=== uart_rx_fifo ===
Fig. 1: uart_rx_fifo, metal 2
Scale: 3 px per micron.
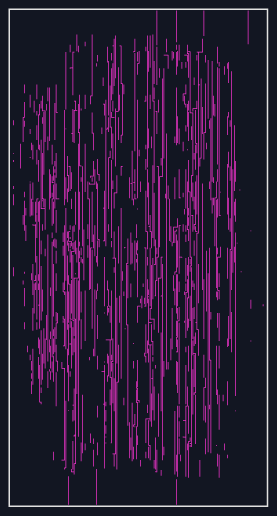
Fig. 2: uart_rx_fifo, placement density heat map
Scale: 3 px per micron. 9 x 17 tiles, from black (low) to pale yellow (high), 0 to 100% covered.
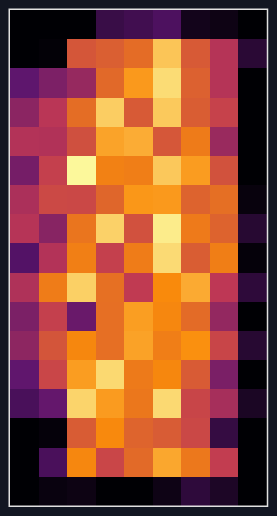
`src/rtl/uart_pkg.sv`:
```
// Shared constants and types for the UART receive path.
package uart_pkg;
  localparam int UART_DATA_W     = 8;
  localparam int UART_FIFO_DEPTH = 16;

  typedef struct packed {
    logic                   vld;
    logic [UART_DATA_W-1:0] data;
  } rx_beat_t;
endpackage

```
`src/rtl/uart_fifo_mem.sv`:
```
// FIFO storage: one synchronous write port, one asynchronous read port, no reset.
module uart_fifo_mem
  import uart_pkg::*;
#(
  parameter int DEPTH = UART_FIFO_DEPTH,
  parameter int AW    = $clog2(DEPTH)
) (
  input  logic                   clk,
  input  logic                   we,
  input  logic [AW-1:0]          waddr,
  input  logic [UART_DATA_W-1:0] wdata,
  input  logic [AW-1:0]          raddr,
  output logic [UART_DATA_W-1:0] rdata
);
  logic [DEPTH-1:0][UART_DATA_W-1:0] mem;

  always_ff @(posedge clk)
    if (we) mem[waddr] <= wdata;

  assign rdata = mem[raddr];
endmodule

```
`src/rtl/uart_rx_fifo.sv`:
```
// RX byte FIFO between the UART receive engine and MMIO: never stalls the
// engine, drops on full with a sticky overrun flag, level-threshold interrupt.
module uart_rx_fifo
  import uart_pkg::*;
#(
  parameter int DEPTH  = UART_FIFO_DEPTH,
  parameter int THRESH = 8
) (
  input  logic                     clk,
  input  logic                     rst,
  input  logic                     in_valid,
  output logic                     in_ready,
  input  logic [UART_DATA_W-1:0]   in_data,
  input  logic                     pop,
  output logic [UART_DATA_W-1:0]   rd_data,
  output logic                     rd_valid,
  output logic [$clog2(DEPTH):0]   level,
  output logic                     full,
  output logic                     overrun,
  input  logic                     overrun_clr,
  input  logic                     flush,
  output logic                     thresh_irq
);
  localparam int AW = $clog2(DEPTH);
  localparam int LW = AW + 1;

  rx_beat_t      beat;
  logic [AW-1:0] wr_ptr, rd_ptr;
  logic [LW-1:0] level_q;
  logic          pop_ok, push_ok, drop, we;

  assign beat       = '{vld: in_valid, data: in_data};
  assign in_ready   = 1'b1;
  assign level      = level_q;
  assign rd_valid   = level_q != '0;
  assign full       = level_q == LW'(DEPTH);
  assign thresh_irq = level_q >= LW'(THRESH);

  // A pop on a full FIFO frees the slot the coincident push needs.
  assign pop_ok  = pop & rd_valid;
  assign push_ok = beat.vld & (~full | pop_ok);
  assign drop    = beat.vld & full & ~pop_ok & ~flush;
  assign we      = push_ok & ~flush & ~rst;

  uart_fifo_mem #(.DEPTH(DEPTH), .AW(AW)) u_mem (
    .clk   (clk),
    .we    (we),
    .waddr (wr_ptr),
    .wdata (beat.data),
    .raddr (rd_ptr),
    .rdata (rd_data)
  );

  always_ff @(posedge clk) begin
    if (rst) begin
      wr_ptr  <= '0;
      rd_ptr  <= '0;
      level_q <= '0;
      overrun <= 1'b0;
    end else begin
      if (flush) begin
        wr_ptr  <= '0;
        rd_ptr  <= '0;
        level_q <= '0;
      end else begin
        if (push_ok) wr_ptr <= wr_ptr + AW'(1);
        if (pop_ok)  rd_ptr <= rd_ptr + AW'(1);
        case ({push_ok, pop_ok})
          2'b10:   level_q <= level_q + LW'(1);
          2'b01:   level_q <= level_q - LW'(1);
          default: level_q <= level_q;
        endcase
      end
      // Set beats clear when both happen in one cycle.
      if (drop)             overrun <= 1'b1;
      else if (overrun_clr) overrun <= 1'b0;
    end
  end
endmodule

```
`config.mk`:
```
export PLATFORM = sky130hd
export DESIGN_NAME = uart_rx_fifo
export DESIGN_NICKNAME = d
export VERILOG_FILES = /design/src/rtl/uart_pkg.sv /design/src/rtl/uart_fifo_mem.sv /design/src/rtl/uart_rx_fifo.sv
export SDC_FILE = /design/constraint.sdc
export NUM_CORES = 1
export LEC_CHECK = 0
export CAP_MARGIN = 20
export CORE_ASPECT_RATIO = 2
export CORE_MARGIN = 3
export CORE_UTILIZATION = 45
export DETAILED_ROUTE_END_ITERATION = 10
export GPL_TIMING_DRIVEN = 0
export PLACE_DENSITY = 0.61
export SKIP_CTS_REPAIR_TIMING = 1
export SLEW_MARGIN = 0
export SYNTH_ARGS = -nofsm -noshare
export SYNTH_HDL_FRONTEND = slang
export SYNTH_SLANG_ARGS = --single-unit
```
`constraint.sdc`:
```
create_clock -name clk -period 4.6 [get_ports clk]
set_input_delay 0.46 -clock clk [delete_from_list [all_inputs] [get_ports clk]]
set_output_delay 0.46 -clock clk [all_outputs]
set_load 0.02 [all_outputs]
```
==> results.tsv <==
stage	metric	value	unit
setup_path	Crit path depth	6	
setup_path	Critical Path, Cell by Cell	clkbuf_1 > buf_2 > mux4_2 > a22oi_1 > nand2_1 > clkdlybuf4s50_1	
synth	synthesized netlist cell count	313	
sta	setup tns final	0	ps
route	Starting DRT DRC Count	176	
global_routing	total track usage	0.180	
sta	setup clock skew after layout	4.58	ps
global_routing	vias in the first global route	3180	
sta	shortest period the worst path allows	3790	ps
synth	synth top area cells	sky130_fd_sc_hd__edfxtp_1 (67%), sky130_fd_sc_hd__mux4_2 (13%), sky130_fd_sc_hd__dfxtp_1 (4.9%)	
sta	setup repair after global routing missed its margin	no	
die	total number of placement rows	57	
route	router iterations before antenna repair	4	
run_status	run status	finished, final reports clean	
hold_path	depth of the worst hold-timing path	2	
layout	Commonest Layout Cell	sky130_fd_sc_hd__edfxtp_1	
Notes on Fig. 1 above:
nets with wire on the layer: 353
share of all routed wire: 54%
longest straight run: 78.5 microns
wire length reported by the detailed router: 11700 microns
routing usage on met2: 0.308
Vias: 2957

Notes on Fig. 2 above:
fullest tile: 98%
tiles over 75% full: 17%
nearly empty tiles: 14%
mean over tiles: 47%
densest ninth of the die: middle
final core area utilization: 0.560
Core Box Area: 12300 sq um
initial core utilization: 0.465

-- cell type report --
type	instances	area, sq um	area share
Inverter	4	15.0	0.00219
Sequential cell	142	4120	0.601
Clock buffer	21	470	0.0685
Clock inverter	11	211	0.0308
Timing Repair Buffer	30	300	0.0437
Buffer	15	71.3	0.0104
Tap cell	147	184	0.0268
Multi-Input combinational cell	152	1490	0.217
-- power breakdown --
part / switching, uW / internal [uW] / total (uW) / leakage [uW]
sequential: 3.64 / 1410 / 1410 / 0.00126
clock: 486 / 1060 / 1540 / 0.000323
combinational: 62.5 / 46.9 / 109 / 0.000660
total: 552 / 2510 / 3070 / 0.00225

=== load_fu ===
Fig. 3: load_fu, power grid
Scale: 3 px per micron. Pins as bars on the die edge.
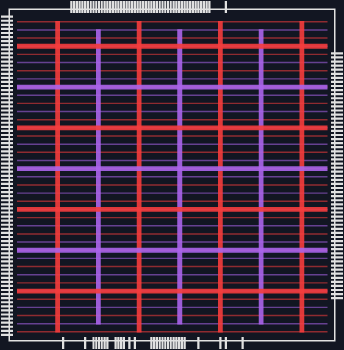
Fig. 4: load_fu, clock nets
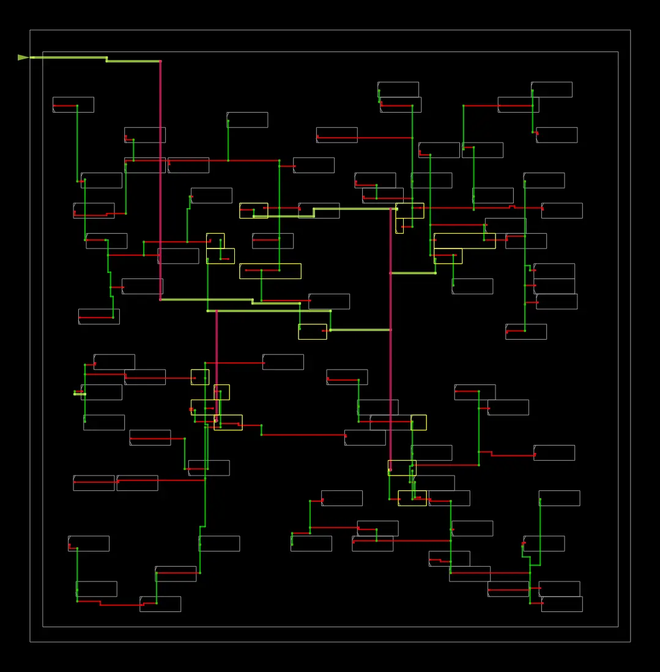
===== src/rtl/load_fu_pkg.sv =====
// Shared constants for the load functional unit:
// access-type encoding, CDB field offsets and FSM state encodings.
package load_fu_pkg;

   // Access type [1:0]; bit 2 set means zero-extend.
   localparam logic [1:0] MEM_B     = 2'b00;
   localparam logic [1:0] MEM_H     = 2'b01;
   localparam logic [1:0] MEM_W     = 2'b10;
   localparam int         MEM_U_BIT = 2;

   // CDB bundle layout {valid, tag, data}.
   localparam int CDB_VALID   = 40;
   localparam int CDB_TAG_HI  = 39;
   localparam int CDB_TAG_LO  = 32;
   localparam int CDB_DATA_HI = 31;
   localparam int CDB_DATA_LO = 0;

   // Load FU states.
   localparam logic [1:0] S_IDLE = 2'd0;
   localparam logic [1:0] S_REQ  = 2'd1;
   localparam logic [1:0] S_RESP = 2'd2;

endpackage


===== src/rtl/load_extend.sv =====
// Extracts the byte/half/word lane from a read word and sign/zero extends it.
// Ports: word_i read word, off_i addr[1:0], type_i access type, res_o result.
module load_extend
   import load_fu_pkg::*;
(
   input  logic [31:0] word_i,
   input  logic [1:0]  off_i,
   input  logic [2:0]  type_i,
   output logic [31:0] res_o
);

   logic [7:0]  b;
   logic [15:0] h;
   logic        sx_b;
   logic        sx_h;

   always_comb begin
      unique case (off_i)
         2'd0:    b = word_i[7:0];
         2'd1:    b = word_i[15:8];
         2'd2:    b = word_i[23:16];
         default: b = word_i[31:24];
      endcase
      // Half lane only looks at addr[1].
      h    = off_i[1] ? word_i[31:16] : word_i[15:0];
      sx_b = b[7] & ~type_i[MEM_U_BIT];
      sx_h = h[15] & ~type_i[MEM_U_BIT];
      case (type_i[1:0])
         MEM_B:   res_o = {{24{sx_b}}, b};
         MEM_H:   res_o = {{16{sx_h}}, h};
         default: res_o = word_i;
      endcase
   end

endmodule


===== src/rtl/load_fu.sv =====
// Load FU: picks a busy RS load line round-robin, reads memory, broadcasts on CDB.
// Ports: clk/rst(sync, low), flush, rs_* line inputs, FU_result_taken, mem_* read port, cdb_* bus.
module load_fu
   import load_fu_pkg::*;
#(
   parameter int         NUM_LINES = 3,
   parameter logic [7:0] TAG_BASE  = 8'd16
)(
   input  logic                   clk,
   input  logic                   rst,
   input  logic                   flush,
   input  logic [NUM_LINES-1:0]   rs_busy,
   input  logic [32*NUM_LINES-1:0] rs_addr,
   input  logic [3*NUM_LINES-1:0] rs_mem_u_b_h_w,
   output logic [NUM_LINES-1:0]   FU_result_taken,
   output logic                   mem_req,
   output logic [31:0]            mem_addr,
   input  logic                   mem_ack,
   input  logic [31:0]            mem_rdata,
   output logic                   cdb_req,
   input  logic                   cdb_grant,
   output logic [40:0]            cdb
);

   localparam int IW  = (NUM_LINES > 1) ? $clog2(NUM_LINES) : 1;
   localparam int IW1 = IW + 1;
   localparam logic [IW-1:0] LAST_RST = IW'(NUM_LINES - 1);

   logic [1:0]    state_q, state_d;
   logic [IW-1:0] idx_q, idx_d;
   logic [IW-1:0] last_q, last_d;
   logic [31:0]   addr_q, addr_d;
   logic [2:0]    type_q, type_d;
   logic [31:0]   data_q, data_d;

   logic [IW-1:0] pick;
   logic [IW:0]   cand;
   logic          found;
   logic [31:0]   sel_addr;
   logic [2:0]    sel_type;
   logic [31:0]   ext;
   logic          fire;

   load_extend u_ext (
      .word_i (mem_rdata),
      .off_i  (addr_q[1:0]),
      .type_i (type_q),
      .res_o  (ext)
   );

   // Round-robin: scan from farthest to nearest so the line right
   // after last_q overrides all others.
   always_comb begin
      pick  = last_q;
      found = 1'b0;
      cand  = '0;
      for (int i = NUM_LINES; i >= 1; i--) begin
         cand = {1'b0, last_q} + IW1'(i);
         if (cand >= IW1'(NUM_LINES))
            cand = cand - IW1'(NUM_LINES);
         if (rs_busy[cand[IW-1:0]]) begin
            pick  = cand[IW-1:0];
            found = 1'b1;
         end
      end
   end

   always_comb begin
      sel_addr = '0;
      sel_type = '0;
      for (int j = 0; j < NUM_LINES; j++) begin
         if (pick == IW'(j)) begin
            sel_addr = rs_addr[32*j +: 32];
            sel_type = rs_mem_u_b_h_w[3*j +: 3];
         end
      end
   end

   // Flush and reset both suppress the broadcast even with a grant.
   assign fire = (state_q == S_RESP) & cdb_grant & ~flush & rst;

   always_comb begin
      state_d = state_q;
      idx_d   = idx_q;
      last_d  = last_q;
      addr_d  = addr_q;
      type_d  = type_q;
      data_d  = data_q;
      case (state_q)
         S_IDLE: begin
            if (found) begin
               idx_d   = pick;
               addr_d  = sel_addr;
               type_d  = sel_type;
               state_d = S_REQ;
            end
         end
         S_REQ: begin
            if (mem_ack) begin
               data_d  = ext;
               state_d = S_RESP;
            end
         end
         S_RESP: begin
            if (cdb_grant) begin
               last_d  = idx_q;
               state_d = S_IDLE;
            end
         end
         default: state_d = S_IDLE;
      endcase
      if (flush) begin
         state_d = S_IDLE;
         idx_d   = idx_q;
         addr_d  = addr_q;
         type_d  = type_q;
         data_d  = data_q;
         last_d  = last_q;
      end
   end

   always_ff @(posedge clk) begin
      if (!rst) begin
         state_q <= S_IDLE;
         idx_q   <= '0;
         last_q  <= LAST_RST;
         addr_q  <= '0;
         type_q  <= '0;
         data_q  <= '0;
      end else begin
         state_q <= state_d;
         idx_q   <= idx_d;
         last_q  <= last_d;
         addr_q  <= addr_d;
         type_q  <= type_d;
         data_q  <= data_d;
      end
   end

   assign mem_req  = (state_q == S_REQ);
   assign mem_addr = {addr_q[31:2], 2'b00};
   assign cdb_req  = (state_q == S_RESP);

   always_comb begin
      cdb = '0;
      if (cdb_req) begin
         cdb[CDB_VALID]              = fire;
         cdb[CDB_TAG_HI:CDB_TAG_LO]  = TAG_BASE + 8'(idx_q);
         cdb[CDB_DATA_HI:CDB_DATA_LO] = data_q;
      end
   end

   always_comb begin
      FU_result_taken = '0;
      if (fire)
         FU_result_taken[idx_q] = 1'b1;
   end

endmodule


===== config.mk =====
export PLATFORM = sky130hd
export DESIGN_NAME = load_fu
export DESIGN_NICKNAME = d
export VERILOG_FILES = /design/src/rtl/load_fu_pkg.sv /design/src/rtl/load_extend.sv /design/src/rtl/load_fu.sv
export SDC_FILE = /design/constraint.sdc
export NUM_CORES = 1
export LEC_CHECK = 0
export CAP_MARGIN = 20
export CORE_AREA = 2 2 106 108
export DETAILED_ROUTE_END_ITERATION = 10
export DIE_AREA = 0 0 108 110
export PLACE_DENSITY = 0.94
export SLEW_MARGIN = 15
export SYNTH_ARGS = -nofsm -noshare
export SYNTH_HDL_FRONTEND = slang
export SYNTH_SLANG_ARGS = --single-unit

===== constraint.sdc =====
create_clock -name clk -period 7.8 [get_ports clk]
set_clock_uncertainty 0.2 [all_clocks]
set_input_delay 1.17 -clock clk [delete_from_list [all_inputs] [get_ports clk]]
set_output_delay 1.17 -clock clk [all_outputs]
set_load 0.01 [all_outputs]

==> results.tsv <==
stage	metric	value	unit
clock_tree	number of buffers inserted during clock tree synthesis	9	
clock_tree	clock buffer depth	2	
global_routing	grt total ovfl	0	
run_status	run status	finished, final reports clean	
clock_tree	depth of the CTS H-tree	3	
synth	FF+latch count, synth	73	
sta	final worst path period share	0.567	
run	Maximum Capacitance Violations	0	
clock_tree	number of hold-repair buffers added at the cts stage	0	
route	Vias	5251	
sta	transition at the pin with the smallest max-transition slack	1060	ps
power_and_ir_drop	sequential power share	0.409	
synth	Multiplexer share	0.0215	
global_routing	maximum number of pins on one net before global-route repair	73	
synth	main flop type after synthesis	sky130_fd_sc_hd__dfxtp_1	
placement	post-DP HPWL	11400	microns
synth	post-synthesis share of cell area spent on and-or and or-and gates	0.338	
layout	area delta synth->final	42.1	%
## Picture notes: Fig. 3
legend:
  VSS:
    color: red
  VDD:
    color: purple
met5 straps: 7
met4 straps: 7
Core Box Area: 10700 sq um
x dimension of the die: 108 microns
Max VDD drop: 0.0944 mV
die extent in y: 110 microns

## Picture notes: Fig. 4
clock buffer instance count of the final layout: 10
Insertion Delay late pin: 350 ps
clock-net power: 339 uW
final sequential cell count: 73
Sinks on Clock Net: 73

-- per-stage QoR --
step           utilization  power (uW)  setup WS, ps  instance area (sq um)
2_1_floorplan            -         573          4280                   4860
3_3_place_gp         0.619         678          3090                   6620
3_5_place_dp         0.620         682          3010                   6630
4_1_cts              0.640        1020          3000                   6850
5_1_grt              0.643        1060          3270                   6870
6_report             0.643        1020          3370                   6870
-- metal layers --
metal | part of all wire | up-vias | wire (microns)
met3 | 0.097 | 44 | 1560
met5 | 0 | - | 0
met1 | 0.38 | 2402 | 6200
met2 | 0.49 | 328 | 7870
met4 | 0.031 | 0 | 505
li1 | - | 2477 | -

=== axi_aw_arbiter_flat ===
Fig. 5: axi_aw_arbiter_flat, power grid
Scale: 3 px per micron. Pins as bars on the die edge.
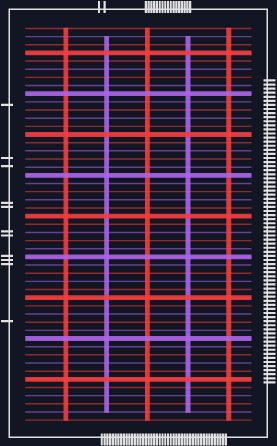
Fig. 6: axi_aw_arbiter_flat, clock nets
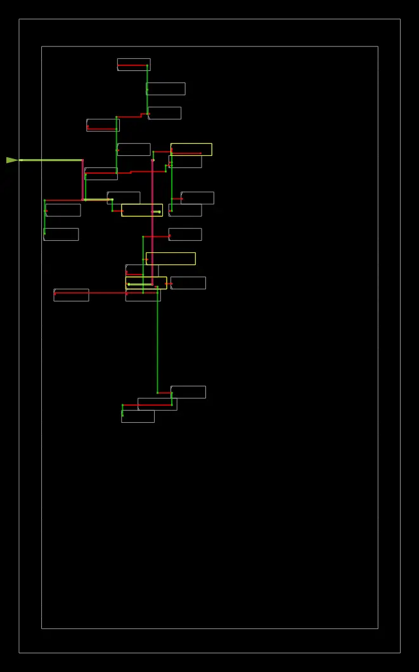
[src/rtl/axi_aw_arbiter_if.sv]
// AW request/grant bundle between NUM_M masters, the shared AW FIFO and the W-channel mux.
interface axi_aw_arbiter_if #(
    parameter int unsigned NUM_M = 2,
    parameter int unsigned PW    = 45
);
    logic [NUM_M-1:0]    s_awvalid;
    logic [NUM_M*PW-1:0] s_awpayload;
    logic [NUM_M-1:0]    s_awready;
    logic                m_awvalid;
    logic                m_awready;
    logic [PW+3:0]       m_awdata;
    logic [1:0]          w_owner;
    logic                w_owner_vld;
    logic                w_last_done;

    modport slave (
        input  s_awvalid, s_awpayload, m_awready, w_last_done,
        output s_awready, m_awvalid, m_awdata, w_owner, w_owner_vld
    );

    modport master (
        output s_awvalid, s_awpayload, m_awready, w_last_done,
        input  s_awready, m_awvalid, m_awdata, w_owner, w_owner_vld
    );
endinterface

[src/rtl/axi_aw_arbiter.sv]
// Shares one AXI AW channel between NUM_M masters and queues grant order for the W mux.
// Define AW_ARB_FIXED_PRIO_EN to replace round-robin with lowest-index-wins priority.
module axi_aw_arbiter #(
    parameter int unsigned NUM_M     = 2,
    parameter int unsigned PW        = 45,
    parameter int unsigned ORD_DEPTH = 4
) (
    input logic             clk,
    input logic             rst_n,   // active-high synchronous reset
    axi_aw_arbiter_if.slave bus
);
    localparam int unsigned PTR_W = (ORD_DEPTH > 1) ? $clog2(ORD_DEPTH) : 1;
    localparam int unsigned CNT_W = $clog2(ORD_DEPTH + 1);

    logic             lock_q, lock_d;
    logic [1:0]       locked_idx_q, locked_idx_d;
`ifndef AW_ARB_FIXED_PRIO_EN
    logic [1:0]       rr_ptr_q, rr_ptr_d;
`endif
    logic [1:0]       ord_mem_q [ORD_DEPTH];
    logic [1:0]       ord_mem_d [ORD_DEPTH];
    logic [PTR_W-1:0] wr_ptr_q, wr_ptr_d, rd_ptr_q, rd_ptr_d;
    logic [CNT_W-1:0] count_q, count_d;

    logic [1:0]    grant;
    logic          found, sel_valid, arb_valid, ord_full, ord_empty, owner_vld, push, pop;
    logic [PW-1:0] sel_payload;

    function automatic logic [PTR_W-1:0] ptr_inc(input logic [PTR_W-1:0] p);
        return (p == PTR_W'(ORD_DEPTH - 1)) ? '0 : p + PTR_W'(1);
    endfunction

    always_comb begin
        grant = '0;
        found = 1'b0;
        if (lock_q) begin
            grant = locked_idx_q;
        end else begin
`ifdef AW_ARB_FIXED_PRIO_EN
            for (int k = 0; k < int'(NUM_M); k++) begin
                if (!found && bus.s_awvalid[k]) begin
                    grant = 2'(k);
                    found = 1'b1;
                end
            end
`else
            grant = rr_ptr_q;
            // Scan from rr_ptr upwards, wrapping at NUM_M.
            for (int i = 0; i < int'(NUM_M); i++) begin
                for (int k = 0; k < int'(NUM_M); k++) begin
                    if (!found && bus.s_awvalid[k] &&
                        k == (int'(rr_ptr_q) + i) % int'(NUM_M)) begin
                        grant = 2'(k);
                        found = 1'b1;
                    end
                end
            end
`endif
        end
    end

    always_comb begin
        sel_valid   = 1'b0;
        sel_payload = '0;
        for (int k = 0; k < int'(NUM_M); k++) begin
            if (grant == 2'(k)) begin
                sel_valid   = bus.s_awvalid[k];
                sel_payload = bus.s_awpayload[k*PW +: PW];
            end
        end
    end

    assign ord_full  = (count_q == CNT_W'(ORD_DEPTH));
    assign ord_empty = (count_q == '0);
    assign arb_valid = (lock_q ? sel_valid : |bus.s_awvalid) & ~ord_full & ~rst_n;
    assign push      = arb_valid & bus.m_awready;
    assign pop       = bus.w_last_done & ~ord_empty & ~rst_n;
    assign owner_vld = ~rst_n & ~ord_empty;

    always_comb begin
        bus.m_awvalid   = arb_valid;
        bus.m_awdata    = rst_n ? '0 : {2'b00, grant, sel_payload};
        bus.s_awready   = '0;
        for (int k = 0; k < int'(NUM_M); k++) begin
            bus.s_awready[k] = ~rst_n & (grant == 2'(k)) & bus.m_awready & ~ord_full;
        end
        bus.w_owner_vld = owner_vld;
        bus.w_owner     = owner_vld ? ord_mem_q[rd_ptr_q] : 2'b00;
    end

    always_comb begin
        lock_d       = lock_q;
        locked_idx_d = locked_idx_q;
`ifndef AW_ARB_FIXED_PRIO_EN
        rr_ptr_d     = rr_ptr_q;
`endif
        ord_mem_d    = ord_mem_q;
        wr_ptr_d     = wr_ptr_q;
        rd_ptr_d     = rd_ptr_q;
        count_d      = count_q;

        if (push) begin
            lock_d = 1'b0;
`ifndef AW_ARB_FIXED_PRIO_EN
            rr_ptr_d = (grant == 2'(NUM_M - 1)) ? 2'd0 : grant + 2'd1;
`endif
        end else if (arb_valid) begin
            // Valid without accept: pin the grant so the payload stays stable.
            lock_d       = 1'b1;
            locked_idx_d = grant;
        end

        if (push) begin
            ord_mem_d[wr_ptr_q] = grant;
            wr_ptr_d            = ptr_inc(wr_ptr_q);
        end
        if (pop) begin
            rd_ptr_d = ptr_inc(rd_ptr_q);
        end
        if (push && !pop) begin
            count_d = count_q + CNT_W'(1);
        end else if (pop && !push) begin
            count_d = count_q - CNT_W'(1);
        end
    end

    always_ff @(posedge clk) begin
        if (rst_n) begin
            lock_q       <= 1'b0;
            locked_idx_q <= '0;
`ifndef AW_ARB_FIXED_PRIO_EN
            rr_ptr_q     <= '0;
`endif
            for (int i = 0; i < int'(ORD_DEPTH); i++) begin
                ord_mem_q[i] <= '0;
            end
            wr_ptr_q     <= '0;
            rd_ptr_q     <= '0;
            count_q      <= '0;
        end else begin
            lock_q       <= lock_d;
            locked_idx_q <= locked_idx_d;
`ifndef AW_ARB_FIXED_PRIO_EN
            rr_ptr_q     <= rr_ptr_d;
`endif
            ord_mem_q    <= ord_mem_d;
            wr_ptr_q     <= wr_ptr_d;
            rd_ptr_q     <= rd_ptr_d;
            count_q      <= count_d;
        end
    end
endmodule
[src/flat_wrapper.sv]
// flat-port wrapper written by rule: the top's interface ports become plain ports
module axi_aw_arbiter_flat 
#(
    parameter int unsigned NUM_M     = 2,
    parameter int unsigned PW        = 45,
    parameter int unsigned ORD_DEPTH = 4
)
  (clk, rst_n, bus_s_awvalid, bus_s_awpayload, bus_m_awready, bus_w_last_done, bus_s_awready, bus_m_awvalid, bus_m_awdata, bus_w_owner, bus_w_owner_vld);
  axi_aw_arbiter_if #(.NUM_M(NUM_M), .PW(PW)) bus_i ();
  input logic clk;
  input logic rst_n;
  input wire logic [$bits(bus_i.s_awvalid)-1:0] bus_s_awvalid;
  input wire logic [$bits(bus_i.s_awpayload)-1:0] bus_s_awpayload;
  input wire logic [$bits(bus_i.m_awready)-1:0] bus_m_awready;
  input wire logic [$bits(bus_i.w_last_done)-1:0] bus_w_last_done;
  output wire logic [$bits(bus_i.s_awready)-1:0] bus_s_awready;
  output wire logic [$bits(bus_i.m_awvalid)-1:0] bus_m_awvalid;
  output wire logic [$bits(bus_i.m_awdata)-1:0] bus_m_awdata;
  output wire logic [$bits(bus_i.w_owner)-1:0] bus_w_owner;
  output wire logic [$bits(bus_i.w_owner_vld)-1:0] bus_w_owner_vld;
  assign bus_i.s_awvalid = bus_s_awvalid;
  assign bus_i.s_awpayload = bus_s_awpayload;
  assign bus_i.m_awready = bus_m_awready;
  assign bus_i.w_last_done = bus_w_last_done;
  assign bus_s_awready = bus_i.s_awready;
  assign bus_m_awvalid = bus_i.m_awvalid;
  assign bus_m_awdata = bus_i.m_awdata;
  assign bus_w_owner = bus_i.w_owner;
  assign bus_w_owner_vld = bus_i.w_owner_vld;
  axi_aw_arbiter #(.NUM_M(NUM_M), .PW(PW), .ORD_DEPTH(ORD_DEPTH)) u_core (.clk(clk), .rst_n(rst_n), .bus(bus_i));
endmodule
[config.mk]
export PLATFORM = sky130hd
export DESIGN_NAME = axi_aw_arbiter_flat
export DESIGN_NICKNAME = d
export VERILOG_FILES = /design/src/rtl/axi_aw_arbiter_if.sv /design/src/rtl/axi_aw_arbiter.sv /design/src/flat_wrapper.sv
export SDC_FILE = /design/constraint.sdc
export NUM_CORES = 1
export LEC_CHECK = 0
export CAP_MARGIN = 0
export CELL_PAD_IN_SITES_DETAIL_PLACEMENT = 1
export CELL_PAD_IN_SITES_GLOBAL_PLACEMENT = 1
export CORE_ASPECT_RATIO = 1.75
export CORE_MARGIN = 5
export CORE_UTILIZATION = 20
export DETAILED_ROUTE_END_ITERATION = 10
export PLACE_DENSITY = 0.81
export SETUP_SLACK_MARGIN = 0.4
export SYNTH_ARGS = -nofsm -noshare
export SYNTH_HDL_FRONTEND = slang
export SYNTH_SLANG_ARGS = --single-unit
[constraint.sdc]
create_clock -name clk -period 2.3 [get_ports clk]
set_clock_uncertainty 0.2 [all_clocks]
set_input_delay 0.23 -clock clk [delete_from_list [all_inputs] [get_ports clk]]
set_output_delay 0.23 -clock clk [all_outputs]
set_load 0.01 [all_outputs]
==> results.tsv <==
stage	metric	value	unit
run	stage-log warning count	33	
synth	Avg Inst Size Synth	7.20	sq um
layout	post-route insts no fill	595	
layout	largest registers in the final layout	u_core.ord_mem_q x8, u_core.count_q x3	
layout	number of nets in the layout	574	
setup_path	worst reg2reg path depth	8	
setup_path	worst path arrival time	1870	ps
synth	Yosys warnings	0	
sta	shortest period the worst path allows	2300	ps
clock_tree	number of hold-repair buffers added at the cts stage	0	
synth	Multiplexer share	0.0445	
route	vias per cell	5.41	
power_and_ir_drop	clock network power share	0.166	
power_and_ir_drop	sequential power share	0.161	
setup_path	critical path type	reg -> out	
die	total number of placement rows	48	
setup_path	worst path required time	1870	ps
synth	list of most frequent post-synthesis cells	sky130_fd_sc_hd__nand3_1 (51), sky130_fd_sc_hd__a21oi_1 (50), sky130_fd_sc_hd__o211ai_1 (45), sky130_fd_sc_hd__dfxtp_1 (20), sky130_fd_sc_hd__buf_2 (17)	
sta	final worst path period share	1.00	
run_status	run status	finished, final reports clean	
synth	yosys stat area	2000	sq um
layout	Final Instance Area	4850	sq um
layout	Commonest Layout Cell	sky130_fd_sc_hd__clkdlybuf4s50_1	
placement	worst setup slack before clock tree synthesis	-550	ps
sta	count of final hold-check violations	0	
die	Die Outline Area	12200	sq um
synth	post-synthesis share of cell area spent on and-or and or-and gates	0.372	
synth	FFs w/ async S/R, synth	0	
setup_path	dominant delay contributor by cell family on the critical path	AND-OR/OR-AND gates	
route	detailed-route wire length on metal 1	4880	microns
placement	post-placement cell area	3800	sq um
hold_path	class of the tightest hold or removal check	reg -> reg	
global_routing	met1 track demand over resource in global routing	0.215	
synth	xor and xnor area share after synthesis	0.00878	
clock_tree	number of buffers inserted during clock tree synthesis	3	
clock_tree	Clock Root Buffer	sky130_fd_sc_hd__clkbuf_16	
synth	top-area cell type share of the netlist area	0.201	
setup_path	crit path from	u_core.rr_ptr_q[0]	
global_routing	routing usage on met2	0.406	
synth	most frequent cell after synthesis	sky130_fd_sc_hd__nand3_1	
About Fig. 5:
legend:
  VDD:
    color: purple
  VSS:
    color: red
met1 rails: 49
rows: 48
met4 straps: 5
met5 straps: 9
die extent in y: 142 microns
x dimension of the die: 85.5 microns
Max VDD drop: 0.477 mV
Core Box Area: 9850 sq um

About Fig. 6:
clock buffer instance count of the final layout: 3
final sequential cell count: 20

==> repair_timing <==
action	CTS	global route
hold endpoints to repair	0	0
gates resized	233	101
setup buffers	23	7
setup endpoints to repair	60	58
gates cloned	12	4
pin swaps	57	35
==> cell type report <==
type,count,area (sq um),share of cell area
well taps,125,156,0.0322
repair buffers,222,2350,0.483
clock buffers,3,75.1,0.0155
multi-input cells,219,1810,0.373
flip-flops and latches,20,415,0.0856
clock inverters,1,30.0,0.00619
inverters,5,18.8,0.00387

=== uart_tx_core ===
Fig. 7: uart_tx_core, placement density heat map
Scale: 3 px per micron. 14 x 14 tiles, from black (low) to pale yellow (high), 0 to 100% covered.
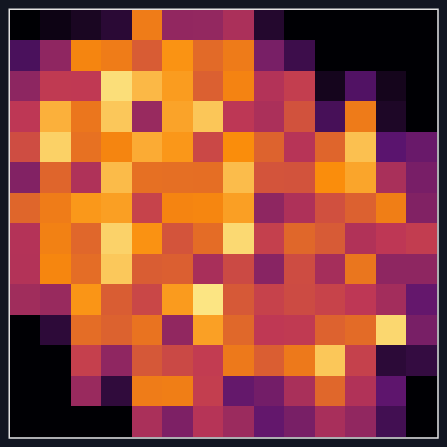
==> src/rtl/uart_pkg.sv <==
// Shared types and helpers for the UART transmitter.
//   tx_state_t   : transmitter FSM states
//   MIN_BAUD_DIV : smallest usable clk-cycles-per-bit value
//   MAX_DATA_W   : widest supported data word
//   parity_bit() : parity bit for a zero-extended data word
package uart_pkg;

    typedef enum logic [2:0] {
        IDLE,
        START,
        DATA,
        PARITY,
        STOP
    } tx_state_t;

    localparam int MIN_BAUD_DIV = 2;
    localparam int MAX_DATA_W   = 9;

    // Zero-extension of narrower words leaves the XOR reduction unchanged.
    function automatic logic parity_bit(input logic [MAX_DATA_W-1:0] data,
                                        input logic                  odd);
        return (^data) ^ odd;
    endfunction

endpackage

==> src/rtl/uart_tx_core_sync_fifo.sv <==
// Synchronous write-side FIFO for the UART transmitter.
// Ports:
//   clk, rst      : clock, synchronous active-high reset
//   wr_en/wr_data : push request and word
//   rd_en         : pop request (head is presented on rd_data combinationally)
//   full/empty    : registered occupancy flags
//   level         : registered occupancy count
//   overflow      : one-cycle pulse after a push attempt while full
module sync_fifo #(
    parameter  int DATA_W     = 8,
    parameter  int FIFO_DEPTH = 16,
    localparam int CNT_W      = $clog2(FIFO_DEPTH) + 1
) (
    input  logic              clk,
    input  logic              rst,
    input  logic              wr_en,
    input  logic [DATA_W-1:0] wr_data,
    input  logic              rd_en,
    output logic [DATA_W-1:0] rd_data,
    output logic              full,
    output logic              empty,
    output logic [CNT_W-1:0]  level,
    output logic              overflow
);

    localparam int PTR_W = (FIFO_DEPTH > 1) ? $clog2(FIFO_DEPTH) : 1;

    logic [DATA_W-1:0] r_mem [FIFO_DEPTH];
    logic [PTR_W-1:0]  r_wr_ptr;
    logic [PTR_W-1:0]  r_rd_ptr;
    logic [CNT_W-1:0]  r_level;
    logic              r_full;
    logic              r_empty;
    logic              r_overflow;

    logic              w_push;
    logic              w_pop;
    logic [CNT_W-1:0]  w_level_next;

    // A push is refused when full even if a pop frees a slot this cycle.
    assign w_push = wr_en && !r_full;
    assign w_pop  = rd_en && !r_empty;

    always_comb begin
        w_level_next = r_level;
        if (w_push && !w_pop) begin
            w_level_next = r_level + CNT_W'(1);
        end else if (!w_push && w_pop) begin
            w_level_next = r_level - CNT_W'(1);
        end
    end

    always_ff @(posedge clk) begin
        if (rst) begin
            r_wr_ptr   <= '0;
            r_rd_ptr   <= '0;
            r_level    <= '0;
            r_full     <= 1'b0;
            r_empty    <= 1'b1;
            r_overflow <= 1'b0;
        end else begin
            if (w_push) begin
                r_wr_ptr <= r_wr_ptr + PTR_W'(1);
            end
            if (w_pop) begin
                r_rd_ptr <= r_rd_ptr + PTR_W'(1);
            end
            r_level    <= w_level_next;
            r_full     <= (w_level_next == CNT_W'(FIFO_DEPTH));
            r_empty    <= (w_level_next == '0);
            r_overflow <= wr_en && r_full;
        end
    end

    always_ff @(posedge clk) begin
        if (w_push) begin
            r_mem[r_wr_ptr] <= wr_data;
        end
    end

    assign rd_data  = r_mem[r_rd_ptr];
    assign full     = r_full;
    assign empty    = r_empty;
    assign level    = r_level;
    assign overflow = r_overflow;

endmodule

==> src/rtl/uart_tx_core.sv <==
// UART transmitter with write FIFO and per-frame latched framing config.
// Ports:
//   clk, rst                 : clock, synchronous active-high reset
//   wr_en, wr_data           : FIFO push port
//   baud_div                 : clk cycles per bit (values below 2 act as 2)
//   parity_en, odd_parity    : parity enable / odd select
//   two_stop                 : two stop bits when set
//   tx_en                    : permits new frames to start
//   tx_out                   : serial line, idle high (registered)
//   busy                     : frame in progress
//   full, empty, level       : FIFO status
//   overflow                 : one-cycle pulse, write dropped while full
//
// state  | meaning
// IDLE   | line high, waiting for tx_en and a queued word
// START  | start bit (low) for one bit time
// DATA   | data bits LSB first, one bit time each
// PARITY | parity bit for one bit time (only when latched parity_en)
// STOP   | one or two high stop bits, then back to IDLE
module uart_tx_core
    import uart_pkg::*;
#(
    parameter  int DATA_W     = 8,
    parameter  int FIFO_DEPTH = 16,
    parameter  int DIV_W      = 16,
    localparam int CNT_W      = $clog2(FIFO_DEPTH) + 1
) (
    input  logic              clk,
    input  logic              rst,
    input  logic              wr_en,
    input  logic [DATA_W-1:0] wr_data,
    input  logic [DIV_W-1:0]  baud_div,
    input  logic              parity_en,
    input  logic              odd_parity,
    input  logic              two_stop,
    input  logic              tx_en,
    output logic              tx_out,
    output logic              busy,
    output logic              full,
    output logic              empty,
    output logic [CNT_W-1:0]  level,
    output logic              overflow
);

    localparam int BIT_W = $clog2(DATA_W);

    tx_state_t         r_state;
    logic [DIV_W-1:0]  r_baud_cnt;
    logic [BIT_W-1:0]  r_bit_cnt;
    logic              r_stop_cnt;
    logic [DATA_W-1:0] r_shift;
    logic [DIV_W-1:0]  r_div;
    logic              r_par_en;
    logic              r_two_stop;
    logic              r_parity_bit;
    logic              r_tx_out;

    tx_state_t         w_state_next;
    logic [DIV_W-1:0]  w_baud_next;
    logic [BIT_W-1:0]  w_bit_next;
    logic              w_stop_next;
    logic [DATA_W-1:0] w_shift_next;
    logic              w_load;
    logic              w_tc;
    logic              w_tx_next;
    logic [DATA_W-1:0] w_fifo_rdata;
    logic              w_fifo_empty;
    logic [DIV_W-1:0]  w_div_eff;

    sync_fifo #(
        .DATA_W     (DATA_W),
        .FIFO_DEPTH (FIFO_DEPTH)
    ) u_fifo (
        .clk      (clk),
        .rst      (rst),
        .wr_en    (wr_en),
        .wr_data  (wr_data),
        .rd_en    (w_load),
        .rd_data  (w_fifo_rdata),
        .full     (full),
        .empty    (w_fifo_empty),
        .level    (level),
        .overflow (overflow)
    );

    assign w_div_eff = (baud_div < DIV_W'(MIN_BAUD_DIV)) ? DIV_W'(MIN_BAUD_DIV) : baud_div;
    assign w_tc      = (r_baud_cnt == r_div - DIV_W'(1));

    always_comb begin
        w_state_next = r_state;
        w_baud_next  = r_baud_cnt;
        w_bit_next   = r_bit_cnt;
        w_stop_next  = r_stop_cnt;
        w_shift_next = r_shift;
        w_load       = 1'b0;

        case (r_state)
            IDLE: begin
                if (tx_en && !w_fifo_empty) begin
                    w_load       = 1'b1;
                    w_shift_next = w_fifo_rdata;
                    w_baud_next  = '0;
                    w_state_next = START;
                end
            end
            START: begin
                if (w_tc) begin
                    w_baud_next  = '0;
                    w_bit_next   = '0;
                    w_state_next = DATA;
                end else begin
                    w_baud_next = r_baud_cnt + DIV_W'(1);
                end
            end
            DATA: begin
                if (w_tc) begin
                    w_baud_next = '0;
                    if (r_bit_cnt == BIT_W'(DATA_W - 1)) begin
                        w_stop_next  = 1'b0;
                        w_state_next = r_par_en ? PARITY : STOP;
                    end else begin
                        w_bit_next   = r_bit_cnt + BIT_W'(1);
                        w_shift_next = r_shift >> 1;
                    end
                end else begin
                    w_baud_next = r_baud_cnt + DIV_W'(1);
                end
            end
            PARITY: begin
                if (w_tc) begin
                    w_baud_next  = '0;
                    w_stop_next  = 1'b0;
                    w_state_next = STOP;
                end else begin
                    w_baud_next = r_baud_cnt + DIV_W'(1);
                end
            end
            STOP: begin
                if (w_tc) begin
                    w_baud_next = '0;
                    if (r_two_stop && !r_stop_cnt) begin
                        w_stop_next = 1'b1;
                    end else begin
                        w_state_next = IDLE;
                    end
                end else begin
                    w_baud_next = r_baud_cnt + DIV_W'(1);
                end
            end
            default: begin
                w_state_next = IDLE;
            end
        endcase
    end

    // Line level is derived from the next state so tx_out is a clean flop output.
    always_comb begin
        w_tx_next = 1'b1;
        case (w_state_next)
            START:   w_tx_next = 1'b0;
            DATA:    w_tx_next = w_shift_next[0];
            PARITY:  w_tx_next = r_parity_bit;
            default: w_tx_next = 1'b1;
        endcase
    end

    always_ff @(posedge clk) begin
        if (rst) begin
            r_state      <= IDLE;
            r_baud_cnt   <= '0;
            r_bit_cnt    <= '0;
            r_stop_cnt   <= 1'b0;
            r_shift      <= '0;
            r_div        <= DIV_W'(MIN_BAUD_DIV);
            r_par_en     <= 1'b0;
            r_two_stop   <= 1'b0;
            r_parity_bit <= 1'b0;
            r_tx_out     <= 1'b1;
        end else begin
            r_state    <= w_state_next;
            r_baud_cnt <= w_baud_next;
            r_bit_cnt  <= w_bit_next;
            r_stop_cnt <= w_stop_next;
            r_shift    <= w_shift_next;
            r_tx_out   <= w_tx_next;
            if (w_load) begin
                r_div        <= w_div_eff;
                r_par_en     <= parity_en;
                r_two_stop   <= two_stop;
                r_parity_bit <= parity_bit(MAX_DATA_W'(w_fifo_rdata), odd_parity);
            end
        end
    end

    assign tx_out = r_tx_out;
    assign busy   = (r_state != IDLE);
    assign empty  = w_fifo_empty;

endmodule

==> config.mk <==
export PLATFORM = sky130hd
export DESIGN_NAME = uart_tx_core
export DESIGN_NICKNAME = d
export VERILOG_FILES = /design/src/rtl/uart_pkg.sv /design/src/rtl/uart_tx_core_sync_fifo.sv /design/src/rtl/uart_tx_core.sv
export SDC_FILE = /design/constraint.sdc
export NUM_CORES = 1
export LEC_CHECK = 0
export ABC_CLOCK_PERIOD_IN_PS = 4000
export CAP_MARGIN = 20
export CORE_UTILIZATION = 45
export DETAILED_ROUTE_END_ITERATION = 6
export PLACE_DENSITY = 0.6
export SLEW_MARGIN = 25
export SYNTH_ARGS = -nofsm -noshare
export SYNTH_HDL_FRONTEND = slang
export SYNTH_HIERARCHICAL = 1
export SYNTH_SLANG_ARGS = --single-unit
==> constraint.sdc <==
create_clock -name clk -period 4 [get_ports clk]
set_input_delay 0.8 -clock clk [delete_from_list [all_inputs] [get_ports clk]]
set_output_delay 0.8 -clock clk [all_outputs]
set_load 0.02 [all_outputs]
==> results.tsv <==
stage	metric	value	unit
clock_tree	Insertion Delay late pin	440	ps
synth	most frequent cell after synthesis	sky130_fd_sc_hd__edfxtp_1	
layout	Final Instance Area	10100	sq um
sta	achievable clock frequency	278	MHz
layout	clock buffer instance count of the final layout	17	
global_routing	global-route wire length before repair	28400	microns
placement	final estimated routing congestion in global placement	0.838	
synth	count of flip-flops with a built-in enable after synthesis	128	
setup_path	biggest fanout along the worst timing path	24	
synth	FFs w/ async S/R, synth	0	
clock_tree	depth of the CTS H-tree	4	
global_routing	grt total ovfl	0	
setup_path	Max stage delay cell, worst path	sky130_fd_sc_hd__or4b_2	
clock_tree	setup bufs post-CTS	0	
layout	area fraction of clock buffers and clock inverters	0.0587	
power_and_ir_drop	pwr dens	457	nW/um^2
sta	setup tns final	0	ps
setup_path	worst reg2reg path depth	11	
power_and_ir_drop	Pleak	0.00331	uW
layout	dominant class by area	flip-flops and latches	
hold_path	Min-Delay Endpoint	r_parity_bit	
route	router iterations before antenna repair	5	
hold_path	HP Start	r_parity_bit	
layout	area delta synth->final	13.9	%
sta	shortest period the worst path allows	3600	ps
layout	register share of the cell area	0.521	
run_status	run status	finished, final reports clean	
synth	Yosys warnings	6	
synth	main flop type after synthesis	sky130_fd_sc_hd__edfxtp_1	
die	die extent in y	142	microns
clock_tree	Sinks on Clock Net	199	
layout	max FFs per register	128	
layout	post-route insts no fill	993	
About Fig. 7:
tiles over 75% full: 15%
emptiest ninth of the die: top right
nearly empty tiles: 12%
Core Box Area: 19400 sq um
final core area utilization: 0.521

[metal layers]
| layer | routed length, microns | up-vias |
|---|---|---|
| met5 | 0 | - |
| met4 | 274 | 0 |
| met3 | 557 | 21 |
| met2 | 9000 | 115 |
| met1 | 7650 | 2726 |
| li1 | - | 2668 |
[cell families after synthesis]
kind of cell,count (synthesis),share of synthesized area
AND/OR/NAND/NOR,226,0.130
flip-flops,199,0.593
AND-OR/OR-AND,111,0.0795
buffers and inverters,50,0.0289
multiplexers,44,0.116
XOR/XNOR,37,0.0365
adder cells (fa/ha/maj),11,0.0155

=== spi_slave_regs ===
Fig. 8: spi_slave_regs, placement density heat map
Scale: 2 px per micron. 16 x 20 tiles, from black (low) to pale yellow (high), 0 to 100% covered.
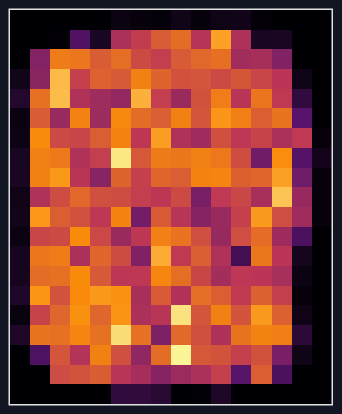
**config.mk**
```make
export PLATFORM = sky130hd
export DESIGN_NAME = spi_slave_regs
export DESIGN_NICKNAME = d
export VERILOG_FILES = /design/src/rtl/spi_slave_regs.sv
export SDC_FILE = /design/constraint.sdc
export NUM_CORES = 1
export LEC_CHECK = 0
export ABC_AREA = 1
export CAP_MARGIN = 10
export CORE_ASPECT_RATIO = 1.25
export CORE_MARGIN = 8
export CORE_UTILIZATION = 47
export DETAILED_ROUTE_END_ITERATION = 7
export SLEW_MARGIN = 20
export SYNTH_ARGS = -nofsm -noshare
export SYNTH_HDL_FRONTEND = slang
export SYNTH_SLANG_ARGS = --single-unit
export TNS_END_PERCENT = 5
```
**constraint.sdc**
```tcl
create_clock -name sys_clk -period 2.91 [get_ports sys_clk]
set_input_delay 0.582 -clock sys_clk [delete_from_list [all_inputs] [get_ports sys_clk]]
set_output_delay 0.582 -clock sys_clk [all_outputs]
set_load 0.03 [all_outputs]
```
**src/rtl/spi_slave_regs.sv**
```systemverilog
// SPI slave terminating the 16-bit frame (5-bit command + 11 data bits, MSB first)
// in front of a 16 x 11-bit configuration register file; address 0 reads a fixed ID.
module spi_slave_regs #(
    parameter int                    CMD_WIDTH  = 5,
    parameter int                    ADDR_WIDTH = 4,
    parameter int                    DATA_WIDTH = 11,
    parameter logic                  WRITE      = 1'b0,
    parameter logic                  READ       = 1'b1,
    parameter logic [DATA_WIDTH-1:0] ID_VALUE   = 11'h305
) (
    input  logic                  sys_clk,
    input  logic                  sys_rst_n,
    input  logic                  spi_cs_n,
    input  logic                  spi_sclk,
    input  logic                  spi_mosi,
    output logic                  spi_miso,
    output logic                  spi_miso_oe,
    output logic                  reg_wr_valid,
    output logic [ADDR_WIDTH-1:0] reg_wr_addr,
    output logic [DATA_WIDTH-1:0] reg_wr_data,
    input  logic [ADDR_WIDTH-1:0] cfg_addr,
    output logic [DATA_WIDTH-1:0] cfg_rdata
);
    localparam int                CNT_W    = $clog2(CMD_WIDTH + DATA_WIDTH + 1);
    localparam logic [CNT_W-1:0]  LAST_CMD = CNT_W'(CMD_WIDTH - 1);
    localparam logic [CNT_W-1:0]  LAST_BIT = CNT_W'(CMD_WIDTH + DATA_WIDTH - 1);
    localparam int                DEPTH    = 1 << ADDR_WIDTH;

    typedef enum logic [1:0] {IDLE, CMD, DATA, DONE} state_t;

    state_t                  state, state_nx;
    logic [2:0]              cs_q, sclk_q;
    logic [1:0]              mosi_q;
    logic                    cs_s, cs_fall, sclk_rise, sclk_fall, mosi_s;
    logic [CNT_W-1:0]        bit_cnt;
    logic [DATA_WIDTH-2:0]   sh;
    logic [DATA_WIDTH-1:0]   tx_shift;
    logic                    rw_q;
    logic [ADDR_WIDTH-1:0]   addr_q;
    logic                    miso_q, oe_q;
    logic [CMD_WIDTH-1:0]    cmd_word;
    logic [DATA_WIDTH-1:0]   rx_word;
    logic [DATA_WIDTH-1:0]   regs [DEPTH];

    // cs_n chain resets to "low" so a frame cut by reset is not restarted
    // until the master raises and drops cs_n again.
    always_ff @(posedge sys_clk) begin
        if (!sys_rst_n) begin
            cs_q   <= '0;
            sclk_q <= '0;
            mosi_q <= '0;
        end else begin
            cs_q   <= {cs_q[1:0], spi_cs_n};
            sclk_q <= {sclk_q[1:0], spi_sclk};
            mosi_q <= {mosi_q[0], spi_mosi};
        end
    end

    assign cs_s      = cs_q[1];
    assign cs_fall   = ~cs_q[1] & cs_q[2];
    assign sclk_rise = sclk_q[1] & ~sclk_q[2] & ~cs_s;
    assign sclk_fall = ~sclk_q[1] & sclk_q[2] & ~cs_s;
    assign mosi_s    = mosi_q[1];
    assign cmd_word  = {sh[CMD_WIDTH-2:0], mosi_s};
    assign rx_word   = {sh, mosi_s};

    always_ff @(posedge sys_clk) begin
        if (!sys_rst_n) state <= IDLE;
        else            state <= state_nx;
    end

    always_comb begin
        state_nx = state;
        case (state)
            IDLE:    if (cs_fall) state_nx = CMD;
            CMD:     if (cs_s) state_nx = IDLE;
                     else if (sclk_fall && bit_cnt == LAST_CMD) state_nx = DATA;
            DATA:    if (cs_s) state_nx = IDLE;
                     else if (sclk_fall && bit_cnt == LAST_BIT) state_nx = DONE;
            DONE:    if (cs_s) state_nx = IDLE;
            default: state_nx = IDLE;
        endcase
    end

    always_comb begin
        spi_miso_oe = 1'b0;
        spi_miso    = 1'b0;
        if (state == DATA && rw_q == READ) begin
            spi_miso_oe = oe_q;
            spi_miso    = miso_q;
        end
    end

    always_ff @(posedge sys_clk) begin
        if (!sys_rst_n) begin
            bit_cnt      <= '0;
            sh           <= '0;
            tx_shift     <= '0;
            rw_q         <= WRITE;
            addr_q       <= '0;
            miso_q       <= 1'b0;
            oe_q         <= 1'b0;
            reg_wr_valid <= 1'b0;
            reg_wr_addr  <= '0;
            reg_wr_data  <= '0;
            for (int i = 0; i < DEPTH; i++) regs[i] <= '0;
        end else begin
            reg_wr_valid <= 1'b0;
            case (state)
                IDLE: begin
                    bit_cnt <= '0;
                    sh      <= '0;
                    miso_q  <= 1'b0;
                    oe_q    <= 1'b0;
                end
                CMD: if (sclk_fall) begin
                    sh      <= {sh[DATA_WIDTH-3:0], mosi_s};
                    bit_cnt <= bit_cnt + CNT_W'(1);
                    if (bit_cnt == LAST_CMD) begin
                        rw_q   <= cmd_word[CMD_WIDTH-1];
                        addr_q <= cmd_word[ADDR_WIDTH-1:0];
                        miso_q <= 1'b0;
                        oe_q   <= 1'b0;
                        tx_shift <= (cmd_word[ADDR_WIDTH-1:0] == '0) ? ID_VALUE
                                                                   : regs[cmd_word[ADDR_WIDTH-1:0]];
                    end
                end
                DATA: begin
                    if (sclk_fall) begin
                        sh      <= {sh[DATA_WIDTH-3:0], mosi_s};
                        bit_cnt <= bit_cnt + CNT_W'(1);
                        if (bit_cnt == LAST_BIT && rw_q == WRITE && addr_q != '0) begin
                            regs[addr_q] <= rx_word;
                            reg_wr_valid <= 1'b1;
                            reg_wr_addr  <= addr_q;
                            reg_wr_data  <= rx_word;
                        end
                    end
                    if (sclk_rise && rw_q == READ) begin
                        miso_q   <= tx_shift[DATA_WIDTH-1];
                        tx_shift <= {tx_shift[DATA_WIDTH-2:0], 1'b0};
                        oe_q     <= 1'b1;
                    end
                end
                default: begin
                    miso_q <= 1'b0;
                    oe_q   <= 1'b0;
                end
            endcase
        end
    end

    // Core read port sees the pre-write value in the cycle a write commits.
    always_ff @(posedge sys_clk) begin
        if (!sys_rst_n)          cfg_rdata <= '0;
        else if (cfg_addr == '0) cfg_rdata <= ID_VALUE;
        else                     cfg_rdata <= regs[cfg_addr];
    end

endmodule

```
==> results.tsv <==
stage	metric	value	unit
die	total number of placement rows	66	
sta	setup tns final	0	ps
setup_path	number of buffers and inverters on the critical path	3	
layout	final sequential cell count	243	
power_and_ir_drop	share of total power consumed by net switching	0.262	
global_routing	maximum number of pins on one net before global-route repair	122	
layout	dominant class by area	flip-flops and latches	
power_and_ir_drop	Pleak	0.00543	uW
power_and_ir_drop	cell-internal power	6500	uW
sta	setup clock skew after layout	12.5	ps
sta	remaining max-slew budget at the tightest pin	0.404	
layout	number of nets in the layout	1580	
synth	area fraction in full adders, half adders and majority gates	0.00711	
die	x dimension of the die	161	microns
layout	number of inserted diodes	0	
global_routing	global-route wire length before repair	55700	microns
layout	logic share of the area	0.336	
setup_path	Worst Setup Start Kind	flip-flop	
die	IO Count	38	
clock_tree	Sinks on Clock Net	243	
run_status	run status	finished, final reports clean	
synth	synthesized area	12300	sq um
setup_path	slowest cell delay on critical path	670	ps
layout	Seq. cell area	6600	sq um
layout	layout cells sized above 1	0.0669	
global_routing	met3 track demand over resource	0.0254	
setup_path	crit end category	output pin	
layout	area fraction of clock buffers and clock inverters	0.0698	
synth	synth top area cells	sky130_fd_sc_hd__edfxtp_1 (42%), sky130_fd_sc_hd__dfxtp_1 (11%), sky130_fd_sc_hd__nand2_1 (11%)	
route	count of antenna-violating nets left after detailed routing	0	
synth	FFs w/ async S/R, synth	0	
Notes on Fig. 8 above:
mean over tiles: 43%
nearly empty tiles: 16%
tiles over 75% full: 7.2%
densest ninth of the die: middle
Core Box Area: 25900 sq um
initial core utilization: 0.475

state kept, by name, indices dropped and copies added, names as in the netlist:
name          flops
addr_q            4
bit_cnt           5
cfg_rdata        11
cs_q              3
miso_q            1
mosi_q            2
oe_q              1
reg_wr_addr       4
reg_wr_data      11
reg_wr_valid      1
regs            173
rw_q              1
sclk_q            3
sh               10
state             2
tx_shift         11
final timing paths:
check,to,slack [ps],depth (start not counted)
setup / recovery,spi_miso,90,5
hold / removal,addr_q[1],340,3
setup reg to reg,regs[4][1],300,10
hold reg to reg,mosi_q[1],410,2

=== rr_arb_n_flat ===
Fig. 9: rr_arb_n_flat, placement density heat map
Scale: 4 px per micron. 9 x 9 tiles, from black (low) to pale yellow (high), 0 to 100% covered.
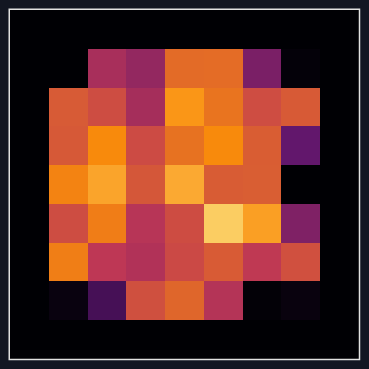
Fig. 10: rr_arb_n_flat, clock nets
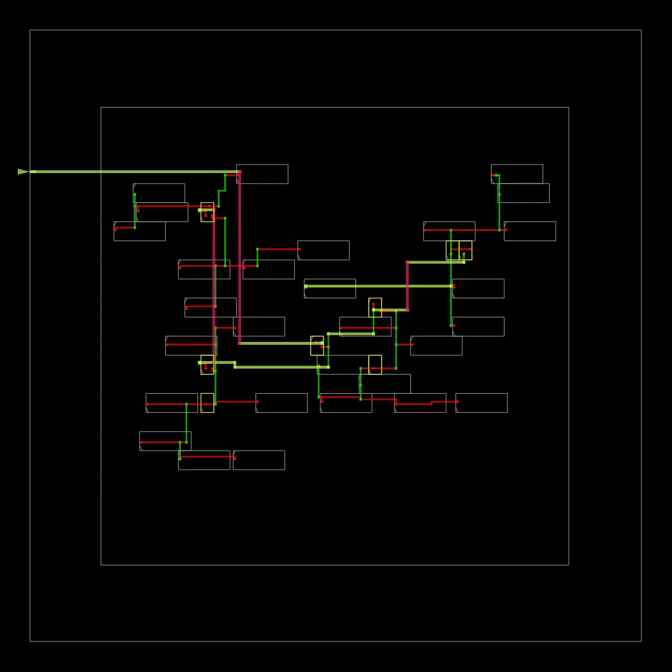
File: src/rtl/rr_arb_n_if.sv
// Stream bundle for the N-input round-robin arbiter: N producer lanes in, one merged lane out.
// slave  : the arbiter's view (consumes s_*, produces o_*).
// master : the environment's view (drives s_* and o_TREADY).
interface rr_arb_n_if #(
  parameter int DATA_WIDTH = 8,
  parameter int N_INPUTS   = 4
);
  localparam int ID_WIDTH = $clog2(N_INPUTS);

  logic [N_INPUTS*DATA_WIDTH-1:0] s_TDATA;
  logic [N_INPUTS-1:0]            s_TVALID;
  logic [N_INPUTS-1:0]            s_TLAST;
  logic [N_INPUTS-1:0]            s_TREADY;
  logic [DATA_WIDTH-1:0]          o_TDATA;
  logic [ID_WIDTH-1:0]            o_TID;
  logic                           o_TLAST;
  logic                           o_TVALID;
  logic                           o_TREADY;

  modport slave (
    input  s_TDATA, s_TVALID, s_TLAST,
    output s_TREADY,
    output o_TDATA, o_TID, o_TLAST, o_TVALID,
    input  o_TREADY
  );

  modport master (
    output s_TDATA, s_TVALID, s_TLAST,
    input  s_TREADY,
    input  o_TDATA, o_TID, o_TLAST, o_TVALID,
    output o_TREADY
  );
endinterface

File: src/rtl/rr_arb_n.sv
// N-input AXI-Stream arbiter: round-robin or fixed priority, optional TLAST packet
// lock, optional 2-entry skid buffer on the output so o_TREADY never reaches s_TREADY.
module rr_arb_n #(
  parameter int DATA_WIDTH = 8,
  parameter int N_INPUTS   = 4,
  parameter int PIPE_STAGE = 1,
  parameter int TLAST_ARB  = 1,
  parameter int ARB_MODE   = 0
) (
  input logic        clk,
  input logic        rst,
  rr_arb_n_if.slave  bus
);
  localparam int          ID_WIDTH = $clog2(N_INPUTS);
  localparam int unsigned NU       = N_INPUTS;

  typedef enum logic {ST_IDLE, ST_LOCKED} state_t;

  state_t                r_state, w_state_nxt;
  logic [ID_WIDTH-1:0]   r_ptr, w_ptr_nxt;
  logic [ID_WIDTH-1:0]   r_lock, w_lock_nxt;
  logic [ID_WIDTH-1:0]   w_grant;
  logic                  w_gnt_valid;
  logic                  w_can_accept;
  logic                  w_fire;
  logic [DATA_WIDTH-1:0] w_data;
  logic                  w_last;

  // Grant selection: locked lane, else lowest index (fixed) or first valid after ptr (round-robin)
  always_comb begin
    w_grant     = '0;
    w_gnt_valid = 1'b0;
    if (r_state == ST_LOCKED) begin
      w_grant     = r_lock;
      w_gnt_valid = bus.s_TVALID[r_lock];
    end else if (ARB_MODE == 1) begin
      // Descending scan: the last hit written is the lowest valid index.
      for (int unsigned k = NU; k > 0; k--) begin
        if (bus.s_TVALID[ID_WIDTH'(k - 1)]) begin
          w_grant     = ID_WIDTH'(k - 1);
          w_gnt_valid = 1'b1;
        end
      end
    end else begin
      // Offsets scanned from N down to 1 so offset 1 (ptr+1) wins; offset N is ptr itself.
      for (int unsigned k = NU; k > 0; k--) begin
        if (bus.s_TVALID[ID_WIDTH'((32'(r_ptr) + k) % NU)]) begin
          w_grant     = ID_WIDTH'((32'(r_ptr) + k) % NU);
          w_gnt_valid = 1'b1;
        end
      end
    end
  end

  assign w_fire = !rst && w_gnt_valid && w_can_accept;
  assign w_data = bus.s_TDATA[w_grant*DATA_WIDTH +: DATA_WIDTH];
  assign w_last = bus.s_TLAST[w_grant];

  // Per-input ready: one-hot on the granted lane when the beat can move, zero otherwise
  always_comb begin
    bus.s_TREADY = '0;
    if (w_fire) bus.s_TREADY[w_grant] = 1'b1;
  end

  // Next lock/pointer state from the accepted beat
  always_comb begin
    w_state_nxt = r_state;
    w_ptr_nxt   = r_ptr;
    w_lock_nxt  = r_lock;
    if (w_fire) begin
      if (TLAST_ARB == 0 || w_last) begin
        w_state_nxt = ST_IDLE;
        w_ptr_nxt   = w_grant;
      end else begin
        w_state_nxt = ST_LOCKED;
        w_lock_nxt  = w_grant;
      end
    end
  end

  // Arbitration state register; reset leaves ptr on the last lane so lane 0 wins first
  always_ff @(posedge clk) begin
    if (rst) begin
      r_state <= ST_IDLE;
      r_ptr   <= ID_WIDTH'(N_INPUTS - 1);
      r_lock  <= '0;
    end else begin
      r_state <= w_state_nxt;
      r_ptr   <= w_ptr_nxt;
      r_lock  <= w_lock_nxt;
    end
  end

  generate
    if (PIPE_STAGE == 0) begin : g_comb
      assign w_can_accept = bus.o_TREADY;
      assign bus.o_TVALID = !rst && w_gnt_valid;
      assign bus.o_TDATA  = rst ? '0 : w_data;
      assign bus.o_TLAST  = !rst && w_last;
      assign bus.o_TID    = rst ? '0 : w_grant;
    end else begin : g_skid
      logic                  r_ov, r_olast, r_sv, r_slast;
      logic [DATA_WIDTH-1:0] r_odata, r_sdata;
      logic [ID_WIDTH-1:0]   r_oid, r_sid;

      // Ready depends only on the skid flop, breaking the o_TREADY -> s_TREADY path
      assign w_can_accept = !r_sv;
      assign bus.o_TVALID = r_ov;
      assign bus.o_TDATA  = r_odata;
      assign bus.o_TLAST  = r_olast;
      assign bus.o_TID    = r_oid;

      // Output register refills from skid first, else from the arbiter; stalled beats park in skid
      always_ff @(posedge clk) begin
        if (rst) begin
          r_ov    <= 1'b0;
          r_odata <= '0;
          r_olast <= 1'b0;
          r_oid   <= '0;
          r_sv    <= 1'b0;
          r_sdata <= '0;
          r_slast <= 1'b0;
          r_sid   <= '0;
        end else if (!r_ov || bus.o_TREADY) begin
          if (r_sv) begin
            r_ov    <= 1'b1;
            r_odata <= r_sdata;
            r_olast <= r_slast;
            r_oid   <= r_sid;
            r_sv    <= 1'b0;
          end else begin
            r_ov <= w_fire;
            if (w_fire) begin
              r_odata <= w_data;
              r_olast <= w_last;
              r_oid   <= w_grant;
            end
          end
        end else if (w_fire) begin
          r_sv    <= 1'b1;
          r_sdata <= w_data;
          r_slast <= w_last;
          r_sid   <= w_grant;
        end
      end
    end
  endgenerate
endmodule

File: src/flat_wrapper.sv
// flat-port wrapper written by rule: the top's interface ports become plain ports
module rr_arb_n_flat 
#(
  parameter int DATA_WIDTH = 8,
  parameter int N_INPUTS   = 4,
  parameter int PIPE_STAGE = 1,
  parameter int TLAST_ARB  = 1,
  parameter int ARB_MODE   = 0
)
  (clk, rst, bus_s_TDATA, bus_s_TVALID, bus_s_TLAST, bus_s_TREADY, bus_o_TDATA, bus_o_TID, bus_o_TLAST, bus_o_TVALID, bus_o_TREADY);
  rr_arb_n_if #(.DATA_WIDTH(DATA_WIDTH), .N_INPUTS(N_INPUTS)) bus_i ();
  input logic clk;
  input logic rst;
  input wire logic [$bits(bus_i.s_TDATA)-1:0] bus_s_TDATA;
  input wire logic [$bits(bus_i.s_TVALID)-1:0] bus_s_TVALID;
  input wire logic [$bits(bus_i.s_TLAST)-1:0] bus_s_TLAST;
  output wire logic [$bits(bus_i.s_TREADY)-1:0] bus_s_TREADY;
  output wire logic [$bits(bus_i.o_TDATA)-1:0] bus_o_TDATA;
  output wire logic [$bits(bus_i.o_TID)-1:0] bus_o_TID;
  output wire logic [$bits(bus_i.o_TLAST)-1:0] bus_o_TLAST;
  output wire logic [$bits(bus_i.o_TVALID)-1:0] bus_o_TVALID;
  input wire logic [$bits(bus_i.o_TREADY)-1:0] bus_o_TREADY;
  assign bus_i.s_TDATA = bus_s_TDATA;
  assign bus_i.s_TVALID = bus_s_TVALID;
  assign bus_i.s_TLAST = bus_s_TLAST;
  assign bus_s_TREADY = bus_i.s_TREADY;
  assign bus_o_TDATA = bus_i.o_TDATA;
  assign bus_o_TID = bus_i.o_TID;
  assign bus_o_TLAST = bus_i.o_TLAST;
  assign bus_o_TVALID = bus_i.o_TVALID;
  assign bus_i.o_TREADY = bus_o_TREADY;
  rr_arb_n #(.DATA_WIDTH(DATA_WIDTH), .N_INPUTS(N_INPUTS), .PIPE_STAGE(PIPE_STAGE), .TLAST_ARB(TLAST_ARB), .ARB_MODE(ARB_MODE)) u_core (.clk(clk), .rst(rst), .bus(bus_i));
endmodule
File: config.mk
export PLATFORM = sky130hd
export DESIGN_NAME = rr_arb_n_flat
export DESIGN_NICKNAME = d
export VERILOG_FILES = /design/src/rtl/rr_arb_n_if.sv /design/src/rtl/rr_arb_n.sv /design/src/flat_wrapper.sv
export SDC_FILE = /design/constraint.sdc
export NUM_CORES = 1
export LEC_CHECK = 0
export CORE_MARGIN = 10
export CORE_UTILIZATION = 40
export CTS_BUF_LIST = sky130_fd_sc_hd__clkbuf_2
export CTS_CLUSTER_DIAMETER = 30
export DETAILED_ROUTE_END_ITERATION = 10
export GPL_TIMING_DRIVEN = 1
export PLACE_DENSITY = 0.71
export SYNTH_ARGS = -nofsm -noshare
export SYNTH_HDL_FRONTEND = slang
export SYNTH_SLANG_ARGS = --single-unit
File: constraint.sdc
create_clock -name clk -period 5.1 [get_ports clk]
set_clock_uncertainty 0.2 [all_clocks]
set_input_delay 0.765 -clock clk [delete_from_list [all_inputs] [get_ports clk]]
set_output_delay 0.765 -clock clk [all_outputs]
set_load 0.05 [all_outputs]
==> results.tsv <==
stage	metric	value	unit
setup_path	Worst R2R End	u_core.bus.o_TDATA[5]	
global_routing	vias in the first global route	1722	
die	IO Count	59	
route	routed wl met3	424	microns
die	Die Outline Area	7600	sq um
hold_path	class of the tightest hold or removal check	reg -> reg	
clock_tree	clock tree from TritonCTS	done	
hold_path	Min-Delay Endpoint	u_core.bus.o_TID[1]	
sta	max-slew violation count	0	
route	wire length reported by the detailed router	4960	microns
synth	portion of the post-synthesis area used by sequential elements	0.322	
setup_path	dominant delay contributor by cell family on the critical path	buffers and inverters	
sta	post-route worst setup slack	1190	ps
hold_path	depth of the worst hold-timing path	2	
run_status	run status	finished, final reports clean	
sta	smallest hold slack	270	ps
placement	post-placement cell area	2400	sq um
setup_path	Critical Path, Cell by Cell	clkdlybuf4s50_1 > a21boi_1 > o221a_2 > a211o_1 > buf_4 > inv_1 > nor2_1 > buf_4	
synth	area fraction in full adders, half adders and majority gates	0	
die	total number of placement rows	24	
global_routing	number of antenna violations at the first check in global routing	0	
sta	setup tns final	0	ps
setup_path	worst reg2reg path depth	7	
synth	most area-hungry cell type in the Yosys netlist	sky130_fd_sc_hd__dfxtp_1	
placement	worst setup slack before clock tree synthesis	1170	ps
synth	count of distinct cell types in the synthesized netlist	40	
sta	achievable clock frequency	256	MHz
route	highest metal layer used by the detailed router	met4	
synth	post-synthesis share of cell area spent on and-or and or-and gates	0.220	
setup_path	crit end category	output pin	
die	die extent in y	87.2	microns
About Fig. 9:
mean over tiles: 31%
tiles over 75% full: 6.2%
nearly empty tiles: 44%
final core area utilization: 0.559
initial core utilization: 0.415
Core Box Area: 4350 sq um

About Fig. 10:
number of buffers inserted during clock tree synthesis: 5
clock-net power: 119 uW
clock buffer instance count of the final layout: 8
final sequential cell count: 29

-- layout make-up --
class | count | area [sq um]
Multi-Input combinational cell | 152 | 1120
Clock buffer | 8 | 40.0
Sequential cell | 29 | 581
Timing Repair Buffer | 62 | 601
Fill cell | 406 | 1920
Tap cell | 52 | 65.1
Inverter | 9 | 33.8
-- power by group --
part           total [uW]  switching (uW)  internal, uW
Clock                 119            78.2          40.5
Combinational         481             276           206
Sequential            292            28.9           263

=== class_sum_argmax_axis ===
Fig. 11: class_sum_argmax_axis, power grid
Scale: 2 px per micron. Pins as bars on the die edge.
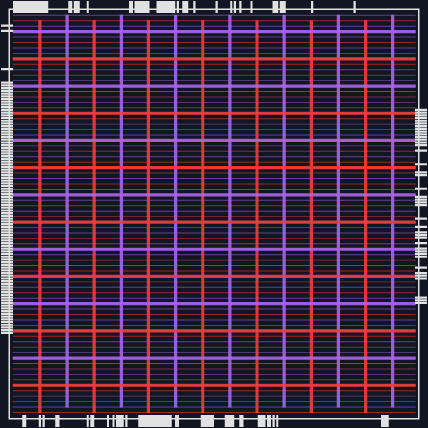
[config.mk]
export PLATFORM = sky130hd
export DESIGN_NAME = class_sum_argmax_axis
export DESIGN_NICKNAME = d
export VERILOG_FILES = /design/src/rtl/tm_result_pkg.sv /design/src/rtl/result_fifo.sv /design/src/rtl/class_sum_argmax_axis.sv
export SDC_FILE = /design/constraint.sdc
export NUM_CORES = 1
export LEC_CHECK = 0
export ABC_AREA = 0
export CORE_UTILIZATION = 40
export CTS_CLUSTER_DIAMETER = 50
export DETAILED_ROUTE_END_ITERATION = 8
export PLACE_DENSITY = 0.65
export SKIP_LAST_GASP = 1
export SLEW_MARGIN = 5
export SYNTH_ARGS = -nofsm -noshare
export SYNTH_HDL_FRONTEND = slang
export SYNTH_SLANG_ARGS = --single-unit
export TNS_END_PERCENT = 100
[constraint.sdc]
create_clock -name clk -period 7.57 [get_ports clk]
set_clock_uncertainty 0.15 [all_clocks]
set_input_delay 1.514 -clock clk [delete_from_list [all_inputs] [get_ports clk]]
set_output_delay 1.514 -clock clk [all_outputs]
set_load 0.02 [all_outputs]
[src/rtl/tm_result_pkg.sv]
// Shared types for the argmax result path: scan FSM states and the packed result word
// carried from the scanner through the result FIFO to the AXI-Stream output.
package tm_result_pkg;

    typedef enum logic [1:0] {
        IDLE = 2'd0,
        SCAN = 2'd1,
        PUSH = 2'd2
    } state_t;

    typedef struct packed {
        logic        last;
        logic [15:0] seq;
        logic [15:0] val;
        logic [15:0] idx;
    } result_t;

    localparam int IDX_LSB     = 0;
    localparam int VAL_LSB     = 16;
    localparam int SEQ_LSB     = 32;
    localparam int FIELD_W     = 16;
    localparam int RESULT_BITS = 48;

endpackage

[src/rtl/result_fifo.sv]
// Synchronous result FIFO; the head entry is read straight out of the storage registers,
// so a pushed word becomes visible on the cycle after the push.
module result_fifo
    import tm_result_pkg::*;
#(
    parameter int DEPTH = 4
) (
    input  logic                     clk,
    input  logic                     rst,
    input  logic                     push,
    input  logic                     pop,
    input  result_t                  din,
    output result_t                  dout,
    output logic                     full,
    output logic                     empty,
    output logic [$clog2(DEPTH):0]   level
);

    localparam int AW = $clog2(DEPTH);
    localparam int LW = AW + 1;

    result_t          r_mem [DEPTH];
    logic [AW-1:0]    r_wr_ptr;
    logic [AW-1:0]    r_rd_ptr;
    logic [LW-1:0]    r_count;
    logic             w_do_push;
    logic             w_do_pop;

    assign full      = (r_count == LW'(DEPTH));
    assign empty     = (r_count == '0);
    assign level     = r_count;
    assign w_do_push = push && !full;
    assign w_do_pop  = pop && !empty;
    assign dout      = r_mem[r_rd_ptr];

    always_ff @(posedge clk) begin
        if (rst) begin
            r_wr_ptr <= '0;
            r_rd_ptr <= '0;
            r_count  <= '0;
        end else begin
            if (w_do_push) r_wr_ptr <= r_wr_ptr + AW'(1);
            if (w_do_pop)  r_rd_ptr <= r_rd_ptr + AW'(1);
            case ({w_do_push, w_do_pop})
                2'b10:   r_count <= r_count + LW'(1);
                2'b01:   r_count <= r_count - LW'(1);
                default: r_count <= r_count;
            endcase
        end
    end

    // Storage needs no reset: the pointers and count alone define what is valid.
    always_ff @(posedge clk) begin
        if (w_do_push) r_mem[r_wr_ptr] <= din;
    end

endmodule

[src/rtl/class_sum_argmax_axis.sv]
// Snapshots the class sums on each finish pulse, scans them one class per cycle for the
// argmax, and streams one packed result word per sample out on an AXI-Stream master.
module class_sum_argmax_axis
    import tm_result_pkg::*;
#(
    parameter int CLASS_NUM              = 10,
    parameter int WEIGHT_LENGTH          = 16,
    parameter int C_M00_AXIS_TDATA_WIDTH = 64,
    parameter int FIFO_DEPTH             = 4
) (
    input  logic                                  clk,
    input  logic                                  rst,
    input  logic                                  finish_in,
    input  logic                                  last_in,
    input  logic signed [WEIGHT_LENGTH-1:0]       class_sums_in [CLASS_NUM],
    output logic                                  in_ready,
    output logic                                  m_axis_tvalid,
    input  logic                                  m_axis_tready,
    output logic [C_M00_AXIS_TDATA_WIDTH-1:0]     m_axis_tdata,
    output logic [C_M00_AXIS_TDATA_WIDTH/8-1:0]   m_axis_tkeep,
    output logic                                  m_axis_tlast,
    output logic [15:0]                           drop_count,
    output logic [$clog2(FIFO_DEPTH):0]           fifo_level,
    output state_t                                o_dbg_state
);

    localparam int IDX_W = (CLASS_NUM > 1) ? $clog2(CLASS_NUM) : 1;

    state_t                          r_state;
    state_t                          w_state_next;
    logic signed [WEIGHT_LENGTH-1:0] r_sums [CLASS_NUM];
    logic                            r_last;
    logic signed [WEIGHT_LENGTH-1:0] r_best_val;
    logic [IDX_W-1:0]                r_best_idx;
    logic [IDX_W-1:0]                r_idx;
    logic [15:0]                     r_seq;
    logic [15:0]                     r_drop;

    logic                            w_accept;
    logic                            w_drop;
    logic                            w_last_idx;
    logic signed [WEIGHT_LENGTH-1:0] w_cand;
    logic                            w_push;
    logic                            w_pop;
    logic                            w_full;
    logic                            w_empty;
    result_t                         w_push_word;
    result_t                         w_head;

    assign in_ready    = (r_state == IDLE) && !w_full;
    assign w_accept    = finish_in && in_ready;
    assign w_drop      = finish_in && !in_ready;
    assign w_cand      = r_sums[r_idx];
    assign w_last_idx  = (r_idx == IDX_W'(CLASS_NUM - 1));
    assign w_push      = (r_state == PUSH) && !w_full;
    assign drop_count  = r_drop;
    assign o_dbg_state = r_state;

    always_ff @(posedge clk) begin
        if (rst) r_state <= IDLE;
        else     r_state <= w_state_next;
    end

    always_comb begin
        w_state_next = r_state;
        case (r_state)
            IDLE:    if (w_accept) w_state_next = (CLASS_NUM == 1) ? PUSH : SCAN;
            SCAN:    if (w_last_idx) w_state_next = PUSH;
            PUSH:    w_state_next = IDLE;
            default: w_state_next = IDLE;
        endcase
    end

    always_ff @(posedge clk) begin
        if (rst) begin
            for (int i = 0; i < CLASS_NUM; i++) r_sums[i] <= '0;
            r_last     <= 1'b0;
            r_best_val <= '0;
            r_best_idx <= '0;
            r_idx      <= '0;
            r_seq      <= '0;
            r_drop     <= '0;
        end else begin
            if (w_drop && (r_drop != 16'hFFFF)) r_drop <= r_drop + 16'd1;
            case (r_state)
                IDLE: begin
                    if (w_accept) begin
                        r_sums     <= class_sums_in;
                        r_last     <= last_in;
                        r_best_val <= class_sums_in[0];
                        r_best_idx <= '0;
                        r_idx      <= IDX_W'(1);
                    end
                end
                SCAN: begin
                    // Strict compare keeps the earliest index on ties.
                    if (w_cand > r_best_val) begin
                        r_best_val <= w_cand;
                        r_best_idx <= r_idx;
                    end
                    r_idx <= r_idx + IDX_W'(1);
                end
                PUSH:    r_seq <= r_seq + 16'd1;
                default: ;
            endcase
        end
    end

    always_comb begin
        w_push_word      = '0;
        w_push_word.last = r_last;
        w_push_word.seq  = r_seq;
        w_push_word.val  = 16'(r_best_val);
        w_push_word.idx  = 16'(r_best_idx);
    end

    result_fifo #(
        .DEPTH (FIFO_DEPTH)
    ) u_fifo (
        .clk   (clk),
        .rst   (rst),
        .push  (w_push),
        .pop   (w_pop),
        .din   (w_push_word),
        .dout  (w_head),
        .full  (w_full),
        .empty (w_empty),
        .level (fifo_level)
    );

    // AXIS: a word moves on tvalid && tready; tvalid is the FIFO's non-empty flag, so the
    // head entry (and with it tdata/tlast/tkeep) holds until it is accepted.
    assign m_axis_tvalid = !w_empty;
    assign w_pop         = m_axis_tvalid && m_axis_tready;
    assign m_axis_tkeep  = {(C_M00_AXIS_TDATA_WIDTH/8){m_axis_tvalid}};

    always_comb begin
        m_axis_tdata = '0;
        m_axis_tlast = 1'b0;
        if (m_axis_tvalid) begin
            m_axis_tdata[IDX_LSB +: FIELD_W] = w_head.idx;
            m_axis_tdata[VAL_LSB +: FIELD_W] = w_head.val;
            m_axis_tdata[SEQ_LSB +: FIELD_W] = w_head.seq;
            m_axis_tlast                     = w_head.last;
        end
    end

endmodule

==> results.tsv <==
stage	metric	value	unit
run_status	run status	finished, final reports clean	
synth	count of distinct cell types in the synthesized netlist	48	
global_routing	highest-utilization routing layer at the global route stage	met2	
global_routing	maximum number of pins on one net before global-route repair	89	
setup_path	worst path required time	5910	ps
hold_path	class of the tightest hold or removal check	reg -> reg	
layout	final sequential cell count	376	
setup_path	worst path arrival time	2800	ps
synth	portion of the post-synthesis area used by sequential elements	0.552	
route	wire length reported by the detailed router	40000	microns
layout	area delta synth->final	23.9	%
synth	top comb family, area	simple AND/OR/NAND/NOR gates	
synth	area fraction in full adders, half adders and majority gates	0.0204	
synth	Yosys warnings	0	
setup_path	Crit path depth	4	
sta	setup tns final	0	ps
clock_tree	depth of the CTS H-tree	2	
setup_path	Worst Setup Start Kind	flip-flop	
setup_path	number of buffers and inverters on the critical path	2	
setup_path	setup slack of the worst register-to-register path	3310	ps
sta	final worst path period share	0.590	
hold_path	depth of the worst hold-timing path	2	
clock_tree	Insertion Delay late pin	530	ps
clock_tree	clock buffer depth	3	
layout	dominant class by area	flip-flops and latches	
clock_tree	clock transition at the registers of the reported paths	50	ps
synth	FF+latch count, synth	376	
About Fig. 11:
legend:
  VDD:
    color: purple
  VSS:
    color: red
met5 straps: 14
signal pins: 261
met4 straps: 14
rows: 73
met1 rails: 74
Max VDD drop: 0.128 mV
Core Box Area: 40000 sq um
x dimension of the die: 204 microns
die extent in y: 204 microns

==> metrics by stage <==
stage | worst slack (ps) | cell area (sq um) | hold WS, ps | utilization | instances
CTS | 3030 | 20200 | 302 | 0.505 | 2230
finish | 3100 | 20200 | 302 | 0.505 | 2230
global placement | 3310 | 18800 | 289 | 0.471 | 2156
detailed placement | 3280 | 18800 | 294 | 0.471 | 2156
floorplan | 3940 | 16400 | 283 | - | 1521
global route | 2940 | 20200 | 320 | 0.505 | 2230

=== stim_sequencer ===
### src/rtl/stim_pkg.sv
// Shared types and LFSR helpers for the stimulus sequencer.
package stim_pkg;

   typedef enum logic [1:0] {
      S_IDLE,
      S_RUN,
      S_HOLD,
      S_DONE
   } stim_state_e;

   // Feedback taps on bits 7,5,4,3 (x^8+x^6+x^5+x^4+1)
   localparam logic [7:0] LFSR_TAPS = 8'hB8;

   function automatic logic [7:0] lfsr_next(input logic [7:0] s);
      return {s[6:0], ^(s & LFSR_TAPS)};
   endfunction

   function automatic logic [7:0] seed_fix(
      input logic [7:0] s,
      input logic [7:0] dflt
   );
      return (s == 8'h00) ? dflt : s;
   endfunction

endpackage

### src/rtl/stim_lfsr.sv
// 8-bit Fibonacci LFSR with seed load and single-step advance.
module stim_lfsr
   import stim_pkg::*;
#(
   parameter logic [7:0] SEED = 8'hA5
) (
   input  logic       clk,
   input  logic       rst_n,
   input  logic       load,
   input  logic [7:0] seed,
   input  logic       adv,
   output logic       lsb
);

   logic [7:0] q;

   always_ff @(posedge clk or negedge rst_n) begin
      if (!rst_n) begin
         q <= SEED;
      end else if (load) begin
         q <= seed_fix(seed, SEED);
      end else if (adv) begin
         q <= lfsr_next(q);
      end
   end

   assign lsb = q[0];

endmodule

### src/rtl/stim_sequencer.sv
// Walks sel through NUM_STEPS steps, holding each and pulsing en once.
module stim_sequencer
   import stim_pkg::*;
#(
   parameter int         NUM_STEPS   = 8,
   parameter int         HOLD_CYCLES = 2,
   parameter logic [7:0] LFSR_SEED   = 8'hA5,
   localparam int SW = (NUM_STEPS > 2) ? $clog2(NUM_STEPS) : 1,
   localparam int HW = (HOLD_CYCLES > 2) ? $clog2(HOLD_CYCLES) : 1
) (
   input  logic          clk,
   input  logic          rst_n,
   input  logic          start,
   input  logic          abort,
   input  logic          seed_load,
   input  logic [7:0]    seed,
   output logic          en,
   output logic [1:0]    sel,
   output logic          d,
   output logic          busy,
   output logic          done,
   output logic [SW-1:0] step_idx
);

   localparam logic [SW-1:0] LAST_STEP = SW'(NUM_STEPS - 1);
   localparam logic [HW-1:0] LAST_HOLD = HW'(HOLD_CYCLES - 1);

   stim_state_e   state_q, state_n;
   logic [SW-1:0] step_q, step_n;
   logic [HW-1:0] hold_q, hold_n;
   logic [1:0]    sel_q, sel_n;
   logic          d_q, d_n;
   logic          lfsr_ld, lfsr_adv, lfsr_lsb;

   stim_lfsr #(
      .SEED (LFSR_SEED)
   ) u_lfsr (
      .clk   (clk),
      .rst_n (rst_n),
      .load  (lfsr_ld),
      .seed  (seed),
      .adv   (lfsr_adv),
      .lsb   (lfsr_lsb)
   );

   always_ff @(posedge clk or negedge rst_n) begin
      if (!rst_n) begin
         state_q <= S_IDLE;
         step_q  <= '0;
         hold_q  <= '0;
         sel_q   <= '0;
         d_q     <= 1'b0;
      end else begin
         state_q <= state_n;
         step_q  <= step_n;
         hold_q  <= hold_n;
         sel_q   <= sel_n;
         d_q     <= d_n;
      end
   end

   always_comb begin
      state_n  = state_q;
      step_n   = step_q;
      hold_n   = hold_q;
      sel_n    = sel_q;
      d_n      = d_q;
      lfsr_ld  = 1'b0;
      lfsr_adv = 1'b0;
      if (abort && state_q != S_IDLE) begin
         state_n = S_IDLE;
         sel_n   = '0;
         d_n     = 1'b0;
      end else begin
         unique case (state_q)
            S_IDLE: begin
               lfsr_ld = seed_load;
               if (start) begin
                  state_n = S_RUN;
                  step_n  = '0;
                  hold_n  = '0;
               end
            end
            S_RUN: begin
               state_n = S_HOLD;
               hold_n  = '0;
               sel_n   = 2'(step_q);
               d_n     = lfsr_lsb;
            end
            S_HOLD: begin
               if (hold_q == LAST_HOLD) begin
                  lfsr_adv = 1'b1;
                  if (step_q == LAST_STEP) begin
                     state_n = S_DONE;
                  end else begin
                     step_n  = step_q + SW'(1);
                     state_n = S_RUN;
                  end
               end else begin
                  hold_n = hold_q + HW'(1);
               end
            end
            S_DONE: begin
               state_n = S_IDLE;
            end
         endcase
      end
   end

   // Status outputs decode registered state only
   assign busy     = (state_q == S_RUN) || (state_q == S_HOLD);
   assign done     = (state_q == S_DONE);
   assign en       = (state_q == S_HOLD) && (hold_q == LAST_HOLD);
   assign sel      = sel_q;
   assign d        = d_q;
   assign step_idx = step_q;

endmodule
### config.mk
export PLATFORM = sky130hd
export DESIGN_NAME = stim_sequencer
export DESIGN_NICKNAME = d
export VERILOG_FILES = /design/src/rtl/stim_pkg.sv /design/src/rtl/stim_lfsr.sv /design/src/rtl/stim_sequencer.sv
export SDC_FILE = /design/constraint.sdc
export NUM_CORES = 1
export LEC_CHECK = 0
export CAP_MARGIN = 20
export CORE_ASPECT_RATIO = 0.8
export CORE_UTILIZATION = 24
export CTS_CLUSTER_DIAMETER = 150
export CTS_CLUSTER_SIZE = 10
export DETAILED_ROUTE_END_ITERATION = 10
export SYNTH_ARGS = -nofsm -noshare
export SYNTH_HDL_FRONTEND = slang
export SYNTH_SLANG_ARGS = --single-unit
### constraint.sdc
create_clock -name clk -period 2.1 [get_ports clk]
set_clock_uncertainty 0.2 [all_clocks]
set_input_delay 0.21 -clock clk [delete_from_list [all_inputs] [get_ports clk]]
set_output_delay 0.21 -clock clk [all_outputs]
set_load 0.1 [all_outputs]
Fig. 12: stim_sequencer, sequential cells colored by netlist name
Scale: 4 px per micron. Other sequential cells in the stronger gray, the rest of the logic in the fainter gray.
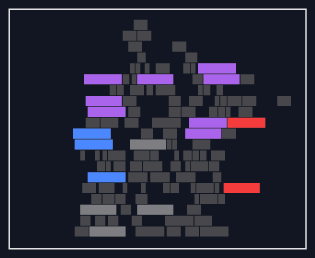
legend:
  `state_q`:
    color: red
    placed_flops: 2
  `u_lfsr.q`:
    color: purple
    placed_flops: 8
  `step_idx`:
    color: blue
    placed_flops: 3
power consumed by sequential cells: 603 uW
register share of the cell area: 0.321
Seq. cell area: 435 sq um
final core area utilization: 0.349

==> results.tsv <==
stage	metric	value	unit
setup_path	critical path type	reg -> reg	
synth	synth top area cells	sky130_fd_sc_hd__dfrtp_1 (33%), sky130_fd_sc_hd__mux2i_1 (11%), sky130_fd_sc_hd__dfstp_2 (11%)	
layout	layout cells sized above 1	0.242	
power_and_ir_drop	cell-internal power	1060	uW
sta	max-slew violation count	0	
power_and_ir_drop	Comb power frac	0.584	
setup_path	worst setup path endpoint	u_lfsr.q[1]	
setup_path	dominant delay contributor by cell family on the critical path	flip-flops	
setup_path	launch point of the worst reg-to-reg path	state_q[0]	
placement	post-placement cell area	1290	sq um
synth	FFs w/ async S/R, synth	1.00	
layout	area delta synth->final	36.7	%
synth	Yosys warnings	0	
sta	count of final hold-check violations	0	
die	total number of placement rows	20	
synth	main flop type after synthesis	sky130_fd_sc_hd__dfrtp_1	
placement	final estimated routing congestion in global placement	0.815	
synth	FF+latch count, synth	17	
layout	Final Instance Area	1360	sq um
synth	most area-hungry cell type in the Yosys netlist	sky130_fd_sc_hd__dfrtp_1	
synth	post-synthesis share of cell area spent on and-or and or-and gates	0.135	
clock_tree	clock buffer depth	2	
setup_path	Max stage delay cell, worst path	sky130_fd_sc_hd__dfrtp_1	
layout	most frequent logic cells in the routed design	sky130_fd_sc_hd__clkdlybuf4s50_1 (12), sky130_fd_sc_hd__mux2i_1 (11), sky130_fd_sc_hd__a21oi_1 (9), sky130_fd_sc_hd__nor2_1 (9), sky130_fd_sc_hd__dfrtp_1 (9)	
clock_tree	clock transition at the registers of the reported paths	70	ps
synth	yosys stat area	991	sq um
route	Starting DRT DRC Count	45	
setup_path	Crit path depth	7	
power_and_ir_drop	sequential power share	0.297	
synth	most frequent cell after synthesis	sky130_fd_sc_hd__dfrtp_1	
power_and_ir_drop	Pleak	0.000566	uW
route	Vias	778	
power_and_ir_drop	switching power summed over all nets	967	uW
synth	Multiplexer share	0.134	
power_and_ir_drop	pwr dens	1500	nW/um^2
placement	total instance count after detailed placement	170	
sta	Setup violations, final	0	
sta	setup repair after global routing missed its margin	no	
run_status	run status	finished, final reports clean	
global_routing	total track usage	0.113	
power_and_ir_drop	Max VDD drop	0.552	mV
clock_tree	Insertion Delay late pin	250	ps
Fig. 13: stim_sequencer, placement density heat map
Scale: 4 px per micron. 7 x 6 tiles, from black (low) to pale yellow (high), 0 to 100% covered.
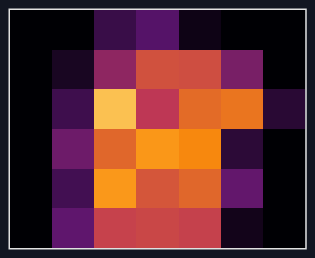
fullest tile: 86%
emptiest ninth of the die: top left
tiles over 75% full: 7.1%
mean over tiles: 29%
nearly empty tiles: 31%
Core Box Area: 3880 sq um
initial core utilization: 0.255

==> area by class of cell <==
type / count / area [sq um]
Fill cell: 400 / 2520
Inverter: 7 / 26.3
Timing Repair Buffer: 24 / 260
Sequential cell: 17 / 435
Clock buffer: 4 / 45.0
Tap cell: 55 / 68.8
Multi-Input combinational cell: 68 / 519
==> metal layers <==
metal / routed length [microns] / vias to the layer above / share of wire / GRT usage
met5: 0 / - / 0 / 0
met2: 1170 / 15 / 0.52 / 0.201
met1: 940 / 383 / 0.42 / 0.137
met3: 86 / 4 / 0.039 / 0.0221
met4: 29 / 0 / 0.013 / 0.0412
li1: - / 376 / - / -

=== prefetch_unit ===
Fig. 14: prefetch_unit, power grid
Scale: 3 px per micron. Pins as bars on the die edge.
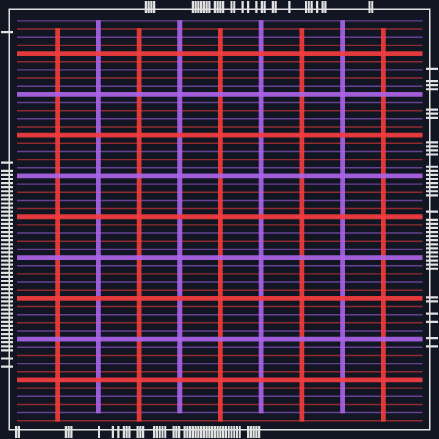
$ cat config.mk
export PLATFORM = sky130hd
export DESIGN_NAME = prefetch_unit
export DESIGN_NICKNAME = d
export VERILOG_FILES = /design/src/rtl/prefetch_pkg.sv /design/src/rtl/prefetch_fifo.sv /design/src/rtl/prefetch_unit.sv
export SDC_FILE = /design/constraint.sdc
export NUM_CORES = 1
export LEC_CHECK = 0
export ABC_AREA = 1
export CORE_MARGIN = 2
export CORE_UTILIZATION = 55
export DETAILED_ROUTE_END_ITERATION = 7
export HOLD_SLACK_MARGIN = 0.02
export PLACE_DENSITY = 0.82
export SKIP_LAST_GASP = 1
export SYNTH_ARGS = -nofsm -noshare
export SYNTH_HDL_FRONTEND = slang
export SYNTH_HIERARCHICAL = 1
export SYNTH_SLANG_ARGS = --single-unit
export TNS_END_PERCENT = 20
$ cat constraint.sdc
create_clock -name clk -period 4.6 [get_ports clk]
set_input_delay 0.92 -clock clk [delete_from_list [all_inputs] [get_ports clk]]
set_output_delay 0.92 -clock clk [all_outputs]
set_load 0.01 [all_outputs]
$ cat src/rtl/prefetch_pkg.sv
// prefetch_pkg: shared fetch constants and the compressed-halfword test
package prefetch_pkg;
  localparam int HALF_W = 16;
  localparam int WORD_W = 32;
  localparam int OPC_W = 2;
  localparam logic [WORD_W-1:0] NOP = 32'h0000_0013;
  function automatic logic is_compressed(input logic [HALF_W-1:0] h);
    return h[OPC_W-1:0] != 2'b11;
  endfunction
endpackage

$ cat src/rtl/prefetch_fifo.sv
// prefetch_fifo: circular buffer with 0..2 entries pushed/popped per cycle; PAIR exposes two head entries
module prefetch_fifo #(
  parameter int EW = 16,
  parameter int N = 8,
  parameter bit PAIR = 1'b1,
  localparam int HW = PAIR ? 2 * EW : EW
) (
  input  logic              clk,
  input  logic              rst_n,
  input  logic              clr,
  input  logic [1:0]        push_n,
  input  logic [1:0]        pop_n,
  input  logic [HW-1:0]     din,
  output logic [HW-1:0]     head,
  output logic [$clog2(N):0] count,
  output logic              full,
  output logic              empty
);
  localparam int PW = $clog2(N);
  logic [EW-1:0] mem [N];
  logic [PW-1:0] wp, rp, wp1, rp1;
  assign wp1 = wp + PW'(1);
  assign rp1 = rp + PW'(1);
  assign full = count == (PW + 1)'(N);
  assign empty = count == '0;
  if (PAIR) begin : g_pair
    assign head = {mem[rp1], mem[rp]};
  end else begin : g_one
    assign head = mem[rp];
  end
  always_ff @(posedge clk) begin
    if (!rst_n || clr) begin
      wp <= '0;
      rp <= '0;
      count <= '0;
    end else begin
      if (push_n != 2'd0) mem[wp] <= din[EW-1:0];
      if (push_n == 2'd2) mem[wp1] <= din[HW-1 -: EW];
      wp <= wp + PW'(push_n);
      rp <= rp + PW'(pop_n);
      count <= count + (PW + 1)'(push_n) - (PW + 1)'(pop_n);
    end
  end
endmodule

$ cat src/rtl/prefetch_unit.sv
// prefetch_unit: fetch buffer between instruction bus and decode with PC redirect and bus flush
// PREFETCH_COMPRESSED_EN enables halfword realignment for compressed code; default is a word FIFO
module prefetch_unit
  import prefetch_pkg::*;
#(
  parameter logic [31:0] BOOT_ADDRESS = 32'h0000_0000,
  parameter int DEPTH = 4
) (
  input  logic        clk,
  input  logic        rst_n,
  output logic        instruction_request,
  output logic [31:0] instruction_address,
  input  logic        instruction_response,
  input  logic [31:0] instruction_data,
  output logic        flush_bus,
  input  logic        redirect_valid,
  input  logic [31:0] redirect_target,
  output logic        out_valid,
  input  logic        out_ready,
  output logic [31:0] out_instruction,
  output logic [31:0] out_pc,
  output logic        out_is_compressed
);
`ifdef PREFETCH_COMPRESSED_EN
  localparam int EW = HALF_W;
  localparam int EN = 2 * DEPTH;
  localparam int SLOT = 2;
  localparam bit PAIR = 1'b1;
`else
  localparam int EW = WORD_W;
  localparam int EN = DEPTH;
  localparam int SLOT = 1;
  localparam bit PAIR = 1'b0;
`endif
  localparam int CW = $clog2(EN) + 1;
  logic [WORD_W-1:0] din, head, pc_step, tgt_pc;
  logic [CW-1:0] count, count_next;
  logic [1:0] push_n, pop_n;
  logic full, empty, accept, fire;
  assign accept = instruction_request && instruction_response && !redirect_valid && !full;
  assign fire = out_valid && out_ready && !redirect_valid;
  assign count_next = count + CW'(push_n) - CW'(pop_n);
`ifdef PREFETCH_COMPRESSED_EN
  logic comp, skip_low;
  assign comp = is_compressed(head[HALF_W-1:0]);
  assign out_is_compressed = comp;
  assign out_valid = count >= CW'(2) || (!empty && comp);
  assign out_instruction = !out_valid ? NOP : comp ? {16'h0, head[HALF_W-1:0]} : head;
  // after a redirect into the upper half, only that half of the first word is kept
  assign din = skip_low ? {instruction_data[15:0], instruction_data[31:16]} : instruction_data;
  assign push_n = accept ? (skip_low ? 2'd1 : 2'd2) : 2'd0;
  assign pop_n = fire ? (comp ? 2'd1 : 2'd2) : 2'd0;
  assign pc_step = comp ? 32'd2 : 32'd4;
  assign tgt_pc = redirect_target;
  always_ff @(posedge clk) begin
    if (!rst_n) skip_low <= 1'b0;
    else if (redirect_valid) skip_low <= redirect_target[1];
    else if (accept) skip_low <= 1'b0;
  end
`else
  logic unused_tgt;
  assign unused_tgt = ^redirect_target[1:0];
  assign out_is_compressed = 1'b0;
  assign out_valid = !empty;
  assign out_instruction = out_valid ? head : NOP;
  assign din = instruction_data;
  assign push_n = {1'b0, accept};
  assign pop_n = {1'b0, fire};
  assign pc_step = 32'd4;
  assign tgt_pc = {redirect_target[31:2], 2'b00};
`endif
  prefetch_fifo #(.EW(EW), .N(EN), .PAIR(PAIR)) u_fifo (
    .clk(clk),
    .rst_n(rst_n),
    .clr(redirect_valid),
    .push_n(push_n),
    .pop_n(pop_n),
    .din(din),
    .head(head),
    .count(count),
    .full(full),
    .empty(empty)
  );
  always_ff @(posedge clk) begin
    if (!rst_n) begin
      instruction_request <= 1'b0;
      flush_bus <= 1'b0;
      instruction_address <= BOOT_ADDRESS;
      out_pc <= BOOT_ADDRESS;
    end else if (redirect_valid) begin
      flush_bus <= instruction_request && !instruction_response;
      instruction_request <= !(instruction_request && !instruction_response);
      instruction_address <= {redirect_target[31:2], 2'b00};
      out_pc <= tgt_pc;
    end else begin
      flush_bus <= 1'b0;
      // hold an outstanding request; otherwise request only if a full word will still fit
      instruction_request <= (instruction_request && !instruction_response) ||
                             count_next <= CW'(EN - SLOT);
      if (accept) instruction_address <= instruction_address + 32'd4;
      if (fire) out_pc <= out_pc + pc_step;
    end
  end
endmodule
==> results.tsv <==
stage	metric	value	unit
power_and_ir_drop	Pleak	0.00493	uW
sta	count of final hold-check violations	0	
run_status	run status	finished, final reports clean	
sta	achievable clock frequency	281	MHz
layout	register containing the most flip-flops in the final layout	u_fifo/mem	
setup_path	launch point of the worst reg-to-reg path	u_fifo/count[1]	
setup_path	Critical Path, Cell by Cell	buf_4 > o211ai_1 > nand2_1 > inv_1 > nor2_1 > clkdlybuf4s50_1	
global_routing	total track usage	0.259	
placement	worst setup slack before clock tree synthesis	1140	ps
hold_path	depth of the worst hold-timing path	2	
layout	Seq. cell area	5230	sq um
layout	final sequential cell count	197	
clock_tree	Sinks on Clock Net	197	
global_routing	highest-utilization routing layer at the global route stage	met2	
synth	Multiplexer share	0	
run	Maximum Capacitance Violations	0	
layout	Final Instance Area	12500	sq um
layout	Filler cells	1372	
global_routing	grt total ovfl	0	
sta	setup tns final	0	ps
run	stage-log warning count	30	
power_and_ir_drop	post-layout total power	4140	uW
setup_path	Worst R2R End	u_fifo/count[2]	
die	IO Count	169	
route	number of remaining DRC errors	0	
setup_path	Max stage delay cell, worst path	sky130_fd_sc_hd__dfxtp_2	
setup_path	dominant delay contributor by cell family on the critical path	buffers and inverters	
layout	area delta synth->final	23.0	%
setup_path	slowest cell delay on critical path	910	ps
layout	area fraction of clock buffers and clock inverters	0.0507	
layout	inverter count of the layout excluding clock inverters	199	
sta	Setup violations, final	0	
## Picture notes: Fig. 14
legend:
  VSS:
    color: red
  VDD:
    color: purple
rows: 49
met1 rails: 50
signal pins: 169
die extent in y: 140 microns
x dimension of the die: 140 microns
Max VDD drop: 0.300 mV

==> cells in the final DEF, fill, tap and decap left out, drive strengths merged <==
cell,count
nand3,58
a21oi,89
o22ai,1
buf,11
nand4,7
nand3b,2
a21o,1
clkinv,5
o211ai,32
o221ai,1
fa,3
xor2,13
conb,10
nor2,133
inv,209
and2,1
clkdlybuf4s50,161
a31oi,12
edfxtp,128
nand2,325
nor3,4
dfxtp,69
o31ai,1
clkbuf,17
o311ai,1
xnor2,5
or2,3
nor3b,1
ha,8
o21bai,3
o21ai,67
==> where the power goes <==
group	switching (uW)	internal, uW
registers	74.4	1950
clock network	788	762
logic	302	263

=== cmd_responder_flat ===
**src/rtl/cmd_pkg.sv**
```systemverilog
// -----------------------------------------------------------------------------
// cmd_pkg
// Shared definitions for the command responder and the command generator:
// command bus encodings, FSM state encodings and bus geometry.
// -----------------------------------------------------------------------------
package cmd_pkg;

    localparam int ADDR_W = 4;
    localparam int DATA_W = 8;
    localparam int CNT_W  = 8;
    localparam int DEPTH  = 16;

    // Command bus encodings; any code not listed here is invalid.
    typedef enum logic [2:0] {
        CMD_NOP = 3'b111,
        CMD_ACT = 3'b011,
        CMD_WR  = 3'b101,
        CMD_RD  = 3'b110
    } cmd_e;

    typedef enum logic {
        ST_IDLE  = 1'b0,
        ST_ARMED = 1'b1
    } state_e;

endpackage

```
**src/rtl/cmd_responder_if.sv**
```systemverilog
// -----------------------------------------------------------------------------
// cmd_responder_if
// Command/response bundle between a command generator (master) and the
// responder (slave).
//   cmd, addr, wdata, err_clr          : master -> slave
//   rdata, rd_valid, wr_ack, proto_err,
//   err_sticky, wr_cnt, rd_cnt         : slave -> master
// cmd is a plain 3-bit vector so that invalid codes can be carried.
// -----------------------------------------------------------------------------
interface cmd_responder_if;
    import cmd_pkg::*;

    logic [2:0]        cmd;
    logic [ADDR_W-1:0] addr;
    logic [DATA_W-1:0] wdata;
    logic              err_clr;
    logic [DATA_W-1:0] rdata;
    logic              rd_valid;
    logic              wr_ack;
    logic              proto_err;
    logic              err_sticky;
    logic [CNT_W-1:0]  wr_cnt;
    logic [CNT_W-1:0]  rd_cnt;

    modport master (
        output cmd, addr, wdata, err_clr,
        input  rdata, rd_valid, wr_ack, proto_err, err_sticky, wr_cnt, rd_cnt
    );

    modport slave (
        input  cmd, addr, wdata, err_clr,
        output rdata, rd_valid, wr_ack, proto_err, err_sticky, wr_cnt, rd_cnt
    );

endinterface

```
**src/rtl/cmd_regfile.sv**
```systemverilog
// -----------------------------------------------------------------------------
// cmd_regfile
// 16x8 storage with one synchronous write port and one registered read port.
// rdata holds its value until the next read. rst (async, active-low) clears
// every word and the read register.
//   clk, rst          : clock / async active-low clear
//   we, waddr, wdata  : write port
//   re, raddr, rdata  : registered read port
// -----------------------------------------------------------------------------
module cmd_regfile
    import cmd_pkg::*;
(
    input  logic              clk,
    input  logic              rst,
    input  logic              we,
    input  logic [ADDR_W-1:0] waddr,
    input  logic [DATA_W-1:0] wdata,
    input  logic              re,
    input  logic [ADDR_W-1:0] raddr,
    output logic [DATA_W-1:0] rdata
);

    logic [DATA_W-1:0] mem [DEPTH];

    always_ff @(posedge clk or negedge rst) begin
        if (!rst) begin
            for (int i = 0; i < DEPTH; i++) begin
                mem[i] <= '0;
            end
            rdata <= '0;
        end else begin
            if (we) begin
                mem[waddr] <= wdata;
            end
            if (re) begin
                rdata <= mem[raddr];
            end
        end
    end

endmodule

```
**src/rtl/cmd_responder.sv**
```systemverilog
// -----------------------------------------------------------------------------
// cmd_responder
// Two-state (IDLE/ARMED) command responder. ACT arms the block with an
// address; a following WR or RD performs the access and returns to IDLE.
// Any other command sequence is a protocol violation. All outputs are
// registered: wr_ack / rd_valid / proto_err pulse in the cycle after the
// edge that caused them.
//   clk, rst : clock / async active-low reset
//   bus      : slave side of cmd_responder_if (commands in, responses out)
// -----------------------------------------------------------------------------
module cmd_responder
    import cmd_pkg::*;
(
    input  logic            clk,
    input  logic            rst,
    cmd_responder_if.slave  bus
);

    state_e            state;
    logic [ADDR_W-1:0] addr_q;
    logic              wr_ack_q;
    logic              rd_valid_q;
    logic              proto_err_q;
    logic              err_sticky_q;
    logic [CNT_W-1:0]  wr_cnt_q;
    logic [CNT_W-1:0]  rd_cnt_q;
    logic [DATA_W-1:0] rdata_w;

    logic do_wr;
    logic do_rd;
    logic viol;

    // Decode the command against the current state. In ARMED, everything
    // other than WR/RD (including a re-ACT) counts as a violation.
    always_comb begin
        do_wr = 1'b0;
        do_rd = 1'b0;
        viol  = 1'b0;
        case (state)
            ST_IDLE: begin
                viol = (bus.cmd != CMD_NOP) && (bus.cmd != CMD_ACT);
            end
            ST_ARMED: begin
                do_wr = (bus.cmd == CMD_WR);
                do_rd = (bus.cmd == CMD_RD);
                viol  = !(do_wr || do_rd);
            end
            default: ;
        endcase
    end

    // Memory writes and reads happen on the accepting edge; the read data
    // is therefore ready in the same cycle the rd_valid pulse appears.
    cmd_regfile u_regfile (
        .clk   (clk),
        .rst   (rst),
        .we    (do_wr),
        .waddr (addr_q),
        .wdata (bus.wdata),
        .re    (do_rd),
        .raddr (addr_q),
        .rdata (rdata_w)
    );

    always_ff @(posedge clk or negedge rst) begin
        if (!rst) begin
            state        <= ST_IDLE;
            addr_q       <= '0;
            wr_ack_q     <= 1'b0;
            rd_valid_q   <= 1'b0;
            proto_err_q  <= 1'b0;
            err_sticky_q <= 1'b0;
            wr_cnt_q     <= '0;
            rd_cnt_q     <= '0;
        end else begin
            wr_ack_q    <= do_wr;
            rd_valid_q  <= do_rd;
            proto_err_q <= viol;
            // A new violation wins over a simultaneous clear.
            err_sticky_q <= viol | (err_sticky_q & ~bus.err_clr);
            // Counters advance together with their pulse.
            if (do_wr) begin
                wr_cnt_q <= wr_cnt_q + 8'd1;
            end
            if (do_rd) begin
                rd_cnt_q <= rd_cnt_q + 8'd1;
            end
            case (state)
                ST_IDLE: begin
                    if (bus.cmd == CMD_ACT) begin
                        addr_q <= bus.addr;
                        state  <= ST_ARMED;
                    end
                end
                ST_ARMED: begin
                    // Re-ACT restarts with the new address; anything else ends
                    // the transaction (completed or discarded).
                    if (bus.cmd == CMD_ACT) begin
                        addr_q <= bus.addr;
                    end else begin
                        state <= ST_IDLE;
                    end
                end
                default: state <= ST_IDLE;
            endcase
        end
    end

    assign bus.rdata      = rdata_w;
    assign bus.rd_valid   = rd_valid_q;
    assign bus.wr_ack     = wr_ack_q;
    assign bus.proto_err  = proto_err_q;
    assign bus.err_sticky = err_sticky_q;
    assign bus.wr_cnt     = wr_cnt_q;
    assign bus.rd_cnt     = rd_cnt_q;

endmodule

```
**src/flat_wrapper.sv**
```systemverilog
// flat-port wrapper written by rule: the top's interface ports become plain ports
module cmd_responder_flat import cmd_pkg::*;
  (clk, rst, bus_cmd, bus_addr, bus_wdata, bus_err_clr, bus_rdata, bus_rd_valid, bus_wr_ack, bus_proto_err, bus_err_sticky, bus_wr_cnt, bus_rd_cnt);
  cmd_responder_if bus_i ();
  input  logic clk;
  input  logic rst;
  input wire logic [$bits(bus_i.cmd)-1:0] bus_cmd;
  input wire logic [$bits(bus_i.addr)-1:0] bus_addr;
  input wire logic [$bits(bus_i.wdata)-1:0] bus_wdata;
  input wire logic [$bits(bus_i.err_clr)-1:0] bus_err_clr;
  output wire logic [$bits(bus_i.rdata)-1:0] bus_rdata;
  output wire logic [$bits(bus_i.rd_valid)-1:0] bus_rd_valid;
  output wire logic [$bits(bus_i.wr_ack)-1:0] bus_wr_ack;
  output wire logic [$bits(bus_i.proto_err)-1:0] bus_proto_err;
  output wire logic [$bits(bus_i.err_sticky)-1:0] bus_err_sticky;
  output wire logic [$bits(bus_i.wr_cnt)-1:0] bus_wr_cnt;
  output wire logic [$bits(bus_i.rd_cnt)-1:0] bus_rd_cnt;
  assign bus_i.cmd = bus_cmd;
  assign bus_i.addr = bus_addr;
  assign bus_i.wdata = bus_wdata;
  assign bus_i.err_clr = bus_err_clr;
  assign bus_rdata = bus_i.rdata;
  assign bus_rd_valid = bus_i.rd_valid;
  assign bus_wr_ack = bus_i.wr_ack;
  assign bus_proto_err = bus_i.proto_err;
  assign bus_err_sticky = bus_i.err_sticky;
  assign bus_wr_cnt = bus_i.wr_cnt;
  assign bus_rd_cnt = bus_i.rd_cnt;
  cmd_responder u_core (.clk(clk), .rst(rst), .bus(bus_i));
endmodule
```
**config.mk**
```make
export PLATFORM = sky130hd
export DESIGN_NAME = cmd_responder_flat
export DESIGN_NICKNAME = d
export VERILOG_FILES = /design/src/rtl/cmd_pkg.sv /design/src/rtl/cmd_responder_if.sv /design/src/rtl/cmd_regfile.sv /design/src/rtl/cmd_responder.sv /design/src/flat_wrapper.sv
export SDC_FILE = /design/constraint.sdc
export NUM_CORES = 1
export LEC_CHECK = 0
export CORE_AREA = 2 2 125 127
export DETAILED_ROUTE_END_ITERATION = 12
export DIE_AREA = 0 0 127 129
export PLACE_DENSITY = 0.77
export REMOVE_ABC_BUFFERS = 1
export SLEW_MARGIN = 10
export SYNTH_ARGS = -nofsm -noshare
export SYNTH_HDL_FRONTEND = slang
export SYNTH_SLANG_ARGS = --single-unit
```
**constraint.sdc**
```tcl
create_clock -name clk -period 2.8 [get_ports clk]
set_input_delay 0.56 -clock clk [delete_from_list [all_inputs] [get_ports clk]]
set_output_delay 0.56 -clock clk [all_outputs]
set_load 0.02 [all_outputs]
```
==> results.tsv <==
stage	metric	value	unit
run_status	run status	finished, final reports clean	
sta	achievable clock frequency	441	MHz
die	IO Count	46	
setup_path	Critical Path, Cell by Cell	clkdlybuf4s50_1 > nand4b_4 > or4_1 > mux2_4	
run	stage-log warning count	25	
power_and_ir_drop	combinational power	800	uW
layout	logic share of the area	0.361	
synth	yosys stat area	7330	sq um
sta	final worst path period share	0.810	
global_routing	met3 track demand over resource	0.0728	
sta	smallest hold slack	41.1	ps
layout	area delta synth->final	18.2	%
global_routing	highest-utilization routing layer at the global route stage	met2	
power_and_ir_drop	post-layout total power	5900	uW
sta	setup tns final	0	ps
route	met2 routed WL	7560	microns
power_and_ir_drop	top power consumer group	registers	
clock_tree	Sinks on Clock Net	161	
synth	Yosys warnings	0	
synth	Yosys Instances	481	
clock_tree	number of gates given a new drive strength after cts	0	
layout	total number of multi-input combinational cells	283	
sta	shortest period the worst path allows	2270	ps
setup_path	crit path from	bus_cmd[2]	
synth	yosys simple share	0.0739	
synth	main flop type after synthesis	sky130_fd_sc_hd__dfrtp_1	
layout	dominant class by area	flip-flops and latches	
synth	synthesized area	7330	sq um
setup_path	slowest cell delay on critical path	780	ps
synth	list of most frequent post-synthesis cells	sky130_fd_sc_hd__dfrtp_1 (161), sky130_fd_sc_hd__mux2_2 (126), sky130_fd_sc_hd__mux4_2 (24), sky130_fd_sc_hd__mux2i_1 (16), sky130_fd_sc_hd__nand2_1 (16)	
global_routing	vias in the first global route	4572	
layout	register share of the cell area	0.465	
synth	FFs w/ async S/R, synth	1.00	
synth	Multiplexer share	0.303	
global_routing	number of antenna violations at the first check in global routing	0	
[registers in the layout (all words and copies together) (netlist names)]
name,count
u_core.bus.err_sticky,1
u_core.bus.proto_err,1
u_core.addr_q,4
u_core.state,1
u_core.bus.rd_cnt,8
u_core.bus.wr_cnt,8
u_core.u_regfile.mem,128
u_core.bus.wr_ack,1
u_core.bus.rd_valid,1
u_core.u_regfile.rdata,8
[critical path, delay by kind of cell]
kind / cells / cell delay, ps
simple gates: 2 / 1050
buf+inv: 1 / 570
mux: 1 / 380
Fig. 15: cmd_responder_flat, placement density heat map
Scale: 3 px per micron. 13 x 13 tiles, from black (low) to pale yellow (high), 0 to 100% covered.
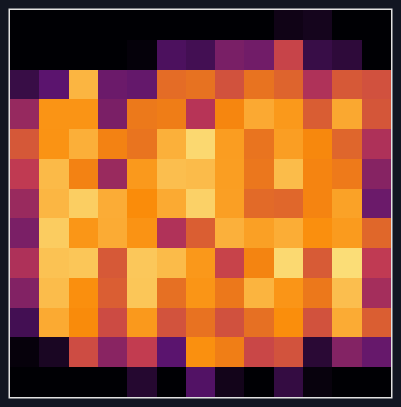
nearly empty tiles: 15%
tiles over 75% full: 31%
densest ninth of the die: middle
Core Box Area: 15000 sq um
final core area utilization: 0.579
initial core utilization: 0.490

Fig. 16: cmd_responder_flat, clock nets
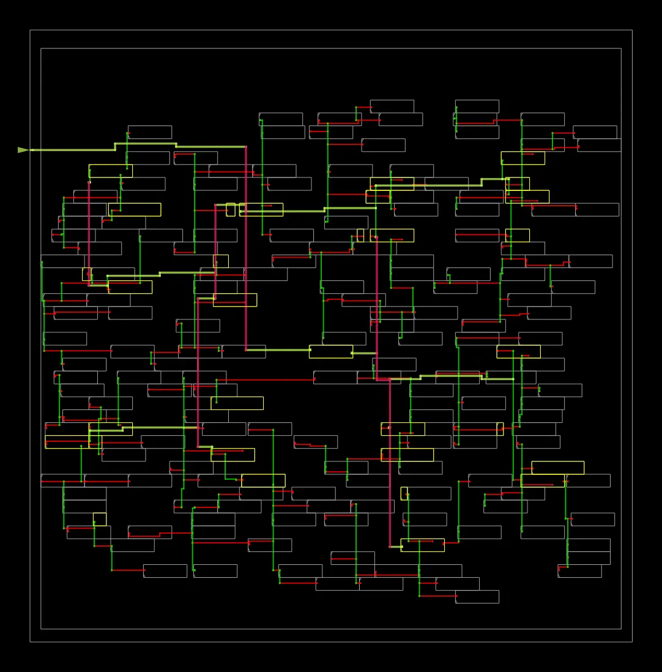
final sequential cell count: 161
setup clock skew after layout: 8.20 ps
clock buffer instance count of the final layout: 23
number of buffers inserted during clock tree synthesis: 17
Insertion Delay late pin: 430 ps


=== range_to_platform ===
## src/rtl/range_to_platform.sv

```systemverilog
// range_to_platform
//   Conditions raw VL53L0X millimetre range samples into a platform position
//   for the game engine. An accepted sample has the sensor offset removed
//   with a floor at zero. It is then averaged over a power-of-two window,
//   scaled, clamped and registered. A valid strobe fires exactly three cycles
//   after the accepted input strobe. A watchdog raises stale when no accepted
//   sample has arrived for TIMEOUT_CYCLES cycles, and it re-arms the window.
//
// Ports
//   clk_i              system clock
//   rst_ni             asynchronous active-low reset
//   range_i[15:0]      raw range from the I2C driver, mm
//   range_valid_i      one-cycle strobe, range_i holds a new sample
//   error_i            driver error level; strobes are ignored while high
//   position_o[9:0]    filtered platform position
//   position_valid_o   one-cycle strobe when position_o updates
//   max_platform_pos_o high while position_o == POS_MAX
//   stale_o            no accepted sample within TIMEOUT_CYCLES, or none yet
module range_to_platform #(
  parameter int DATA_W         = 16,
  parameter int RANGE_OFFSET   = 45,
  parameter int POS_SHIFT      = 1,
  parameter int AVG_LOG2       = 2,
  parameter int POS_MAX        = 400,
  parameter int RANGE_LIMIT    = 8190,
  parameter int TIMEOUT_CYCLES = 4000000
) (
  input  logic              clk_i,
  input  logic              rst_ni,
  input  logic [DATA_W-1:0] range_i,
  input  logic              range_valid_i,
  input  logic              error_i,
  output logic [9:0]        position_o,
  output logic              position_valid_o,
  output logic              max_platform_pos_o,
  output logic              stale_o
);

  localparam int WIN   = 1 << AVG_LOG2;
  localparam int SUM_W = DATA_W + AVG_LOG2;
  localparam int CNT_W = $clog2(TIMEOUT_CYCLES + 1);
  localparam logic [CNT_W-1:0] TIMEOUT = CNT_W'(TIMEOUT_CYCLES);

  // Offset removal, saturating at zero.
  function automatic logic [DATA_W-1:0] sat_sub(input logic [DATA_W-1:0] r);
    if (r > DATA_W'(RANGE_OFFSET)) begin
      return r - DATA_W'(RANGE_OFFSET);
    end
    return '0;
  endfunction

  // Upper clamp. The compare uses the full width so that large values are
  // not wrapped into the 10-bit range before they are compared.
  function automatic logic [9:0] clamp_pos(input logic [DATA_W-1:0] p);
    if (p > DATA_W'(POS_MAX)) begin
      return 10'(POS_MAX);
    end
    return p[9:0];
  endfunction

  logic accept;
  assign accept = range_valid_i & ~error_i & (range_i < DATA_W'(RANGE_LIMIT));

  // ---- stage p1: offset removal, watchdog ----
  logic [DATA_W-1:0] sub_p1_q;
  logic              vld_p1_q;
  logic [CNT_W-1:0]  cnt_q, cnt_d;
  logic              stale_q, stale_d;
  logic              timeout_hit;

  always_comb begin
    cnt_d       = cnt_q;
    stale_d     = stale_q;
    timeout_hit = 1'b0;
    if (accept) begin
      // A sample that arrives on the timeout cycle wins.
      cnt_d   = '0;
      stale_d = 1'b0;
    end else if (cnt_q != TIMEOUT) begin
      cnt_d = cnt_q + CNT_W'(1);
      if (cnt_d == TIMEOUT) begin
        stale_d     = 1'b1;
        timeout_hit = 1'b1;
      end
    end
  end

  always_ff @(posedge clk_i or negedge rst_ni) begin
    if (!rst_ni) begin
      vld_p1_q <= 1'b0;
      cnt_q    <= '0;
      stale_q  <= 1'b1;
    end else begin
      vld_p1_q <= accept;
      cnt_q    <= cnt_d;
      stale_q  <= stale_d;
    end
  end

  // Pure data register. It is only consumed when vld_p1_q is set.
  always_ff @(posedge clk_i) begin
    if (accept) begin
      sub_p1_q <= sat_sub(range_i);
    end
  end

  // ---- stage p2: moving-average window ----
  logic [DATA_W-1:0]   win_q [WIN];
  logic [DATA_W-1:0]   win_d [WIN];
  logic [SUM_W-1:0]    sum_q, sum_d;
  logic [AVG_LOG2-1:0] wr_ptr_q, wr_ptr_d;
  logic                primed_q, primed_d;
  logic                vld_p2_q;

  always_comb begin
    win_d    = win_q;
    sum_d    = sum_q;
    wr_ptr_d = wr_ptr_q;
    primed_d = primed_q;
    // The watchdog drops the history so the next sample re-primes the window.
    if (timeout_hit) begin
      primed_d = 1'b0;
    end
    if (vld_p1_q) begin
      if (!primed_q) begin
        // First sample fills the whole window, so there is no ramp from zero.
        for (int i = 0; i < WIN; i++) begin
          win_d[i] = sub_p1_q;
        end
        sum_d    = SUM_W'(sub_p1_q) << AVG_LOG2;
        wr_ptr_d = '0;
        primed_d = 1'b1;
      end else begin
        win_d[wr_ptr_q] = sub_p1_q;
        sum_d    = sum_q - SUM_W'(win_q[wr_ptr_q]) + SUM_W'(sub_p1_q);
        wr_ptr_d = wr_ptr_q + AVG_LOG2'(1);
      end
    end
  end

  always_ff @(posedge clk_i or negedge rst_ni) begin
    if (!rst_ni) begin
      for (int i = 0; i < WIN; i++) begin
        win_q[i] <= '0;
      end
      sum_q    <= '0;
      wr_ptr_q <= '0;
      primed_q <= 1'b0;
      vld_p2_q <= 1'b0;
    end else begin
      win_q    <= win_d;
      sum_q    <= sum_d;
      wr_ptr_q <= wr_ptr_d;
      primed_q <= primed_d;
      vld_p2_q <= vld_p1_q;
    end
  end

  // ---- stage p3: scale, clamp, register outputs ----
  logic [DATA_W-1:0] avg_p3;
  logic [DATA_W-1:0] scaled_p3;
  logic [9:0]        pos_p3;
  logic [9:0]        pos_q;
  logic              vld_p3_q;
  logic              max_q;

  assign avg_p3    = DATA_W'(sum_q >> AVG_LOG2);
  assign scaled_p3 = avg_p3 >> POS_SHIFT;
  assign pos_p3    = clamp_pos(scaled_p3);

  always_ff @(posedge clk_i or negedge rst_ni) begin
    if (!rst_ni) begin
      pos_q    <= '0;
      max_q    <= 1'b0;
      vld_p3_q <= 1'b0;
    end else begin
      vld_p3_q <= vld_p2_q;
      if (vld_p2_q) begin
        pos_q <= pos_p3;
        max_q <= (pos_p3 == 10'(POS_MAX));
      end
    end
  end

  assign position_o         = pos_q;
  assign position_valid_o   = vld_p3_q;
  assign max_platform_pos_o = max_q;
  assign stale_o            = stale_q;

endmodule

```

## config.mk

```make
export PLATFORM = sky130hd
export DESIGN_NAME = range_to_platform
export DESIGN_NICKNAME = d
export VERILOG_FILES = /design/src/rtl/range_to_platform.sv
export SDC_FILE = /design/constraint.sdc
export NUM_CORES = 1
export LEC_CHECK = 0
export CAP_MARGIN = 20
export CORE_MARGIN = 2
export CORE_UTILIZATION = 55
export CTS_BUF_LIST = sky130_fd_sc_hd__clkbuf_4 sky130_fd_sc_hd__clkbuf_8
export CTS_CLUSTER_SIZE = 30
export DETAILED_ROUTE_END_ITERATION = 16
export DONT_BUFFER_PORTS = 1
export HOLD_SLACK_MARGIN = 0.12
export PLACE_DENSITY = 0.73
export SLEW_MARGIN = 10
export SYNTH_ARGS = -nofsm -noshare
export SYNTH_HDL_FRONTEND = slang
export SYNTH_SLANG_ARGS = --single-unit
```

## constraint.sdc

```tcl
create_clock -name clk_i -period 4.3 [get_ports clk_i]
set_input_delay 0.645 -clock clk_i [delete_from_list [all_inputs] [get_ports clk_i]]
set_output_delay 0.645 -clock clk_i [all_outputs]
set_load 0.005 [all_outputs]
```

==> results.tsv <==
stage	metric	value	unit
run_status	run status	finished, final reports clean	
setup_path	slowest cell delay on critical path	530	ps
synth	main flop type after synthesis	sky130_fd_sc_hd__dfrtp_1	
placement	Port-buffer cells	0	
setup_path	worst reg2reg path depth	11	
route	detailed-route wire length on metal 1	7500	microns
global_routing	vias in the first global route	5983	
synth	net count entering floorplan	862	
synth	yosys simple share	0.157	
die	IO Count	33	
clock_tree	Insertion Delay late pin	450	ps
placement	total instance count after detailed placement	952	
power_and_ir_drop	clock-net power	1050	uW
layout	inverter count of the layout excluding clock inverters	85	
setup_path	worst setup path endpoint	sum_q[17]	
layout	Commonest Layout Cell	sky130_fd_sc_hd__dfrtp_1	
sta	shortest period the worst path allows	3850	ps
setup_path	number of buffers and inverters on the critical path	2	
layout	clock buffer instance count of the final layout	20	
power_and_ir_drop	combinational power	2640	uW
synth	count of distinct cell types in the synthesized netlist	64	
setup_path	crit path from	wr_ptr_q[0]	
global_routing	global-route wire length before repair	29800	microns
power_and_ir_drop	sequential power share	0.346	
sta	post-route worst setup slack	448	ps
sta	Setup violations, final	0	
die	x dimension of the die	123	microns
synth	list of most frequent post-synthesis cells	sky130_fd_sc_hd__dfrtp_1 (121), sky130_fd_sc_hd__nand2_1 (91), sky130_fd_sc_hd__inv_1 (85), sky130_fd_sc_hd__o21ai_0 (82), sky130_fd_sc_hd__nor2_1 (66)	
synth	FFs w/ async S/R, synth	0.884	
global_routing	grt total ovfl	0	
synth	Yosys warnings	0	
route	Starting DRT DRC Count	414	
sta	count of final hold-check violations	0	
die	Die Outline Area	15100	sq um
sta	setup repair after global routing missed its margin	no	
layout	number of inserted diodes	0	
clock_tree	Clock Root Buffer	sky130_fd_sc_hd__clkbuf_8	
layout	Final Instance Area	8410	sq um
## logic make-up after synthesis
| group | Yosys count |
|---|---|
| xor+xnor | 37 |
| flops | 138 |
| simple gates | 253 |
| buf+inv | 123 |
| compound gates | 173 |
| fa+ha+maj | 44 |
| mux | 30 |
## state kept, by name, indices dropped and copies added (netlist names)
register            flops
position_o             10
position_valid_o        1
stale_o                 1
sum_q                  18
win_q                  64
wr_ptr_q                2
vld_p1_q                1
max_platform_pos_o      1
primed_q                1
sub_p1_q               16
cnt_q                  22
vld_p2_q                1
Fig. 17: range_to_platform, metal 2
Scale: 3 px per micron.
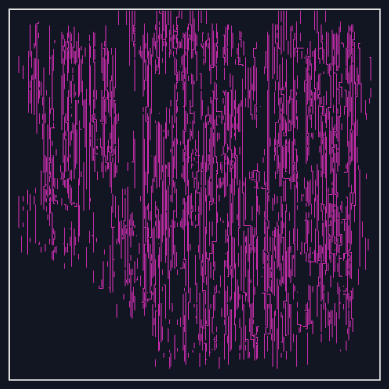
nets with wire on the layer: 721
longest straight run: 53.4 microns
main direction: vertical
Vias: 5816
routing usage on met2: 0.430

Fig. 18: range_to_platform, sequential cells colored by netlist name
Scale: 3 px per micron. Other sequential cells in the stronger gray, the rest of the logic in the fainter gray.
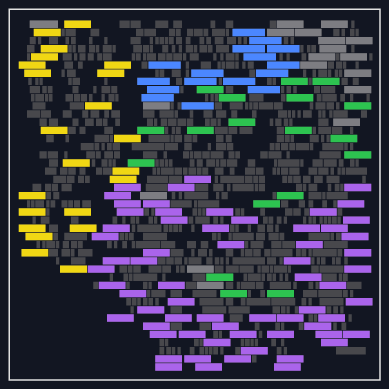
legend:
  `sub_p1_q`:
    color: blue
    placed_flops: 16
  `sum_q`:
    color: green
    placed_flops: 18
  `cnt_q`:
    color: yellow
    placed_flops: 22
  `win_q`:
    color: purple
    placed_flops: 64
not colored: 18
Seq. cell area: 3530 sq um
final core area utilization: 0.606


=== gol_gen_sequencer ===
Fig. 19: gol_gen_sequencer, placement density heat map
Scale: 1.5 px per micron. 24 x 26 tiles, from black (low) to pale yellow (high), 0 to 100% covered.
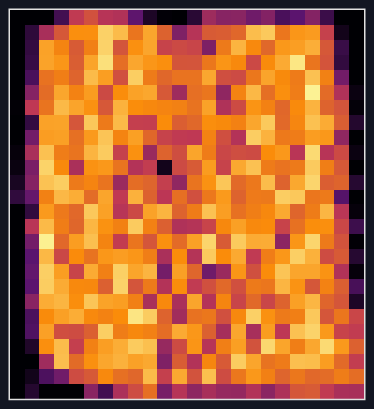
Fig. 20: gol_gen_sequencer, clock nets
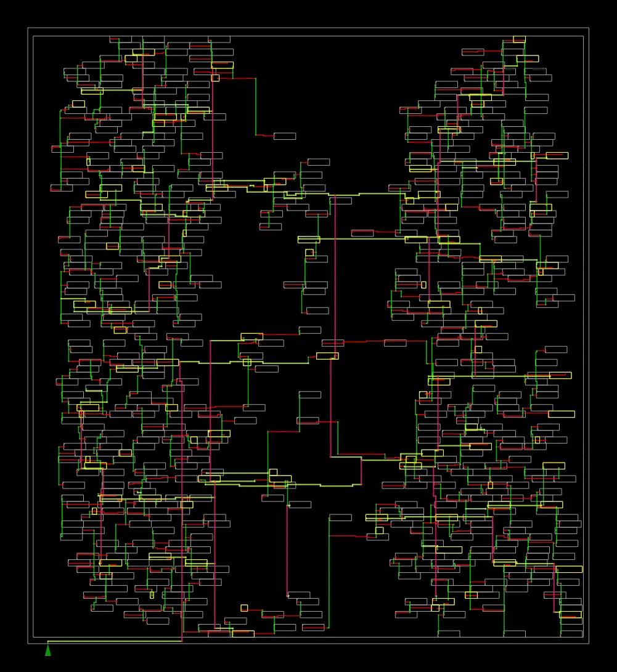
Fig. 21: gol_gen_sequencer, sequential cells colored by netlist name
Scale: 1.5 px per micron. Other sequential cells in the stronger gray, the rest of the logic in the fainter gray.
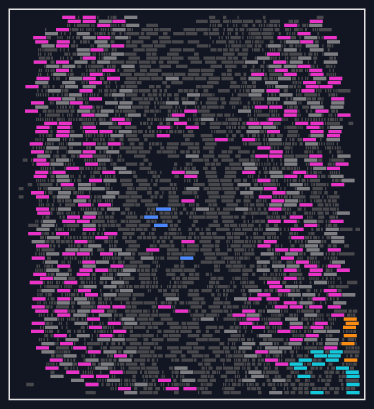
File: config.mk
export PLATFORM = sky130hd
export DESIGN_NAME = gol_gen_sequencer
export DESIGN_NICKNAME = d
export VERILOG_FILES = /design/src/rtl/gol_pkg.sv /design/src/rtl/gol_row_rule.sv /design/src/rtl/gol_gen_sequencer.sv
export SDC_FILE = /design/constraint.sdc
export NUM_CORES = 1
export LEC_CHECK = 0
export CAP_MARGIN = 5
export CORE_ASPECT_RATIO = 1.1
export CORE_MARGIN = 2
export CORE_UTILIZATION = 58
export DETAILED_ROUTE_END_ITERATION = 7
export PLACE_DENSITY = 0.78
export SYNTH_ARGS = -nofsm -noshare
export SYNTH_HDL_FRONTEND = slang
export SYNTH_SLANG_ARGS = --single-unit
File: constraint.sdc
create_clock -name i_clk -period 6.2 [get_ports i_clk]
set_input_delay 1.24 -clock i_clk [delete_from_list [all_inputs] [get_ports i_clk]]
set_output_delay 1.24 -clock i_clk [all_outputs]
set_load 0.005 [all_outputs]
File: src/rtl/gol_pkg.sv
// Shared types and constants for the Game of Life generation sequencer.
// Optional RESEED behaviour in the top level is enabled by defining GOL_RESEED_EN.
package gol_pkg;

    localparam int GRID_W = 16;
    localparam int GRID_H = 16;
    localparam int ROW_W  = $clog2(GRID_H);

    typedef logic [GRID_W-1:0]             row_t;
    typedef logic [GRID_H-1:0][GRID_W-1:0] grid_t;

    typedef enum logic [1:0] {
        IDLE    = 2'd0,
        COMPUTE = 2'd1,
        COMMIT  = 2'd2,
        RESEED  = 2'd3
    } state_t;

    // Glider in the top-left corner: rows 0..2 = .X. / ..X / XXX (bit x = cell x)
    localparam grid_t INIT_PATTERN = {{((GRID_H-3)*GRID_W){1'b0}},
                                      16'h0007, 16'h0004, 16'h0002};

    localparam logic [15:0] LFSR_SEED = 16'hACE1;

    // Fibonacci LFSR, taps 16,14,13,11
    function automatic logic [15:0] lfsr_next(input logic [15:0] s);
        return {s[14:0], s[15] ^ s[13] ^ s[12] ^ s[10]};
    endfunction

endpackage

File: src/rtl/gol_row_rule.sv
// Combinational Game of Life rule for one row, wrapping horizontally.
// Vertical wrap is the caller's job: it picks which rows feed above/below.
module gol_row_rule
    import gol_pkg::*;
(
    input  logic [GRID_W-1:0] i_above,
    input  logic [GRID_W-1:0] i_cur,
    input  logic [GRID_W-1:0] i_below,
    output logic [GRID_W-1:0] o_next
);

    for (genvar x = 0; x < GRID_W; x++) begin : g_cell
        localparam int XL = (x + GRID_W - 1) % GRID_W;
        localparam int XR = (x + 1) % GRID_W;

        logic [3:0] w_cnt;

        // Sum of the 8 neighbours; max 8 fits in 4 bits
        assign w_cnt = {3'b000, i_above[XL]} + {3'b000, i_above[x]} + {3'b000, i_above[XR]}
                     + {3'b000, i_cur[XL]}                          + {3'b000, i_cur[XR]}
                     + {3'b000, i_below[XL]} + {3'b000, i_below[x]} + {3'b000, i_below[XR]};

        assign o_next[x] = (w_cnt == 4'd3) | (i_cur[x] & (w_cnt == 4'd2));
    end

endmodule

File: src/rtl/gol_gen_sequencer.sv
// Game of Life grid owner and generation sequencer for the VGA demo.
// Computes the next generation row by row into a shadow buffer and commits
// it in one edge during blanking, so scanout never sees a torn frame.
// Build option: define GOL_RESEED_EN to refill an empty grid from an LFSR.
//
// state   | meaning
// IDLE    | grid stable, seed writes accepted, waiting for a request
// COMPUTE | one shadow row per cycle, GRID_H cycles
// COMMIT  | waiting for blanking to copy shadow -> grid
// RESEED  | (GOL_RESEED_EN) refilling an empty grid, one row per cycle
module gol_gen_sequencer
    import gol_pkg::*;
#(
    parameter int FRAME_DIV = 60,
    parameter int GEN_W     = 16
) (
    input  logic              i_clk,
    input  logic              i_rst_n,
    input  logic              i_frame_tick,
    input  logic              i_in_blank,
    input  logic              i_run,
    input  logic              i_step,
    input  logic              i_seed_we,
    input  logic [3:0]        i_seed_row,
    input  logic [GRID_W-1:0] i_seed_data,
    output logic              o_seed_ready,
    input  logic [3:0]        i_rd_x,
    input  logic [3:0]        i_rd_y,
    output logic              o_rd_cell,
    output logic              o_busy,
    output logic [GEN_W-1:0]  o_gen_count,
    output logic              o_overrun
);

    localparam int                FC_W     = $clog2(FRAME_DIV + 1);
    localparam logic [FC_W-1:0]   FC_LAST  = FC_W'(FRAME_DIV - 1);
    localparam logic [ROW_W-1:0]  ROW_LAST = ROW_W'(GRID_H - 1);

    state_t             r_state;
    state_t             w_state_nxt;
    grid_t              r_grid;
    grid_t              r_next;
    logic [ROW_W-1:0]   r_row;
    logic [FC_W-1:0]    r_frame_cnt;
    logic               r_gen_req;
    logic               r_overrun;
    logic [GEN_W-1:0]   r_gen_count;

    logic               w_frame_gen;
    logic               w_new_req;
    logic               w_start;
    logic               w_seed_wr;
    logic               w_compute;
    logic               w_commit;
    logic [ROW_W-1:0]   w_row_up;
    logic [ROW_W-1:0]   w_row_dn;
    row_t               w_rule_out;

`ifdef GOL_RESEED_EN
    logic [15:0]        r_lfsr;
    logic               w_reseed_wr;
`endif

    assign w_frame_gen = i_frame_tick & i_run & (r_frame_cnt == FC_LAST);
    assign w_new_req   = i_step | w_frame_gen;

    assign w_row_up = (r_row == '0)       ? ROW_LAST : r_row - ROW_W'(1);
    assign w_row_dn = (r_row == ROW_LAST) ? '0       : r_row + ROW_W'(1);

    gol_row_rule u_rule (
        .i_above (r_grid[w_row_up]),
        .i_cur   (r_grid[r_row]),
        .i_below (r_grid[w_row_dn]),
        .o_next  (w_rule_out)
    );

    // State register
    always_ff @(posedge i_clk or negedge i_rst_n) begin
        if (!i_rst_n) r_state <= IDLE;
        else          r_state <= w_state_nxt;
    end

    // Next-state and per-state strobes; a fresh request is taken in the same
    // cycle it arrives so busy rises one edge after the request.
    always_comb begin
        w_state_nxt = r_state;
        w_start     = 1'b0;
        w_seed_wr   = 1'b0;
        w_compute   = 1'b0;
        w_commit    = 1'b0;
`ifdef GOL_RESEED_EN
        w_reseed_wr = 1'b0;
`endif
        case (r_state)
            IDLE: begin
                if (i_seed_we) begin
                    w_seed_wr = 1'b1;
                end else if (r_gen_req | w_new_req) begin
                    w_start     = 1'b1;
                    w_state_nxt = COMPUTE;
                end
            end
            COMPUTE: begin
                w_compute = 1'b1;
                if (r_row == ROW_LAST) w_state_nxt = COMMIT;
            end
            COMMIT: begin
                if (i_in_blank) begin
                    w_commit = 1'b1;
`ifdef GOL_RESEED_EN
                    w_state_nxt = (r_next == '0) ? RESEED : IDLE;
`else
                    w_state_nxt = IDLE;
`endif
                end
            end
`ifdef GOL_RESEED_EN
            RESEED: begin
                w_reseed_wr = 1'b1;
                if (r_row == ROW_LAST) w_state_nxt = IDLE;
            end
`endif
            default: w_state_nxt = IDLE;
        endcase
    end

    // Row pointer shared by COMPUTE and RESEED; wraps to 0 after the last row
    always_ff @(posedge i_clk or negedge i_rst_n) begin
        if (!i_rst_n) begin
            r_row <= '0;
        end else if (w_start) begin
            r_row <= '0;
`ifdef GOL_RESEED_EN
        end else if (w_compute | w_reseed_wr) begin
`else
        end else if (w_compute) begin
`endif
            r_row <= (r_row == ROW_LAST) ? '0 : r_row + ROW_W'(1);
        end
    end

    // Frame divider: counts run-qualified frame ticks, wraps at FRAME_DIV-1
    always_ff @(posedge i_clk or negedge i_rst_n) begin
        if (!i_rst_n) begin
            r_frame_cnt <= '0;
        end else if (i_frame_tick & i_run) begin
            r_frame_cnt <= (r_frame_cnt == FC_LAST) ? '0 : r_frame_cnt + FC_W'(1);
        end
    end

    // Single pending request; anything arriving while one is held is dropped
    always_ff @(posedge i_clk or negedge i_rst_n) begin
        if (!i_rst_n) begin
            r_gen_req <= 1'b0;
            r_overrun <= 1'b0;
        end else begin
            if ((w_new_req & r_gen_req) | (i_step & w_frame_gen)) r_overrun <= 1'b1;
            r_gen_req <= w_start ? 1'b0 : (r_gen_req | w_new_req);
        end
    end

    // Shadow buffer, one row per COMPUTE cycle
    always_ff @(posedge i_clk or negedge i_rst_n) begin
        if (!i_rst_n)       r_next        <= '0;
        else if (w_compute) r_next[r_row] <= w_rule_out;
    end

    // Committed grid: seed writes, atomic commit, and optional reseed rows
    always_ff @(posedge i_clk or negedge i_rst_n) begin
        if (!i_rst_n) begin
            r_grid <= INIT_PATTERN;
        end else if (w_seed_wr) begin
            r_grid[i_seed_row] <= i_seed_data;
        end else if (w_commit) begin
            r_grid <= r_next;
`ifdef GOL_RESEED_EN
        end else if (w_reseed_wr) begin
            r_grid[r_row] <= r_lfsr;
`endif
        end
    end

`ifdef GOL_RESEED_EN
    // LFSR runs only while reseeding so each refill continues the sequence
    always_ff @(posedge i_clk or negedge i_rst_n) begin
        if (!i_rst_n)         r_lfsr <= LFSR_SEED;
        else if (w_reseed_wr) r_lfsr <= lfsr_next(r_lfsr);
    end
`endif

    // Generation counter, bumped only by a commit
    always_ff @(posedge i_clk or negedge i_rst_n) begin
        if (!i_rst_n)      r_gen_count <= '0;
        else if (w_commit) r_gen_count <= r_gen_count + GEN_W'(1);
    end

    assign o_rd_cell    = r_grid[i_rd_y][i_rd_x];
    assign o_busy       = (r_state != IDLE);
    assign o_seed_ready = (r_state == IDLE);
    assign o_gen_count  = r_gen_count;
    assign o_overrun    = r_overrun;

endmodule

==> results.tsv <==
stage	metric	value	unit
setup_path	worst reg2reg path depth	20	
layout	area delta synth->final	9.49	%
layout	number of nets in the layout	3509	
synth	synthesized netlist cell count	3393	
sta	max-slew violation count	0	
route	detailed-route wire length on metal 1	44600	microns
synth	list of most frequent post-synthesis cells	sky130_fd_sc_hd__nand2_1 (1007), sky130_fd_sc_hd__dfrtp_1 (537), sky130_fd_sc_hd__o21ai_0 (288), sky130_fd_sc_hd__a2bb2oi_1 (257), sky130_fd_sc_hd__mux4_2 (237)	
layout	multi-input combinational cell area	19100	sq um
hold_path	depth of the worst hold-timing path	2	
sta	Setup violations, final	1	
setup_path	dominant delay contributor by cell family on the critical path	AND-OR/OR-AND gates	
synth	area fraction in full adders, half adders and majority gates	0.0556	
sta	post-route worst setup slack	-10.6	ps
clock_tree	clock transition at the registers of the reported paths	60	ps
placement	Port-buffer cells	54	
layout	layout cells sized above 1	0.157	
global_routing	vias in the first global route	29400	
route	met2 routed WL	53600	microns
sta	shortest period the worst path allows	6210	ps
layout	Filler cells	4584	
run_status	violations in the final reports	negative setup slack	
global_routing	total track usage	0.407	
setup_path	worst path arrival time	4970	ps
die	Die Outline Area	61200	sq um
clock_tree	number of hold-repair buffers added at the cts stage	0	
global_routing	global-route wire length before repair	186000	microns
synth	portion of the post-synthesis area used by sequential elements	0.395	
setup_path	Worst Setup Start Kind	input port	
setup_path	number of buffers and inverters on the critical path	2	
route	wire length reported by the detailed router	124000	microns
layout	Final Instance Area	37600	sq um
run_status	run status	complete, but fails checks	
setup_path	worst setup path endpoint	o_rd_cell	
setup_path	setup slack of the worst register-to-register path	240	ps
route	Starting DRT DRC Count	4460	
Notes on Fig. 19 above:
mean over tiles: 60%
tiles over 75% full: 33%
nearly empty tiles: 7.1%
fullest tile: 97%
final core area utilization: 0.642
Core Box Area: 58500 sq um
initial core utilization: 0.587

Notes on Fig. 20 above:
Insertion Delay late pin: 630 ps
Sinks on Clock Net: 542
final sequential cell count: 542
clock buffer instance count of the final layout: 80
setup clock skew after layout: 23.2 ps

Notes on Fig. 21 above:
legend:
  `r_frame_cnt`:
    color: orange
    placed_flops: 6
    where: bottom right
  `o_gen_count`:
    color: cyan
    placed_flops: 16
    where: bottom right
  `r_next`:
    color: magenta
    placed_flops: 256
    where: widely spread
  `r_row`:
    color: blue
    placed_flops: 4
    where: middle
register share of the cell area: 0.361

[through the flow]
| stage | setup TNS [ps] | cells | hold WS [ps] | setup WS [ps] | util |
|---|---|---|---|---|---|
| 6_report | -10.6 | 4164 | 474 | -10.6 | 0.642 |
| 5_1_grt | 0 | 4163 | 492 | 33.1 | 0.642 |
| 4_1_cts | 0 | 4159 | 477 | 128 | 0.642 |
| 3_5_place_dp | 0 | 4055 | 460 | 135 | 0.609 |
| 3_3_place_gp | 0 | 4055 | 456 | 93.8 | 0.609 |
| 2_1_floorplan | 0 | 3393 | 443 | 3.13 | - |

=== btc_host_driver ===
## src/rtl/btc_pkg.sv

```systemverilog
// btc_pkg: shared state encoding, digest size and byte-index width for the host driver and miner top.
package btc_pkg;
  localparam int HASH_BYTES = 32;
  localparam int IDX_W = $clog2(HASH_BYTES) + 1;
  typedef enum logic [1:0] {IDLE, START, FEED, COLLECT} btc_state_e;
  function automatic int hash_lsb(input logic [IDX_W-1:0] k);
    return 8 * (HASH_BYTES - 1 - int'(k));
  endfunction
endpackage

```

## src/rtl/btc_host_hs.sv

```systemverilog
// btc_host_hs: four-phase rdy/rq handshake engine; offer raises rdy, cap marks the first rq&rdy edge, release drops rdy.
module btc_host_hs (
  input  logic clk,
  input  logic rst_n,
  input  logic clr_i,
  input  logic rq_i,
  input  logic ok_i,
  output logic rdy_o,
  output logic offer_o,
  output logic cap_o,
  output logic rel_o
);
  logic rdy_q, taken_q;
  assign rdy_o   = rdy_q;
  assign offer_o = rq_i & ~rdy_q & ok_i;
  assign cap_o   = rq_i & rdy_q & ~taken_q;
  assign rel_o   = rdy_q & ~rq_i;
  always_ff @(posedge clk or negedge rst_n)
    if (!rst_n) begin
      rdy_q   <= 1'b0;
      taken_q <= 1'b0;
    end else if (clr_i) begin
      rdy_q   <= 1'b0;
      taken_q <= 1'b0;
    end else begin
      rdy_q   <= offer_o | (rdy_q & rq_i);
      taken_q <= rdy_q & rq_i;
    end
endmodule

```

## src/rtl/btc_host_driver.sv

```systemverilog
// btc_host_driver: feeds upstream bytes to the miner and collects the 32-byte digest over rq/rdy.
// Optional watchdog abort enabled by defining BTC_HOST_TIMEOUT_EN.
module btc_host_driver
  import btc_pkg::*;
#(
  parameter int TIMEOUT_CYCLES = 65535,
  parameter int FEED_CNT_W     = 16
) (
  input  logic                  clk,
  input  logic                  rst_n,
  input  logic                  go,
  input  logic [7:0]            in_data,
  input  logic                  in_valid,
  output logic                  in_ready,
  output logic                  dut_start,
  output logic                  dut_rdy,
  output logic [7:0]            dut_data,
  input  logic                  dut_rq,
  input  logic                  dut_done,
  input  logic [7:0]            dut_hash,
  output logic [255:0]          hash,
  output logic                  hash_valid,
  output logic                  busy,
  output logic                  err,
  output logic [FEED_CNT_W-1:0] bytes_fed
);
  btc_state_e state_q, state_d;
  logic [IDX_W-1:0] idx_q;
  logic [7:0] data_q;
  logic [255:0] hash_q;
  logic [FEED_CNT_W-1:0] fed_q;
  logic done_q, in_ready_q, hash_valid_q, err_q;
  logic feed, coll, done_any, ok, offer, cap, rel, last, abort;
  assign feed     = state_q == FEED;
  assign coll     = state_q == COLLECT;
  assign done_any = dut_done | done_q;
  // once done is seen no further byte is offered; COLLECT stops offering after the last digest byte
  assign ok       = ~abort & (feed ? in_valid & ~done_any : coll & (idx_q != IDX_W'(HASH_BYTES)));
  assign last     = coll & rel & (idx_q == IDX_W'(HASH_BYTES));
  btc_host_hs u_hs (
    .clk    (clk),
    .rst_n  (rst_n),
    .clr_i  (abort | ~(feed | coll)),
    .rq_i   (dut_rq),
    .ok_i   (ok),
    .rdy_o  (dut_rdy),
    .offer_o(offer),
    .cap_o  (cap),
    .rel_o  (rel)
  );
`ifdef BTC_HOST_TIMEOUT_EN
  localparam int WD_W = $clog2(TIMEOUT_CYCLES + 1);
  logic [WD_W-1:0] wd_q;
  logic rq_q, dn_q;
  always_ff @(posedge clk or negedge rst_n)
    if (!rst_n) begin
      wd_q <= '0;
      rq_q <= 1'b0;
      dn_q <= 1'b0;
    end else begin
      rq_q <= dut_rq;
      dn_q <= dut_done;
      wd_q <= (~(feed | coll) | (dut_rq ^ rq_q) | (dut_done & ~dn_q)) ? '0 : wd_q + 1'b1;
    end
  assign abort = (feed | coll) & (wd_q == WD_W'(TIMEOUT_CYCLES));
`else
  assign abort = 1'b0;
`endif
  always_comb
    state_d = abort ? IDLE :
              state_q == IDLE  ? (go ? START : IDLE) :
              state_q == START ? FEED :
              feed ? (done_any & ~dut_rdy ? COLLECT : FEED) :
              (hash_valid_q ? IDLE : COLLECT);
  always_ff @(posedge clk or negedge rst_n)
    if (!rst_n) begin
      state_q      <= IDLE;
      idx_q        <= '0;
      data_q       <= '0;
      hash_q       <= '0;
      fed_q        <= '0;
      done_q       <= 1'b0;
      in_ready_q   <= 1'b0;
      hash_valid_q <= 1'b0;
      err_q        <= 1'b0;
    end else begin
      state_q      <= state_d;
      done_q       <= feed & done_any;
      in_ready_q   <= feed & offer;
      hash_valid_q <= last;
      err_q        <= abort;
      if (state_q == IDLE && go) begin
        fed_q <= '0;
        idx_q <= '0;
      end
      if (feed & offer) begin
        data_q <= in_data;
        fed_q  <= fed_q + FEED_CNT_W'(fed_q != '1);
      end
      if (coll & cap) begin
        hash_q[hash_lsb(idx_q) +: 8] <= dut_hash;
        idx_q                        <= idx_q + 1'b1;
      end
    end
  assign in_ready   = in_ready_q;
  assign dut_start  = state_q == START;
  assign dut_data   = data_q;
  assign hash       = hash_q;
  assign hash_valid = hash_valid_q;
  assign busy       = state_q != IDLE;
  assign err        = err_q;
  assign bytes_fed  = fed_q;
endmodule

```

## config.mk

```make
export PLATFORM = sky130hd
export DESIGN_NAME = btc_host_driver
export DESIGN_NICKNAME = d
export VERILOG_FILES = /design/src/rtl/btc_pkg.sv /design/src/rtl/btc_host_hs.sv /design/src/rtl/btc_host_driver.sv
export SDC_FILE = /design/constraint.sdc
export NUM_CORES = 1
export LEC_CHECK = 0
export ABC_AREA = 1
export ABC_CLOCK_PERIOD_IN_PS = 8300
export CAP_MARGIN = 20
export CORE_MARGIN = 2
export CORE_UTILIZATION = 44
export CTS_CLUSTER_SIZE = 40
export DETAILED_ROUTE_END_ITERATION = 8
export PLACE_DENSITY_LB_ADDON = 0.3
export SLEW_MARGIN = 20
export SYNTH_ARGS = -nofsm -noshare
export SYNTH_HDL_FRONTEND = slang
export SYNTH_SLANG_ARGS = --single-unit
```

## constraint.sdc

```tcl
create_clock -name clk -period 8.3 [get_ports clk]
set_clock_uncertainty 0.1 [all_clocks]
set_input_delay 1.245 -clock clk [delete_from_list [all_inputs] [get_ports clk]]
set_output_delay 1.245 -clock clk [all_outputs]
set_load 0.03 [all_outputs]
```

Fig. 22: btc_host_driver, metal 2
Scale: 2 px per micron.
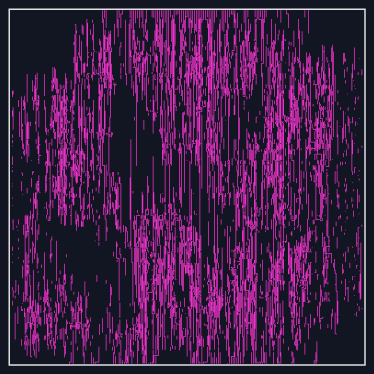
longest straight run: 53.4 microns
main direction: vertical
wire length on this layer: 18900 microns
routing usage on met2: 0.404
wire length reported by the detailed router: 41500 microns

==> results.tsv <==
stage	metric	value	unit
run_status	run status	finished, final reports clean	
run	Maximum Capacitance Violations	0	
clock_tree	setup bufs post-CTS	0	
setup_path	Worst R2R End	hash[221]	
sta	shortest period the worst path allows	4130	ps
die	initial core utilization	0.446	
setup_path	dominant delay contributor by cell family on the critical path	simple AND/OR/NAND/NOR gates	
layout	multi-input combinational cell area	5230	sq um
layout	Commonest Layout Cell	sky130_fd_sc_hd__nand2_1	
synth	Yosys warnings	0	
route	router iterations before antenna repair	6	
global_routing	met3 track demand over resource	0.0558	
route	final routed wire length divided by cell count	18.3	microns
sta	remaining max-slew budget at the tightest pin	0.276	
die	x dimension of the die	177	microns
power_and_ir_drop	power consumed by sequential cells	1630	uW
clock_tree	depth of the CTS H-tree	1	
placement	worst setup slack before clock tree synthesis	3910	ps
synth	count of flip-flops with a built-in enable after synthesis	0	
layout	logic share of the area	0.296	
setup_path	crit end category	flip-flop	
power_and_ir_drop	top power consumer group	registers	
sta	Setup violations, final	0	
power_and_ir_drop	Comb power frac	0.331	
setup_path	crit path from	idx_q[0]	
global_routing	global-route wire length before repair	65100	microns
synth	most frequent cell after synthesis	sky130_fd_sc_hd__nand2_1	
power_and_ir_drop	combinational power	1570	uW
layout	area delta synth->final	34.0	%
synth	synthesized netlist cell count	1594	
sta	final worst path period share	0.498	
power_and_ir_drop	Pleak	0.00806	uW
route	number of remaining DRC errors	0	
setup_path	Critical Path, Cell by Cell	ha_1 > nand4_1 > nor2_1 > inv_1 > ha_1 > inv_1 > nand2_1 > nor2_1 > nand3_1 > nand2_1 > nand4_2 > nor2_1 > nand3_1 > o21ai_0	
setup_path	setup slack of the worst register-to-register path	4170	ps
sta	max-slew violation count	0	
layout	post-route insts no fill	2271	
synth	top-area cell type share of the netlist area	0.556	
clock_tree	clock transition at the registers of the reported paths	70	ps
route	count of antenna-violating nets left after detailed routing	0	
clock_tree	clock buffer depth	3	
die	die extent in y	177	microns
Fig. 23: btc_host_driver, clock nets
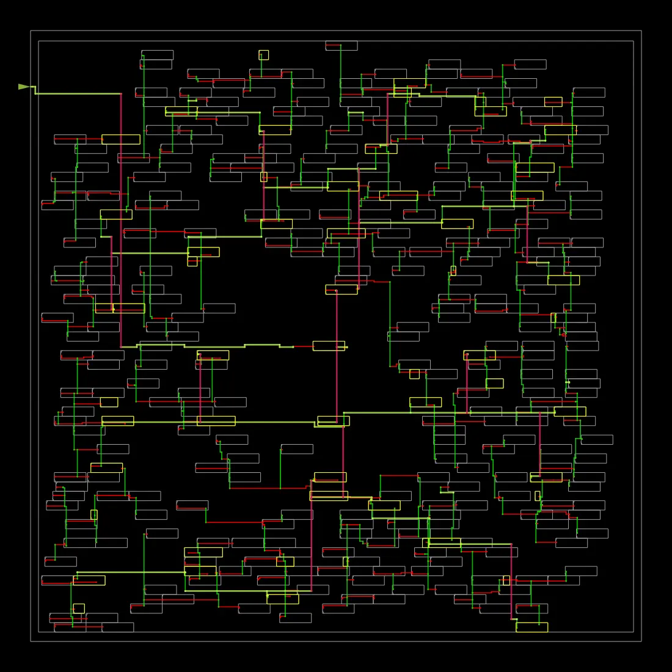
Insertion Delay late pin: 560 ps
number of buffers inserted during clock tree synthesis: 31
clock-net power: 1540 uW
clock buffer instance count of the final layout: 41

-- routing by layer --
metal / vias up / wire length [microns]
li1: 5821 / -
met1: 5964 / 17500
met2: 625 / 18900
met3: 101 / 3750
met4: 0 / 1350
met5: - / 0
-- state kept, by name, indices dropped and copies added, names as in the netlist --
signal,cells
done_q,1
idx_q,6
hash,256
u_hs.rdy_o,1
hash_valid,1
state_q,2
dut_data,8
u_hs.taken_q,1
bytes_fed,16
in_ready,1

=== axis_rr_merge ===
### src/rtl/axis_rr_merge.sv
// axis_rr_merge: packet-aware round-robin merge of NUM_SRC AXI-Stream
// sources into one registered master stream tagged with the source id.
module axis_rr_merge #(
    parameter int C_AXIS_TDATA_WIDTH = 32,
    parameter int NUM_SRC            = 2,
    parameter int PKT_MODE           = 1,
    parameter int SRC_ID_WIDTH       = 2
) (
    input  logic                                  axis_aclk,
    input  logic                                  axis_areset,
    input  logic [NUM_SRC-1:0]                    s_axis_tvalid,
    output logic [NUM_SRC-1:0]                    s_axis_tready,
    input  logic [NUM_SRC*C_AXIS_TDATA_WIDTH-1:0] s_axis_tdata,
    input  logic [NUM_SRC*C_AXIS_TDATA_WIDTH/8-1:0] s_axis_tstrb,
    input  logic [NUM_SRC-1:0]                    s_axis_tlast,
    output logic                                  m_axis_tvalid,
    input  logic                                  m_axis_tready,
    output logic [C_AXIS_TDATA_WIDTH-1:0]         m_axis_tdata,
    output logic [C_AXIS_TDATA_WIDTH/8-1:0]       m_axis_tstrb,
    output logic                                  m_axis_tlast,
    output logic [SRC_ID_WIDTH-1:0]               m_axis_tid
);

    localparam int DW = C_AXIS_TDATA_WIDTH;
    localparam int SW = C_AXIS_TDATA_WIDTH / 8;

    typedef enum logic {
        IDLE = 1'b0,
        PASS = 1'b1
    } state_t;

    state_t                  state_q, state_d;
    logic [SRC_ID_WIDTH-1:0] grant_q, grant_d;
    logic [SRC_ID_WIDTH-1:0] last_grant_q, last_grant_d;
    logic                    m_valid_q, m_valid_d;
    logic [DW-1:0]           m_data_q, m_data_d;
    logic [SW-1:0]           m_strb_q, m_strb_d;
    logic                    m_last_q, m_last_d;
    logic [SRC_ID_WIDTH-1:0] m_tid_q, m_tid_d;

    logic                    sel_valid;
    logic                    sel_last;
    logic [DW-1:0]           sel_data;
    logic [SW-1:0]           sel_strb;
    logic                    rr_found;
    logic [SRC_ID_WIDTH-1:0] rr_pick;
    logic                    room;
    logic                    accept;

    // State register: FSM, grant lock and the output beat register
    always_ff @(posedge axis_aclk) begin
        if (axis_areset) begin
            state_q      <= IDLE;
            grant_q      <= '0;
            last_grant_q <= SRC_ID_WIDTH'(NUM_SRC - 1);
            m_valid_q    <= 1'b0;
            m_data_q     <= '0;
            m_strb_q     <= '0;
            m_last_q     <= 1'b0;
            m_tid_q      <= '0;
        end else begin
            state_q      <= state_d;
            grant_q      <= grant_d;
            last_grant_q <= last_grant_d;
            m_valid_q    <= m_valid_d;
            m_data_q     <= m_data_d;
            m_strb_q     <= m_strb_d;
            m_last_q     <= m_last_d;
            m_tid_q      <= m_tid_d;
        end
    end

    // Mux the currently granted source onto the sel_* lines
    always_comb begin
        sel_valid = 1'b0;
        sel_last  = 1'b0;
        sel_data  = '0;
        sel_strb  = '0;
        for (int j = 0; j < NUM_SRC; j++) begin
            if (grant_q == SRC_ID_WIDTH'(j)) begin
                sel_valid = s_axis_tvalid[j];
                sel_last  = s_axis_tlast[j];
                sel_data  = s_axis_tdata[j*DW +: DW];
                sel_strb  = s_axis_tstrb[j*SW +: SW];
            end
        end
    end

    // Round-robin search: first valid source after last_grant, wrapping
    always_comb begin
        rr_found = 1'b0;
        rr_pick  = '0;
        for (int k = 1; k <= NUM_SRC; k++) begin
            for (int j = 0; j < NUM_SRC; j++) begin
                if (!rr_found && s_axis_tvalid[j] &&
                    ((int'(last_grant_q) + k) % NUM_SRC) == j) begin
                    rr_found = 1'b1;
                    rr_pick  = SRC_ID_WIDTH'(j);
                end
            end
        end
    end

    // Next state: lock a grant in IDLE, release it on the closing beat
    always_comb begin
        state_d      = state_q;
        grant_d      = grant_q;
        last_grant_d = last_grant_q;
        case (state_q)
            IDLE: begin
                if (rr_found) begin
                    grant_d = rr_pick;
                    state_d = PASS;
                end
            end
            PASS: begin
                if (accept && ((PKT_MODE == 0) || sel_last)) begin
                    last_grant_d = grant_q;
                    state_d      = IDLE;
                end
            end
            default: state_d = IDLE;
        endcase
    end

    // Outputs: ready to the granted source only, and the output register
    always_comb begin
        room          = !m_valid_q || m_axis_tready;
        s_axis_tready = '0;
        if (state_q == PASS) begin
            for (int j = 0; j < NUM_SRC; j++) begin
                if (grant_q == SRC_ID_WIDTH'(j)) begin
                    s_axis_tready[j] = room;
                end
            end
        end
        accept    = (state_q == PASS) && room && sel_valid;
        m_valid_d = m_valid_q;
        m_data_d  = m_data_q;
        m_strb_d  = m_strb_q;
        m_last_d  = m_last_q;
        m_tid_d   = m_tid_q;
        if (accept) begin
            m_valid_d = 1'b1;
            m_data_d  = sel_data;
            m_strb_d  = sel_strb;
            m_last_d  = sel_last;
            m_tid_d   = grant_q;
        end else if (m_valid_q && m_axis_tready) begin
            m_valid_d = 1'b0;
        end
    end

    assign m_axis_tvalid = m_valid_q;
    assign m_axis_tdata  = m_data_q;
    assign m_axis_tstrb  = m_strb_q;
    assign m_axis_tlast  = m_last_q;
    assign m_axis_tid    = m_tid_q;

endmodule

### config.mk
export PLATFORM = sky130hd
export DESIGN_NAME = axis_rr_merge
export DESIGN_NICKNAME = d
export VERILOG_FILES = /design/src/rtl/axis_rr_merge.sv
export SDC_FILE = /design/constraint.sdc
export NUM_CORES = 1
export LEC_CHECK = 0
export CORE_MARGIN = 2
export CORE_UTILIZATION = 40
export CTS_CLUSTER_DIAMETER = 40
export CTS_CLUSTER_SIZE = 25
export DETAILED_ROUTE_END_ITERATION = 10
export PLACE_DENSITY_LB_ADDON = 0.15
export SLEW_MARGIN = 20
export SYNTH_ARGS = -nofsm -noshare
export SYNTH_HDL_FRONTEND = slang
export SYNTH_SLANG_ARGS = --single-unit
### constraint.sdc
create_clock -name axis_aclk -period 3.7 [get_ports axis_aclk]
set_clock_uncertainty 0.15 [all_clocks]
set_input_delay 0.925 -clock axis_aclk [delete_from_list [all_inputs] [get_ports axis_aclk]]
set_output_delay 0.925 -clock axis_aclk [all_outputs]
set_load 0.01 [all_outputs]
Fig. 24: axis_rr_merge, sequential cells colored by netlist name
Scale: 4 px per micron. Other sequential cells in the stronger gray, the rest of the logic in the fainter gray.
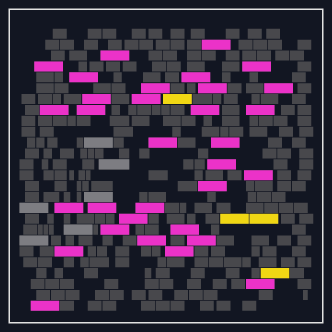
legend:
  `m_axis_tdata`:
    color: magenta
    placed_flops: 32
  `m_axis_tstrb`:
    color: yellow
    placed_flops: 4
not colored: 6
final core area utilization: 0.663
power consumed by sequential cells: 517 uW

==> results.tsv <==
stage	metric	value	unit
placement	total instance count after detailed placement	376	
route	number of remaining DRC errors	0	
setup_path	launch point of the worst reg-to-reg path	grant_q[0]	
clock_tree	number of buffers inserted during clock tree synthesis	5	
power_and_ir_drop	Max VDD drop	0.195	mV
power_and_ir_drop	clock-net power	305	uW
power_and_ir_drop	post-layout total power	1210	uW
run_status	run status	finished, final reports clean	
hold_path	depth of the worst hold-timing path	2	
layout	dominant class by area	non-clock buffers	
global_routing	number of antenna violations at the first check in global routing	0	
die	x dimension of the die	78.0	microns
layout	most frequent logic cells in the routed design	sky130_fd_sc_hd__clkdlybuf4s50_1 (118), sky130_fd_sc_hd__dfxtp_1 (41), sky130_fd_sc_hd__mux2i_1 (37)	
run	Maximum Capacitance Violations	0	
synth	FF+latch count, synth	42	
route	router iterations before antenna repair	5	
-- through the flow --
stage / setup slack [ps] / hold WS [ps] / area (sq um)
floorplan: 966 / 332 / 2190
global placement: 439 / 301 / 3360
detailed placement: 423 / 309 / 3360
CTS: 415 / 327 / 3450
global route: 376 / 355 / 3450
finish: 427 / 322 / 3450
-- flip-flops by register name, summed over array words and instances, names as in the netlist --
register       flops
m_axis_tdata      32
m_axis_tstrb       4
grant_q            1
last_grant_q       1
m_axis_tid         1
m_axis_tlast       1
m_axis_tvalid      1
state_q            1

=== getir_asamasi ===
Fig. 25: getir_asamasi, placement density heat map
Scale: 2 px per micron. 15 x 15 tiles, from black (low) to pale yellow (high), 0 to 100% covered.
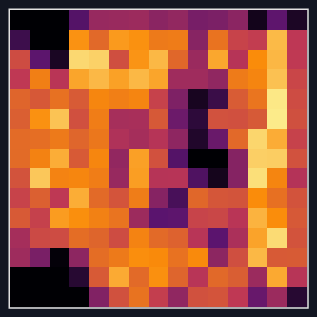
**config.mk**
```make
export PLATFORM = sky130hd
export DESIGN_NAME = getir_asamasi
export DESIGN_NICKNAME = d
export VERILOG_FILES = /design/src/rtl/getir_asamasi_pkg.sv /design/src/rtl/getir_tamponu.sv /design/src/rtl/getir_asamasi.sv
export SDC_FILE = /design/constraint.sdc
export NUM_CORES = 1
export LEC_CHECK = 0
export ABC_AREA = 1
export CAP_MARGIN = 25
export CORE_MARGIN = 2
export CORE_UTILIZATION = 43
export DETAILED_ROUTE_END_ITERATION = 7
export PLACE_DENSITY = 0.82
export SYNTH_ARGS = -nofsm -noshare
export SYNTH_HDL_FRONTEND = slang
export SYNTH_HIERARCHICAL = 1
export SYNTH_SLANG_ARGS = --single-unit
```
**constraint.sdc**
```tcl
create_clock -name clk -period 6.9 [get_ports clk]
set_input_delay 1.38 -clock clk [delete_from_list [all_inputs] [get_ports clk]]
set_output_delay 1.38 -clock clk [all_outputs]
set_load 0.01 [all_outputs]
```
**src/rtl/getir_asamasi_pkg.sv**
```systemverilog
// Shared definitions for the fetch stage: FSM states, branch opcode, PC step.
// Also holds the PC word-alignment helper used for every externally supplied target.
package getir_asamasi_pkg;

   typedef enum logic {
      ISTE  = 1'b0,
      BEKLE = 1'b1
   } durum_t;

   localparam logic [6:0]  OPC_DALLAN      = 7'b1100011;
   localparam logic [31:0] PS_ADIM         = 32'd4;
   localparam int          TAMPON_GENISLIK = 65;

   function automatic logic [31:0] hizala(input logic [31:0] hedef);
      return hedef & ~32'd3;
   endfunction

endpackage

```
**src/rtl/getir_tamponu.sv**
```systemverilog
// Synchronous FIFO between fetch and decode; entries are {PC, instruction, taken}.
// Flush clears the pointers and the count and overrides any same-cycle push or pop.
module getir_tamponu #(
   parameter int DATA_W       = 65,
   parameter int TAMPON_DERIN = 2
) (
   input  logic                            clk,
   input  logic                            rst,
   input  logic                            it,
   input  logic                            cek,
   input  logic                            temizle,
   input  logic [DATA_W-1:0]               giris,
   output logic [DATA_W-1:0]               cikis,
   output logic [$clog2(TAMPON_DERIN):0]   sayi,
   output logic                            bos,
   output logic                            dolu
);
   localparam int AW = $clog2(TAMPON_DERIN);
   localparam int SW = AW + 1;

   logic [DATA_W-1:0] bellek [TAMPON_DERIN];
   logic [AW-1:0]     bas;
   logic [AW-1:0]     son;

   always_ff @(posedge clk) begin
      if (rst || temizle) begin
         bas  <= '0;
         son  <= '0;
         sayi <= '0;
      end else begin
         if (it)
            son <= son + AW'(1);
         if (cek)
            bas <= bas + AW'(1);
         if (it && !cek)
            sayi <= sayi + SW'(1);
         else if (cek && !it)
            sayi <= sayi - SW'(1);
      end
   end

   // Storage carries data only and is deliberately left out of reset.
   always_ff @(posedge clk) begin
      if (it && !temizle)
         bellek[son] <= giris;
   end

   assign cikis = bellek[bas];
   assign bos   = (sayi == '0);
   assign dolu  = (sayi == SW'(TAMPON_DERIN));

endmodule

```
**src/rtl/getir_asamasi.sv**
```systemverilog
// Fetch stage: owns the PC, keeps one instruction-memory read in flight, consults the
// predictor on each returned instruction and queues {PC, instruction, taken} for decode.
module getir_asamasi
   import getir_asamasi_pkg::*;
#(
   parameter logic [31:0] RESET_PS     = 32'h0000_0000,
   parameter int          TAMPON_DERIN = 2
) (
   input  logic        clk,
   input  logic        rst,
   output logic        bellek_istek_gecerli,
   input  logic        bellek_istek_hazir,
   output logic [31:0] bellek_istek_adres,
   input  logic        bellek_yanit_gecerli,
   input  logic [31:0] bellek_yanit_buyruk,
   output logic        ongorucu_gecerli,
   output logic [31:0] ongorucu_ps,
   output logic [31:0] ongorucu_buyruk,
   input  logic        ongorucu_dallan,
   input  logic [31:0] ongorucu_dallan_ps,
   input  logic        yurut_yonlendir,
   input  logic [31:0] yurut_yonlendir_ps,
   output logic        coz_gecerli,
   input  logic        coz_hazir,
   output logic [31:0] coz_ps,
   output logic [31:0] coz_buyruk,
   output logic        coz_tahmin_dallan
);
   localparam int SW = $clog2(TAMPON_DERIN) + 1;

   durum_t durum;
   durum_t durum_sonraki;
   logic [31:0] ps;
   logic        atla;

   logic [SW-1:0]              sayi;
   logic                       bos;
   logic                       dolu;
   logic [TAMPON_GENISLIK-1:0] giris;
   logic [TAMPON_GENISLIK-1:0] cikis;

   logic yer_var;
   logic istek_kabul;
   logic yanit_al;
   logic tahmin;
   logic it;
   logic cek;

   // A request needs a free slot for its response, counting entries already queued.
   assign yer_var     = (int'(sayi) + 1) <= TAMPON_DERIN;
   assign istek_kabul = bellek_istek_gecerli && bellek_istek_hazir;
   assign yanit_al    = !rst && (durum == BEKLE) && bellek_yanit_gecerli
                        && !atla && !yurut_yonlendir;
   assign tahmin      = ongorucu_dallan && (bellek_yanit_buyruk[6:0] == OPC_DALLAN);
   assign it          = yanit_al && !dolu;
   assign cek         = coz_gecerli && coz_hazir && !yurut_yonlendir;
   assign giris       = {ps, bellek_yanit_buyruk, tahmin};

   getir_tamponu #(
      .DATA_W       (TAMPON_GENISLIK),
      .TAMPON_DERIN (TAMPON_DERIN)
   ) u_tampon (
      .clk     (clk),
      .rst     (rst),
      .it      (it),
      .cek     (cek),
      .temizle (yurut_yonlendir),
      .giris   (giris),
      .cikis   (cikis),
      .sayi    (sayi),
      .bos     (bos),
      .dolu    (dolu)
   );

   always_ff @(posedge clk) begin
      if (rst)
         durum <= ISTE;
      else
         durum <= durum_sonraki;
   end

   // A redirect while a read is still out leaves us waiting for it so it can be dropped.
   always_comb begin
      durum_sonraki = durum;
      if (yurut_yonlendir)
         durum_sonraki = ((durum == BEKLE) && !bellek_yanit_gecerli) ? BEKLE : ISTE;
      else if (durum == ISTE) begin
         if (istek_kabul)
            durum_sonraki = BEKLE;
      end else if (bellek_yanit_gecerli)
         durum_sonraki = ISTE;
   end

   always_comb begin
      bellek_istek_gecerli = 1'b0;
      bellek_istek_adres   = '0;
      ongorucu_gecerli     = 1'b0;
      ongorucu_ps          = '0;
      ongorucu_buyruk      = '0;
      coz_gecerli          = 1'b0;
      coz_ps               = '0;
      coz_buyruk           = '0;
      coz_tahmin_dallan    = 1'b0;
      if (!rst) begin
         bellek_istek_gecerli = (durum == ISTE) && yer_var && !yurut_yonlendir;
         bellek_istek_adres   = ps;
         ongorucu_gecerli     = yanit_al;
         ongorucu_ps          = ps;
         ongorucu_buyruk      = bellek_yanit_buyruk;
         coz_gecerli          = !bos;
         if (!bos)
            {coz_ps, coz_buyruk, coz_tahmin_dallan} = cikis;
      end
   end

   // A discarded response leaves PC untouched: it already holds the redirect target.
   always_ff @(posedge clk) begin
      if (rst) begin
         ps   <= RESET_PS;
         atla <= 1'b0;
      end else if (yurut_yonlendir) begin
         ps   <= hizala(yurut_yonlendir_ps);
         atla <= (durum == BEKLE) && !bellek_yanit_gecerli;
      end else if ((durum == BEKLE) && bellek_yanit_gecerli) begin
         atla <= 1'b0;
         if (!atla)
            ps <= tahmin ? hizala(ongorucu_dallan_ps) : ps + PS_ADIM;
      end
   end

endmodule

```
==> results.tsv <==
stage	metric	value	unit
run_status	run status	finished, final reports clean	
route	vias per cell	4.97	
setup_path	crit end category	output pin	
setup_path	slowest cell delay on critical path	570	ps
synth	most area-hungry cell type in the Yosys netlist	sky130_fd_sc_hd__edfxtp_1	
setup_path	worst setup path endpoint	ongorucu_gecerli	
layout	register containing the most flip-flops in the final layout	u_tampon/bellek	
clock_tree	Insertion Delay late pin	430	ps
route	number of remaining DRC errors	0	
synth	Yosys Instances	957	
power_and_ir_drop	clock-net power	910	uW
sta	setup repair after global routing missed its margin	no	
setup_path	biggest fanout along the worst timing path	31	
power_and_ir_drop	top power consumer group	registers	
layout	total number of multi-input combinational cells	549	
synth	list of most frequent post-synthesis cells	sky130_fd_sc_hd__nor2_1 (172), sky130_fd_sc_hd__inv_1 (156), sky130_fd_sc_hd__edfxtp_1 (130), sky130_fd_sc_hd__nand2_1 (116), sky130_fd_sc_hd__mux2_4 (50)	
layout	logic share of the area	0.266	
layout	register share of the cell area	0.387	
sta	achievable clock frequency	202	MHz
layout	Layout non-clock buf frac	0.222	
power_and_ir_drop	cell-internal power	1690	uW
About Fig. 25:
emptiest ninth of the die: bottom left
mean over tiles: 53%
nearly empty tiles: 6.7%
initial core utilization: 0.441
final core area utilization: 0.596

==> layer usage <==
layer  GRT usage  share of wire  vias up
li1            -              -     3490
met1       0.264           0.41     3367
met2       0.365           0.48      338
met3      0.0482          0.083       40
met4      0.0838          0.024        0
met5           0              0        -
==> logic make-up after synthesis <==
kind of cell,count (synthesis),share of synthesized area
muxes,65,0.102
buffers and inverters,239,0.121
and+or+nand+nor,377,0.180
DFF,169,0.521
xor gates and xnor gates,7,0.00682
AOI/OAI and AO/OA,98,0.0657
adders and majority gates,2,0.00278

=== writeback_unit_flat ===
Fig. 26: writeback_unit_flat, clock nets
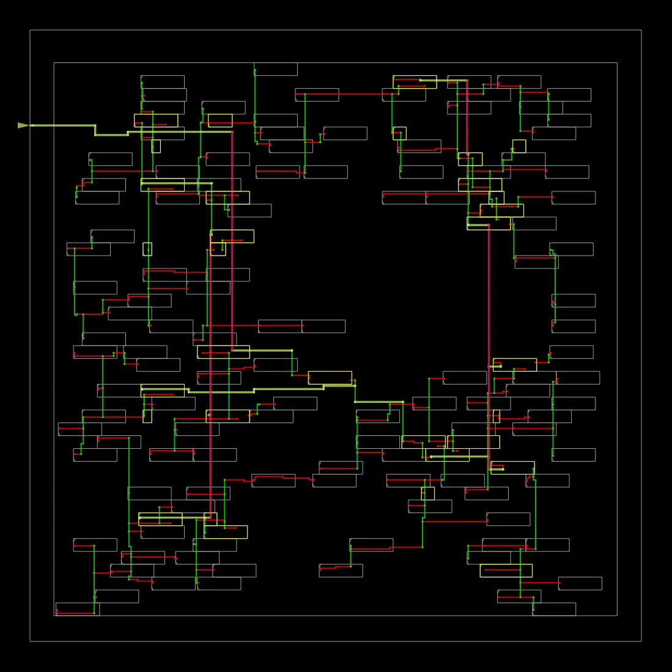
Fig. 27: writeback_unit_flat, placement density heat map
Scale: 3 px per micron. 13 x 13 tiles, from black (low) to pale yellow (high), 0 to 100% covered.
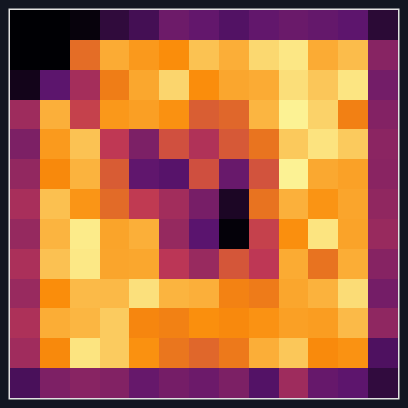
==> config.mk <==
export PLATFORM = sky130hd
export DESIGN_NAME = writeback_unit_flat
export DESIGN_NICKNAME = d
export VERILOG_FILES = /design/src/rtl/writeback_unit_pkg.sv /design/src/rtl/writeback_unit_if.sv /design/src/rtl/writeback_unit_load_align.sv /design/src/rtl/writeback_unit.sv /design/src/flat_wrapper.sv
export SDC_FILE = /design/constraint.sdc
export NUM_CORES = 1
export LEC_CHECK = 0
export CAP_MARGIN = 40
export CORE_MARGIN = 5
export CORE_UTILIZATION = 46
export DETAILED_ROUTE_END_ITERATION = 10
export GPL_ROUTABILITY_DRIVEN = 0
export PLACE_DENSITY = 0.87
export SLEW_MARGIN = 20
export SYNTH_ARGS = -nofsm -noshare
export SYNTH_HDL_FRONTEND = slang
export SYNTH_SLANG_ARGS = --single-unit
==> constraint.sdc <==
create_clock -name clk -period 3.2 [get_ports clk]
set_input_delay 0.32 -clock clk [delete_from_list [all_inputs] [get_ports clk]]
set_output_delay 0.32 -clock clk [all_outputs]
set_load 0.01 [all_outputs]
==> src/rtl/writeback_unit_pkg.sv <==
// rtl/writeback_unit_pkg.sv - shared types and constants for the writeback stage
// Provides datapath width, opcode constants, FSM state enum and load/store size encoding.
package writeback_unit_pkg;

  localparam int width = 32;

  localparam logic [6:0] OP_LUI    = 7'b0110111;
  localparam logic [6:0] OP_AUIPC  = 7'b0010111;
  localparam logic [6:0] OP_JAL    = 7'b1101111;
  localparam logic [6:0] OP_JALR   = 7'b1100111;
  localparam logic [6:0] OP_BRANCH = 7'b1100011;
  localparam logic [6:0] OP_LOAD   = 7'b0000011;
  localparam logic [6:0] OP_STORE  = 7'b0100011;
  localparam logic [6:0] OP_IMM    = 7'b0010011;
  localparam logic [6:0] OP_REG    = 7'b0110011;
  localparam logic [6:0] OP_SYSTEM = 7'b1110011;

  typedef enum logic [1:0] {
    IDLE = 2'd0,
    REQ  = 2'd1,
    WAIT = 2'd2
  } wb_state_t;

  typedef enum logic [2:0] {
    SZ_B  = 3'b000,
    SZ_H  = 3'b001,
    SZ_W  = 3'b010,
    SZ_BU = 3'b100,
    SZ_HU = 3'b101
  } ld_st_size_t;

endpackage

==> src/rtl/writeback_unit_if.sv <==
// rtl/writeback_unit_if.sv - data-memory request/response bus
// master: the writeback unit (drives requests, sinks responses); slave: the memory.
interface writeback_unit_if
  import writeback_unit_pkg::*;
();
  logic             mem_req_valid;
  logic             mem_req_ready;
  logic [width-1:0] mem_req_addr;
  logic             mem_req_we;
  logic [width-1:0] mem_req_wdata;
  logic [3:0]       mem_req_be;
  logic             mem_rsp_valid;
  logic [width-1:0] mem_rsp_rdata;

  modport master (
    output mem_req_valid, mem_req_addr, mem_req_we, mem_req_wdata, mem_req_be,
    input  mem_req_ready, mem_rsp_valid, mem_rsp_rdata
  );

  modport slave (
    input  mem_req_valid, mem_req_addr, mem_req_we, mem_req_wdata, mem_req_be,
    output mem_req_ready, mem_rsp_valid, mem_rsp_rdata
  );
endinterface

==> src/rtl/writeback_unit_load_align.sv <==
// rtl/writeback_unit_load_align.sv - lane select and sign/zero extension of load data
// Ports: raw (memory word), offset (addr[1:0]), func3 (size/signedness) -> data (extended).
module load_align
  import writeback_unit_pkg::*;
(
  input  logic [width-1:0] raw,
  input  logic [1:0]       offset,
  input  logic [2:0]       func3,
  output logic [width-1:0] data
);
  logic [7:0]  lane_b;
  logic [15:0] lane_h;

  always_comb begin
    lane_b = raw[{offset, 3'b000} +: 8];
    // Halves are only reached aligned, so offset[1] alone picks the lane.
    lane_h = offset[1] ? raw[31:16] : raw[15:0];
    case (func3)
      SZ_B:    data = {{24{lane_b[7]}}, lane_b};
      SZ_BU:   data = {24'd0, lane_b};
      SZ_H:    data = {{16{lane_h[15]}}, lane_h};
      SZ_HU:   data = {16'd0, lane_h};
      default: data = raw;
    endcase
  end
endmodule

==> src/rtl/writeback_unit.sv <==
// rtl/writeback_unit.sv - final pipeline stage: memory access and register-file write port
// Ports: clk, reset (async active-low); execute handshake in_valid/in_ready with
// opcode/func3/rd/alu_result/pc_plus4/csr_rdata/store_data; mem (memory bus master);
// register write port reg_wr/address_wr/wb_out; misalign pulse.
module writeback_unit
  import writeback_unit_pkg::*;
(
  input  logic                clk,
  input  logic                reset,
  input  logic                in_valid,
  output logic                in_ready,
  input  logic [6:0]          opcode,
  input  logic [2:0]          func3,
  input  logic [4:0]          rd,
  input  logic [width-1:0]    alu_result,
  input  logic [width-1:0]    pc_plus4,
  input  logic [width-1:0]    csr_rdata,
  input  logic [width-1:0]    store_data,
  writeback_unit_if.master    mem,
  output logic                reg_wr,
  output logic [4:0]          address_wr,
  output logic [width-1:0]    wb_out,
  output logic                misalign
);
  wb_state_t        state, state_next;
  logic [width-1:0] req_addr, req_wdata, load_data, src_sel, wdata_c;
  logic [3:0]       req_be, be_c;
  logic [1:0]       req_off;
  logic [2:0]       req_f3;
  logic [4:0]       req_rd;
  logic             req_we;
  logic             accept, is_load, is_store, is_mem, writes_rd, misaligned;

  // in_ready is forced low while reset is held so every output reads 0 in reset.
  assign in_ready   = reset && (state == IDLE);
  assign accept     = in_valid && in_ready;
  assign is_load    = (opcode == OP_LOAD);
  assign is_store   = (opcode == OP_STORE);
  assign is_mem     = is_load || is_store;
  assign writes_rd  = (opcode == OP_REG) || (opcode == OP_IMM) || (opcode == OP_LUI) ||
                      (opcode == OP_AUIPC) || (opcode == OP_JAL) || (opcode == OP_JALR) ||
                      (opcode == OP_SYSTEM);
  // func3[1:0]: 00 byte, 01 half, anything else handled as a word.
  assign misaligned = (func3[1:0] == 2'b01) ? alu_result[0] :
                      (func3[1:0] == 2'b00) ? 1'b0 : (alu_result[1:0] != 2'b00);

  always_comb begin
    src_sel = alu_result;
    if (opcode == OP_JAL || opcode == OP_JALR) src_sel = pc_plus4;
    else if (opcode == OP_SYSTEM)              src_sel = csr_rdata;
  end

  always_comb begin
    be_c    = 4'b1111;
    wdata_c = store_data;
    case (func3[1:0])
      2'b00: begin
        be_c    = 4'b0001 << alu_result[1:0];
        wdata_c = {4{store_data[7:0]}};
      end
      2'b01: begin
        be_c    = 4'b0011 << alu_result[1:0];
        wdata_c = {2{store_data[15:0]}};
      end
      default: ;
    endcase
  end

  load_align u_load_align (
    .raw    (mem.mem_rsp_rdata),
    .offset (req_off),
    .func3  (req_f3),
    .data   (load_data)
  );

  always_ff @(posedge clk or negedge reset) begin
    if (!reset) state <= IDLE;
    else        state <= state_next;
  end

  always_comb begin
    state_next = state;
    case (state)
      IDLE:    if (accept && is_mem && !misaligned) state_next = REQ;
      REQ:     if (mem.mem_req_ready) state_next = req_we ? IDLE : WAIT;
      WAIT:    if (mem.mem_rsp_valid) state_next = IDLE;
      default: state_next = IDLE;
    endcase
  end

  always_ff @(posedge clk or negedge reset) begin
    if (!reset) begin
      req_addr   <= '0;
      req_wdata  <= '0;
      req_be     <= '0;
      req_off    <= '0;
      req_f3     <= '0;
      req_rd     <= '0;
      req_we     <= 1'b0;
      reg_wr     <= 1'b0;
      address_wr <= '0;
      wb_out     <= '0;
      misalign   <= 1'b0;
    end else begin
      reg_wr   <= 1'b0;
      misalign <= 1'b0;
      if (accept) begin
        if (is_mem) begin
          if (misaligned) begin
            misalign <= 1'b1;
          end else begin
            req_addr  <= {alu_result[width-1:2], 2'b00};
            req_off   <= alu_result[1:0];
            req_f3    <= func3;
            req_rd    <= rd;
            req_we    <= is_store;
            req_be    <= be_c;
            req_wdata <= wdata_c;
          end
        end else if (writes_rd) begin
          reg_wr     <= (rd != 5'd0);
          address_wr <= rd;
          wb_out     <= src_sel;
        end
      end
      if (state == WAIT && mem.mem_rsp_valid) begin
        reg_wr     <= (req_rd != 5'd0);
        address_wr <= req_rd;
        wb_out     <= load_data;
      end
    end
  end

  assign mem.mem_req_valid = (state == REQ);
  assign mem.mem_req_addr  = req_addr;
  assign mem.mem_req_we    = req_we;
  assign mem.mem_req_wdata = req_wdata;
  assign mem.mem_req_be    = req_be;
endmodule
==> src/flat_wrapper.sv <==
// flat-port wrapper written by rule: the top's interface ports become plain ports
module writeback_unit_flat import writeback_unit_pkg::*;
  (clk, reset, in_valid, in_ready, opcode, func3, rd, alu_result, pc_plus4, csr_rdata, store_data, reg_wr, address_wr, wb_out, misalign, mem_mem_req_valid, mem_mem_req_addr, mem_mem_req_we, mem_mem_req_wdata, mem_mem_req_be, mem_mem_req_ready, mem_mem_rsp_valid, mem_mem_rsp_rdata);
  writeback_unit_if mem_i ();
  input  logic clk;
  input  logic reset;
  input  logic in_valid;
  output logic in_ready;
  input  logic [6:0] opcode;
  input  logic [2:0] func3;
  input  logic [4:0] rd;
  input  logic [width-1:0] alu_result;
  input  logic [width-1:0] pc_plus4;
  input  logic [width-1:0] csr_rdata;
  input  logic [width-1:0] store_data;
  output logic reg_wr;
  output logic [4:0] address_wr;
  output logic [width-1:0] wb_out;
  output logic misalign;
  output wire logic [$bits(mem_i.mem_req_valid)-1:0] mem_mem_req_valid;
  output wire logic [$bits(mem_i.mem_req_addr)-1:0] mem_mem_req_addr;
  output wire logic [$bits(mem_i.mem_req_we)-1:0] mem_mem_req_we;
  output wire logic [$bits(mem_i.mem_req_wdata)-1:0] mem_mem_req_wdata;
  output wire logic [$bits(mem_i.mem_req_be)-1:0] mem_mem_req_be;
  input wire logic [$bits(mem_i.mem_req_ready)-1:0] mem_mem_req_ready;
  input wire logic [$bits(mem_i.mem_rsp_valid)-1:0] mem_mem_rsp_valid;
  input wire logic [$bits(mem_i.mem_rsp_rdata)-1:0] mem_mem_rsp_rdata;
  assign mem_mem_req_valid = mem_i.mem_req_valid;
  assign mem_mem_req_addr = mem_i.mem_req_addr;
  assign mem_mem_req_we = mem_i.mem_req_we;
  assign mem_mem_req_wdata = mem_i.mem_req_wdata;
  assign mem_mem_req_be = mem_i.mem_req_be;
  assign mem_i.mem_req_ready = mem_mem_req_ready;
  assign mem_i.mem_rsp_valid = mem_mem_rsp_valid;
  assign mem_i.mem_rsp_rdata = mem_mem_rsp_rdata;
  writeback_unit u_core (.clk(clk), .reset(reset), .in_valid(in_valid), .in_ready(in_ready), .opcode(opcode), .func3(func3), .rd(rd), .alu_result(alu_result), .pc_plus4(pc_plus4), .csr_rdata(csr_rdata), .store_data(store_data), .mem(mem_i), .reg_wr(reg_wr), .address_wr(address_wr), .wb_out(wb_out), .misalign(misalign));
endmodule
==> results.tsv <==
stage	metric	value	unit
route	router iterations before antenna repair	5	
layout	clock buffer instance count of the final layout	20	
layout	register share of the cell area	0.290	
run	stage-log warning count	26	
clock_tree	setup bufs post-CTS	0	
route	number of remaining DRC errors	0	
layout	total number of multi-input combinational cells	575	
power_and_ir_drop	Pleak	0.00453	uW
run_status	run status	finished, final reports clean	
layout	number of nets in the layout	1210	
setup_path	Top cell by count, worst path	sky130_fd_sc_hd__mux2_4	
sta	setup repair after global routing missed its margin	no	
layout	Buffers, non-clock	309	
power_and_ir_drop	share of total power consumed by net switching	0.257	
synth	list of most frequent post-synthesis cells	sky130_fd_sc_hd__nand2_1 (232), sky130_fd_sc_hd__dfrtp_1 (118), sky130_fd_sc_hd__a21oi_1 (56), sky130_fd_sc_hd__clkbuf_1 (45), sky130_fd_sc_hd__o21ai_1 (32)	
setup_path	Critical Path, Cell by Cell	mux2_4 > mux4_2 > a21oi_4 > a22oi_1 > mux2_4	
setup_path	crit end category	flip-flop	
layout	logic share of the area	0.324	
clock_tree	depth of the CTS H-tree	4	
setup_path	biggest fanout along the worst timing path	16	
setup_path	slowest cell delay on critical path	510	ps
route	count of antenna-violating nets left after detailed routing	0	
synth	Yosys warnings	0	
setup_path	worst path arrival time	2680	ps
global_routing	vias in the first global route	6929	
power_and_ir_drop	top power consumer group	the clock network	
layout	Layout non-clock buf frac	0.301	
placement	post-DP HPWL	17600	microns
power_and_ir_drop	combinational power	1090	uW
global_routing	total track usage	0.287	
setup_path	Worst R2R End	u_core.wb_out[18]	
layout	number of inserted diodes	0	
sta	max-slew violation count	0	
die	IO Count	290	
setup_path	crit path from	u_core.req_off[0]	
## Picture notes: Fig. 26
clock-net power: 1960 uW
number of buffers inserted during clock tree synthesis: 17

## Picture notes: Fig. 27
fullest tile: 97%
tiles over 75% full: 44%
mean over tiles: 60%
nearly empty tiles: 3.6%
Core Box Area: 13900 sq um
initial core utilization: 0.470
final core area utilization: 0.731

-- state kept, by name, summed over array words and instances, names as in the netlist, 2 cells and up --
signal                    count
u_core.address_wr             5
u_core.mem.mem_req_addr      30
u_core.mem.mem_req_be         4
u_core.mem.mem_req_wdata     32
u_core.req_f3                 3
u_core.req_off                2
u_core.req_rd                 5
u_core.state                  2
u_core.wb_out                32
-- cells by family after synthesis --
group | synth area share
and+or+nand+nor | 0.202
AOI/OAI and AO/OA | 0.207
DFF | 0.451
buffers and inverters | 0.0483
muxes | 0.0900
xor gates and xnor gates | 0.00134
other | 0.000573

=== mul_div_unit ===
Fig. 28: mul_div_unit, clock nets
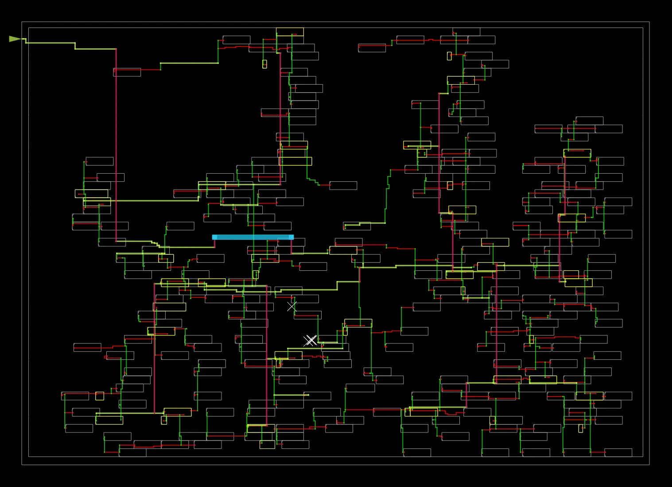
Fig. 29: mul_div_unit, power grid
Scale: 2 px per micron. Pins as bars on the die edge.
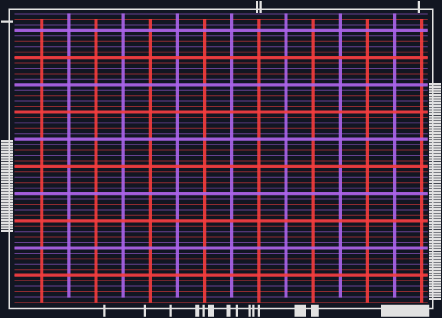
Fig. 30: mul_div_unit, placement density heat map
Scale: 2 px per micron. 21 x 15 tiles, from black (low) to pale yellow (high), 0 to 100% covered.
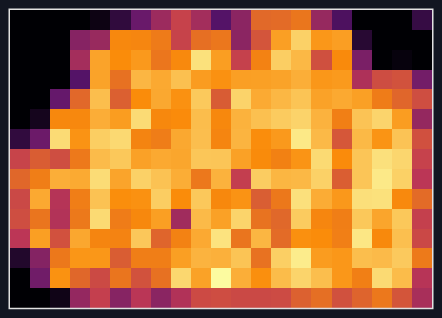
File: config.mk
export PLATFORM = sky130hd
export DESIGN_NAME = mul_div_unit
export DESIGN_NICKNAME = d
export VERILOG_FILES = /design/src/rtl/mips_pkg.sv /design/src/rtl/md_negate.sv /design/src/rtl/mul_div_unit.sv
export SDC_FILE = /design/constraint.sdc
export NUM_CORES = 1
export LEC_CHECK = 0
export ABC_CLOCK_PERIOD_IN_PS = 7900
export CORE_ASPECT_RATIO = 0.7
export CORE_MARGIN = 2
export CORE_UTILIZATION = 60
export DETAILED_ROUTE_END_ITERATION = 8
export GPL_ROUTABILITY_DRIVEN = 0
export PLACE_DENSITY = 0.86
export SKIP_LAST_GASP = 1
export SYNTH_ARGS = -nofsm -noshare
export SYNTH_HDL_FRONTEND = slang
export SYNTH_SLANG_ARGS = --single-unit
File: constraint.sdc
create_clock -name clk -period 7.9 [get_ports clk]
set_input_delay 1.975 -clock clk [delete_from_list [all_inputs] [get_ports clk]]
set_output_delay 1.975 -clock clk [all_outputs]
set_load 0.005 [all_outputs]
File: src/rtl/mips_pkg.sv
// rtl/mips_pkg.sv - shared encodings and widths for the MIPS multiply/divide unit
package mips_pkg;

  localparam int XLEN = 32;

  localparam logic [1:0] MD_MULT  = 2'b00;
  localparam logic [1:0] MD_MULTU = 2'b01;
  localparam logic [1:0] MD_DIV   = 2'b10;
  localparam logic [1:0] MD_DIVU  = 2'b11;

  typedef enum logic [1:0] {
    ST_IDLE = 2'd0,
    ST_MUL  = 2'd1,
    ST_DIV  = 2'd2,
    ST_FIX  = 2'd3
  } mdState_t;

endpackage

File: src/rtl/md_negate.sv
// rtl/md_negate.sv - conditional two's-complement negate, used for operand magnitudes and result sign fix
module md_negate #(
  parameter int W = 64
) (
  input  logic [W-1:0] a,
  input  logic         neg,
  output logic [W-1:0] y
);

  assign y = neg ? (~a + 1'b1) : a;

endmodule

File: src/rtl/mul_div_unit.sv
// rtl/mul_div_unit.sv - 33-cycle MULT/MULTU/DIV/DIVU engine with architectural HI/LO
module mul_div_unit
  import mips_pkg::*;
(
  input  logic            clk,
  input  logic            rst,
  input  logic            start,
  input  logic [1:0]      op,
  input  logic [XLEN-1:0] rs_data,
  input  logic [XLEN-1:0] rt_data,
  input  logic            mthi,
  input  logic            mtlo,
  input  logic [XLEN-1:0] mt_data,
  output logic            busy,
  output logic            done,
  output logic [XLEN-1:0] hi,
  output logic [XLEN-1:0] lo
);

  mdState_t state, nextState;

  logic [4:0]        cnt;
  logic [XLEN-1:0]   opMag;
  logic [XLEN-1:0]   rem;
  logic [XLEN-1:0]   rawA;
  logic [2*XLEN-1:0] prod;
  logic              opIsDiv, negQ, negR, divZero, doneReg;

  logic              startIsDiv, startSigned;
  logic [XLEN-1:0]   magA, magB, quotFix, remFix;
  logic [2*XLEN-1:0] prodFix;
  logic [XLEN:0]     mulSum, remShift;
  logic [XLEN-1:0]   remSub;
  logic              divTake;

  assign startIsDiv  = (op == MD_DIV) || (op == MD_DIVU);
  assign startSigned = (op == MD_MULT) || (op == MD_DIV);

  md_negate #(.W(XLEN)) uNegA (.a(rs_data), .neg(startSigned & rs_data[XLEN-1]), .y(magA));
  md_negate #(.W(XLEN)) uNegB (.a(rt_data), .neg(startSigned & rt_data[XLEN-1]), .y(magB));
  md_negate #(.W(2*XLEN)) uNegProd (.a(prod), .neg(negQ), .y(prodFix));
  md_negate #(.W(XLEN)) uNegQuot (.a(prod[XLEN-1:0]), .neg(negQ), .y(quotFix));
  md_negate #(.W(XLEN)) uNegRem (.a(rem), .neg(negR), .y(remFix));

  // Multiply: prod holds {accumulator, remaining multiplier bits}; divide: prod[XLEN-1:0] shifts dividend out, quotient in.
  assign mulSum   = {1'b0, prod[2*XLEN-1:XLEN]} + (prod[0] ? {1'b0, opMag} : '0);
  assign remShift = {rem, prod[XLEN-1]};
  assign divTake  = remShift >= {1'b0, opMag};
  assign remSub   = remShift[XLEN-1:0] - opMag;

  always_ff @(posedge clk or negedge rst) begin
    if (!rst) state <= ST_IDLE;
    else      state <= nextState;
  end

  always_comb begin
    nextState = state;
    case (state)
      ST_IDLE: if (start) nextState = startIsDiv ? ST_DIV : ST_MUL;
      ST_MUL,
      ST_DIV:  if (cnt == 5'd31) nextState = ST_FIX;
      ST_FIX:  nextState = ST_IDLE;
      default: nextState = ST_IDLE;
    endcase
  end

  always_comb begin
    busy = (state != ST_IDLE);
    done = doneReg;
  end

  always_ff @(posedge clk or negedge rst) begin
    if (!rst) begin
      cnt     <= '0;
      opMag   <= '0;
      rem     <= '0;
      rawA    <= '0;
      prod    <= '0;
      opIsDiv <= 1'b0;
      negQ    <= 1'b0;
      negR    <= 1'b0;
      divZero <= 1'b0;
      doneReg <= 1'b0;
      hi      <= '0;
      lo      <= '0;
    end else begin
      doneReg <= 1'b0;
      case (state)
        ST_IDLE: begin
          if (start) begin
            cnt     <= '0;
            opMag   <= startIsDiv ? magB : magA;
            prod    <= {{XLEN{1'b0}}, (startIsDiv ? magA : magB)};
            rem     <= '0;
            rawA    <= rs_data;
            opIsDiv <= startIsDiv;
            negQ    <= startSigned & (rs_data[XLEN-1] ^ rt_data[XLEN-1]);
            negR    <= startSigned & rs_data[XLEN-1];
            divZero <= startIsDiv && (rt_data == '0);
          end else begin
            if (mthi) hi <= mt_data;
            if (mtlo) lo <= mt_data;
          end
        end
        ST_MUL: begin
          prod <= {mulSum, prod[XLEN-1:1]};
          cnt  <= cnt + 5'd1;
        end
        ST_DIV: begin
          rem              <= divTake ? remSub : remShift[XLEN-1:0];
          prod[XLEN-1:0]   <= {prod[XLEN-2:0], divTake};
          cnt              <= cnt + 5'd1;
        end
        ST_FIX: begin
          doneReg <= 1'b1;
          if (divZero) begin
            hi <= rawA;
            lo <= '1;
          end else if (opIsDiv) begin
            hi <= remFix;
            lo <= quotFix;
          end else begin
            hi <= prodFix[2*XLEN-1:XLEN];
            lo <= prodFix[XLEN-1:0];
          end
        end
        default: ;
      endcase
    end
  end

endmodule

==> results.tsv <==
stage	metric	value	unit
run_status	run status	complete, but fails checks	
run_status	violations in the final reports	design-rule violations	
synth	synth top area cells	sky130_fd_sc_hd__dfrtp_1 (33%), sky130_fd_sc_hd__o21ai_0 (6.3%), sky130_fd_sc_hd__xnor2_1 (5.6%)	
sta	final worst path period share	0.633	
route	routed wl met3	11700	microns
clock_tree	number of gates given a new drive strength after cts	0	
setup_path	crit path from	prod[0]	
sta	transition at the pin with the smallest max-transition slack	1200	ps
global_routing	routing usage on met2	0.568	
sta	Setup violations, final	0	
global_routing	met1 track demand over resource in global routing	0.580	
synth	FF+latch count, synth	236	
die	total number of placement rows	53	
synth	count of distinct cell types in the synthesized netlist	72	
setup_path	Max stage delay cell, worst path	sky130_fd_sc_hd__a2111oi_0	
setup_path	setup slack of the worst register-to-register path	2900	ps
clock_tree	setup bufs post-CTS	0	
clock_tree	Clock Root Buffer	sky130_fd_sc_hd__clkbuf_16	
synth	FFs w/ async S/R, synth	1.00	
hold_path	depth of the worst hold-timing path	1	
route	number of remaining DRC errors	10	
power_and_ir_drop	Pleak	0.00875	uW
synth	list of most frequent post-synthesis cells	sky130_fd_sc_hd__nand2_1 (243), sky130_fd_sc_hd__dfrtp_1 (236), sky130_fd_sc_hd__o21ai_0 (227), sky130_fd_sc_hd__nor2_1 (196), sky130_fd_sc_hd__a21oi_1 (191)	
die	Die Outline Area	31400	sq um
synth	synthesized netlist cell count	2229	
Notes on Fig. 28 above:
number of buffers inserted during clock tree synthesis: 26
Insertion Delay late pin: 560 ps

Notes on Fig. 29 above:
legend:
  VDD:
    color: purple
  VSS:
    color: red
rows: 53
met1 rails: 54
signal pins: 169
met4 straps: 15
Core Box Area: 29800 sq um
Max VDD drop: 0.310 mV
x dimension of the die: 211 microns
die extent in y: 149 microns

Notes on Fig. 30 above:
emptiest ninth of the die: top left
mean over tiles: 64%
tiles over 75% full: 45%
nearly empty tiles: 8.6%
final core area utilization: 0.692
initial core utilization: 0.604

[where the power goes]
part           internal (uW)  switching, uW
clock network            751            525
registers               1730            735
logic                   1890           2930
total                   4370           4190
[registers in the layout (all words and copies together), names as in the netlist]
register / cells
cnt: 5
divZero: 1
done: 1
hi: 32
lo: 32
negQ: 1
negR: 1
opIsDiv: 1
opMag: 32
prod: 64
rawA: 32
rem: 32
state: 2
[stage by stage]
step	cell area, sq um	util
after floorplan	18000	-
after global placement	19700	0.663
after detailed placement	19700	0.663
after CTS	20600	0.692
after global routing	20600	0.692
final	20600	0.692

=== wptr_full_ctrl ===
[config.mk]
export PLATFORM = sky130hd
export DESIGN_NAME = wptr_full_ctrl
export DESIGN_NICKNAME = d
export VERILOG_FILES = /design/src/rtl/wptr_full_ctrl.sv
export SDC_FILE = /design/constraint.sdc
export NUM_CORES = 1
export LEC_CHECK = 0
export CAP_MARGIN = 20
export CORE_MARGIN = 2
export CORE_UTILIZATION = 39
export CTS_BUF_LIST = sky130_fd_sc_hd__clkbuf_8
export DETAILED_ROUTE_END_ITERATION = 7
export HOLD_SLACK_MARGIN = 0.08
export PLACE_DENSITY = 0.77
export SLEW_MARGIN = 10
export SYNTH_ARGS = -nofsm -noshare
export SYNTH_HDL_FRONTEND = slang
export SYNTH_SLANG_ARGS = --single-unit
[constraint.sdc]
create_clock -name wclk -period 2.49 [get_ports wclk]
set_input_delay 0.3735 -clock wclk [delete_from_list [all_inputs] [get_ports wclk]]
set_output_delay 0.3735 -clock wclk [all_outputs]
set_load 0.01 [all_outputs]
[src/rtl/wptr_full_ctrl.sv]
// rtl/wptr_full_ctrl.sv - async FIFO write-side pointer, full/almost_full/level and overflow control
module wptr_full_ctrl #(
    parameter  int ADDR_WIDTH = 3,
    localparam int PTR_WIDTH  = ADDR_WIDTH + 1
) (
    input  logic                  wclk,
    input  logic                  wrst,
    input  logic                  w_en,
    input  logic [PTR_WIDTH-1:0]  g_rptr_sync,
    input  logic [PTR_WIDTH-1:0]  afull_thresh,
    input  logic                  ovf_clr,
    output logic                  wr_accept,
    output logic [ADDR_WIDTH-1:0] waddr,
    output logic [PTR_WIDTH-1:0]  b_wptr,
    output logic [PTR_WIDTH-1:0]  g_wptr,
    output logic                  full,
    output logic                  almost_full,
    output logic [PTR_WIDTH-1:0]  wlevel,
    output logic                  overflow
);

    logic [PTR_WIDTH-1:0] b_next;
    logic [PTR_WIDTH-1:0] g_next;
    logic [PTR_WIDTH-1:0] rbin;
    logic [PTR_WIDTH-1:0] level_next;
    logic [PTR_WIDTH-1:0] g_full_cmp;

    assign wr_accept = w_en & ~full & ~wrst;
    assign waddr     = b_wptr[ADDR_WIDTH-1:0];

    assign b_next = b_wptr + {{(PTR_WIDTH-1){1'b0}}, wr_accept};
    assign g_next = b_next ^ (b_next >> 1);

    // Gray-to-binary: each binary bit is the XOR of all Gray bits at or above it.
    always_comb begin
        rbin = '0;
        for (int i = 0; i < PTR_WIDTH; i++) begin
            rbin[i] = ^(g_rptr_sync >> i);
        end
    end

    // Full when the write pointer is exactly one lap ahead: top two Gray bits inverted.
    assign g_full_cmp = {~g_rptr_sync[PTR_WIDTH-1:PTR_WIDTH-2], g_rptr_sync[PTR_WIDTH-3:0]};
    assign level_next = b_next - rbin;

    always_ff @(posedge wclk) begin
        if (wrst) begin
            b_wptr      <= '0;
            g_wptr      <= '0;
            full        <= 1'b0;
            almost_full <= 1'b0;
            wlevel      <= '0;
            overflow    <= 1'b0;
        end else begin
            b_wptr      <= b_next;
            g_wptr      <= g_next;
            full        <= (g_next == g_full_cmp);
            almost_full <= (level_next >= afull_thresh);
            wlevel      <= level_next;
            if (w_en && full) begin
                overflow <= 1'b1;
            end else if (ovf_clr) begin
                overflow <= 1'b0;
            end
        end
    end

endmodule

Fig. 31: wptr_full_ctrl, placement density heat map
Scale: 8 px per micron. 10 x 10 tiles, from black (low) to pale yellow (high), 0 to 100% covered.
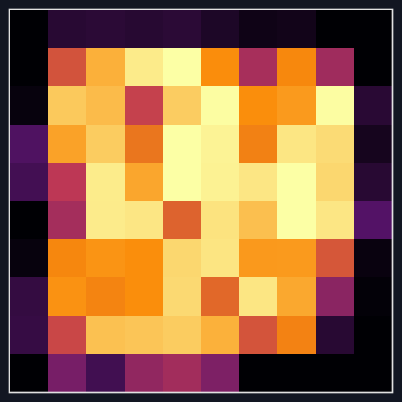
fullest tile: 100%
densest ninth of the die: middle
nearly empty tiles: 13%
tiles over 75% full: 45%
Core Box Area: 1760 sq um
final core area utilization: 0.719

==> results.tsv <==
stage	metric	value	unit
setup_path	Worst Setup Start Kind	input port	
run_status	run status	finished, final reports clean	
route	Vias	661	
synth	top-area cell type share of the netlist area	0.376	
synth	yosys simple share	0.124	
setup_path	setup slack of the worst register-to-register path	140	ps
layout	Seq. cell area	282	sq um
route	highest metal layer used by the detailed router	met4	
layout	inverter count of the layout excluding clock inverters	8	
synth	portion of the post-synthesis area used by sequential elements	0.376	
layout	number of inserted diodes	0	
synth	area fraction in full adders, half adders and majority gates	0.178	
clock_tree	clock transition at the registers of the reported paths	60	ps
layout	layout cells sized above 1	0.272	
synth	yosys stat area	746	sq um
die	initial core utilization	0.423	
power_and_ir_drop	power consumed by sequential cells	255	uW
sta	achievable clock frequency	406	MHz
global_routing	highest-utilization routing layer at the global route stage	met2	
setup_path	number of buffers and inverters on the critical path	3	
layout	area fraction of clock buffers and clock inverters	0.0325	
sta	max-slew violation count	0	
power_and_ir_drop	post-layout total power	722	uW
synth	most area-hungry cell type in the Yosys netlist	sky130_fd_sc_hd__dfxtp_1	
global_routing	grt total ovfl	0	
route	Starting DRT DRC Count	6	
power_and_ir_drop	share of total power consumed by net switching	0.271	
setup_path	worst path arrival time	2590	ps
hold_path	depth of the worst hold-timing path	2	
Fig. 32: wptr_full_ctrl, power grid
Scale: 8 px per micron. Pins as bars on the die edge.
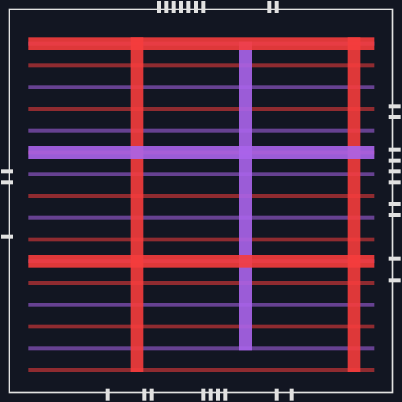
legend:
  VSS:
    color: red
  VDD:
    color: purple
met1 rails: 16
rows: 15
die extent in y: 47.7 microns
x dimension of the die: 47.7 microns
Max VDD drop: 0.319 mV

==> cells in the mapped netlist, types with 2 or more instances <==
master and instances:
sky130_fd_sc_hd__nor2_1 9, sky130_fd_sc_hd__nand2b_1 2, sky130_fd_sc_hd__xor2_1 6, sky130_fd_sc_hd__ha_1 9
sky130_fd_sc_hd__a21oi_1 3, sky130_fd_sc_hd__a21o_1 3, sky130_fd_sc_hd__inv_1 8, sky130_fd_sc_hd__dfxtp_1 14
sky130_fd_sc_hd__nor2b_1 3, sky130_fd_sc_hd__xnor2_1 9, sky130_fd_sc_hd__buf_4 4

=== twiddle_angle_sequencer ===
Fig. 33: twiddle_angle_sequencer, power grid
Scale: 3 px per micron. Pins as bars on the die edge.
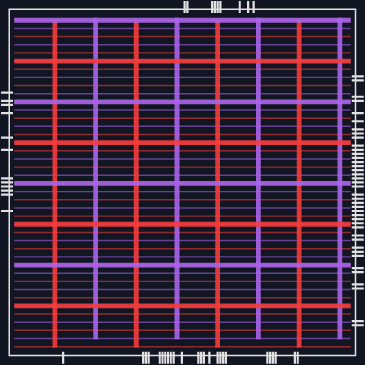
Fig. 34: twiddle_angle_sequencer, placement density heat map
Scale: 3 px per micron. 11 x 11 tiles, from black (low) to pale yellow (high), 0 to 100% covered.
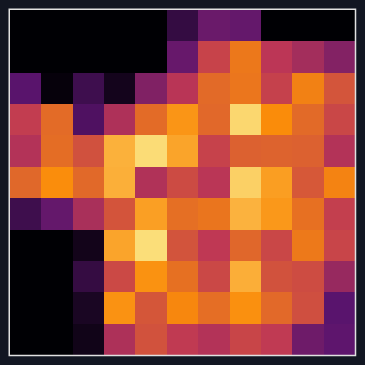
Fig. 35: twiddle_angle_sequencer, metal 2
Scale: 3 px per micron.
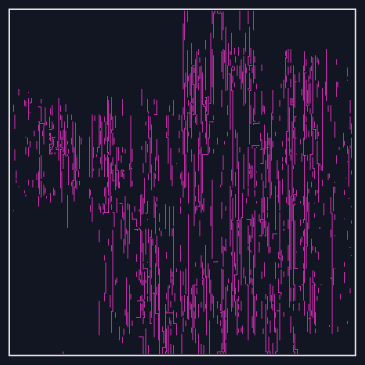
$ cat src/rtl/twiddle_angle_sequencer.sv
// twiddle_angle_sequencer
// Walks one frame of 2^ADDR_W butterflies, reads the per-stage twiddle-angle
// ROM (one-cycle registered read) and presents (butterfly index, angle) pairs
// to the CORDIC rotator through a 2-entry valid/ready output buffer.
// Optional build macro: SEQ_INVERSE_EN adds i_inverse, which makes every
// non-zero angle positive (sign flip) for the inverse transform.
module twiddle_angle_sequencer #(
  parameter int ADDR_W    = 6,
  parameter int DATA_W    = 32,
  parameter int BUF_DEPTH = 2
) (
  input  logic              i_clk,
  input  logic              i_rst_n,
  input  logic              i_start,
  input  logic [2:0]        i_group_log,
`ifdef SEQ_INVERSE_EN
  input  logic              i_inverse,
`endif
  output logic              o_busy,
  output logic              o_done,
  output logic [ADDR_W-1:0] o_rom_addr,
  input  logic [DATA_W-1:0] i_rom_data,
  output logic [DATA_W-1:0] o_angle,
  output logic [ADDR_W-1:0] o_bf_idx,
  output logic              o_valid,
  input  logic              i_ready
);

  typedef enum logic [1:0] {IDLE, RUN, DRAIN} state_t;

  state_t              state_reg, state_next;
  logic [ADDR_W-1:0]   cnt_reg, cnt_next;
  logic [2:0]          g_reg, g_next;
  logic [2:0]          g_clamp;
  logic [ADDR_W-1:0]   grp_mask;
  logic                inflight_reg;
  logic [ADDR_W-1:0]   inflight_idx_reg;
  logic [1:0]          count_reg;
  logic [DATA_W-1:0]   head_angle_reg, tail_angle_reg;
  logic [ADDR_W-1:0]   head_idx_reg, tail_idx_reg;
  logic [DATA_W-1:0]   angle_in;
  logic [2:0]          occupancy;
  logic                issue, done, push, pop;

  // Group size is clamped so the mask never exceeds the frame width.
  assign g_clamp  = (i_group_log > 3'(ADDR_W)) ? 3'(ADDR_W) : i_group_log;
  assign grp_mask = ADDR_W'((1 << g_reg) - 1);

  // Address walks the low g bits of the counter, MSB-aligned in the ROM.
  assign o_rom_addr = (cnt_reg & grp_mask) << (ADDR_W - int'(g_reg));

  assign push    = inflight_reg;
  assign o_valid = (count_reg != 2'd0);
  assign pop     = o_valid & i_ready;

  // Slots already committed: buffered + in flight, minus what leaves this cycle.
  assign occupancy = {1'b0, count_reg} + {2'b00, inflight_reg} - {2'b00, pop};

  assign o_busy   = (state_reg != IDLE);
  assign o_done   = done;
  assign o_angle  = head_angle_reg;
  assign o_bf_idx = head_idx_reg;

`ifdef SEQ_INVERSE_EN
  logic inv_reg;

  // Inverse-mode flag is captured together with the group size at start.
  always_ff @(posedge i_clk or negedge i_rst_n) begin
    if (!i_rst_n)
      inv_reg <= 1'b0;
    else if (state_reg == IDLE && i_start)
      inv_reg <= i_inverse;
  end

  // Zero keeps its +0.0 encoding; everything else gets its sign flipped.
  assign angle_in = (inv_reg && (i_rom_data != '0)) ?
                    {~i_rom_data[DATA_W-1], i_rom_data[DATA_W-2:0]} : i_rom_data;
`else
  assign angle_in = i_rom_data;
`endif

  // State, frame counter and latched group size.
  always_ff @(posedge i_clk or negedge i_rst_n) begin
    if (!i_rst_n) begin
      state_reg <= IDLE;
      cnt_reg   <= '0;
      g_reg     <= '0;
    end else begin
      state_reg <= state_next;
      cnt_reg   <= cnt_next;
      g_reg     <= g_next;
    end
  end

  // Next-state logic: issue reads while buffer space is guaranteed, then drain.
  always_comb begin
    state_next = state_reg;
    cnt_next   = cnt_reg;
    g_next     = g_reg;
    issue      = 1'b0;
    done       = 1'b0;
    case (state_reg)
      IDLE: begin
        if (i_start) begin
          g_next     = g_clamp;
          cnt_next   = '0;
          state_next = RUN;
        end
      end
      RUN: begin
        if (occupancy < 3'(BUF_DEPTH)) begin
          issue    = 1'b1;
          cnt_next = cnt_reg + 1'b1;
          if (cnt_reg == '1)
            state_next = DRAIN;
        end
      end
      DRAIN: begin
        if (count_reg == 2'd0 && !inflight_reg) begin
          done       = 1'b1;
          state_next = IDLE;
        end
      end
      default: state_next = IDLE;
    endcase
  end

  // Tracks the read whose data arrives from the ROM in the following cycle.
  always_ff @(posedge i_clk or negedge i_rst_n) begin
    if (!i_rst_n) begin
      inflight_reg     <= 1'b0;
      inflight_idx_reg <= '0;
    end else begin
      inflight_reg <= issue;
      if (issue)
        inflight_idx_reg <= cnt_reg;
    end
  end

  // Two-entry FIFO as head/tail registers so the head holds its value when empty.
  always_ff @(posedge i_clk or negedge i_rst_n) begin
    if (!i_rst_n) begin
      count_reg      <= 2'd0;
      head_angle_reg <= '0;
      head_idx_reg   <= '0;
      tail_angle_reg <= '0;
      tail_idx_reg   <= '0;
    end else begin
      case ({push, pop})
        2'b10: begin
          if (count_reg == 2'd0) begin
            head_angle_reg <= angle_in;
            head_idx_reg   <= inflight_idx_reg;
          end else begin
            tail_angle_reg <= angle_in;
            tail_idx_reg   <= inflight_idx_reg;
          end
          count_reg <= count_reg + 2'd1;
        end
        2'b01: begin
          if (count_reg == 2'd2) begin
            head_angle_reg <= tail_angle_reg;
            head_idx_reg   <= tail_idx_reg;
          end
          count_reg <= count_reg - 2'd1;
        end
        2'b11: begin
          if (count_reg == 2'd1) begin
            head_angle_reg <= angle_in;
            head_idx_reg   <= inflight_idx_reg;
          end else begin
            head_angle_reg <= tail_angle_reg;
            head_idx_reg   <= tail_idx_reg;
            tail_angle_reg <= angle_in;
            tail_idx_reg   <= inflight_idx_reg;
          end
        end
        default: ;
      endcase
    end
  end

endmodule

$ cat config.mk
export PLATFORM = sky130hd
export DESIGN_NAME = twiddle_angle_sequencer
export DESIGN_NICKNAME = d
export VERILOG_FILES = /design/src/rtl/twiddle_angle_sequencer.sv
export SDC_FILE = /design/constraint.sdc
export NUM_CORES = 1
export LEC_CHECK = 0
export ABC_AREA = 1
export CORE_UTILIZATION = 38
export CTS_CLUSTER_SIZE = 8
export DETAILED_ROUTE_END_ITERATION = 6
export PLACE_DENSITY = 0.73
export SLEW_MARGIN = 10
export SYNTH_ARGS = -nofsm -noshare
export SYNTH_HDL_FRONTEND = slang
export SYNTH_SLANG_ARGS = --single-unit
$ cat constraint.sdc
create_clock -name i_clk -period 3.18 [get_ports i_clk]
set_input_delay 0.636 -clock i_clk [delete_from_list [all_inputs] [get_ports i_clk]]
set_output_delay 0.636 -clock i_clk [all_outputs]
set_load 0.01 [all_outputs]
==> results.tsv <==
stage	metric	value	unit
run_status	run status	finished, final reports clean	
layout	Commonest Layout Cell	sky130_fd_sc_hd__nand2_1	
synth	Yosys Instances	647	
synth	xor and xnor area share after synthesis	0.00903	
global_routing	met1 track demand over resource in global routing	0.222	
global_routing	met3 track demand over resource	0.0264	
hold_path	class of the tightest hold or removal check	in -> async	
global_routing	highest-utilization routing layer at the global route stage	met2	
setup_path	worst setup path endpoint	o_rom_addr[4]	
synth	net count entering floorplan	697	
layout	Seq. cell area	2400	sq um
clock_tree	depth of the CTS H-tree	3	
synth	Avg Inst Size Synth	7.49	sq um
layout	Buffers, non-clock	94	
layout	multi-input combinational cell area	2000	sq um
layout	dominant class by area	flip-flops and latches	
power_and_ir_drop	post-layout total power	6220	uW
synth	FF+latch count, synth	96	
sta	transition at the pin with the smallest max-transition slack	540	ps
Notes on Fig. 33 above:
legend:
  VSS:
    color: red
  VDD:
    color: purple
met1 rails: 41
met5 straps: 8
met4 straps: 8
rows: 40
signal pins: 86
x dimension of the die: 115 microns
Core Box Area: 12200 sq um
Max VDD drop: 0.459 mV
die extent in y: 115 microns

Notes on Fig. 34 above:
emptiest ninth of the die: top left
mean over tiles: 45%
nearly empty tiles: 18%
initial core utilization: 0.397
final core area utilization: 0.507

Notes on Fig. 35 above:
nets with wire on the layer: 541
longest straight run: 40.3 microns
main direction: vertical
wire length reported by the detailed router: 10400 microns
Vias: 4113
routing usage on met2: 0.292

[cell usage after synthesis, drive strengths merged]
cell | n | area, sq um
nand2 | 291 | 1090
dfrtp | 96 | 2400
inv | 71 | 267
o21ai | 60 | 300
nand3 | 51 | 255
buf | 24 | 159
nor2 | 15 | 61.3
ha | 10 | 125
clkbuf | 8 | 30.0
a21oi | 7 | 35.0
nand4 | 3 | 18.8
nor3 | 3 | 15.0
xor2 | 3 | 26.3
xnor2 | 2 | 17.5
fa | 1 | 20.0
nor3b | 1 | 12.5
o21a | 1 | 7.51

=== pit_bus_ctrl ===
==> config.mk <==
export PLATFORM = sky130hd
export DESIGN_NAME = pit_bus_ctrl
export DESIGN_NICKNAME = d
export VERILOG_FILES = /design/src/rtl/pit_pkg.sv /design/src/rtl/pit_cnt_port.sv /design/src/rtl/pit_bus_ctrl.sv
export SDC_FILE = /design/constraint.sdc
export NUM_CORES = 1
export LEC_CHECK = 0
export CORE_MARGIN = 2
export CORE_UTILIZATION = 50
export CTS_CLUSTER_SIZE = 12
export DETAILED_ROUTE_END_ITERATION = 16
export GPL_ROUTABILITY_DRIVEN = 0
export HOLD_SLACK_MARGIN = 0.03
export PLACE_DENSITY = 0.75
export SYNTH_ARGS = -nofsm -noshare
export SYNTH_HDL_FRONTEND = slang
export SYNTH_HIERARCHICAL = 1
export SYNTH_SLANG_ARGS = --single-unit
==> constraint.sdc <==
create_clock -name clk -period 3.4 [get_ports clk]
set_clock_uncertainty 0.15 [all_clocks]
set_input_delay 0.68 -clock clk [delete_from_list [all_inputs] [get_ports clk]]
set_output_delay 0.68 -clock clk [all_outputs]
set_load 0.1 [all_outputs]
==> src/rtl/pit_pkg.sv <==
// Shared encodings for the 8254-style timer host interface: register address,
// read/write access modes and control-word field positions.
package pit_pkg;

   localparam logic [1:0] ADDR_CW  = 2'd3;

   localparam logic [1:0] RW_LATCH = 2'b00;
   localparam logic [1:0] RW_LSB   = 2'b01;
   localparam logic [1:0] RW_MSB   = 2'b10;
   localparam logic [1:0] RW_LM    = 2'b11;

   localparam int CW_SC_HI = 7;
   localparam int CW_SC_LO = 6;
   localparam int CW_RW_HI = 5;
   localparam int CW_RW_LO = 4;
   localparam int CW_M_HI  = 3;
   localparam int CW_M_LO  = 1;

   localparam logic [2:0] MODE_MAX = 3'd2;

   typedef enum logic {
      PTR_LSB = 1'b0,
      PTR_MSB = 1'b1
   } ptr_e;

   // BCD is not supported downstream, so the forwarded word always carries 0.
   function automatic logic [5:0] cw_pack(input logic [1:0] rw, input logic [2:0] mode);
      return {rw, mode, 1'b0};
   endfunction

endpackage

==> src/rtl/pit_cnt_port.sv <==
// Per-counter host port: control word, shared byte pointer, partial LSB,
// count latch and read byte selection.
//   state   | meaning
//   PTR_LSB | next read/write byte is the low byte
//   PTR_MSB | next read/write byte is the high byte (LM mode only)
module pit_cnt_port
   import pit_pkg::*;
(
   input  logic        clk,
   input  logic        rst_n,
   input  logic        cw_wr_i,
   input  logic [5:0]  cw_i,
   input  logic        latch_cmd_i,
   input  logic        cnt_wr_i,
   input  logic [7:0]  wr_data_i,
   input  logic        rd_done_i,
   input  logic [15:0] cnt_cur_i,
   output logic [5:0]  ctrl_word_o,
   output logic [7:0]  rd_byte_o,
   output logic        load_o,
   output logic [15:0] load_value_o
);

   logic [5:0]  cw_q;
   ptr_e        ptr_q;
   logic [7:0]  lsb_q;
   logic [15:0] latch_q;
   logic        full_q;
   logic [1:0]  rw;
   logic [15:0] src;

   assign rw          = cw_q[5:4];
   assign ctrl_word_o = cw_q;
   assign src         = full_q ? latch_q : cnt_cur_i;

   always_comb begin
      rd_byte_o = 8'h00;
      case (rw)
         RW_LSB:  rd_byte_o = src[7:0];
         RW_MSB:  rd_byte_o = src[15:8];
         RW_LM:   rd_byte_o = (ptr_q == PTR_MSB) ? src[15:8] : src[7:0];
         default: rd_byte_o = 8'h00;
      endcase
   end

   always_comb begin
      load_o       = 1'b0;
      load_value_o = {wr_data_i, lsb_q};
      case (rw)
         RW_LSB: begin
            load_o       = cnt_wr_i;
            load_value_o = {8'h00, wr_data_i};
         end
         RW_MSB: begin
            load_o       = cnt_wr_i;
            load_value_o = {wr_data_i, 8'h00};
         end
         RW_LM:   load_o = cnt_wr_i && (ptr_q == PTR_MSB);
         default: load_o = 1'b0;
      endcase
   end

   always_ff @(posedge clk or negedge rst_n) begin
      if (!rst_n) begin
         cw_q    <= '0;
         ptr_q   <= PTR_LSB;
         lsb_q   <= '0;
         latch_q <= '0;
         full_q  <= 1'b0;
      end else if (cw_wr_i) begin
         cw_q   <= cw_i;
         ptr_q  <= PTR_LSB;
         full_q <= 1'b0;
      end else begin
         // A second latch command while full keeps the first snapshot.
         if (latch_cmd_i && !full_q) begin
            latch_q <= cnt_cur_i;
            full_q  <= 1'b1;
         end
         if (cnt_wr_i && rw == RW_LM) begin
            if (ptr_q == PTR_LSB) begin
               lsb_q <= wr_data_i;
               ptr_q <= PTR_MSB;
            end else begin
               ptr_q <= PTR_LSB;
            end
         end
         if (rd_done_i) begin
            case (rw)
               RW_LM: begin
                  ptr_q <= (ptr_q == PTR_LSB) ? PTR_MSB : PTR_LSB;
                  if (ptr_q == PTR_MSB) full_q <= 1'b0;
               end
               RW_LSB, RW_MSB: full_q <= 1'b0;
               default: ;
            endcase
         end
      end
   end

endmodule

==> src/rtl/pit_bus_ctrl.sv <==
// Host bus buffer and read/write logic for the timer: samples the bus, decodes
// writes/reads on strobe rising edges and fans commands out to counter ports.
module pit_bus_ctrl
   import pit_pkg::*;
#(
   parameter int N_CNT = 3,
   parameter int CW_W  = 6
) (
   input  logic                  clk,
   input  logic                  rst_n,
   input  logic                  cs_n,
   input  logic                  rd_n,
   input  logic                  wr_n,
   input  logic [1:0]            addr,
   input  logic [7:0]            data_in,
   output logic [7:0]            data_out,
   output logic                  data_oe,
   output logic [N_CNT*CW_W-1:0] ctrl_word,
   output logic [N_CNT-1:0]      cnt_load,
   output logic [15:0]           cnt_value,
   input  logic [N_CNT*16-1:0]   cnt_current,
   output logic                  bus_err
);

   logic        cs_n_q, rd_n_q, wr_n_q;
   logic [1:0]  addr_q;
   logic [7:0]  data_q;
   logic        clash_q;
   logic [7:0]  data_out_q;
   logic        data_oe_q;
   logic [N_CNT-1:0] cnt_load_q;
   logic [15:0] cnt_value_q;
   logic        bus_err_q;

   logic        sel, clash_now, blocked;
   logic        wr_commit, rd_done, rd_active;
   logic        cw_commit, cw_valid, cw_illegal, cw_prog, latch_cmd;
   logic [1:0]  sc, rw;
   logic [2:0]  mode;
   logic        cnt_wr;

   logic [N_CNT-1:0] port_load;
   logic [15:0]      port_val [N_CNT];
   logic [7:0]       rd_byte  [N_CNT];
   logic [7:0]       rd_sel;
   logic [15:0]      load_val;

   assign sc   = data_q[CW_SC_HI:CW_SC_LO];
   assign rw   = data_q[CW_RW_HI:CW_RW_LO];
   assign mode = data_q[CW_M_HI:CW_M_LO];

   // A write or read overlapped by the other strobe is void until both release.
   assign sel        = !cs_n_q;
   assign clash_now  = sel && !rd_n_q && !wr_n_q;
   assign blocked    = clash_now || clash_q;
   assign wr_commit  = sel && !wr_n_q && wr_n && !blocked;
   assign rd_done    = sel && !rd_n_q && rd_n && !blocked && (addr_q != ADDR_CW);
   assign rd_active  = sel && !rd_n_q && wr_n_q && !clash_q;

   assign cw_commit  = wr_commit && (addr_q == ADDR_CW);
   assign cnt_wr     = wr_commit && (addr_q != ADDR_CW);
   assign cw_valid   = cw_commit && (sc != 2'd3);
   assign cw_illegal = cw_valid && (mode > MODE_MAX);
   assign cw_prog    = cw_valid && !cw_illegal && (rw != RW_LATCH);
   assign latch_cmd  = cw_valid && !cw_illegal && (rw == RW_LATCH);

   for (genvar g = 0; g < N_CNT; g++) begin : g_port
      pit_cnt_port u_port (
         .clk          (clk),
         .rst_n        (rst_n),
         .cw_wr_i      (cw_prog && (sc == 2'(g))),
         .cw_i         (cw_pack(rw, mode)),
         .latch_cmd_i  (latch_cmd && (sc == 2'(g))),
         .cnt_wr_i     (cnt_wr && (addr_q == 2'(g))),
         .wr_data_i    (data_q),
         .rd_done_i    (rd_done && (addr_q == 2'(g))),
         .cnt_cur_i    (cnt_current[g*16 +: 16]),
         .ctrl_word_o  (ctrl_word[g*CW_W +: CW_W]),
         .rd_byte_o    (rd_byte[g]),
         .load_o       (port_load[g]),
         .load_value_o (port_val[g])
      );
   end

   always_comb begin
      rd_sel   = 8'h00;
      load_val = 16'h0000;
      for (int i = 0; i < N_CNT; i++) begin
         if (addr_q == 2'(i)) rd_sel = rd_byte[i];
         if (port_load[i])    load_val = port_val[i];
      end
   end

   always_ff @(posedge clk or negedge rst_n) begin
      if (!rst_n) begin
         cs_n_q      <= 1'b1;
         rd_n_q      <= 1'b1;
         wr_n_q      <= 1'b1;
         addr_q      <= '0;
         data_q      <= '0;
         clash_q     <= 1'b0;
         data_out_q  <= '0;
         data_oe_q   <= 1'b0;
         cnt_load_q  <= '0;
         cnt_value_q <= '0;
         bus_err_q   <= 1'b0;
      end else begin
         cs_n_q  <= cs_n;
         rd_n_q  <= rd_n;
         wr_n_q  <= wr_n;
         addr_q  <= addr;
         data_q  <= data_in;
         if (clash_now)           clash_q <= 1'b1;
         else if (rd_n_q && wr_n_q) clash_q <= 1'b0;
         data_oe_q  <= rd_active;
         data_out_q <= !rd_active ? 8'h00 : (addr_q == ADDR_CW) ? 8'hFF : rd_sel;
         cnt_load_q <= port_load;
         if (|port_load) cnt_value_q <= load_val;
         bus_err_q  <= bus_err_q || clash_now || cw_illegal;
      end
   end

   assign data_out  = data_out_q;
   assign data_oe   = data_oe_q;
   assign cnt_load  = cnt_load_q;
   assign cnt_value = cnt_value_q;
   assign bus_err   = bus_err_q;

endmodule

Fig. 36: pit_bus_ctrl, metal 2
Scale: 3 px per micron.
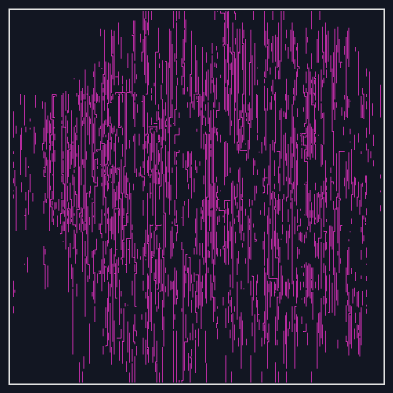
share of all routed wire: 48%
wire length on this layer: 8430 microns
routing usage on met2: 0.374
wire length reported by the detailed router: 17500 microns
Vias: 5679

==> results.tsv <==
stage	metric	value	unit
power_and_ir_drop	power consumed by sequential cells	2060	uW
setup_path	crit path from	wr_n	
route	final routed wire length divided by cell count	17.3	microns
sta	remaining max-slew budget at the tightest pin	0.200	
synth	area fraction in full adders, half adders and majority gates	0.0310	
layout	area fraction of clock buffers and clock inverters	0.0743	
clock_tree	clock transition at the registers of the reported paths	60	ps
layout	total number of multi-input combinational cells	491	
synth	most frequent cell after synthesis	sky130_fd_sc_hd__dfrtp_1	
layout	clock buffer instance count of the final layout	20	
layout	layout cells sized above 1	0.267	
layout	area delta synth->final	25.1	%
synth	count of flip-flops with a built-in enable after synthesis	0	
clock_tree	Clock Root Buffer	sky130_fd_sc_hd__clkbuf_16	
global_routing	global-route wire length before repair	28600	microns
synth	FFs w/ async S/R, synth	1.00	
sta	shortest period the worst path allows	2910	ps
setup_path	biggest fanout along the worst timing path	16	
run_status	run status	finished, final reports clean	
route	router iterations before antenna repair	5	
setup_path	slowest cell delay on critical path	1040	ps
run	Maximum Capacitance Violations	0	
synth	count of distinct cell types in the synthesized netlist	38	
clock_tree	depth of the CTS H-tree	4	
clock_tree	Insertion Delay late pin	430	ps
sta	Setup violations, final	0	
setup_path	dominant delay contributor by cell family on the critical path	simple AND/OR/NAND/NOR gates	
synth	most area-hungry cell type in the Yosys netlist	sky130_fd_sc_hd__dfrtp_1	
clock_tree	number of buffers inserted during clock tree synthesis	17	
setup_path	worst path required time	3500	ps
setup_path	worst reg2reg path depth	4	
synth	Multiplexer share	0.166	
synth	Yosys Instances	703	
global_routing	vias in the first global route	5674	
setup_path	number of buffers and inverters on the critical path	1	
power_and_ir_drop	combinational power	1880	uW
layout	logic share of the area	0.378	
power_and_ir_drop	pwr dens	666	nW/um^2
clock_tree	clock tree from TritonCTS	done	
sta	setup tns final	0	ps
synth	yosys stat area	7260	sq um
Fig. 37: pit_bus_ctrl, placement density heat map
Scale: 3 px per micron. 12 x 12 tiles, from black (low) to pale yellow (high), 0 to 100% covered.
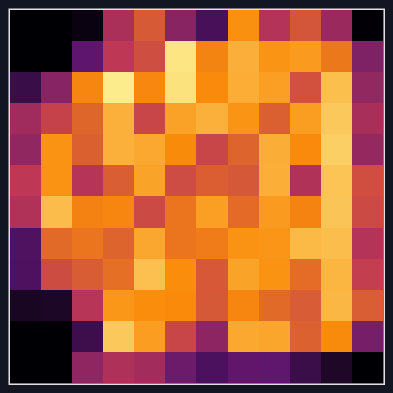
nearly empty tiles: 6.9%
tiles over 75% full: 32%
mean over tiles: 57%
Core Box Area: 14400 sq um
initial core utilization: 0.505
final core area utilization: 0.632

sequential cells by signal, indices dropped and copies added, names as in the netlist:
name,count
addr_q,2
g_port.u_port/lsb_q,24
bus_err,1
g_port.u_port/ptr_q,3
rd_n_q,1
g_port.u_port/latch_q,48
data_oe,1
cnt_value,16
g_port.u_port/ctrl_word_o,18
cs_n_q,1
wr_n_q,1
g_port.u_port/full_q,3
clash_q,1
cnt_load,3
data_out,8
data_q,8
routing by layer:
metal / track usage / wire length (microns)
met1: 0.300 / 7570
met3: 0.0528 / 925
met4: 0.110 / 594
met5: 0 / 0
met2: 0.374 / 8430

=== countdown_timer_flat ===
Fig. 38: countdown_timer_flat, metal 2
Scale: 10 px per micron.
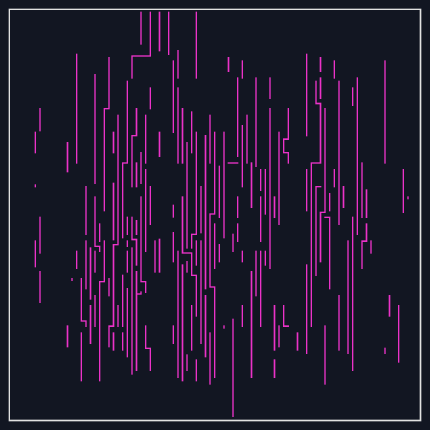
Fig. 39: countdown_timer_flat, sequential cells colored by netlist name
Scale: 10 px per micron. Other sequential cells in the stronger gray, the rest of the logic in the fainter gray.
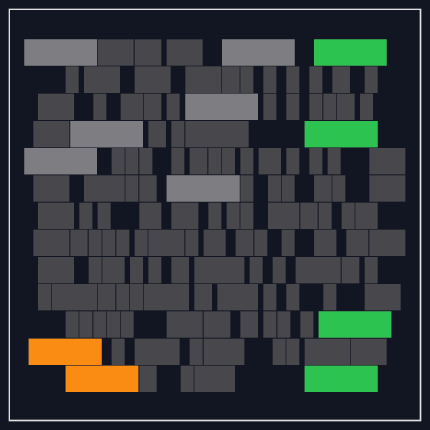
`config.mk`:
```
export PLATFORM = sky130hd
export DESIGN_NAME = countdown_timer_flat
export DESIGN_NICKNAME = d
export VERILOG_FILES = /design/src/rtl/countdown_timer_if.sv /design/src/rtl/countdown_timer.sv /design/src/flat_wrapper.sv
export SDC_FILE = /design/constraint.sdc
export NUM_CORES = 1
export LEC_CHECK = 0
export ABC_AREA = 1
export ABC_CLOCK_PERIOD_IN_PS = 2330
export CAP_MARGIN = 30
export CORE_UTILIZATION = 51
export DETAILED_ROUTE_END_ITERATION = 7
export PLACE_DENSITY_LB_ADDON = 0.08
export SLEW_MARGIN = 20
export SYNTH_ARGS = -nofsm -noshare
export SYNTH_HDL_FRONTEND = slang
export SYNTH_SLANG_ARGS = --single-unit
```
`constraint.sdc`:
```
create_clock -name clock -period 2.33 [get_ports clock]
set_input_delay 0.466 -clock clock [delete_from_list [all_inputs] [get_ports clock]]
set_output_delay 0.466 -clock clock [all_outputs]
set_load 0.03 [all_outputs]
```
`src/rtl/countdown_timer_if.sv`:
```
// Control-side bundle for countdown_timer: load/start/pause/abort and tick in,
// count status and divider realignment out.
interface countdown_timer_if #(
   parameter int unsigned WIDTH = 4
);
   logic             one_hz_enable;
   logic             start_timer;
   logic [WIDTH-1:0] value;
   logic             pause;
   logic             abort;
   logic             divider_reset;
   logic [WIDTH-1:0] remaining;
   logic             busy;
   logic             done;
   logic             expired;

   modport master (
      output one_hz_enable, start_timer, value, pause, abort,
      input  divider_reset, remaining, busy, done, expired
   );

   modport slave (
      input  one_hz_enable, start_timer, value, pause, abort,
      output divider_reset, remaining, busy, done, expired
   );
endinterface

```
`src/rtl/countdown_timer.sv`:
```
// Programmable seconds countdown timer driven by the divider's 1 Hz strobe,
// with optional auto-reload and a divider realignment pulse on every start.
module countdown_timer #(
   parameter int unsigned WIDTH       = 4,
   parameter bit          AUTO_RELOAD = 1'b0
) (
   input  logic           clock,
   input  logic           reset,
   countdown_timer_if.slave tmr
);

   typedef enum logic [1:0] {
      S_IDLE,
      S_RUNNING,
      S_PAUSED,
      S_DONE
   } state_t;

   state_t           state_q, state_d;
   logic [WIDTH-1:0] remaining_q, remaining_d;
   logic [WIDTH-1:0] latched_q, latched_d;
   logic             expired_q, expired_d;
   logic             divrst_q, divrst_d;

   always_ff @(posedge clock) begin
      if (reset) begin
         state_q     <= S_IDLE;
         remaining_q <= '0;
         latched_q   <= '0;
         expired_q   <= 1'b0;
         divrst_q    <= 1'b0;
      end else begin
         state_q     <= state_d;
         remaining_q <= remaining_d;
         latched_q   <= latched_d;
         expired_q   <= expired_d;
         divrst_q    <= divrst_d;
      end
   end

   always_comb begin
      state_d     = state_q;
      remaining_d = remaining_q;
      latched_d   = latched_q;
      expired_d   = 1'b0;
      divrst_d    = 1'b0;

      if (tmr.start_timer) begin
         latched_d   = tmr.value;
         remaining_d = tmr.value;
         divrst_d    = 1'b1;
         if (tmr.value == '0) begin
            state_d   = S_DONE;
            expired_d = 1'b1;
         end else begin
            state_d   = S_RUNNING;
         end
      end else if (tmr.abort) begin
         state_d     = S_IDLE;
         remaining_d = '0;
      end else begin
         unique case (state_q)
            S_RUNNING: begin
               // remaining==0 while RUNNING only occurs in the single visible
               // zero cycle after an auto-reload expiry; refill from the latch.
               if (remaining_q == '0) begin
                  remaining_d = latched_q;
                  if (tmr.pause) state_d = S_PAUSED;
               end else if (tmr.pause) begin
                  state_d = S_PAUSED;
               end else if (tmr.one_hz_enable) begin
                  if (remaining_q == WIDTH'(1)) begin
                     remaining_d = '0;
                     expired_d   = 1'b1;
                     if (!AUTO_RELOAD) state_d = S_DONE;
                  end else begin
                     remaining_d = remaining_q - WIDTH'(1);
                  end
               end
            end
            S_PAUSED: begin
               if (!tmr.pause) state_d = S_RUNNING;
            end
            S_DONE: begin
               remaining_d = '0;
            end
            default: begin
            end
         endcase
      end
   end

   assign tmr.remaining     = remaining_q;
   assign tmr.expired       = expired_q;
   assign tmr.divider_reset = divrst_q;
   assign tmr.busy          = (state_q == S_RUNNING) || (state_q == S_PAUSED);
   assign tmr.done          = (state_q == S_DONE);

endmodule
```
`src/flat_wrapper.sv`:
```
// flat-port wrapper written by rule: the top's interface ports become plain ports
module countdown_timer_flat 
#(
   parameter int unsigned WIDTH       = 4,
   parameter bit          AUTO_RELOAD = 1'b0
)
  (clock, reset, tmr_one_hz_enable, tmr_start_timer, tmr_value, tmr_pause, tmr_abort, tmr_divider_reset, tmr_remaining, tmr_busy, tmr_done, tmr_expired);
  countdown_timer_if #(.WIDTH(WIDTH)) tmr_i ();
  input  logic clock;
  input  logic reset;
  input wire logic [$bits(tmr_i.one_hz_enable)-1:0] tmr_one_hz_enable;
  input wire logic [$bits(tmr_i.start_timer)-1:0] tmr_start_timer;
  input wire logic [$bits(tmr_i.value)-1:0] tmr_value;
  input wire logic [$bits(tmr_i.pause)-1:0] tmr_pause;
  input wire logic [$bits(tmr_i.abort)-1:0] tmr_abort;
  output wire logic [$bits(tmr_i.divider_reset)-1:0] tmr_divider_reset;
  output wire logic [$bits(tmr_i.remaining)-1:0] tmr_remaining;
  output wire logic [$bits(tmr_i.busy)-1:0] tmr_busy;
  output wire logic [$bits(tmr_i.done)-1:0] tmr_done;
  output wire logic [$bits(tmr_i.expired)-1:0] tmr_expired;
  assign tmr_i.one_hz_enable = tmr_one_hz_enable;
  assign tmr_i.start_timer = tmr_start_timer;
  assign tmr_i.value = tmr_value;
  assign tmr_i.pause = tmr_pause;
  assign tmr_i.abort = tmr_abort;
  assign tmr_divider_reset = tmr_i.divider_reset;
  assign tmr_remaining = tmr_i.remaining;
  assign tmr_busy = tmr_i.busy;
  assign tmr_done = tmr_i.done;
  assign tmr_expired = tmr_i.expired;
  countdown_timer #(.WIDTH(WIDTH), .AUTO_RELOAD(AUTO_RELOAD)) u_core (.clock(clock), .reset(reset), .tmr(tmr_i));
endmodule
```
==> results.tsv <==
stage	metric	value	unit
run_status	run status	finished, final reports clean	
clock_tree	setup bufs post-CTS	0	
hold_path	HP Start	u_core.latched_q[2]	
sta	final worst path period share	0.951	
setup_path	Worst Setup Start Kind	flip-flop	
sta	count of final hold-check violations	0	
power_and_ir_drop	Pleak	0.000472	uW
route	detailed-route wire length on metal 1	780	microns
power_and_ir_drop	combinational power	218	uW
setup_path	crit end category	output pin	
die	Core Box Area	1350	sq um
placement	post-placement cell area	963	sq um
route	count of antenna-violating nets left after detailed routing	0	
run	Maximum Capacitance Violations	0	
power_and_ir_drop	cell-internal power	402	uW
sta	smallest hold slack	466	ps
hold_path	Min-Delay Endpoint	u_core.latched_q[2]	
clock_tree	clock buffer depth	2	
setup_path	Worst R2R End	u_core.state_q[0]	
hold_path	class of the tightest hold or removal check	reg -> reg	
clock_tree	Insertion Delay late pin	290	ps
layout	multi-input combinational cell area	472	sq um
layout	Layout non-clock buf frac	0.170	
layout	most frequent logic cells in the routed design	sky130_fd_sc_hd__nand2_1 (38), sky130_fd_sc_hd__clkdlybuf4s50_1 (17), sky130_fd_sc_hd__nor2_1 (15)	
power_and_ir_drop	switching power summed over all nets	227	uW
clock_tree	clock transition at the registers of the reported paths	80	ps
synth	list of most frequent post-synthesis cells	sky130_fd_sc_hd__nand2_1 (38), sky130_fd_sc_hd__nor2_1 (15), sky130_fd_sc_hd__dfxtp_1 (12), sky130_fd_sc_hd__inv_1 (10)	
die	tap cells	15	
power_and_ir_drop	sequential power share	0.374	
setup_path	crit path from	u_core.state_q[0]	
setup_path	worst reg2reg path depth	8	
About Fig. 38:
share of all routed wire: 48%
longest straight run: 16.3 microns
wire length reported by the detailed router: 1720 microns
Vias: 758
routing usage on met2: 0.422

About Fig. 39:
legend:
  `u_core.state_q`:
    color: orange
    placed_flops: 2
  `u_core.tmr.remaining`:
    color: green
    placed_flops: 4
power consumed by sequential cells: 236 uW
final core area utilization: 0.741
register share of the cell area: 0.240
Seq. cell area: 240 sq um

## critical path: stages (launching register included)
cell and delay (ps):
sky130_fd_sc_hd__dfxtp_1 370, sky130_fd_sc_hd__inv_1 70, sky130_fd_sc_hd__ha_1 280, sky130_fd_sc_hd__inv_1 70
sky130_fd_sc_hd__clkdlybuf4s50_1 660
## logic make-up (layout without fill, tap and decap cells)
| group | Yosys count | count (layout) | synth area share |
|---|---|---|---|
| fa+ha+maj | 5 | 5 | 0.0808 |
| simple gates | 71 | 71 | 0.439 |
| compound gates | 13 | 13 | 0.0888 |
| flops | 12 | 12 | 0.310 |
| buf+inv | 16 | 37 | 0.0808 |

=== button_debounce ===
$ cat src/rtl/button_pkg.sv
// rtl/button_pkg.sv - shared debounce state encoding and default stability window
package button_pkg;

   localparam int unsigned DEFAULT_STABLE_CYCLES = 4;

   typedef enum logic [1:0] {
      S_LOW  = 2'b00,
      S_RISE = 2'b01,
      S_HIGH = 2'b10,
      S_FALL = 2'b11
   } db_state_e;

endpackage

$ cat src/rtl/sync2.sv
// rtl/sync2.sv - two-flop synchronizer for asynchronous single-bit board inputs
module sync2 (
   input  logic clk,
   input  logic rst_n,
   input  logic d,
   output logic q
);

   logic ff1_q;
   logic ff1_d;
   logic s_q;
   logic s_d;

   always_comb begin
      ff1_d = d;
      s_d   = ff1_q;
   end

   always_ff @(posedge clk or negedge rst_n) begin
      if (!rst_n) begin
         ff1_q <= 1'b0;
         s_q   <= 1'b0;
      end else begin
         ff1_q <= ff1_d;
         s_q   <= s_d;
      end
   end

   assign q = s_q;

endmodule

$ cat src/rtl/button_debounce.sv
// rtl/button_debounce.sv - push-button debouncer: level changes only after STABLE_CYCLES steady samples
module button_debounce
   import button_pkg::*;
#(
   parameter int unsigned STABLE_CYCLES = DEFAULT_STABLE_CYCLES,
   parameter int unsigned CNT_W         = $clog2(STABLE_CYCLES)
) (
   input  logic clk,
   input  logic rst_n,
   input  logic btn_raw,
   output logic btn_db,
   output logic btn_busy
);

   localparam logic [CNT_W-1:0] CNT_LAST = CNT_W'(STABLE_CYCLES - 1);

   logic             s;
   db_state_e        state_q;
   db_state_e        state_d;
   logic [CNT_W-1:0] cnt_q;
   logic [CNT_W-1:0] cnt_d;

   sync2 u_sync2 (
      .clk   (clk),
      .rst_n (rst_n),
      .d     (btn_raw),
      .q     (s)
   );

   // Any disagreeing sample aborts a window back to the old stable level.
   always_comb begin
      state_d = state_q;
      cnt_d   = cnt_q;
      case (state_q)
         S_LOW: begin
            if (s) begin
               state_d = S_RISE;
               cnt_d   = '0;
            end
         end
         S_RISE: begin
            if (!s) begin
               state_d = S_LOW;
               cnt_d   = '0;
            end else if (cnt_q == CNT_LAST) begin
               state_d = S_HIGH;
               cnt_d   = '0;
            end else begin
               cnt_d = cnt_q + CNT_W'(1);
            end
         end
         S_HIGH: begin
            if (!s) begin
               state_d = S_FALL;
               cnt_d   = '0;
            end
         end
         S_FALL: begin
            if (s) begin
               state_d = S_HIGH;
               cnt_d   = '0;
            end else if (cnt_q == CNT_LAST) begin
               state_d = S_LOW;
               cnt_d   = '0;
            end else begin
               cnt_d = cnt_q + CNT_W'(1);
            end
         end
         default: begin
            state_d = S_LOW;
            cnt_d   = '0;
         end
      endcase
   end

   always_ff @(posedge clk or negedge rst_n) begin
      if (!rst_n) begin
         state_q <= S_LOW;
         cnt_q   <= '0;
      end else begin
         state_q <= state_d;
         cnt_q   <= cnt_d;
      end
   end

   assign btn_db   = (state_q == S_HIGH) | (state_q == S_FALL);
   assign btn_busy = (state_q == S_RISE) | (state_q == S_FALL);

endmodule

$ cat config.mk
export PLATFORM = sky130hd
export DESIGN_NAME = button_debounce
export DESIGN_NICKNAME = d
export VERILOG_FILES = /design/src/rtl/button_pkg.sv /design/src/rtl/sync2.sv /design/src/rtl/button_debounce.sv
export SDC_FILE = /design/constraint.sdc
export NUM_CORES = 1
export LEC_CHECK = 0
export ABC_CLOCK_PERIOD_IN_PS = 1500
export CORE_AREA = 4 4 41 43
export DETAILED_ROUTE_END_ITERATION = 10
export DIE_AREA = 0 0 45 47
export PLACE_DENSITY_LB_ADDON = 0.1
export SLEW_MARGIN = 20
export SYNTH_ARGS = -nofsm -noshare
export SYNTH_HDL_FRONTEND = slang
export SYNTH_SLANG_ARGS = --single-unit
$ cat constraint.sdc
create_clock -name clk -period 1.5 [get_ports clk]
set_clock_uncertainty 0.2 [all_clocks]
set_input_delay 0.3 -clock clk [delete_from_list [all_inputs] [get_ports clk]]
set_output_delay 0.3 -clock clk [all_outputs]
set_load 0.01 [all_outputs]
Fig. 40: button_debounce, clock wires, drivers and flops
Scale: 6 px per micron.
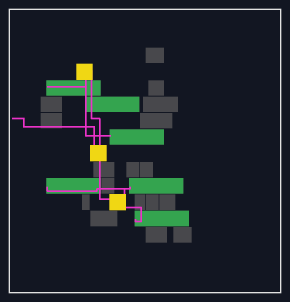
legend:
  clock wires:
    color: magenta
    length: 91.1 microns
  flip-flops:
    color: green
    count: 6
  clock-net drivers:
    color: yellow
    count: 3
flops lie: middle
routed clock nets: 4
Insertion Delay late pin: 240 ps
clock network power share: 0.246

==> results.tsv <==
stage	metric	value	unit
layout	logic share of the area	0.286	
power_and_ir_drop	clock-net power	144	uW
synth	net count entering floorplan	23	
route	detailed-route wire length on metal 1	147	microns
sta	max-slew violation count	0	
layout	dominant class by area	flip-flops and latches	
synth	FFs w/ async S/R, synth	1.00	
clock_tree	depth of the CTS H-tree	1	
layout	Final Instance Area	342	sq um
sta	transition at the pin with the smallest max-transition slack	271	ps
route	Starting DRT DRC Count	0	
layout	inverter count of the layout excluding clock inverters	0	
setup_path	crit end category	output pin	
synth	yosys stat area	255	sq um
layout	clock buffer instance count of the final layout	3	
global_routing	grt total ovfl	0	
synth	top-area cell type share of the netlist area	0.588	
placement	total instance count after detailed placement	38	
sta	setup repair after global routing missed its margin	no	
route	router iterations before antenna repair	1	
setup_path	number of buffers and inverters on the critical path	1	
setup_path	Critical Path, Cell by Cell	dlygate4sd2_1	
layout	Seq. cell area	150	sq um
global_routing	routing usage on met2	0.0678	
layout	Filler cells	150	
sta	final worst path period share	0.928	
power_and_ir_drop	Pleak	0.000166	uW
synth	xor and xnor area share after synthesis	0.0637	
sta	setup tns final	0	ps
power_and_ir_drop	pwr dens	1720	nW/um^2
clock_tree	setup bufs post-CTS	0	
run_status	run status	finished, final reports clean	
path summary, 6_finish.rpt:
check | from | to | slack [ps] | cells after the start
max | state_q[0] | btn_busy | 110 | 1
min | rst_n | cnt_q[1] | 100 | 1
min in group clk | u_sync2.ff1_q | u_sync2.q | 140 | 0
max in group asynchronous | rst_n | asynchronous set/reset pin | 780 | 1
max reg2reg | cnt_q[0] | flip-flop | 180 | 3
min reg2reg | u_sync2.ff1_q | u_sync2.q | 140 | 0

=== alu_seq_ctrl ===
Fig. 41: alu_seq_ctrl, metal 2
Scale: 4 px per micron.
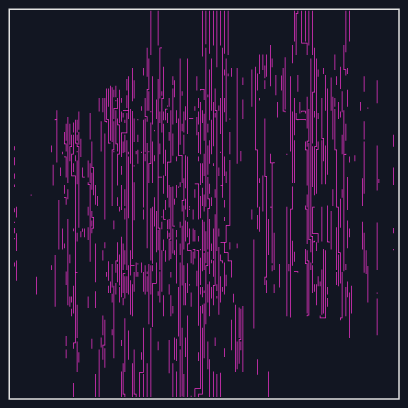
### src/rtl/alu_seq_pkg.sv
// Shared types and constants for the ALU command sequencer.
// State encoding, default widths and flag bit positions.
package alu_seq_pkg;

    localparam int DEF_DW   = 8;
    localparam int DEF_OPW  = 4;
    localparam int DEF_NREG = 4;

    localparam int FLG_Z = 0;
    localparam int FLG_C = 1;
    localparam int FLG_P = 2;
    localparam int FLG_S = 3;

    typedef enum logic [1:0] {
        IDLE = 2'd0,
        EXEC = 2'd1,
        RESP = 2'd2
    } state_t;

endpackage

### src/rtl/alu_seq_regfile.sv
// Operand register file: NREG x DW, two async read ports, one sync write port.
// Ports: clk, rst (sync, high), we/waddr/wdata write, raddr_a/b -> rdata_a/b.
module alu_seq_regfile
    import alu_seq_pkg::*;
#(
    parameter int DW   = DEF_DW,
    parameter int NREG = DEF_NREG,
    localparam int RAW = $clog2(NREG)
) (
    input  logic           clk,
    input  logic           rst,
    input  logic           we,
    input  logic [RAW-1:0] waddr,
    input  logic [DW-1:0]  wdata,
    input  logic [RAW-1:0] raddr_a,
    output logic [DW-1:0]  rdata_a,
    input  logic [RAW-1:0] raddr_b,
    output logic [DW-1:0]  rdata_b
);

    logic [DW-1:0] r_mem [NREG];

    always_ff @(posedge clk) begin
        if (rst) begin
            for (int i = 0; i < NREG; i++) begin
                r_mem[i] <= '0;
            end
        end else if (we) begin
            r_mem[waddr] <= wdata;
        end
    end

    // Reads see the pre-edge contents, so a same-edge write never leaks in.
    assign rdata_a = r_mem[raddr_a];
    assign rdata_b = r_mem[raddr_b];

endmodule

### src/rtl/alu_seq_ctrl.sv
// Command sequencer driving an external ALU: IDLE -> EXEC -> RESP (op), IDLE -> RESP (load).
// Ports: cmd_* command handshake in, alu_* to/from ALU, res_* result handshake out, busy.
module alu_seq_ctrl
    import alu_seq_pkg::*;
#(
    parameter int DW   = DEF_DW,
    parameter int OPW  = DEF_OPW,
    parameter int NREG = DEF_NREG,
    localparam int RAW = $clog2(NREG)
) (
    input  logic           clk,
    input  logic           rst,
    input  logic           cmd_valid,
    output logic           cmd_ready,
    input  logic           cmd_load,
    input  logic           cmd_nowb,
    input  logic [OPW-1:0] cmd_op,
    input  logic [RAW-1:0] cmd_dst,
    input  logic [RAW-1:0] cmd_srca,
    input  logic [RAW-1:0] cmd_srcb,
    input  logic [DW-1:0]  cmd_imm,
    output logic [DW-1:0]  alu_a,
    output logic [DW-1:0]  alu_b,
    output logic [OPW-1:0] alu_d,
    input  logic [DW-1:0]  alu_out,
    input  logic           alu_z,
    input  logic           alu_c,
    input  logic           alu_p,
    input  logic           alu_s,
    output logic           res_valid,
    input  logic           res_ready,
    output logic [DW-1:0]  res_data,
    output logic [3:0]     res_flags,
    output logic           busy
);

    state_t         r_state;
    state_t         w_next;
    logic [RAW-1:0] r_dst;
    logic           r_nowb;

    logic           w_accept;
    logic           w_we;
    logic [RAW-1:0] w_waddr;
    logic [DW-1:0]  w_wdata;
    logic [DW-1:0]  w_rd_a;
    logic [DW-1:0]  w_rd_b;
    logic [3:0]     w_flags;

    alu_seq_regfile #(
        .DW   (DW),
        .NREG (NREG)
    ) u_regfile (
        .clk     (clk),
        .rst     (rst),
        .we      (w_we),
        .waddr   (w_waddr),
        .wdata   (w_wdata),
        .raddr_a (cmd_srca),
        .rdata_a (w_rd_a),
        .raddr_b (cmd_srcb),
        .rdata_b (w_rd_b)
    );

    always_ff @(posedge clk) begin
        if (rst) begin
            r_state <= IDLE;
        end else begin
            r_state <= w_next;
        end
    end

    always_comb begin
        w_next    = r_state;
        w_accept  = 1'b0;
        w_we      = 1'b0;
        w_waddr   = r_dst;
        w_wdata   = alu_out;
        cmd_ready = 1'b0;
        res_valid = 1'b0;
        busy      = 1'b1;
        unique case (r_state)
            IDLE: begin
                cmd_ready = 1'b1;
                busy      = 1'b0;
                w_accept  = cmd_valid;
                if (cmd_valid) begin
                    // Load takes priority over nowb when both are set.
                    if (cmd_load) begin
                        w_we    = 1'b1;
                        w_waddr = cmd_dst;
                        w_wdata = cmd_imm;
                        w_next  = RESP;
                    end else begin
                        w_next  = EXEC;
                    end
                end
            end
            EXEC: begin
                w_we   = !r_nowb;
                w_next = RESP;
            end
            RESP: begin
                res_valid = 1'b1;
                if (res_ready) begin
                    w_next = IDLE;
                end
            end
            default: begin
                w_next = IDLE;
            end
        endcase
    end

    always_comb begin
        w_flags        = '0;
        w_flags[FLG_Z] = alu_z;
        w_flags[FLG_C] = alu_c;
        w_flags[FLG_P] = alu_p;
        w_flags[FLG_S] = alu_s;
    end

    always_ff @(posedge clk) begin
        if (rst) begin
            alu_a     <= '0;
            alu_b     <= '0;
            alu_d     <= '0;
            res_data  <= '0;
            res_flags <= '0;
            r_dst     <= '0;
            r_nowb    <= 1'b0;
        end else if (w_accept) begin
            r_dst  <= cmd_dst;
            r_nowb <= cmd_nowb;
            if (cmd_load) begin
                res_data <= cmd_imm;
            end else begin
                alu_a <= w_rd_a;
                alu_b <= w_rd_b;
                alu_d <= cmd_op;
            end
        end else if (r_state == EXEC) begin
            res_data  <= alu_out;
            res_flags <= w_flags;
        end
    end

endmodule

### config.mk
export PLATFORM = sky130hd
export DESIGN_NAME = alu_seq_ctrl
export DESIGN_NICKNAME = d
export VERILOG_FILES = /design/src/rtl/alu_seq_pkg.sv /design/src/rtl/alu_seq_regfile.sv /design/src/rtl/alu_seq_ctrl.sv
export SDC_FILE = /design/constraint.sdc
export NUM_CORES = 1
export LEC_CHECK = 0
export CAP_MARGIN = 20
export CORE_MARGIN = 5
export CORE_UTILIZATION = 45
export DETAILED_ROUTE_END_ITERATION = 16
export PLACE_DENSITY = 0.72
export SLEW_MARGIN = 5
export SYNTH_ARGS = -nofsm -noshare
export SYNTH_HDL_FRONTEND = slang
export SYNTH_SLANG_ARGS = --single-unit
export TNS_END_PERCENT = 5
### constraint.sdc
create_clock -name clk -period 4.9 [get_ports clk]
set_input_delay 0.98 -clock clk [delete_from_list [all_inputs] [get_ports clk]]
set_output_delay 0.98 -clock clk [all_outputs]
set_load 0.01 [all_outputs]
==> results.tsv <==
stage	metric	value	unit
setup_path	crit end category	flip-flop	
run	stage-log warning count	26	
clock_tree	depth of the CTS H-tree	3	
setup_path	worst reg2reg path depth	3	
route	number of remaining DRC errors	0	
setup_path	Max stage delay cell, worst path	sky130_fd_sc_hd__o21bai_1	
setup_path	worst setup path endpoint	u_regfile.r_mem[0][3]	
global_routing	grt total ovfl	0	
synth	list of most frequent post-synthesis cells	sky130_fd_sc_hd__nand3_1 (48), sky130_fd_sc_hd__a21oi_1 (41), sky130_fd_sc_hd__dfxtp_1 (37), sky130_fd_sc_hd__edfxtp_1 (32), sky130_fd_sc_hd__mux2i_1 (21)	
layout	final sequential cell count	69	
clock_tree	clock transition at the registers of the reported paths	80	ps
sta	transition at the pin with the smallest max-transition slack	1050	ps
sta	post-route worst setup slack	1690	ps
route	detailed-route wire length on metal 1	3630	microns
layout	Commonest Layout Cell	sky130_fd_sc_hd__clkdlybuf4s50_1	
setup_path	crit path from	cmd_load	
clock_tree	number of buffers inserted during clock tree synthesis	9	
sta	max-slew violation count	0	
synth	net count entering floorplan	347	
synth	most area-hungry cell type in the Yosys netlist	sky130_fd_sc_hd__edfxtp_1	
global_routing	vias in the first global route	2633	
synth	main flop type after synthesis	sky130_fd_sc_hd__dfxtp_1	
clock_tree	number of gates given a new drive strength after cts	0	
layout	Final Instance Area	4350	sq um
synth	portion of the post-synthesis area used by sequential elements	0.499	
synth	top-area cell type share of the netlist area	0.282	
layout	final core area utilization	0.593	
clock_tree	number of hold-repair buffers added at the cts stage	0	
clock_tree	Clock Root Buffer	sky130_fd_sc_hd__clkbuf_8	
run_status	run status	finished, final reports clean	
synth	Avg Inst Size Synth	11.0	sq um
layout	multi-input combinational cell area	1550	sq um
setup_path	worst path required time	4870	ps
route	count of antenna-violating nets left after detailed routing	0	
placement	post-DP HPWL	6070	microns
power_and_ir_drop	pwr dens	320	nW/um^2
Notes on Fig. 41 above:
main direction: vertical
longest straight run: 44.4 microns
nets with wire on the layer: 336
wire length on this layer: 4060 microns
wire length reported by the detailed router: 8370 microns
routing usage on met2: 0.288
Vias: 2685

[state kept, by name, summed over array words and instances, names as in the netlist]
name and cells:
alu_a 8, alu_b 8, alu_d 4, r_dst 2, r_nowb 1, r_state 2
res_data 8, res_flags 4, u_regfile.r_mem 32
[kinds of logic after synthesis]
logic type,share of synthesized area
AND/OR/NAND/NOR,0.144
buffers and inverters,0.0510
multiplexers,0.167
AND-OR/OR-AND,0.139
flip-flops,0.499
[power breakdown]
group          leakage, uW  switching [uW]  total, uW  internal, uW
combinational     0.000773             111        224           113
sequential        0.000635            21.4        657           636
clock             0.000112             236        511           275

=== alu_exec_unit ===
Fig. 42: alu_exec_unit, placement density heat map
Scale: 3 px per micron. 14 x 14 tiles, from black (low) to pale yellow (high), 0 to 100% covered.
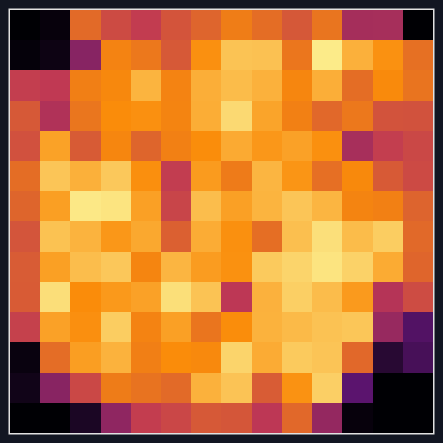
## config.mk

```make
export PLATFORM = sky130hd
export DESIGN_NAME = alu_exec_unit
export DESIGN_NICKNAME = d
export VERILOG_FILES = /design/src/rtl/alu_pkg.sv /design/src/rtl/alu_core.sv /design/src/rtl/alu_exec_unit.sv
export SDC_FILE = /design/constraint.sdc
export NUM_CORES = 1
export LEC_CHECK = 0
export ABC_AREA = 1
export CORE_UTILIZATION = 45
export CTS_CLUSTER_SIZE = 24
export DETAILED_ROUTE_END_ITERATION = 12
export PLACE_DENSITY = 0.73
export SETUP_SLACK_MARGIN = 0.02
export SLEW_MARGIN = 30
export SYNTH_ARGS = -nofsm -noshare
export SYNTH_HDL_FRONTEND = slang
export SYNTH_HIERARCHICAL = 1
export SYNTH_SLANG_ARGS = --single-unit
```

## constraint.sdc

```tcl
create_clock -name clk -period 3.6 [get_ports clk]
set_input_delay 0.72 -clock clk [delete_from_list [all_inputs] [get_ports clk]]
set_output_delay 0.72 -clock clk [all_outputs]
set_load 0.02 [all_outputs]
```

## src/rtl/alu_pkg.sv

```systemverilog
// Shared types for the ALU execute stage: command encodings, internal ops,
// FSM states, the NZCV flag record and the command decoder.
package alu_pkg;

   typedef enum logic [3:0] {
      CMD_AND = 4'b0000,
      CMD_EOR = 4'b0001,
      CMD_SUB = 4'b0010,
      CMD_ADD = 4'b0100,
      CMD_ADC = 4'b0101,
      CMD_TST = 4'b1000,
      CMD_CMP = 4'b1010,
      CMD_CMN = 4'b1011,
      CMD_ORR = 4'b1100,
      CMD_SHF = 4'b1101
   } alu_cmd_e;

   typedef enum logic [2:0] {
      CTL_ADD, CTL_ADC, CTL_SUB, CTL_AND, CTL_ORR, CTL_EOR, CTL_SHIFT, CTL_ILLEGAL
   } alu_ctl_e;

   typedef enum logic [1:0] {IDLE, SHIFT, DONE} state_e;

   typedef struct packed {
      logic n;
      logic z;
      logic c;
      logic v;
   } nzcv_t;

   localparam int FLAG_N = 3;
   localparam int FLAG_Z = 2;
   localparam int FLAG_C = 1;
   localparam int FLAG_V = 0;

   typedef struct packed {
      alu_ctl_e ctl;
      logic     no_write;
      logic     illegal;
      logic     wr_nz;
      logic     wr_cv;
   } dec_t;

   // Compares always write flags; arithmetic writes C/V only with s; logic ops never touch C/V.
   function automatic dec_t alu_decode(input logic alu_op, input logic s, input logic [3:0] cmd);
      dec_t d;
      d = '{ctl: CTL_ADD, no_write: 1'b0, illegal: 1'b0, wr_nz: 1'b0, wr_cv: 1'b0};
      if (alu_op) begin
         d.wr_nz = s;
         case (cmd)
            CMD_ADD: begin d.ctl = CTL_ADD; d.wr_cv = s; end
            CMD_SUB: begin d.ctl = CTL_SUB; d.wr_cv = s; end
            CMD_ADC: begin d.ctl = CTL_ADC; d.wr_cv = s; end
            CMD_AND: d.ctl = CTL_AND;
            CMD_ORR: d.ctl = CTL_ORR;
            CMD_EOR: d.ctl = CTL_EOR;
            CMD_SHF: d.ctl = CTL_SHIFT;
            CMD_CMP: begin d.ctl = CTL_SUB; d.no_write = 1'b1; d.wr_nz = 1'b1; d.wr_cv = 1'b1; end
            CMD_CMN: begin d.ctl = CTL_ADD; d.no_write = 1'b1; d.wr_nz = 1'b1; d.wr_cv = 1'b1; end
            CMD_TST: begin d.ctl = CTL_AND; d.no_write = 1'b1; d.wr_nz = 1'b1; end
            default: begin
               d.ctl      = CTL_ILLEGAL;
               d.no_write = 1'b1;
               d.illegal  = 1'b1;
               d.wr_nz    = 1'b0;
            end
         endcase
      end
      return d;
   endfunction

endpackage

```

## src/rtl/alu_core.sv

```systemverilog
// Combinational add/sub/logic datapath with NZCV generation for the ALU execute stage.
module alu_core
   import alu_pkg::*;
#(
   parameter int WIDTH = 32
) (
   input  alu_ctl_e           ctl_i,
   input  logic [WIDTH-1:0]   a_i,
   input  logic [WIDTH-1:0]   b_i,
   input  logic               carry_i,
   output logic [WIDTH-1:0]   result_o,
   output nzcv_t              nzcv_o
);

   logic [WIDTH:0]   sum;
   logic [WIDTH-1:0] b_op;
   logic             cin;

   // Subtract as a + ~b + 1 so the carry-out is directly NOT borrow.
   // NOTE: every always_comb output gets a default first so no path can infer a latch.
   always_comb begin
      b_op = b_i;
      cin  = 1'b0;
      if (ctl_i == CTL_SUB) begin
         b_op = ~b_i;
         cin  = 1'b1;
      end else if (ctl_i == CTL_ADC) begin
         cin = carry_i;
      end
      sum = {1'b0, a_i} + {1'b0, b_op} + {{WIDTH{1'b0}}, cin};

      case (ctl_i)
         CTL_ADD, CTL_ADC, CTL_SUB: result_o = sum[WIDTH-1:0];
         CTL_AND:                   result_o = a_i & b_i;
         CTL_ORR:                   result_o = a_i | b_i;
         CTL_EOR:                   result_o = a_i ^ b_i;
         default:                   result_o = '0;
      endcase

      nzcv_o.n = result_o[WIDTH-1];
      nzcv_o.z = (result_o == '0);
      nzcv_o.c = sum[WIDTH];
      nzcv_o.v = (a_i[WIDTH-1] == b_op[WIDTH-1]) && (sum[WIDTH-1] != a_i[WIDTH-1]);
   end

endmodule

```

## src/rtl/alu_exec_unit.sv

```systemverilog
// Handshaked ALU execute stage: FSM, shifter and NZCV flag register around alu_core.
// Define ALU_BARREL_SHIFT_EN for single-cycle barrel shifts; otherwise shifts step 1 bit/cycle.
module alu_exec_unit
   import alu_pkg::*;
#(
   parameter int WIDTH   = 32,
   parameter int SHAMT_W = $clog2(WIDTH)
) (
   input  logic               clk,
   input  logic               reset_n,
   input  logic               in_valid,
   output logic               in_ready,
   input  logic               alu_op,
   input  logic               s,
   input  logic [3:0]         cmd,
   input  logic               sh_right,
   input  logic [WIDTH-1:0]   src_a,
   input  logic [WIDTH-1:0]   src_b,
   input  logic [SHAMT_W-1:0] shamt,
   output logic               out_valid,
   input  logic               out_ready,
   output logic [WIDTH-1:0]   result,
   output logic               no_write,
   output logic               illegal,
   output logic [3:0]         flags
);

   state_e             state_q, state_d;
   logic [WIDTH-1:0]   result_q, result_d;
   logic [SHAMT_W-1:0] cnt_q, cnt_d;
   logic               dir_q, dir_d;
   logic               wr_nz_q, wr_nz_d;
   logic               no_write_q, no_write_d;
   logic               illegal_q, illegal_d;
   nzcv_t              flags_q, flags_d;

   dec_t               dec;
   logic               accept;
   logic [WIDTH-1:0]   core_result;
   nzcv_t              core_nzcv;
   logic [WIDTH-1:0]   shifted;

   function automatic nzcv_t set_nz(input nzcv_t f, input logic [WIDTH-1:0] r);
      nzcv_t o;
      o   = f;
      o.n = r[WIDTH-1];
      o.z = (r == '0);
      return o;
   endfunction

   assign dec      = alu_decode(alu_op, s, cmd);
   assign in_ready = (state_q == IDLE) || ((state_q == DONE) && out_ready);
   assign accept   = in_valid && in_ready;

   alu_core #(.WIDTH(WIDTH)) u_core (
      .ctl_i    (dec.ctl),
      .a_i      (src_a),
      .b_i      (src_b),
      .carry_i  (flags_q.c),
      .result_o (core_result),
      .nzcv_o   (core_nzcv)
   );

   // During SHIFT the result register doubles as the shift register.
   assign shifted = dir_q ? (result_q >> 1) : (result_q << 1);

   always_comb begin
      state_d    = state_q;
      result_d   = result_q;
      cnt_d      = cnt_q;
      dir_d      = dir_q;
      wr_nz_d    = wr_nz_q;
      no_write_d = no_write_q;
      illegal_d  = illegal_q;
      flags_d    = flags_q;

      case (state_q)
         SHIFT: begin
            result_d = shifted;
            cnt_d    = cnt_q - SHAMT_W'(1);
            if (cnt_q == SHAMT_W'(1)) begin
               state_d = DONE;
               if (wr_nz_q) flags_d = set_nz(flags_q, shifted);
            end
         end
         DONE:    if (out_ready) state_d = IDLE;
         default: ;
      endcase

      if (accept) begin
         no_write_d = dec.no_write;
         illegal_d  = dec.illegal;
         if (dec.ctl == CTL_SHIFT) begin
`ifdef ALU_BARREL_SHIFT_EN
            result_d = sh_right ? (src_b >> shamt) : (src_b << shamt);
            state_d  = DONE;
            if (dec.wr_nz) flags_d = set_nz(flags_q, result_d);
`else
            result_d = src_b;
            cnt_d    = shamt;
            dir_d    = sh_right;
            wr_nz_d  = dec.wr_nz;
            if (shamt == '0) begin
               state_d = DONE;
               if (dec.wr_nz) flags_d = set_nz(flags_q, src_b);
            end else begin
               state_d = SHIFT;
            end
`endif
         end else begin
            result_d = core_result;
            state_d  = DONE;
            if (dec.wr_nz) begin
               flags_d.n = core_nzcv.n;
               flags_d.z = core_nzcv.z;
            end
            if (dec.wr_cv) begin
               flags_d.c = core_nzcv.c;
               flags_d.v = core_nzcv.v;
            end
         end
      end
   end

   // NOTE: sequential state uses non-blocking assignments so every flop samples pre-edge values.
   always_ff @(posedge clk or negedge reset_n) begin
      if (!reset_n) begin
         state_q    <= IDLE;
         result_q   <= '0;
         cnt_q      <= '0;
         dir_q      <= 1'b0;
         wr_nz_q    <= 1'b0;
         no_write_q <= 1'b0;
         illegal_q  <= 1'b0;
         flags_q    <= '0;
      end else begin
         state_q    <= state_d;
         result_q   <= result_d;
         cnt_q      <= cnt_d;
         dir_q      <= dir_d;
         wr_nz_q    <= wr_nz_d;
         no_write_q <= no_write_d;
         illegal_q  <= illegal_d;
         flags_q    <= flags_d;
      end
   end

   assign out_valid     = (state_q == DONE);
   assign result        = result_q;
   assign no_write      = no_write_q;
   assign illegal       = illegal_q;
   assign flags[FLAG_N] = flags_q.n;
   assign flags[FLAG_Z] = flags_q.z;
   assign flags[FLAG_C] = flags_q.c;
   assign flags[FLAG_V] = flags_q.v;

endmodule
```

==> results.tsv <==
stage	metric	value	unit
synth	top comb family, area	simple AND/OR/NAND/NOR gates	
clock_tree	Sinks on Clock Net	47	
route	highest metal layer used by the detailed router	met4	
sta	transition at the pin with the smallest max-transition slack	635	ps
route	number of remaining DRC errors	0	
layout	number of nets in the layout	2012	
power_and_ir_drop	cell-internal power	2120	uW
setup_path	slowest cell delay on critical path	370	ps
die	IO Count	120	
power_and_ir_drop	post-layout total power	3990	uW
route	met2 routed WL	16600	microns
global_routing	routing usage on met2	0.581	
sta	setup tns final	-2650	ps
placement	post-DP HPWL	25800	microns
clock_tree	Insertion Delay late pin	300	ps
synth	net count entering floorplan	1687	
sta	Setup violations, final	22	
clock_tree	number of hold-repair buffers added at the cts stage	0	
synth	portion of the post-synthesis area used by sequential elements	0.135	
die	Die Outline Area	19900	sq um
sta	final worst path period share	1.11	
run	Maximum Capacitance Violations	0	
placement	worst setup slack before clock tree synthesis	-1290	ps
setup_path	launch point of the worst reg-to-reg path	flags[1]	
run_status	run status	complete, but fails checks	
synth	area fraction in full adders, half adders and majority gates	0.144	
setup_path	dominant delay contributor by cell family on the critical path	simple AND/OR/NAND/NOR gates	
route	Starting DRT DRC Count	1039	
sta	smallest hold slack	430	ps
layout	dominant class by area	multi-input combinational cells	
run	stage-log warning count	62	
global_routing	grt total ovfl	0	
route	vias per cell	5.35	
die	x dimension of the die	141	microns
layout	clock buffer instance count of the final layout	5	
setup_path	critical path type	in -> reg	
route	router iterations before antenna repair	6	
run_status	violations in the final reports	negative setup slack	
power_and_ir_drop	Max VDD drop	0.186	mV
synth	synthesized netlist cell count	1508	
route	Vias	11200	
synth	most frequent cell after synthesis	sky130_fd_sc_hd__nand2_1	
power_and_ir_drop	Comb power frac	0.716	
sta	post-route worst setup slack	-388	ps
setup_path	Worst Setup Start Kind	input port	
About Fig. 42:
tiles over 75% full: 44%
nearly empty tiles: 5.6%
mean over tiles: 66%
fullest tile: 96%
emptiest ninth of the die: bottom right
final core area utilization: 0.712
Core Box Area: 18800 sq um
initial core utilization: 0.462

how the worst max path moves through the flow:
| stage | from | to | slack [ps] | depth (start not counted) |
|---|---|---|---|---|
| after detailed placement | cmd[3] | flags[2] | -1290 | 29 |
| after CTS | cmd[2] | flags[2] | -320 | 31 |
| final | cmd[2] | flags[2] | -390 | 33 |
| after global placement | cmd[3] | flags[2] | -1280 | 29 |
| after global routing | cmd[2] | flags[2] | -560 | 34 |
| after floorplan | cmd[0] | flags[2] | -250 | 33 |


## Gallery

Sequential cells colored by netlist name.
panel A
Scale: 4 px per micron. Other sequential cells in the stronger gray, the rest of the logic in the fainter gray.
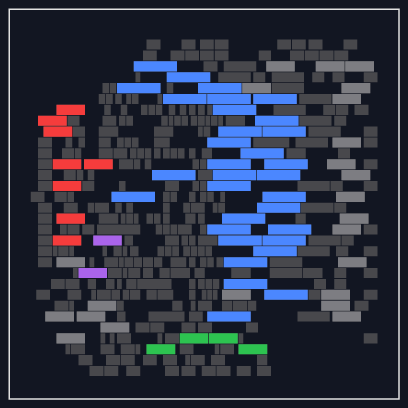
panel B
Scale: 3 px per micron. Other sequential cells in the stronger gray, the rest of the logic in the fainter gray.
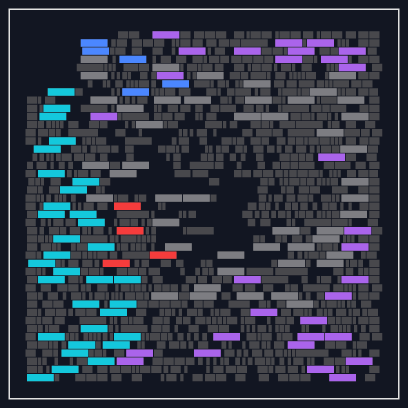
panel C
Scale: 3 px per micron. Other sequential cells in the stronger gray, the rest of the logic in the fainter gray.
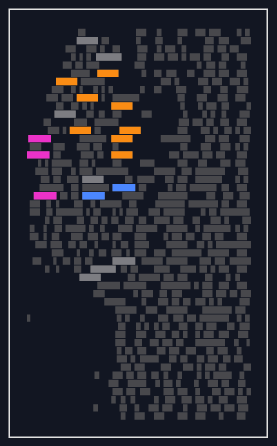
panel D
Scale: 2 px per micron. Other sequential cells in the stronger gray, the rest of the logic in the fainter gray.
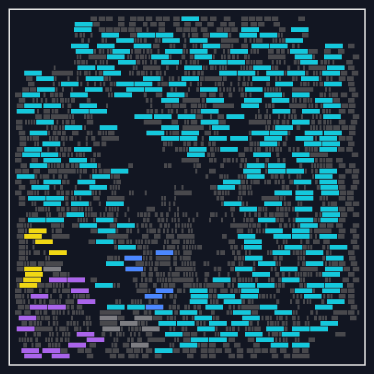
panel E
Scale: 3 px per micron. Other sequential cells in the stronger gray, the rest of the logic in the fainter gray.
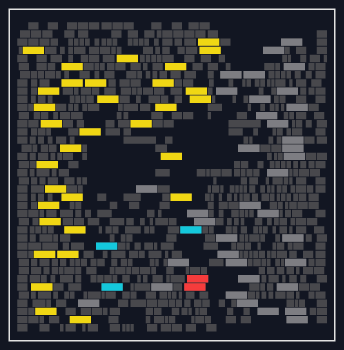
panel F
Scale: 2 px per micron. Other sequential cells in the stronger gray, the rest of the logic in the fainter gray.
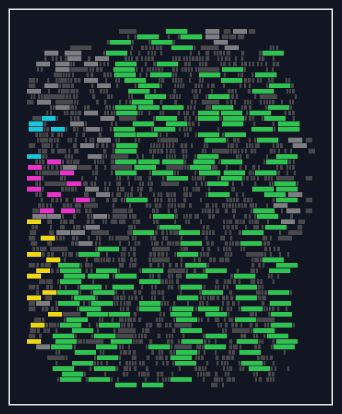
| picture | from |
|---|---|
| panel F | spi_slave_regs |
| panel D | btc_host_driver |
| panel A | alu_seq_ctrl |
| panel B | writeback_unit_flat |
| panel C | axi_aw_arbiter_flat |
| panel E | load_fu |
- fewest cells: panel A
- most sequential cells: panel D


## Gallery

Sequential cells colored by netlist name.
image #1
Scale: 3 px per micron. Other sequential cells in the stronger gray, the rest of the logic in the fainter gray.
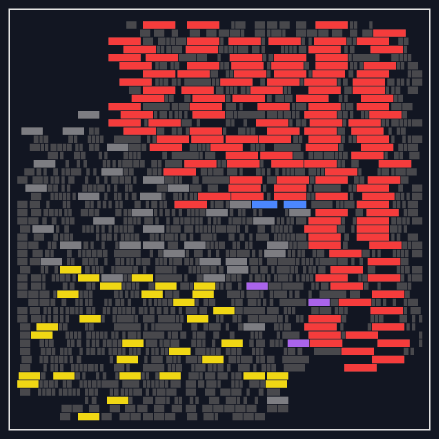
image #2
Scale: 3 px per micron. Other sequential cells in the stronger gray, the rest of the logic in the fainter gray.
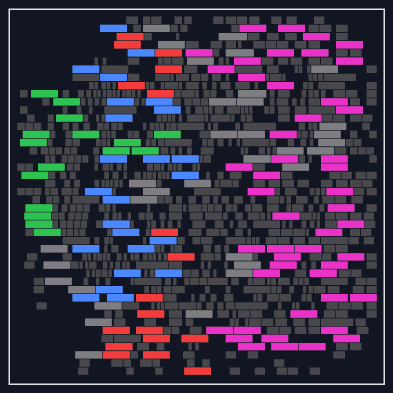
image #3
Scale: 8 px per micron. Other sequential cells in the stronger gray, the rest of the logic in the fainter gray.
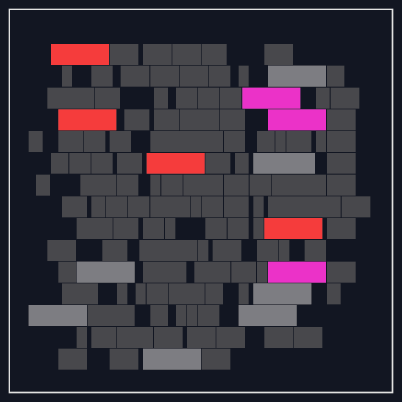
image #4
Scale: 2 px per micron. Other sequential cells in the stronger gray, the rest of the logic in the fainter gray.
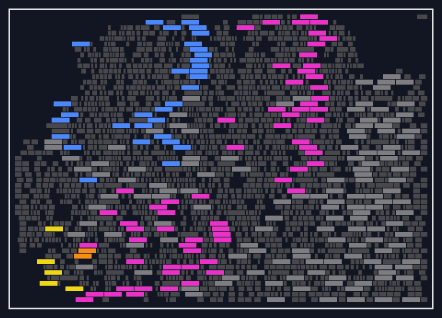
image #5
Scale: 3 px per micron. Other sequential cells in the stronger gray, the rest of the logic in the fainter gray.
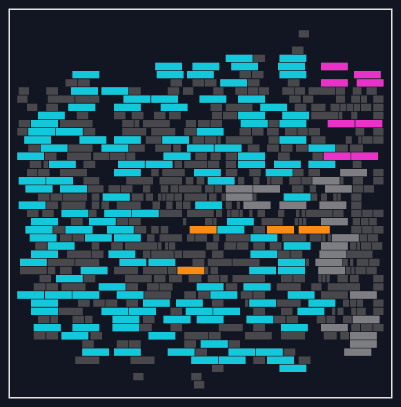
image #6
Scale: 3 px per micron. Other sequential cells in the stronger gray, the rest of the logic in the fainter gray.
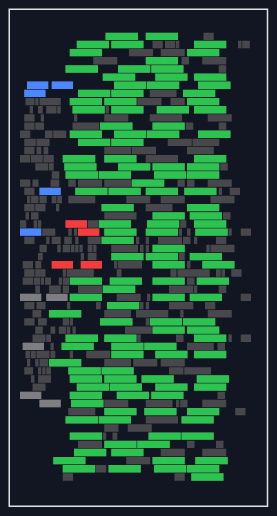
Of these, smallest die: image #3
| from | picture |
|---|---|
| wptr_full_ctrl | image #3 |
| cmd_responder_flat | image #5 |
| mul_div_unit | image #4 |
| pit_bus_ctrl | image #2 |
| uart_rx_fifo | image #6 |
| prefetch_unit | image #1 |

Key to image #5:
legend:
  `u_core.u_regfile.mem`:
    color: cyan
    placed_flops: 128
  `u_core.bus.rd_cnt`:
    color: magenta
    placed_flops: 8
    where: top right
  `u_core.addr_q`:
    color: orange
    placed_flops: 4

Power and IR drop assume default switching activity.
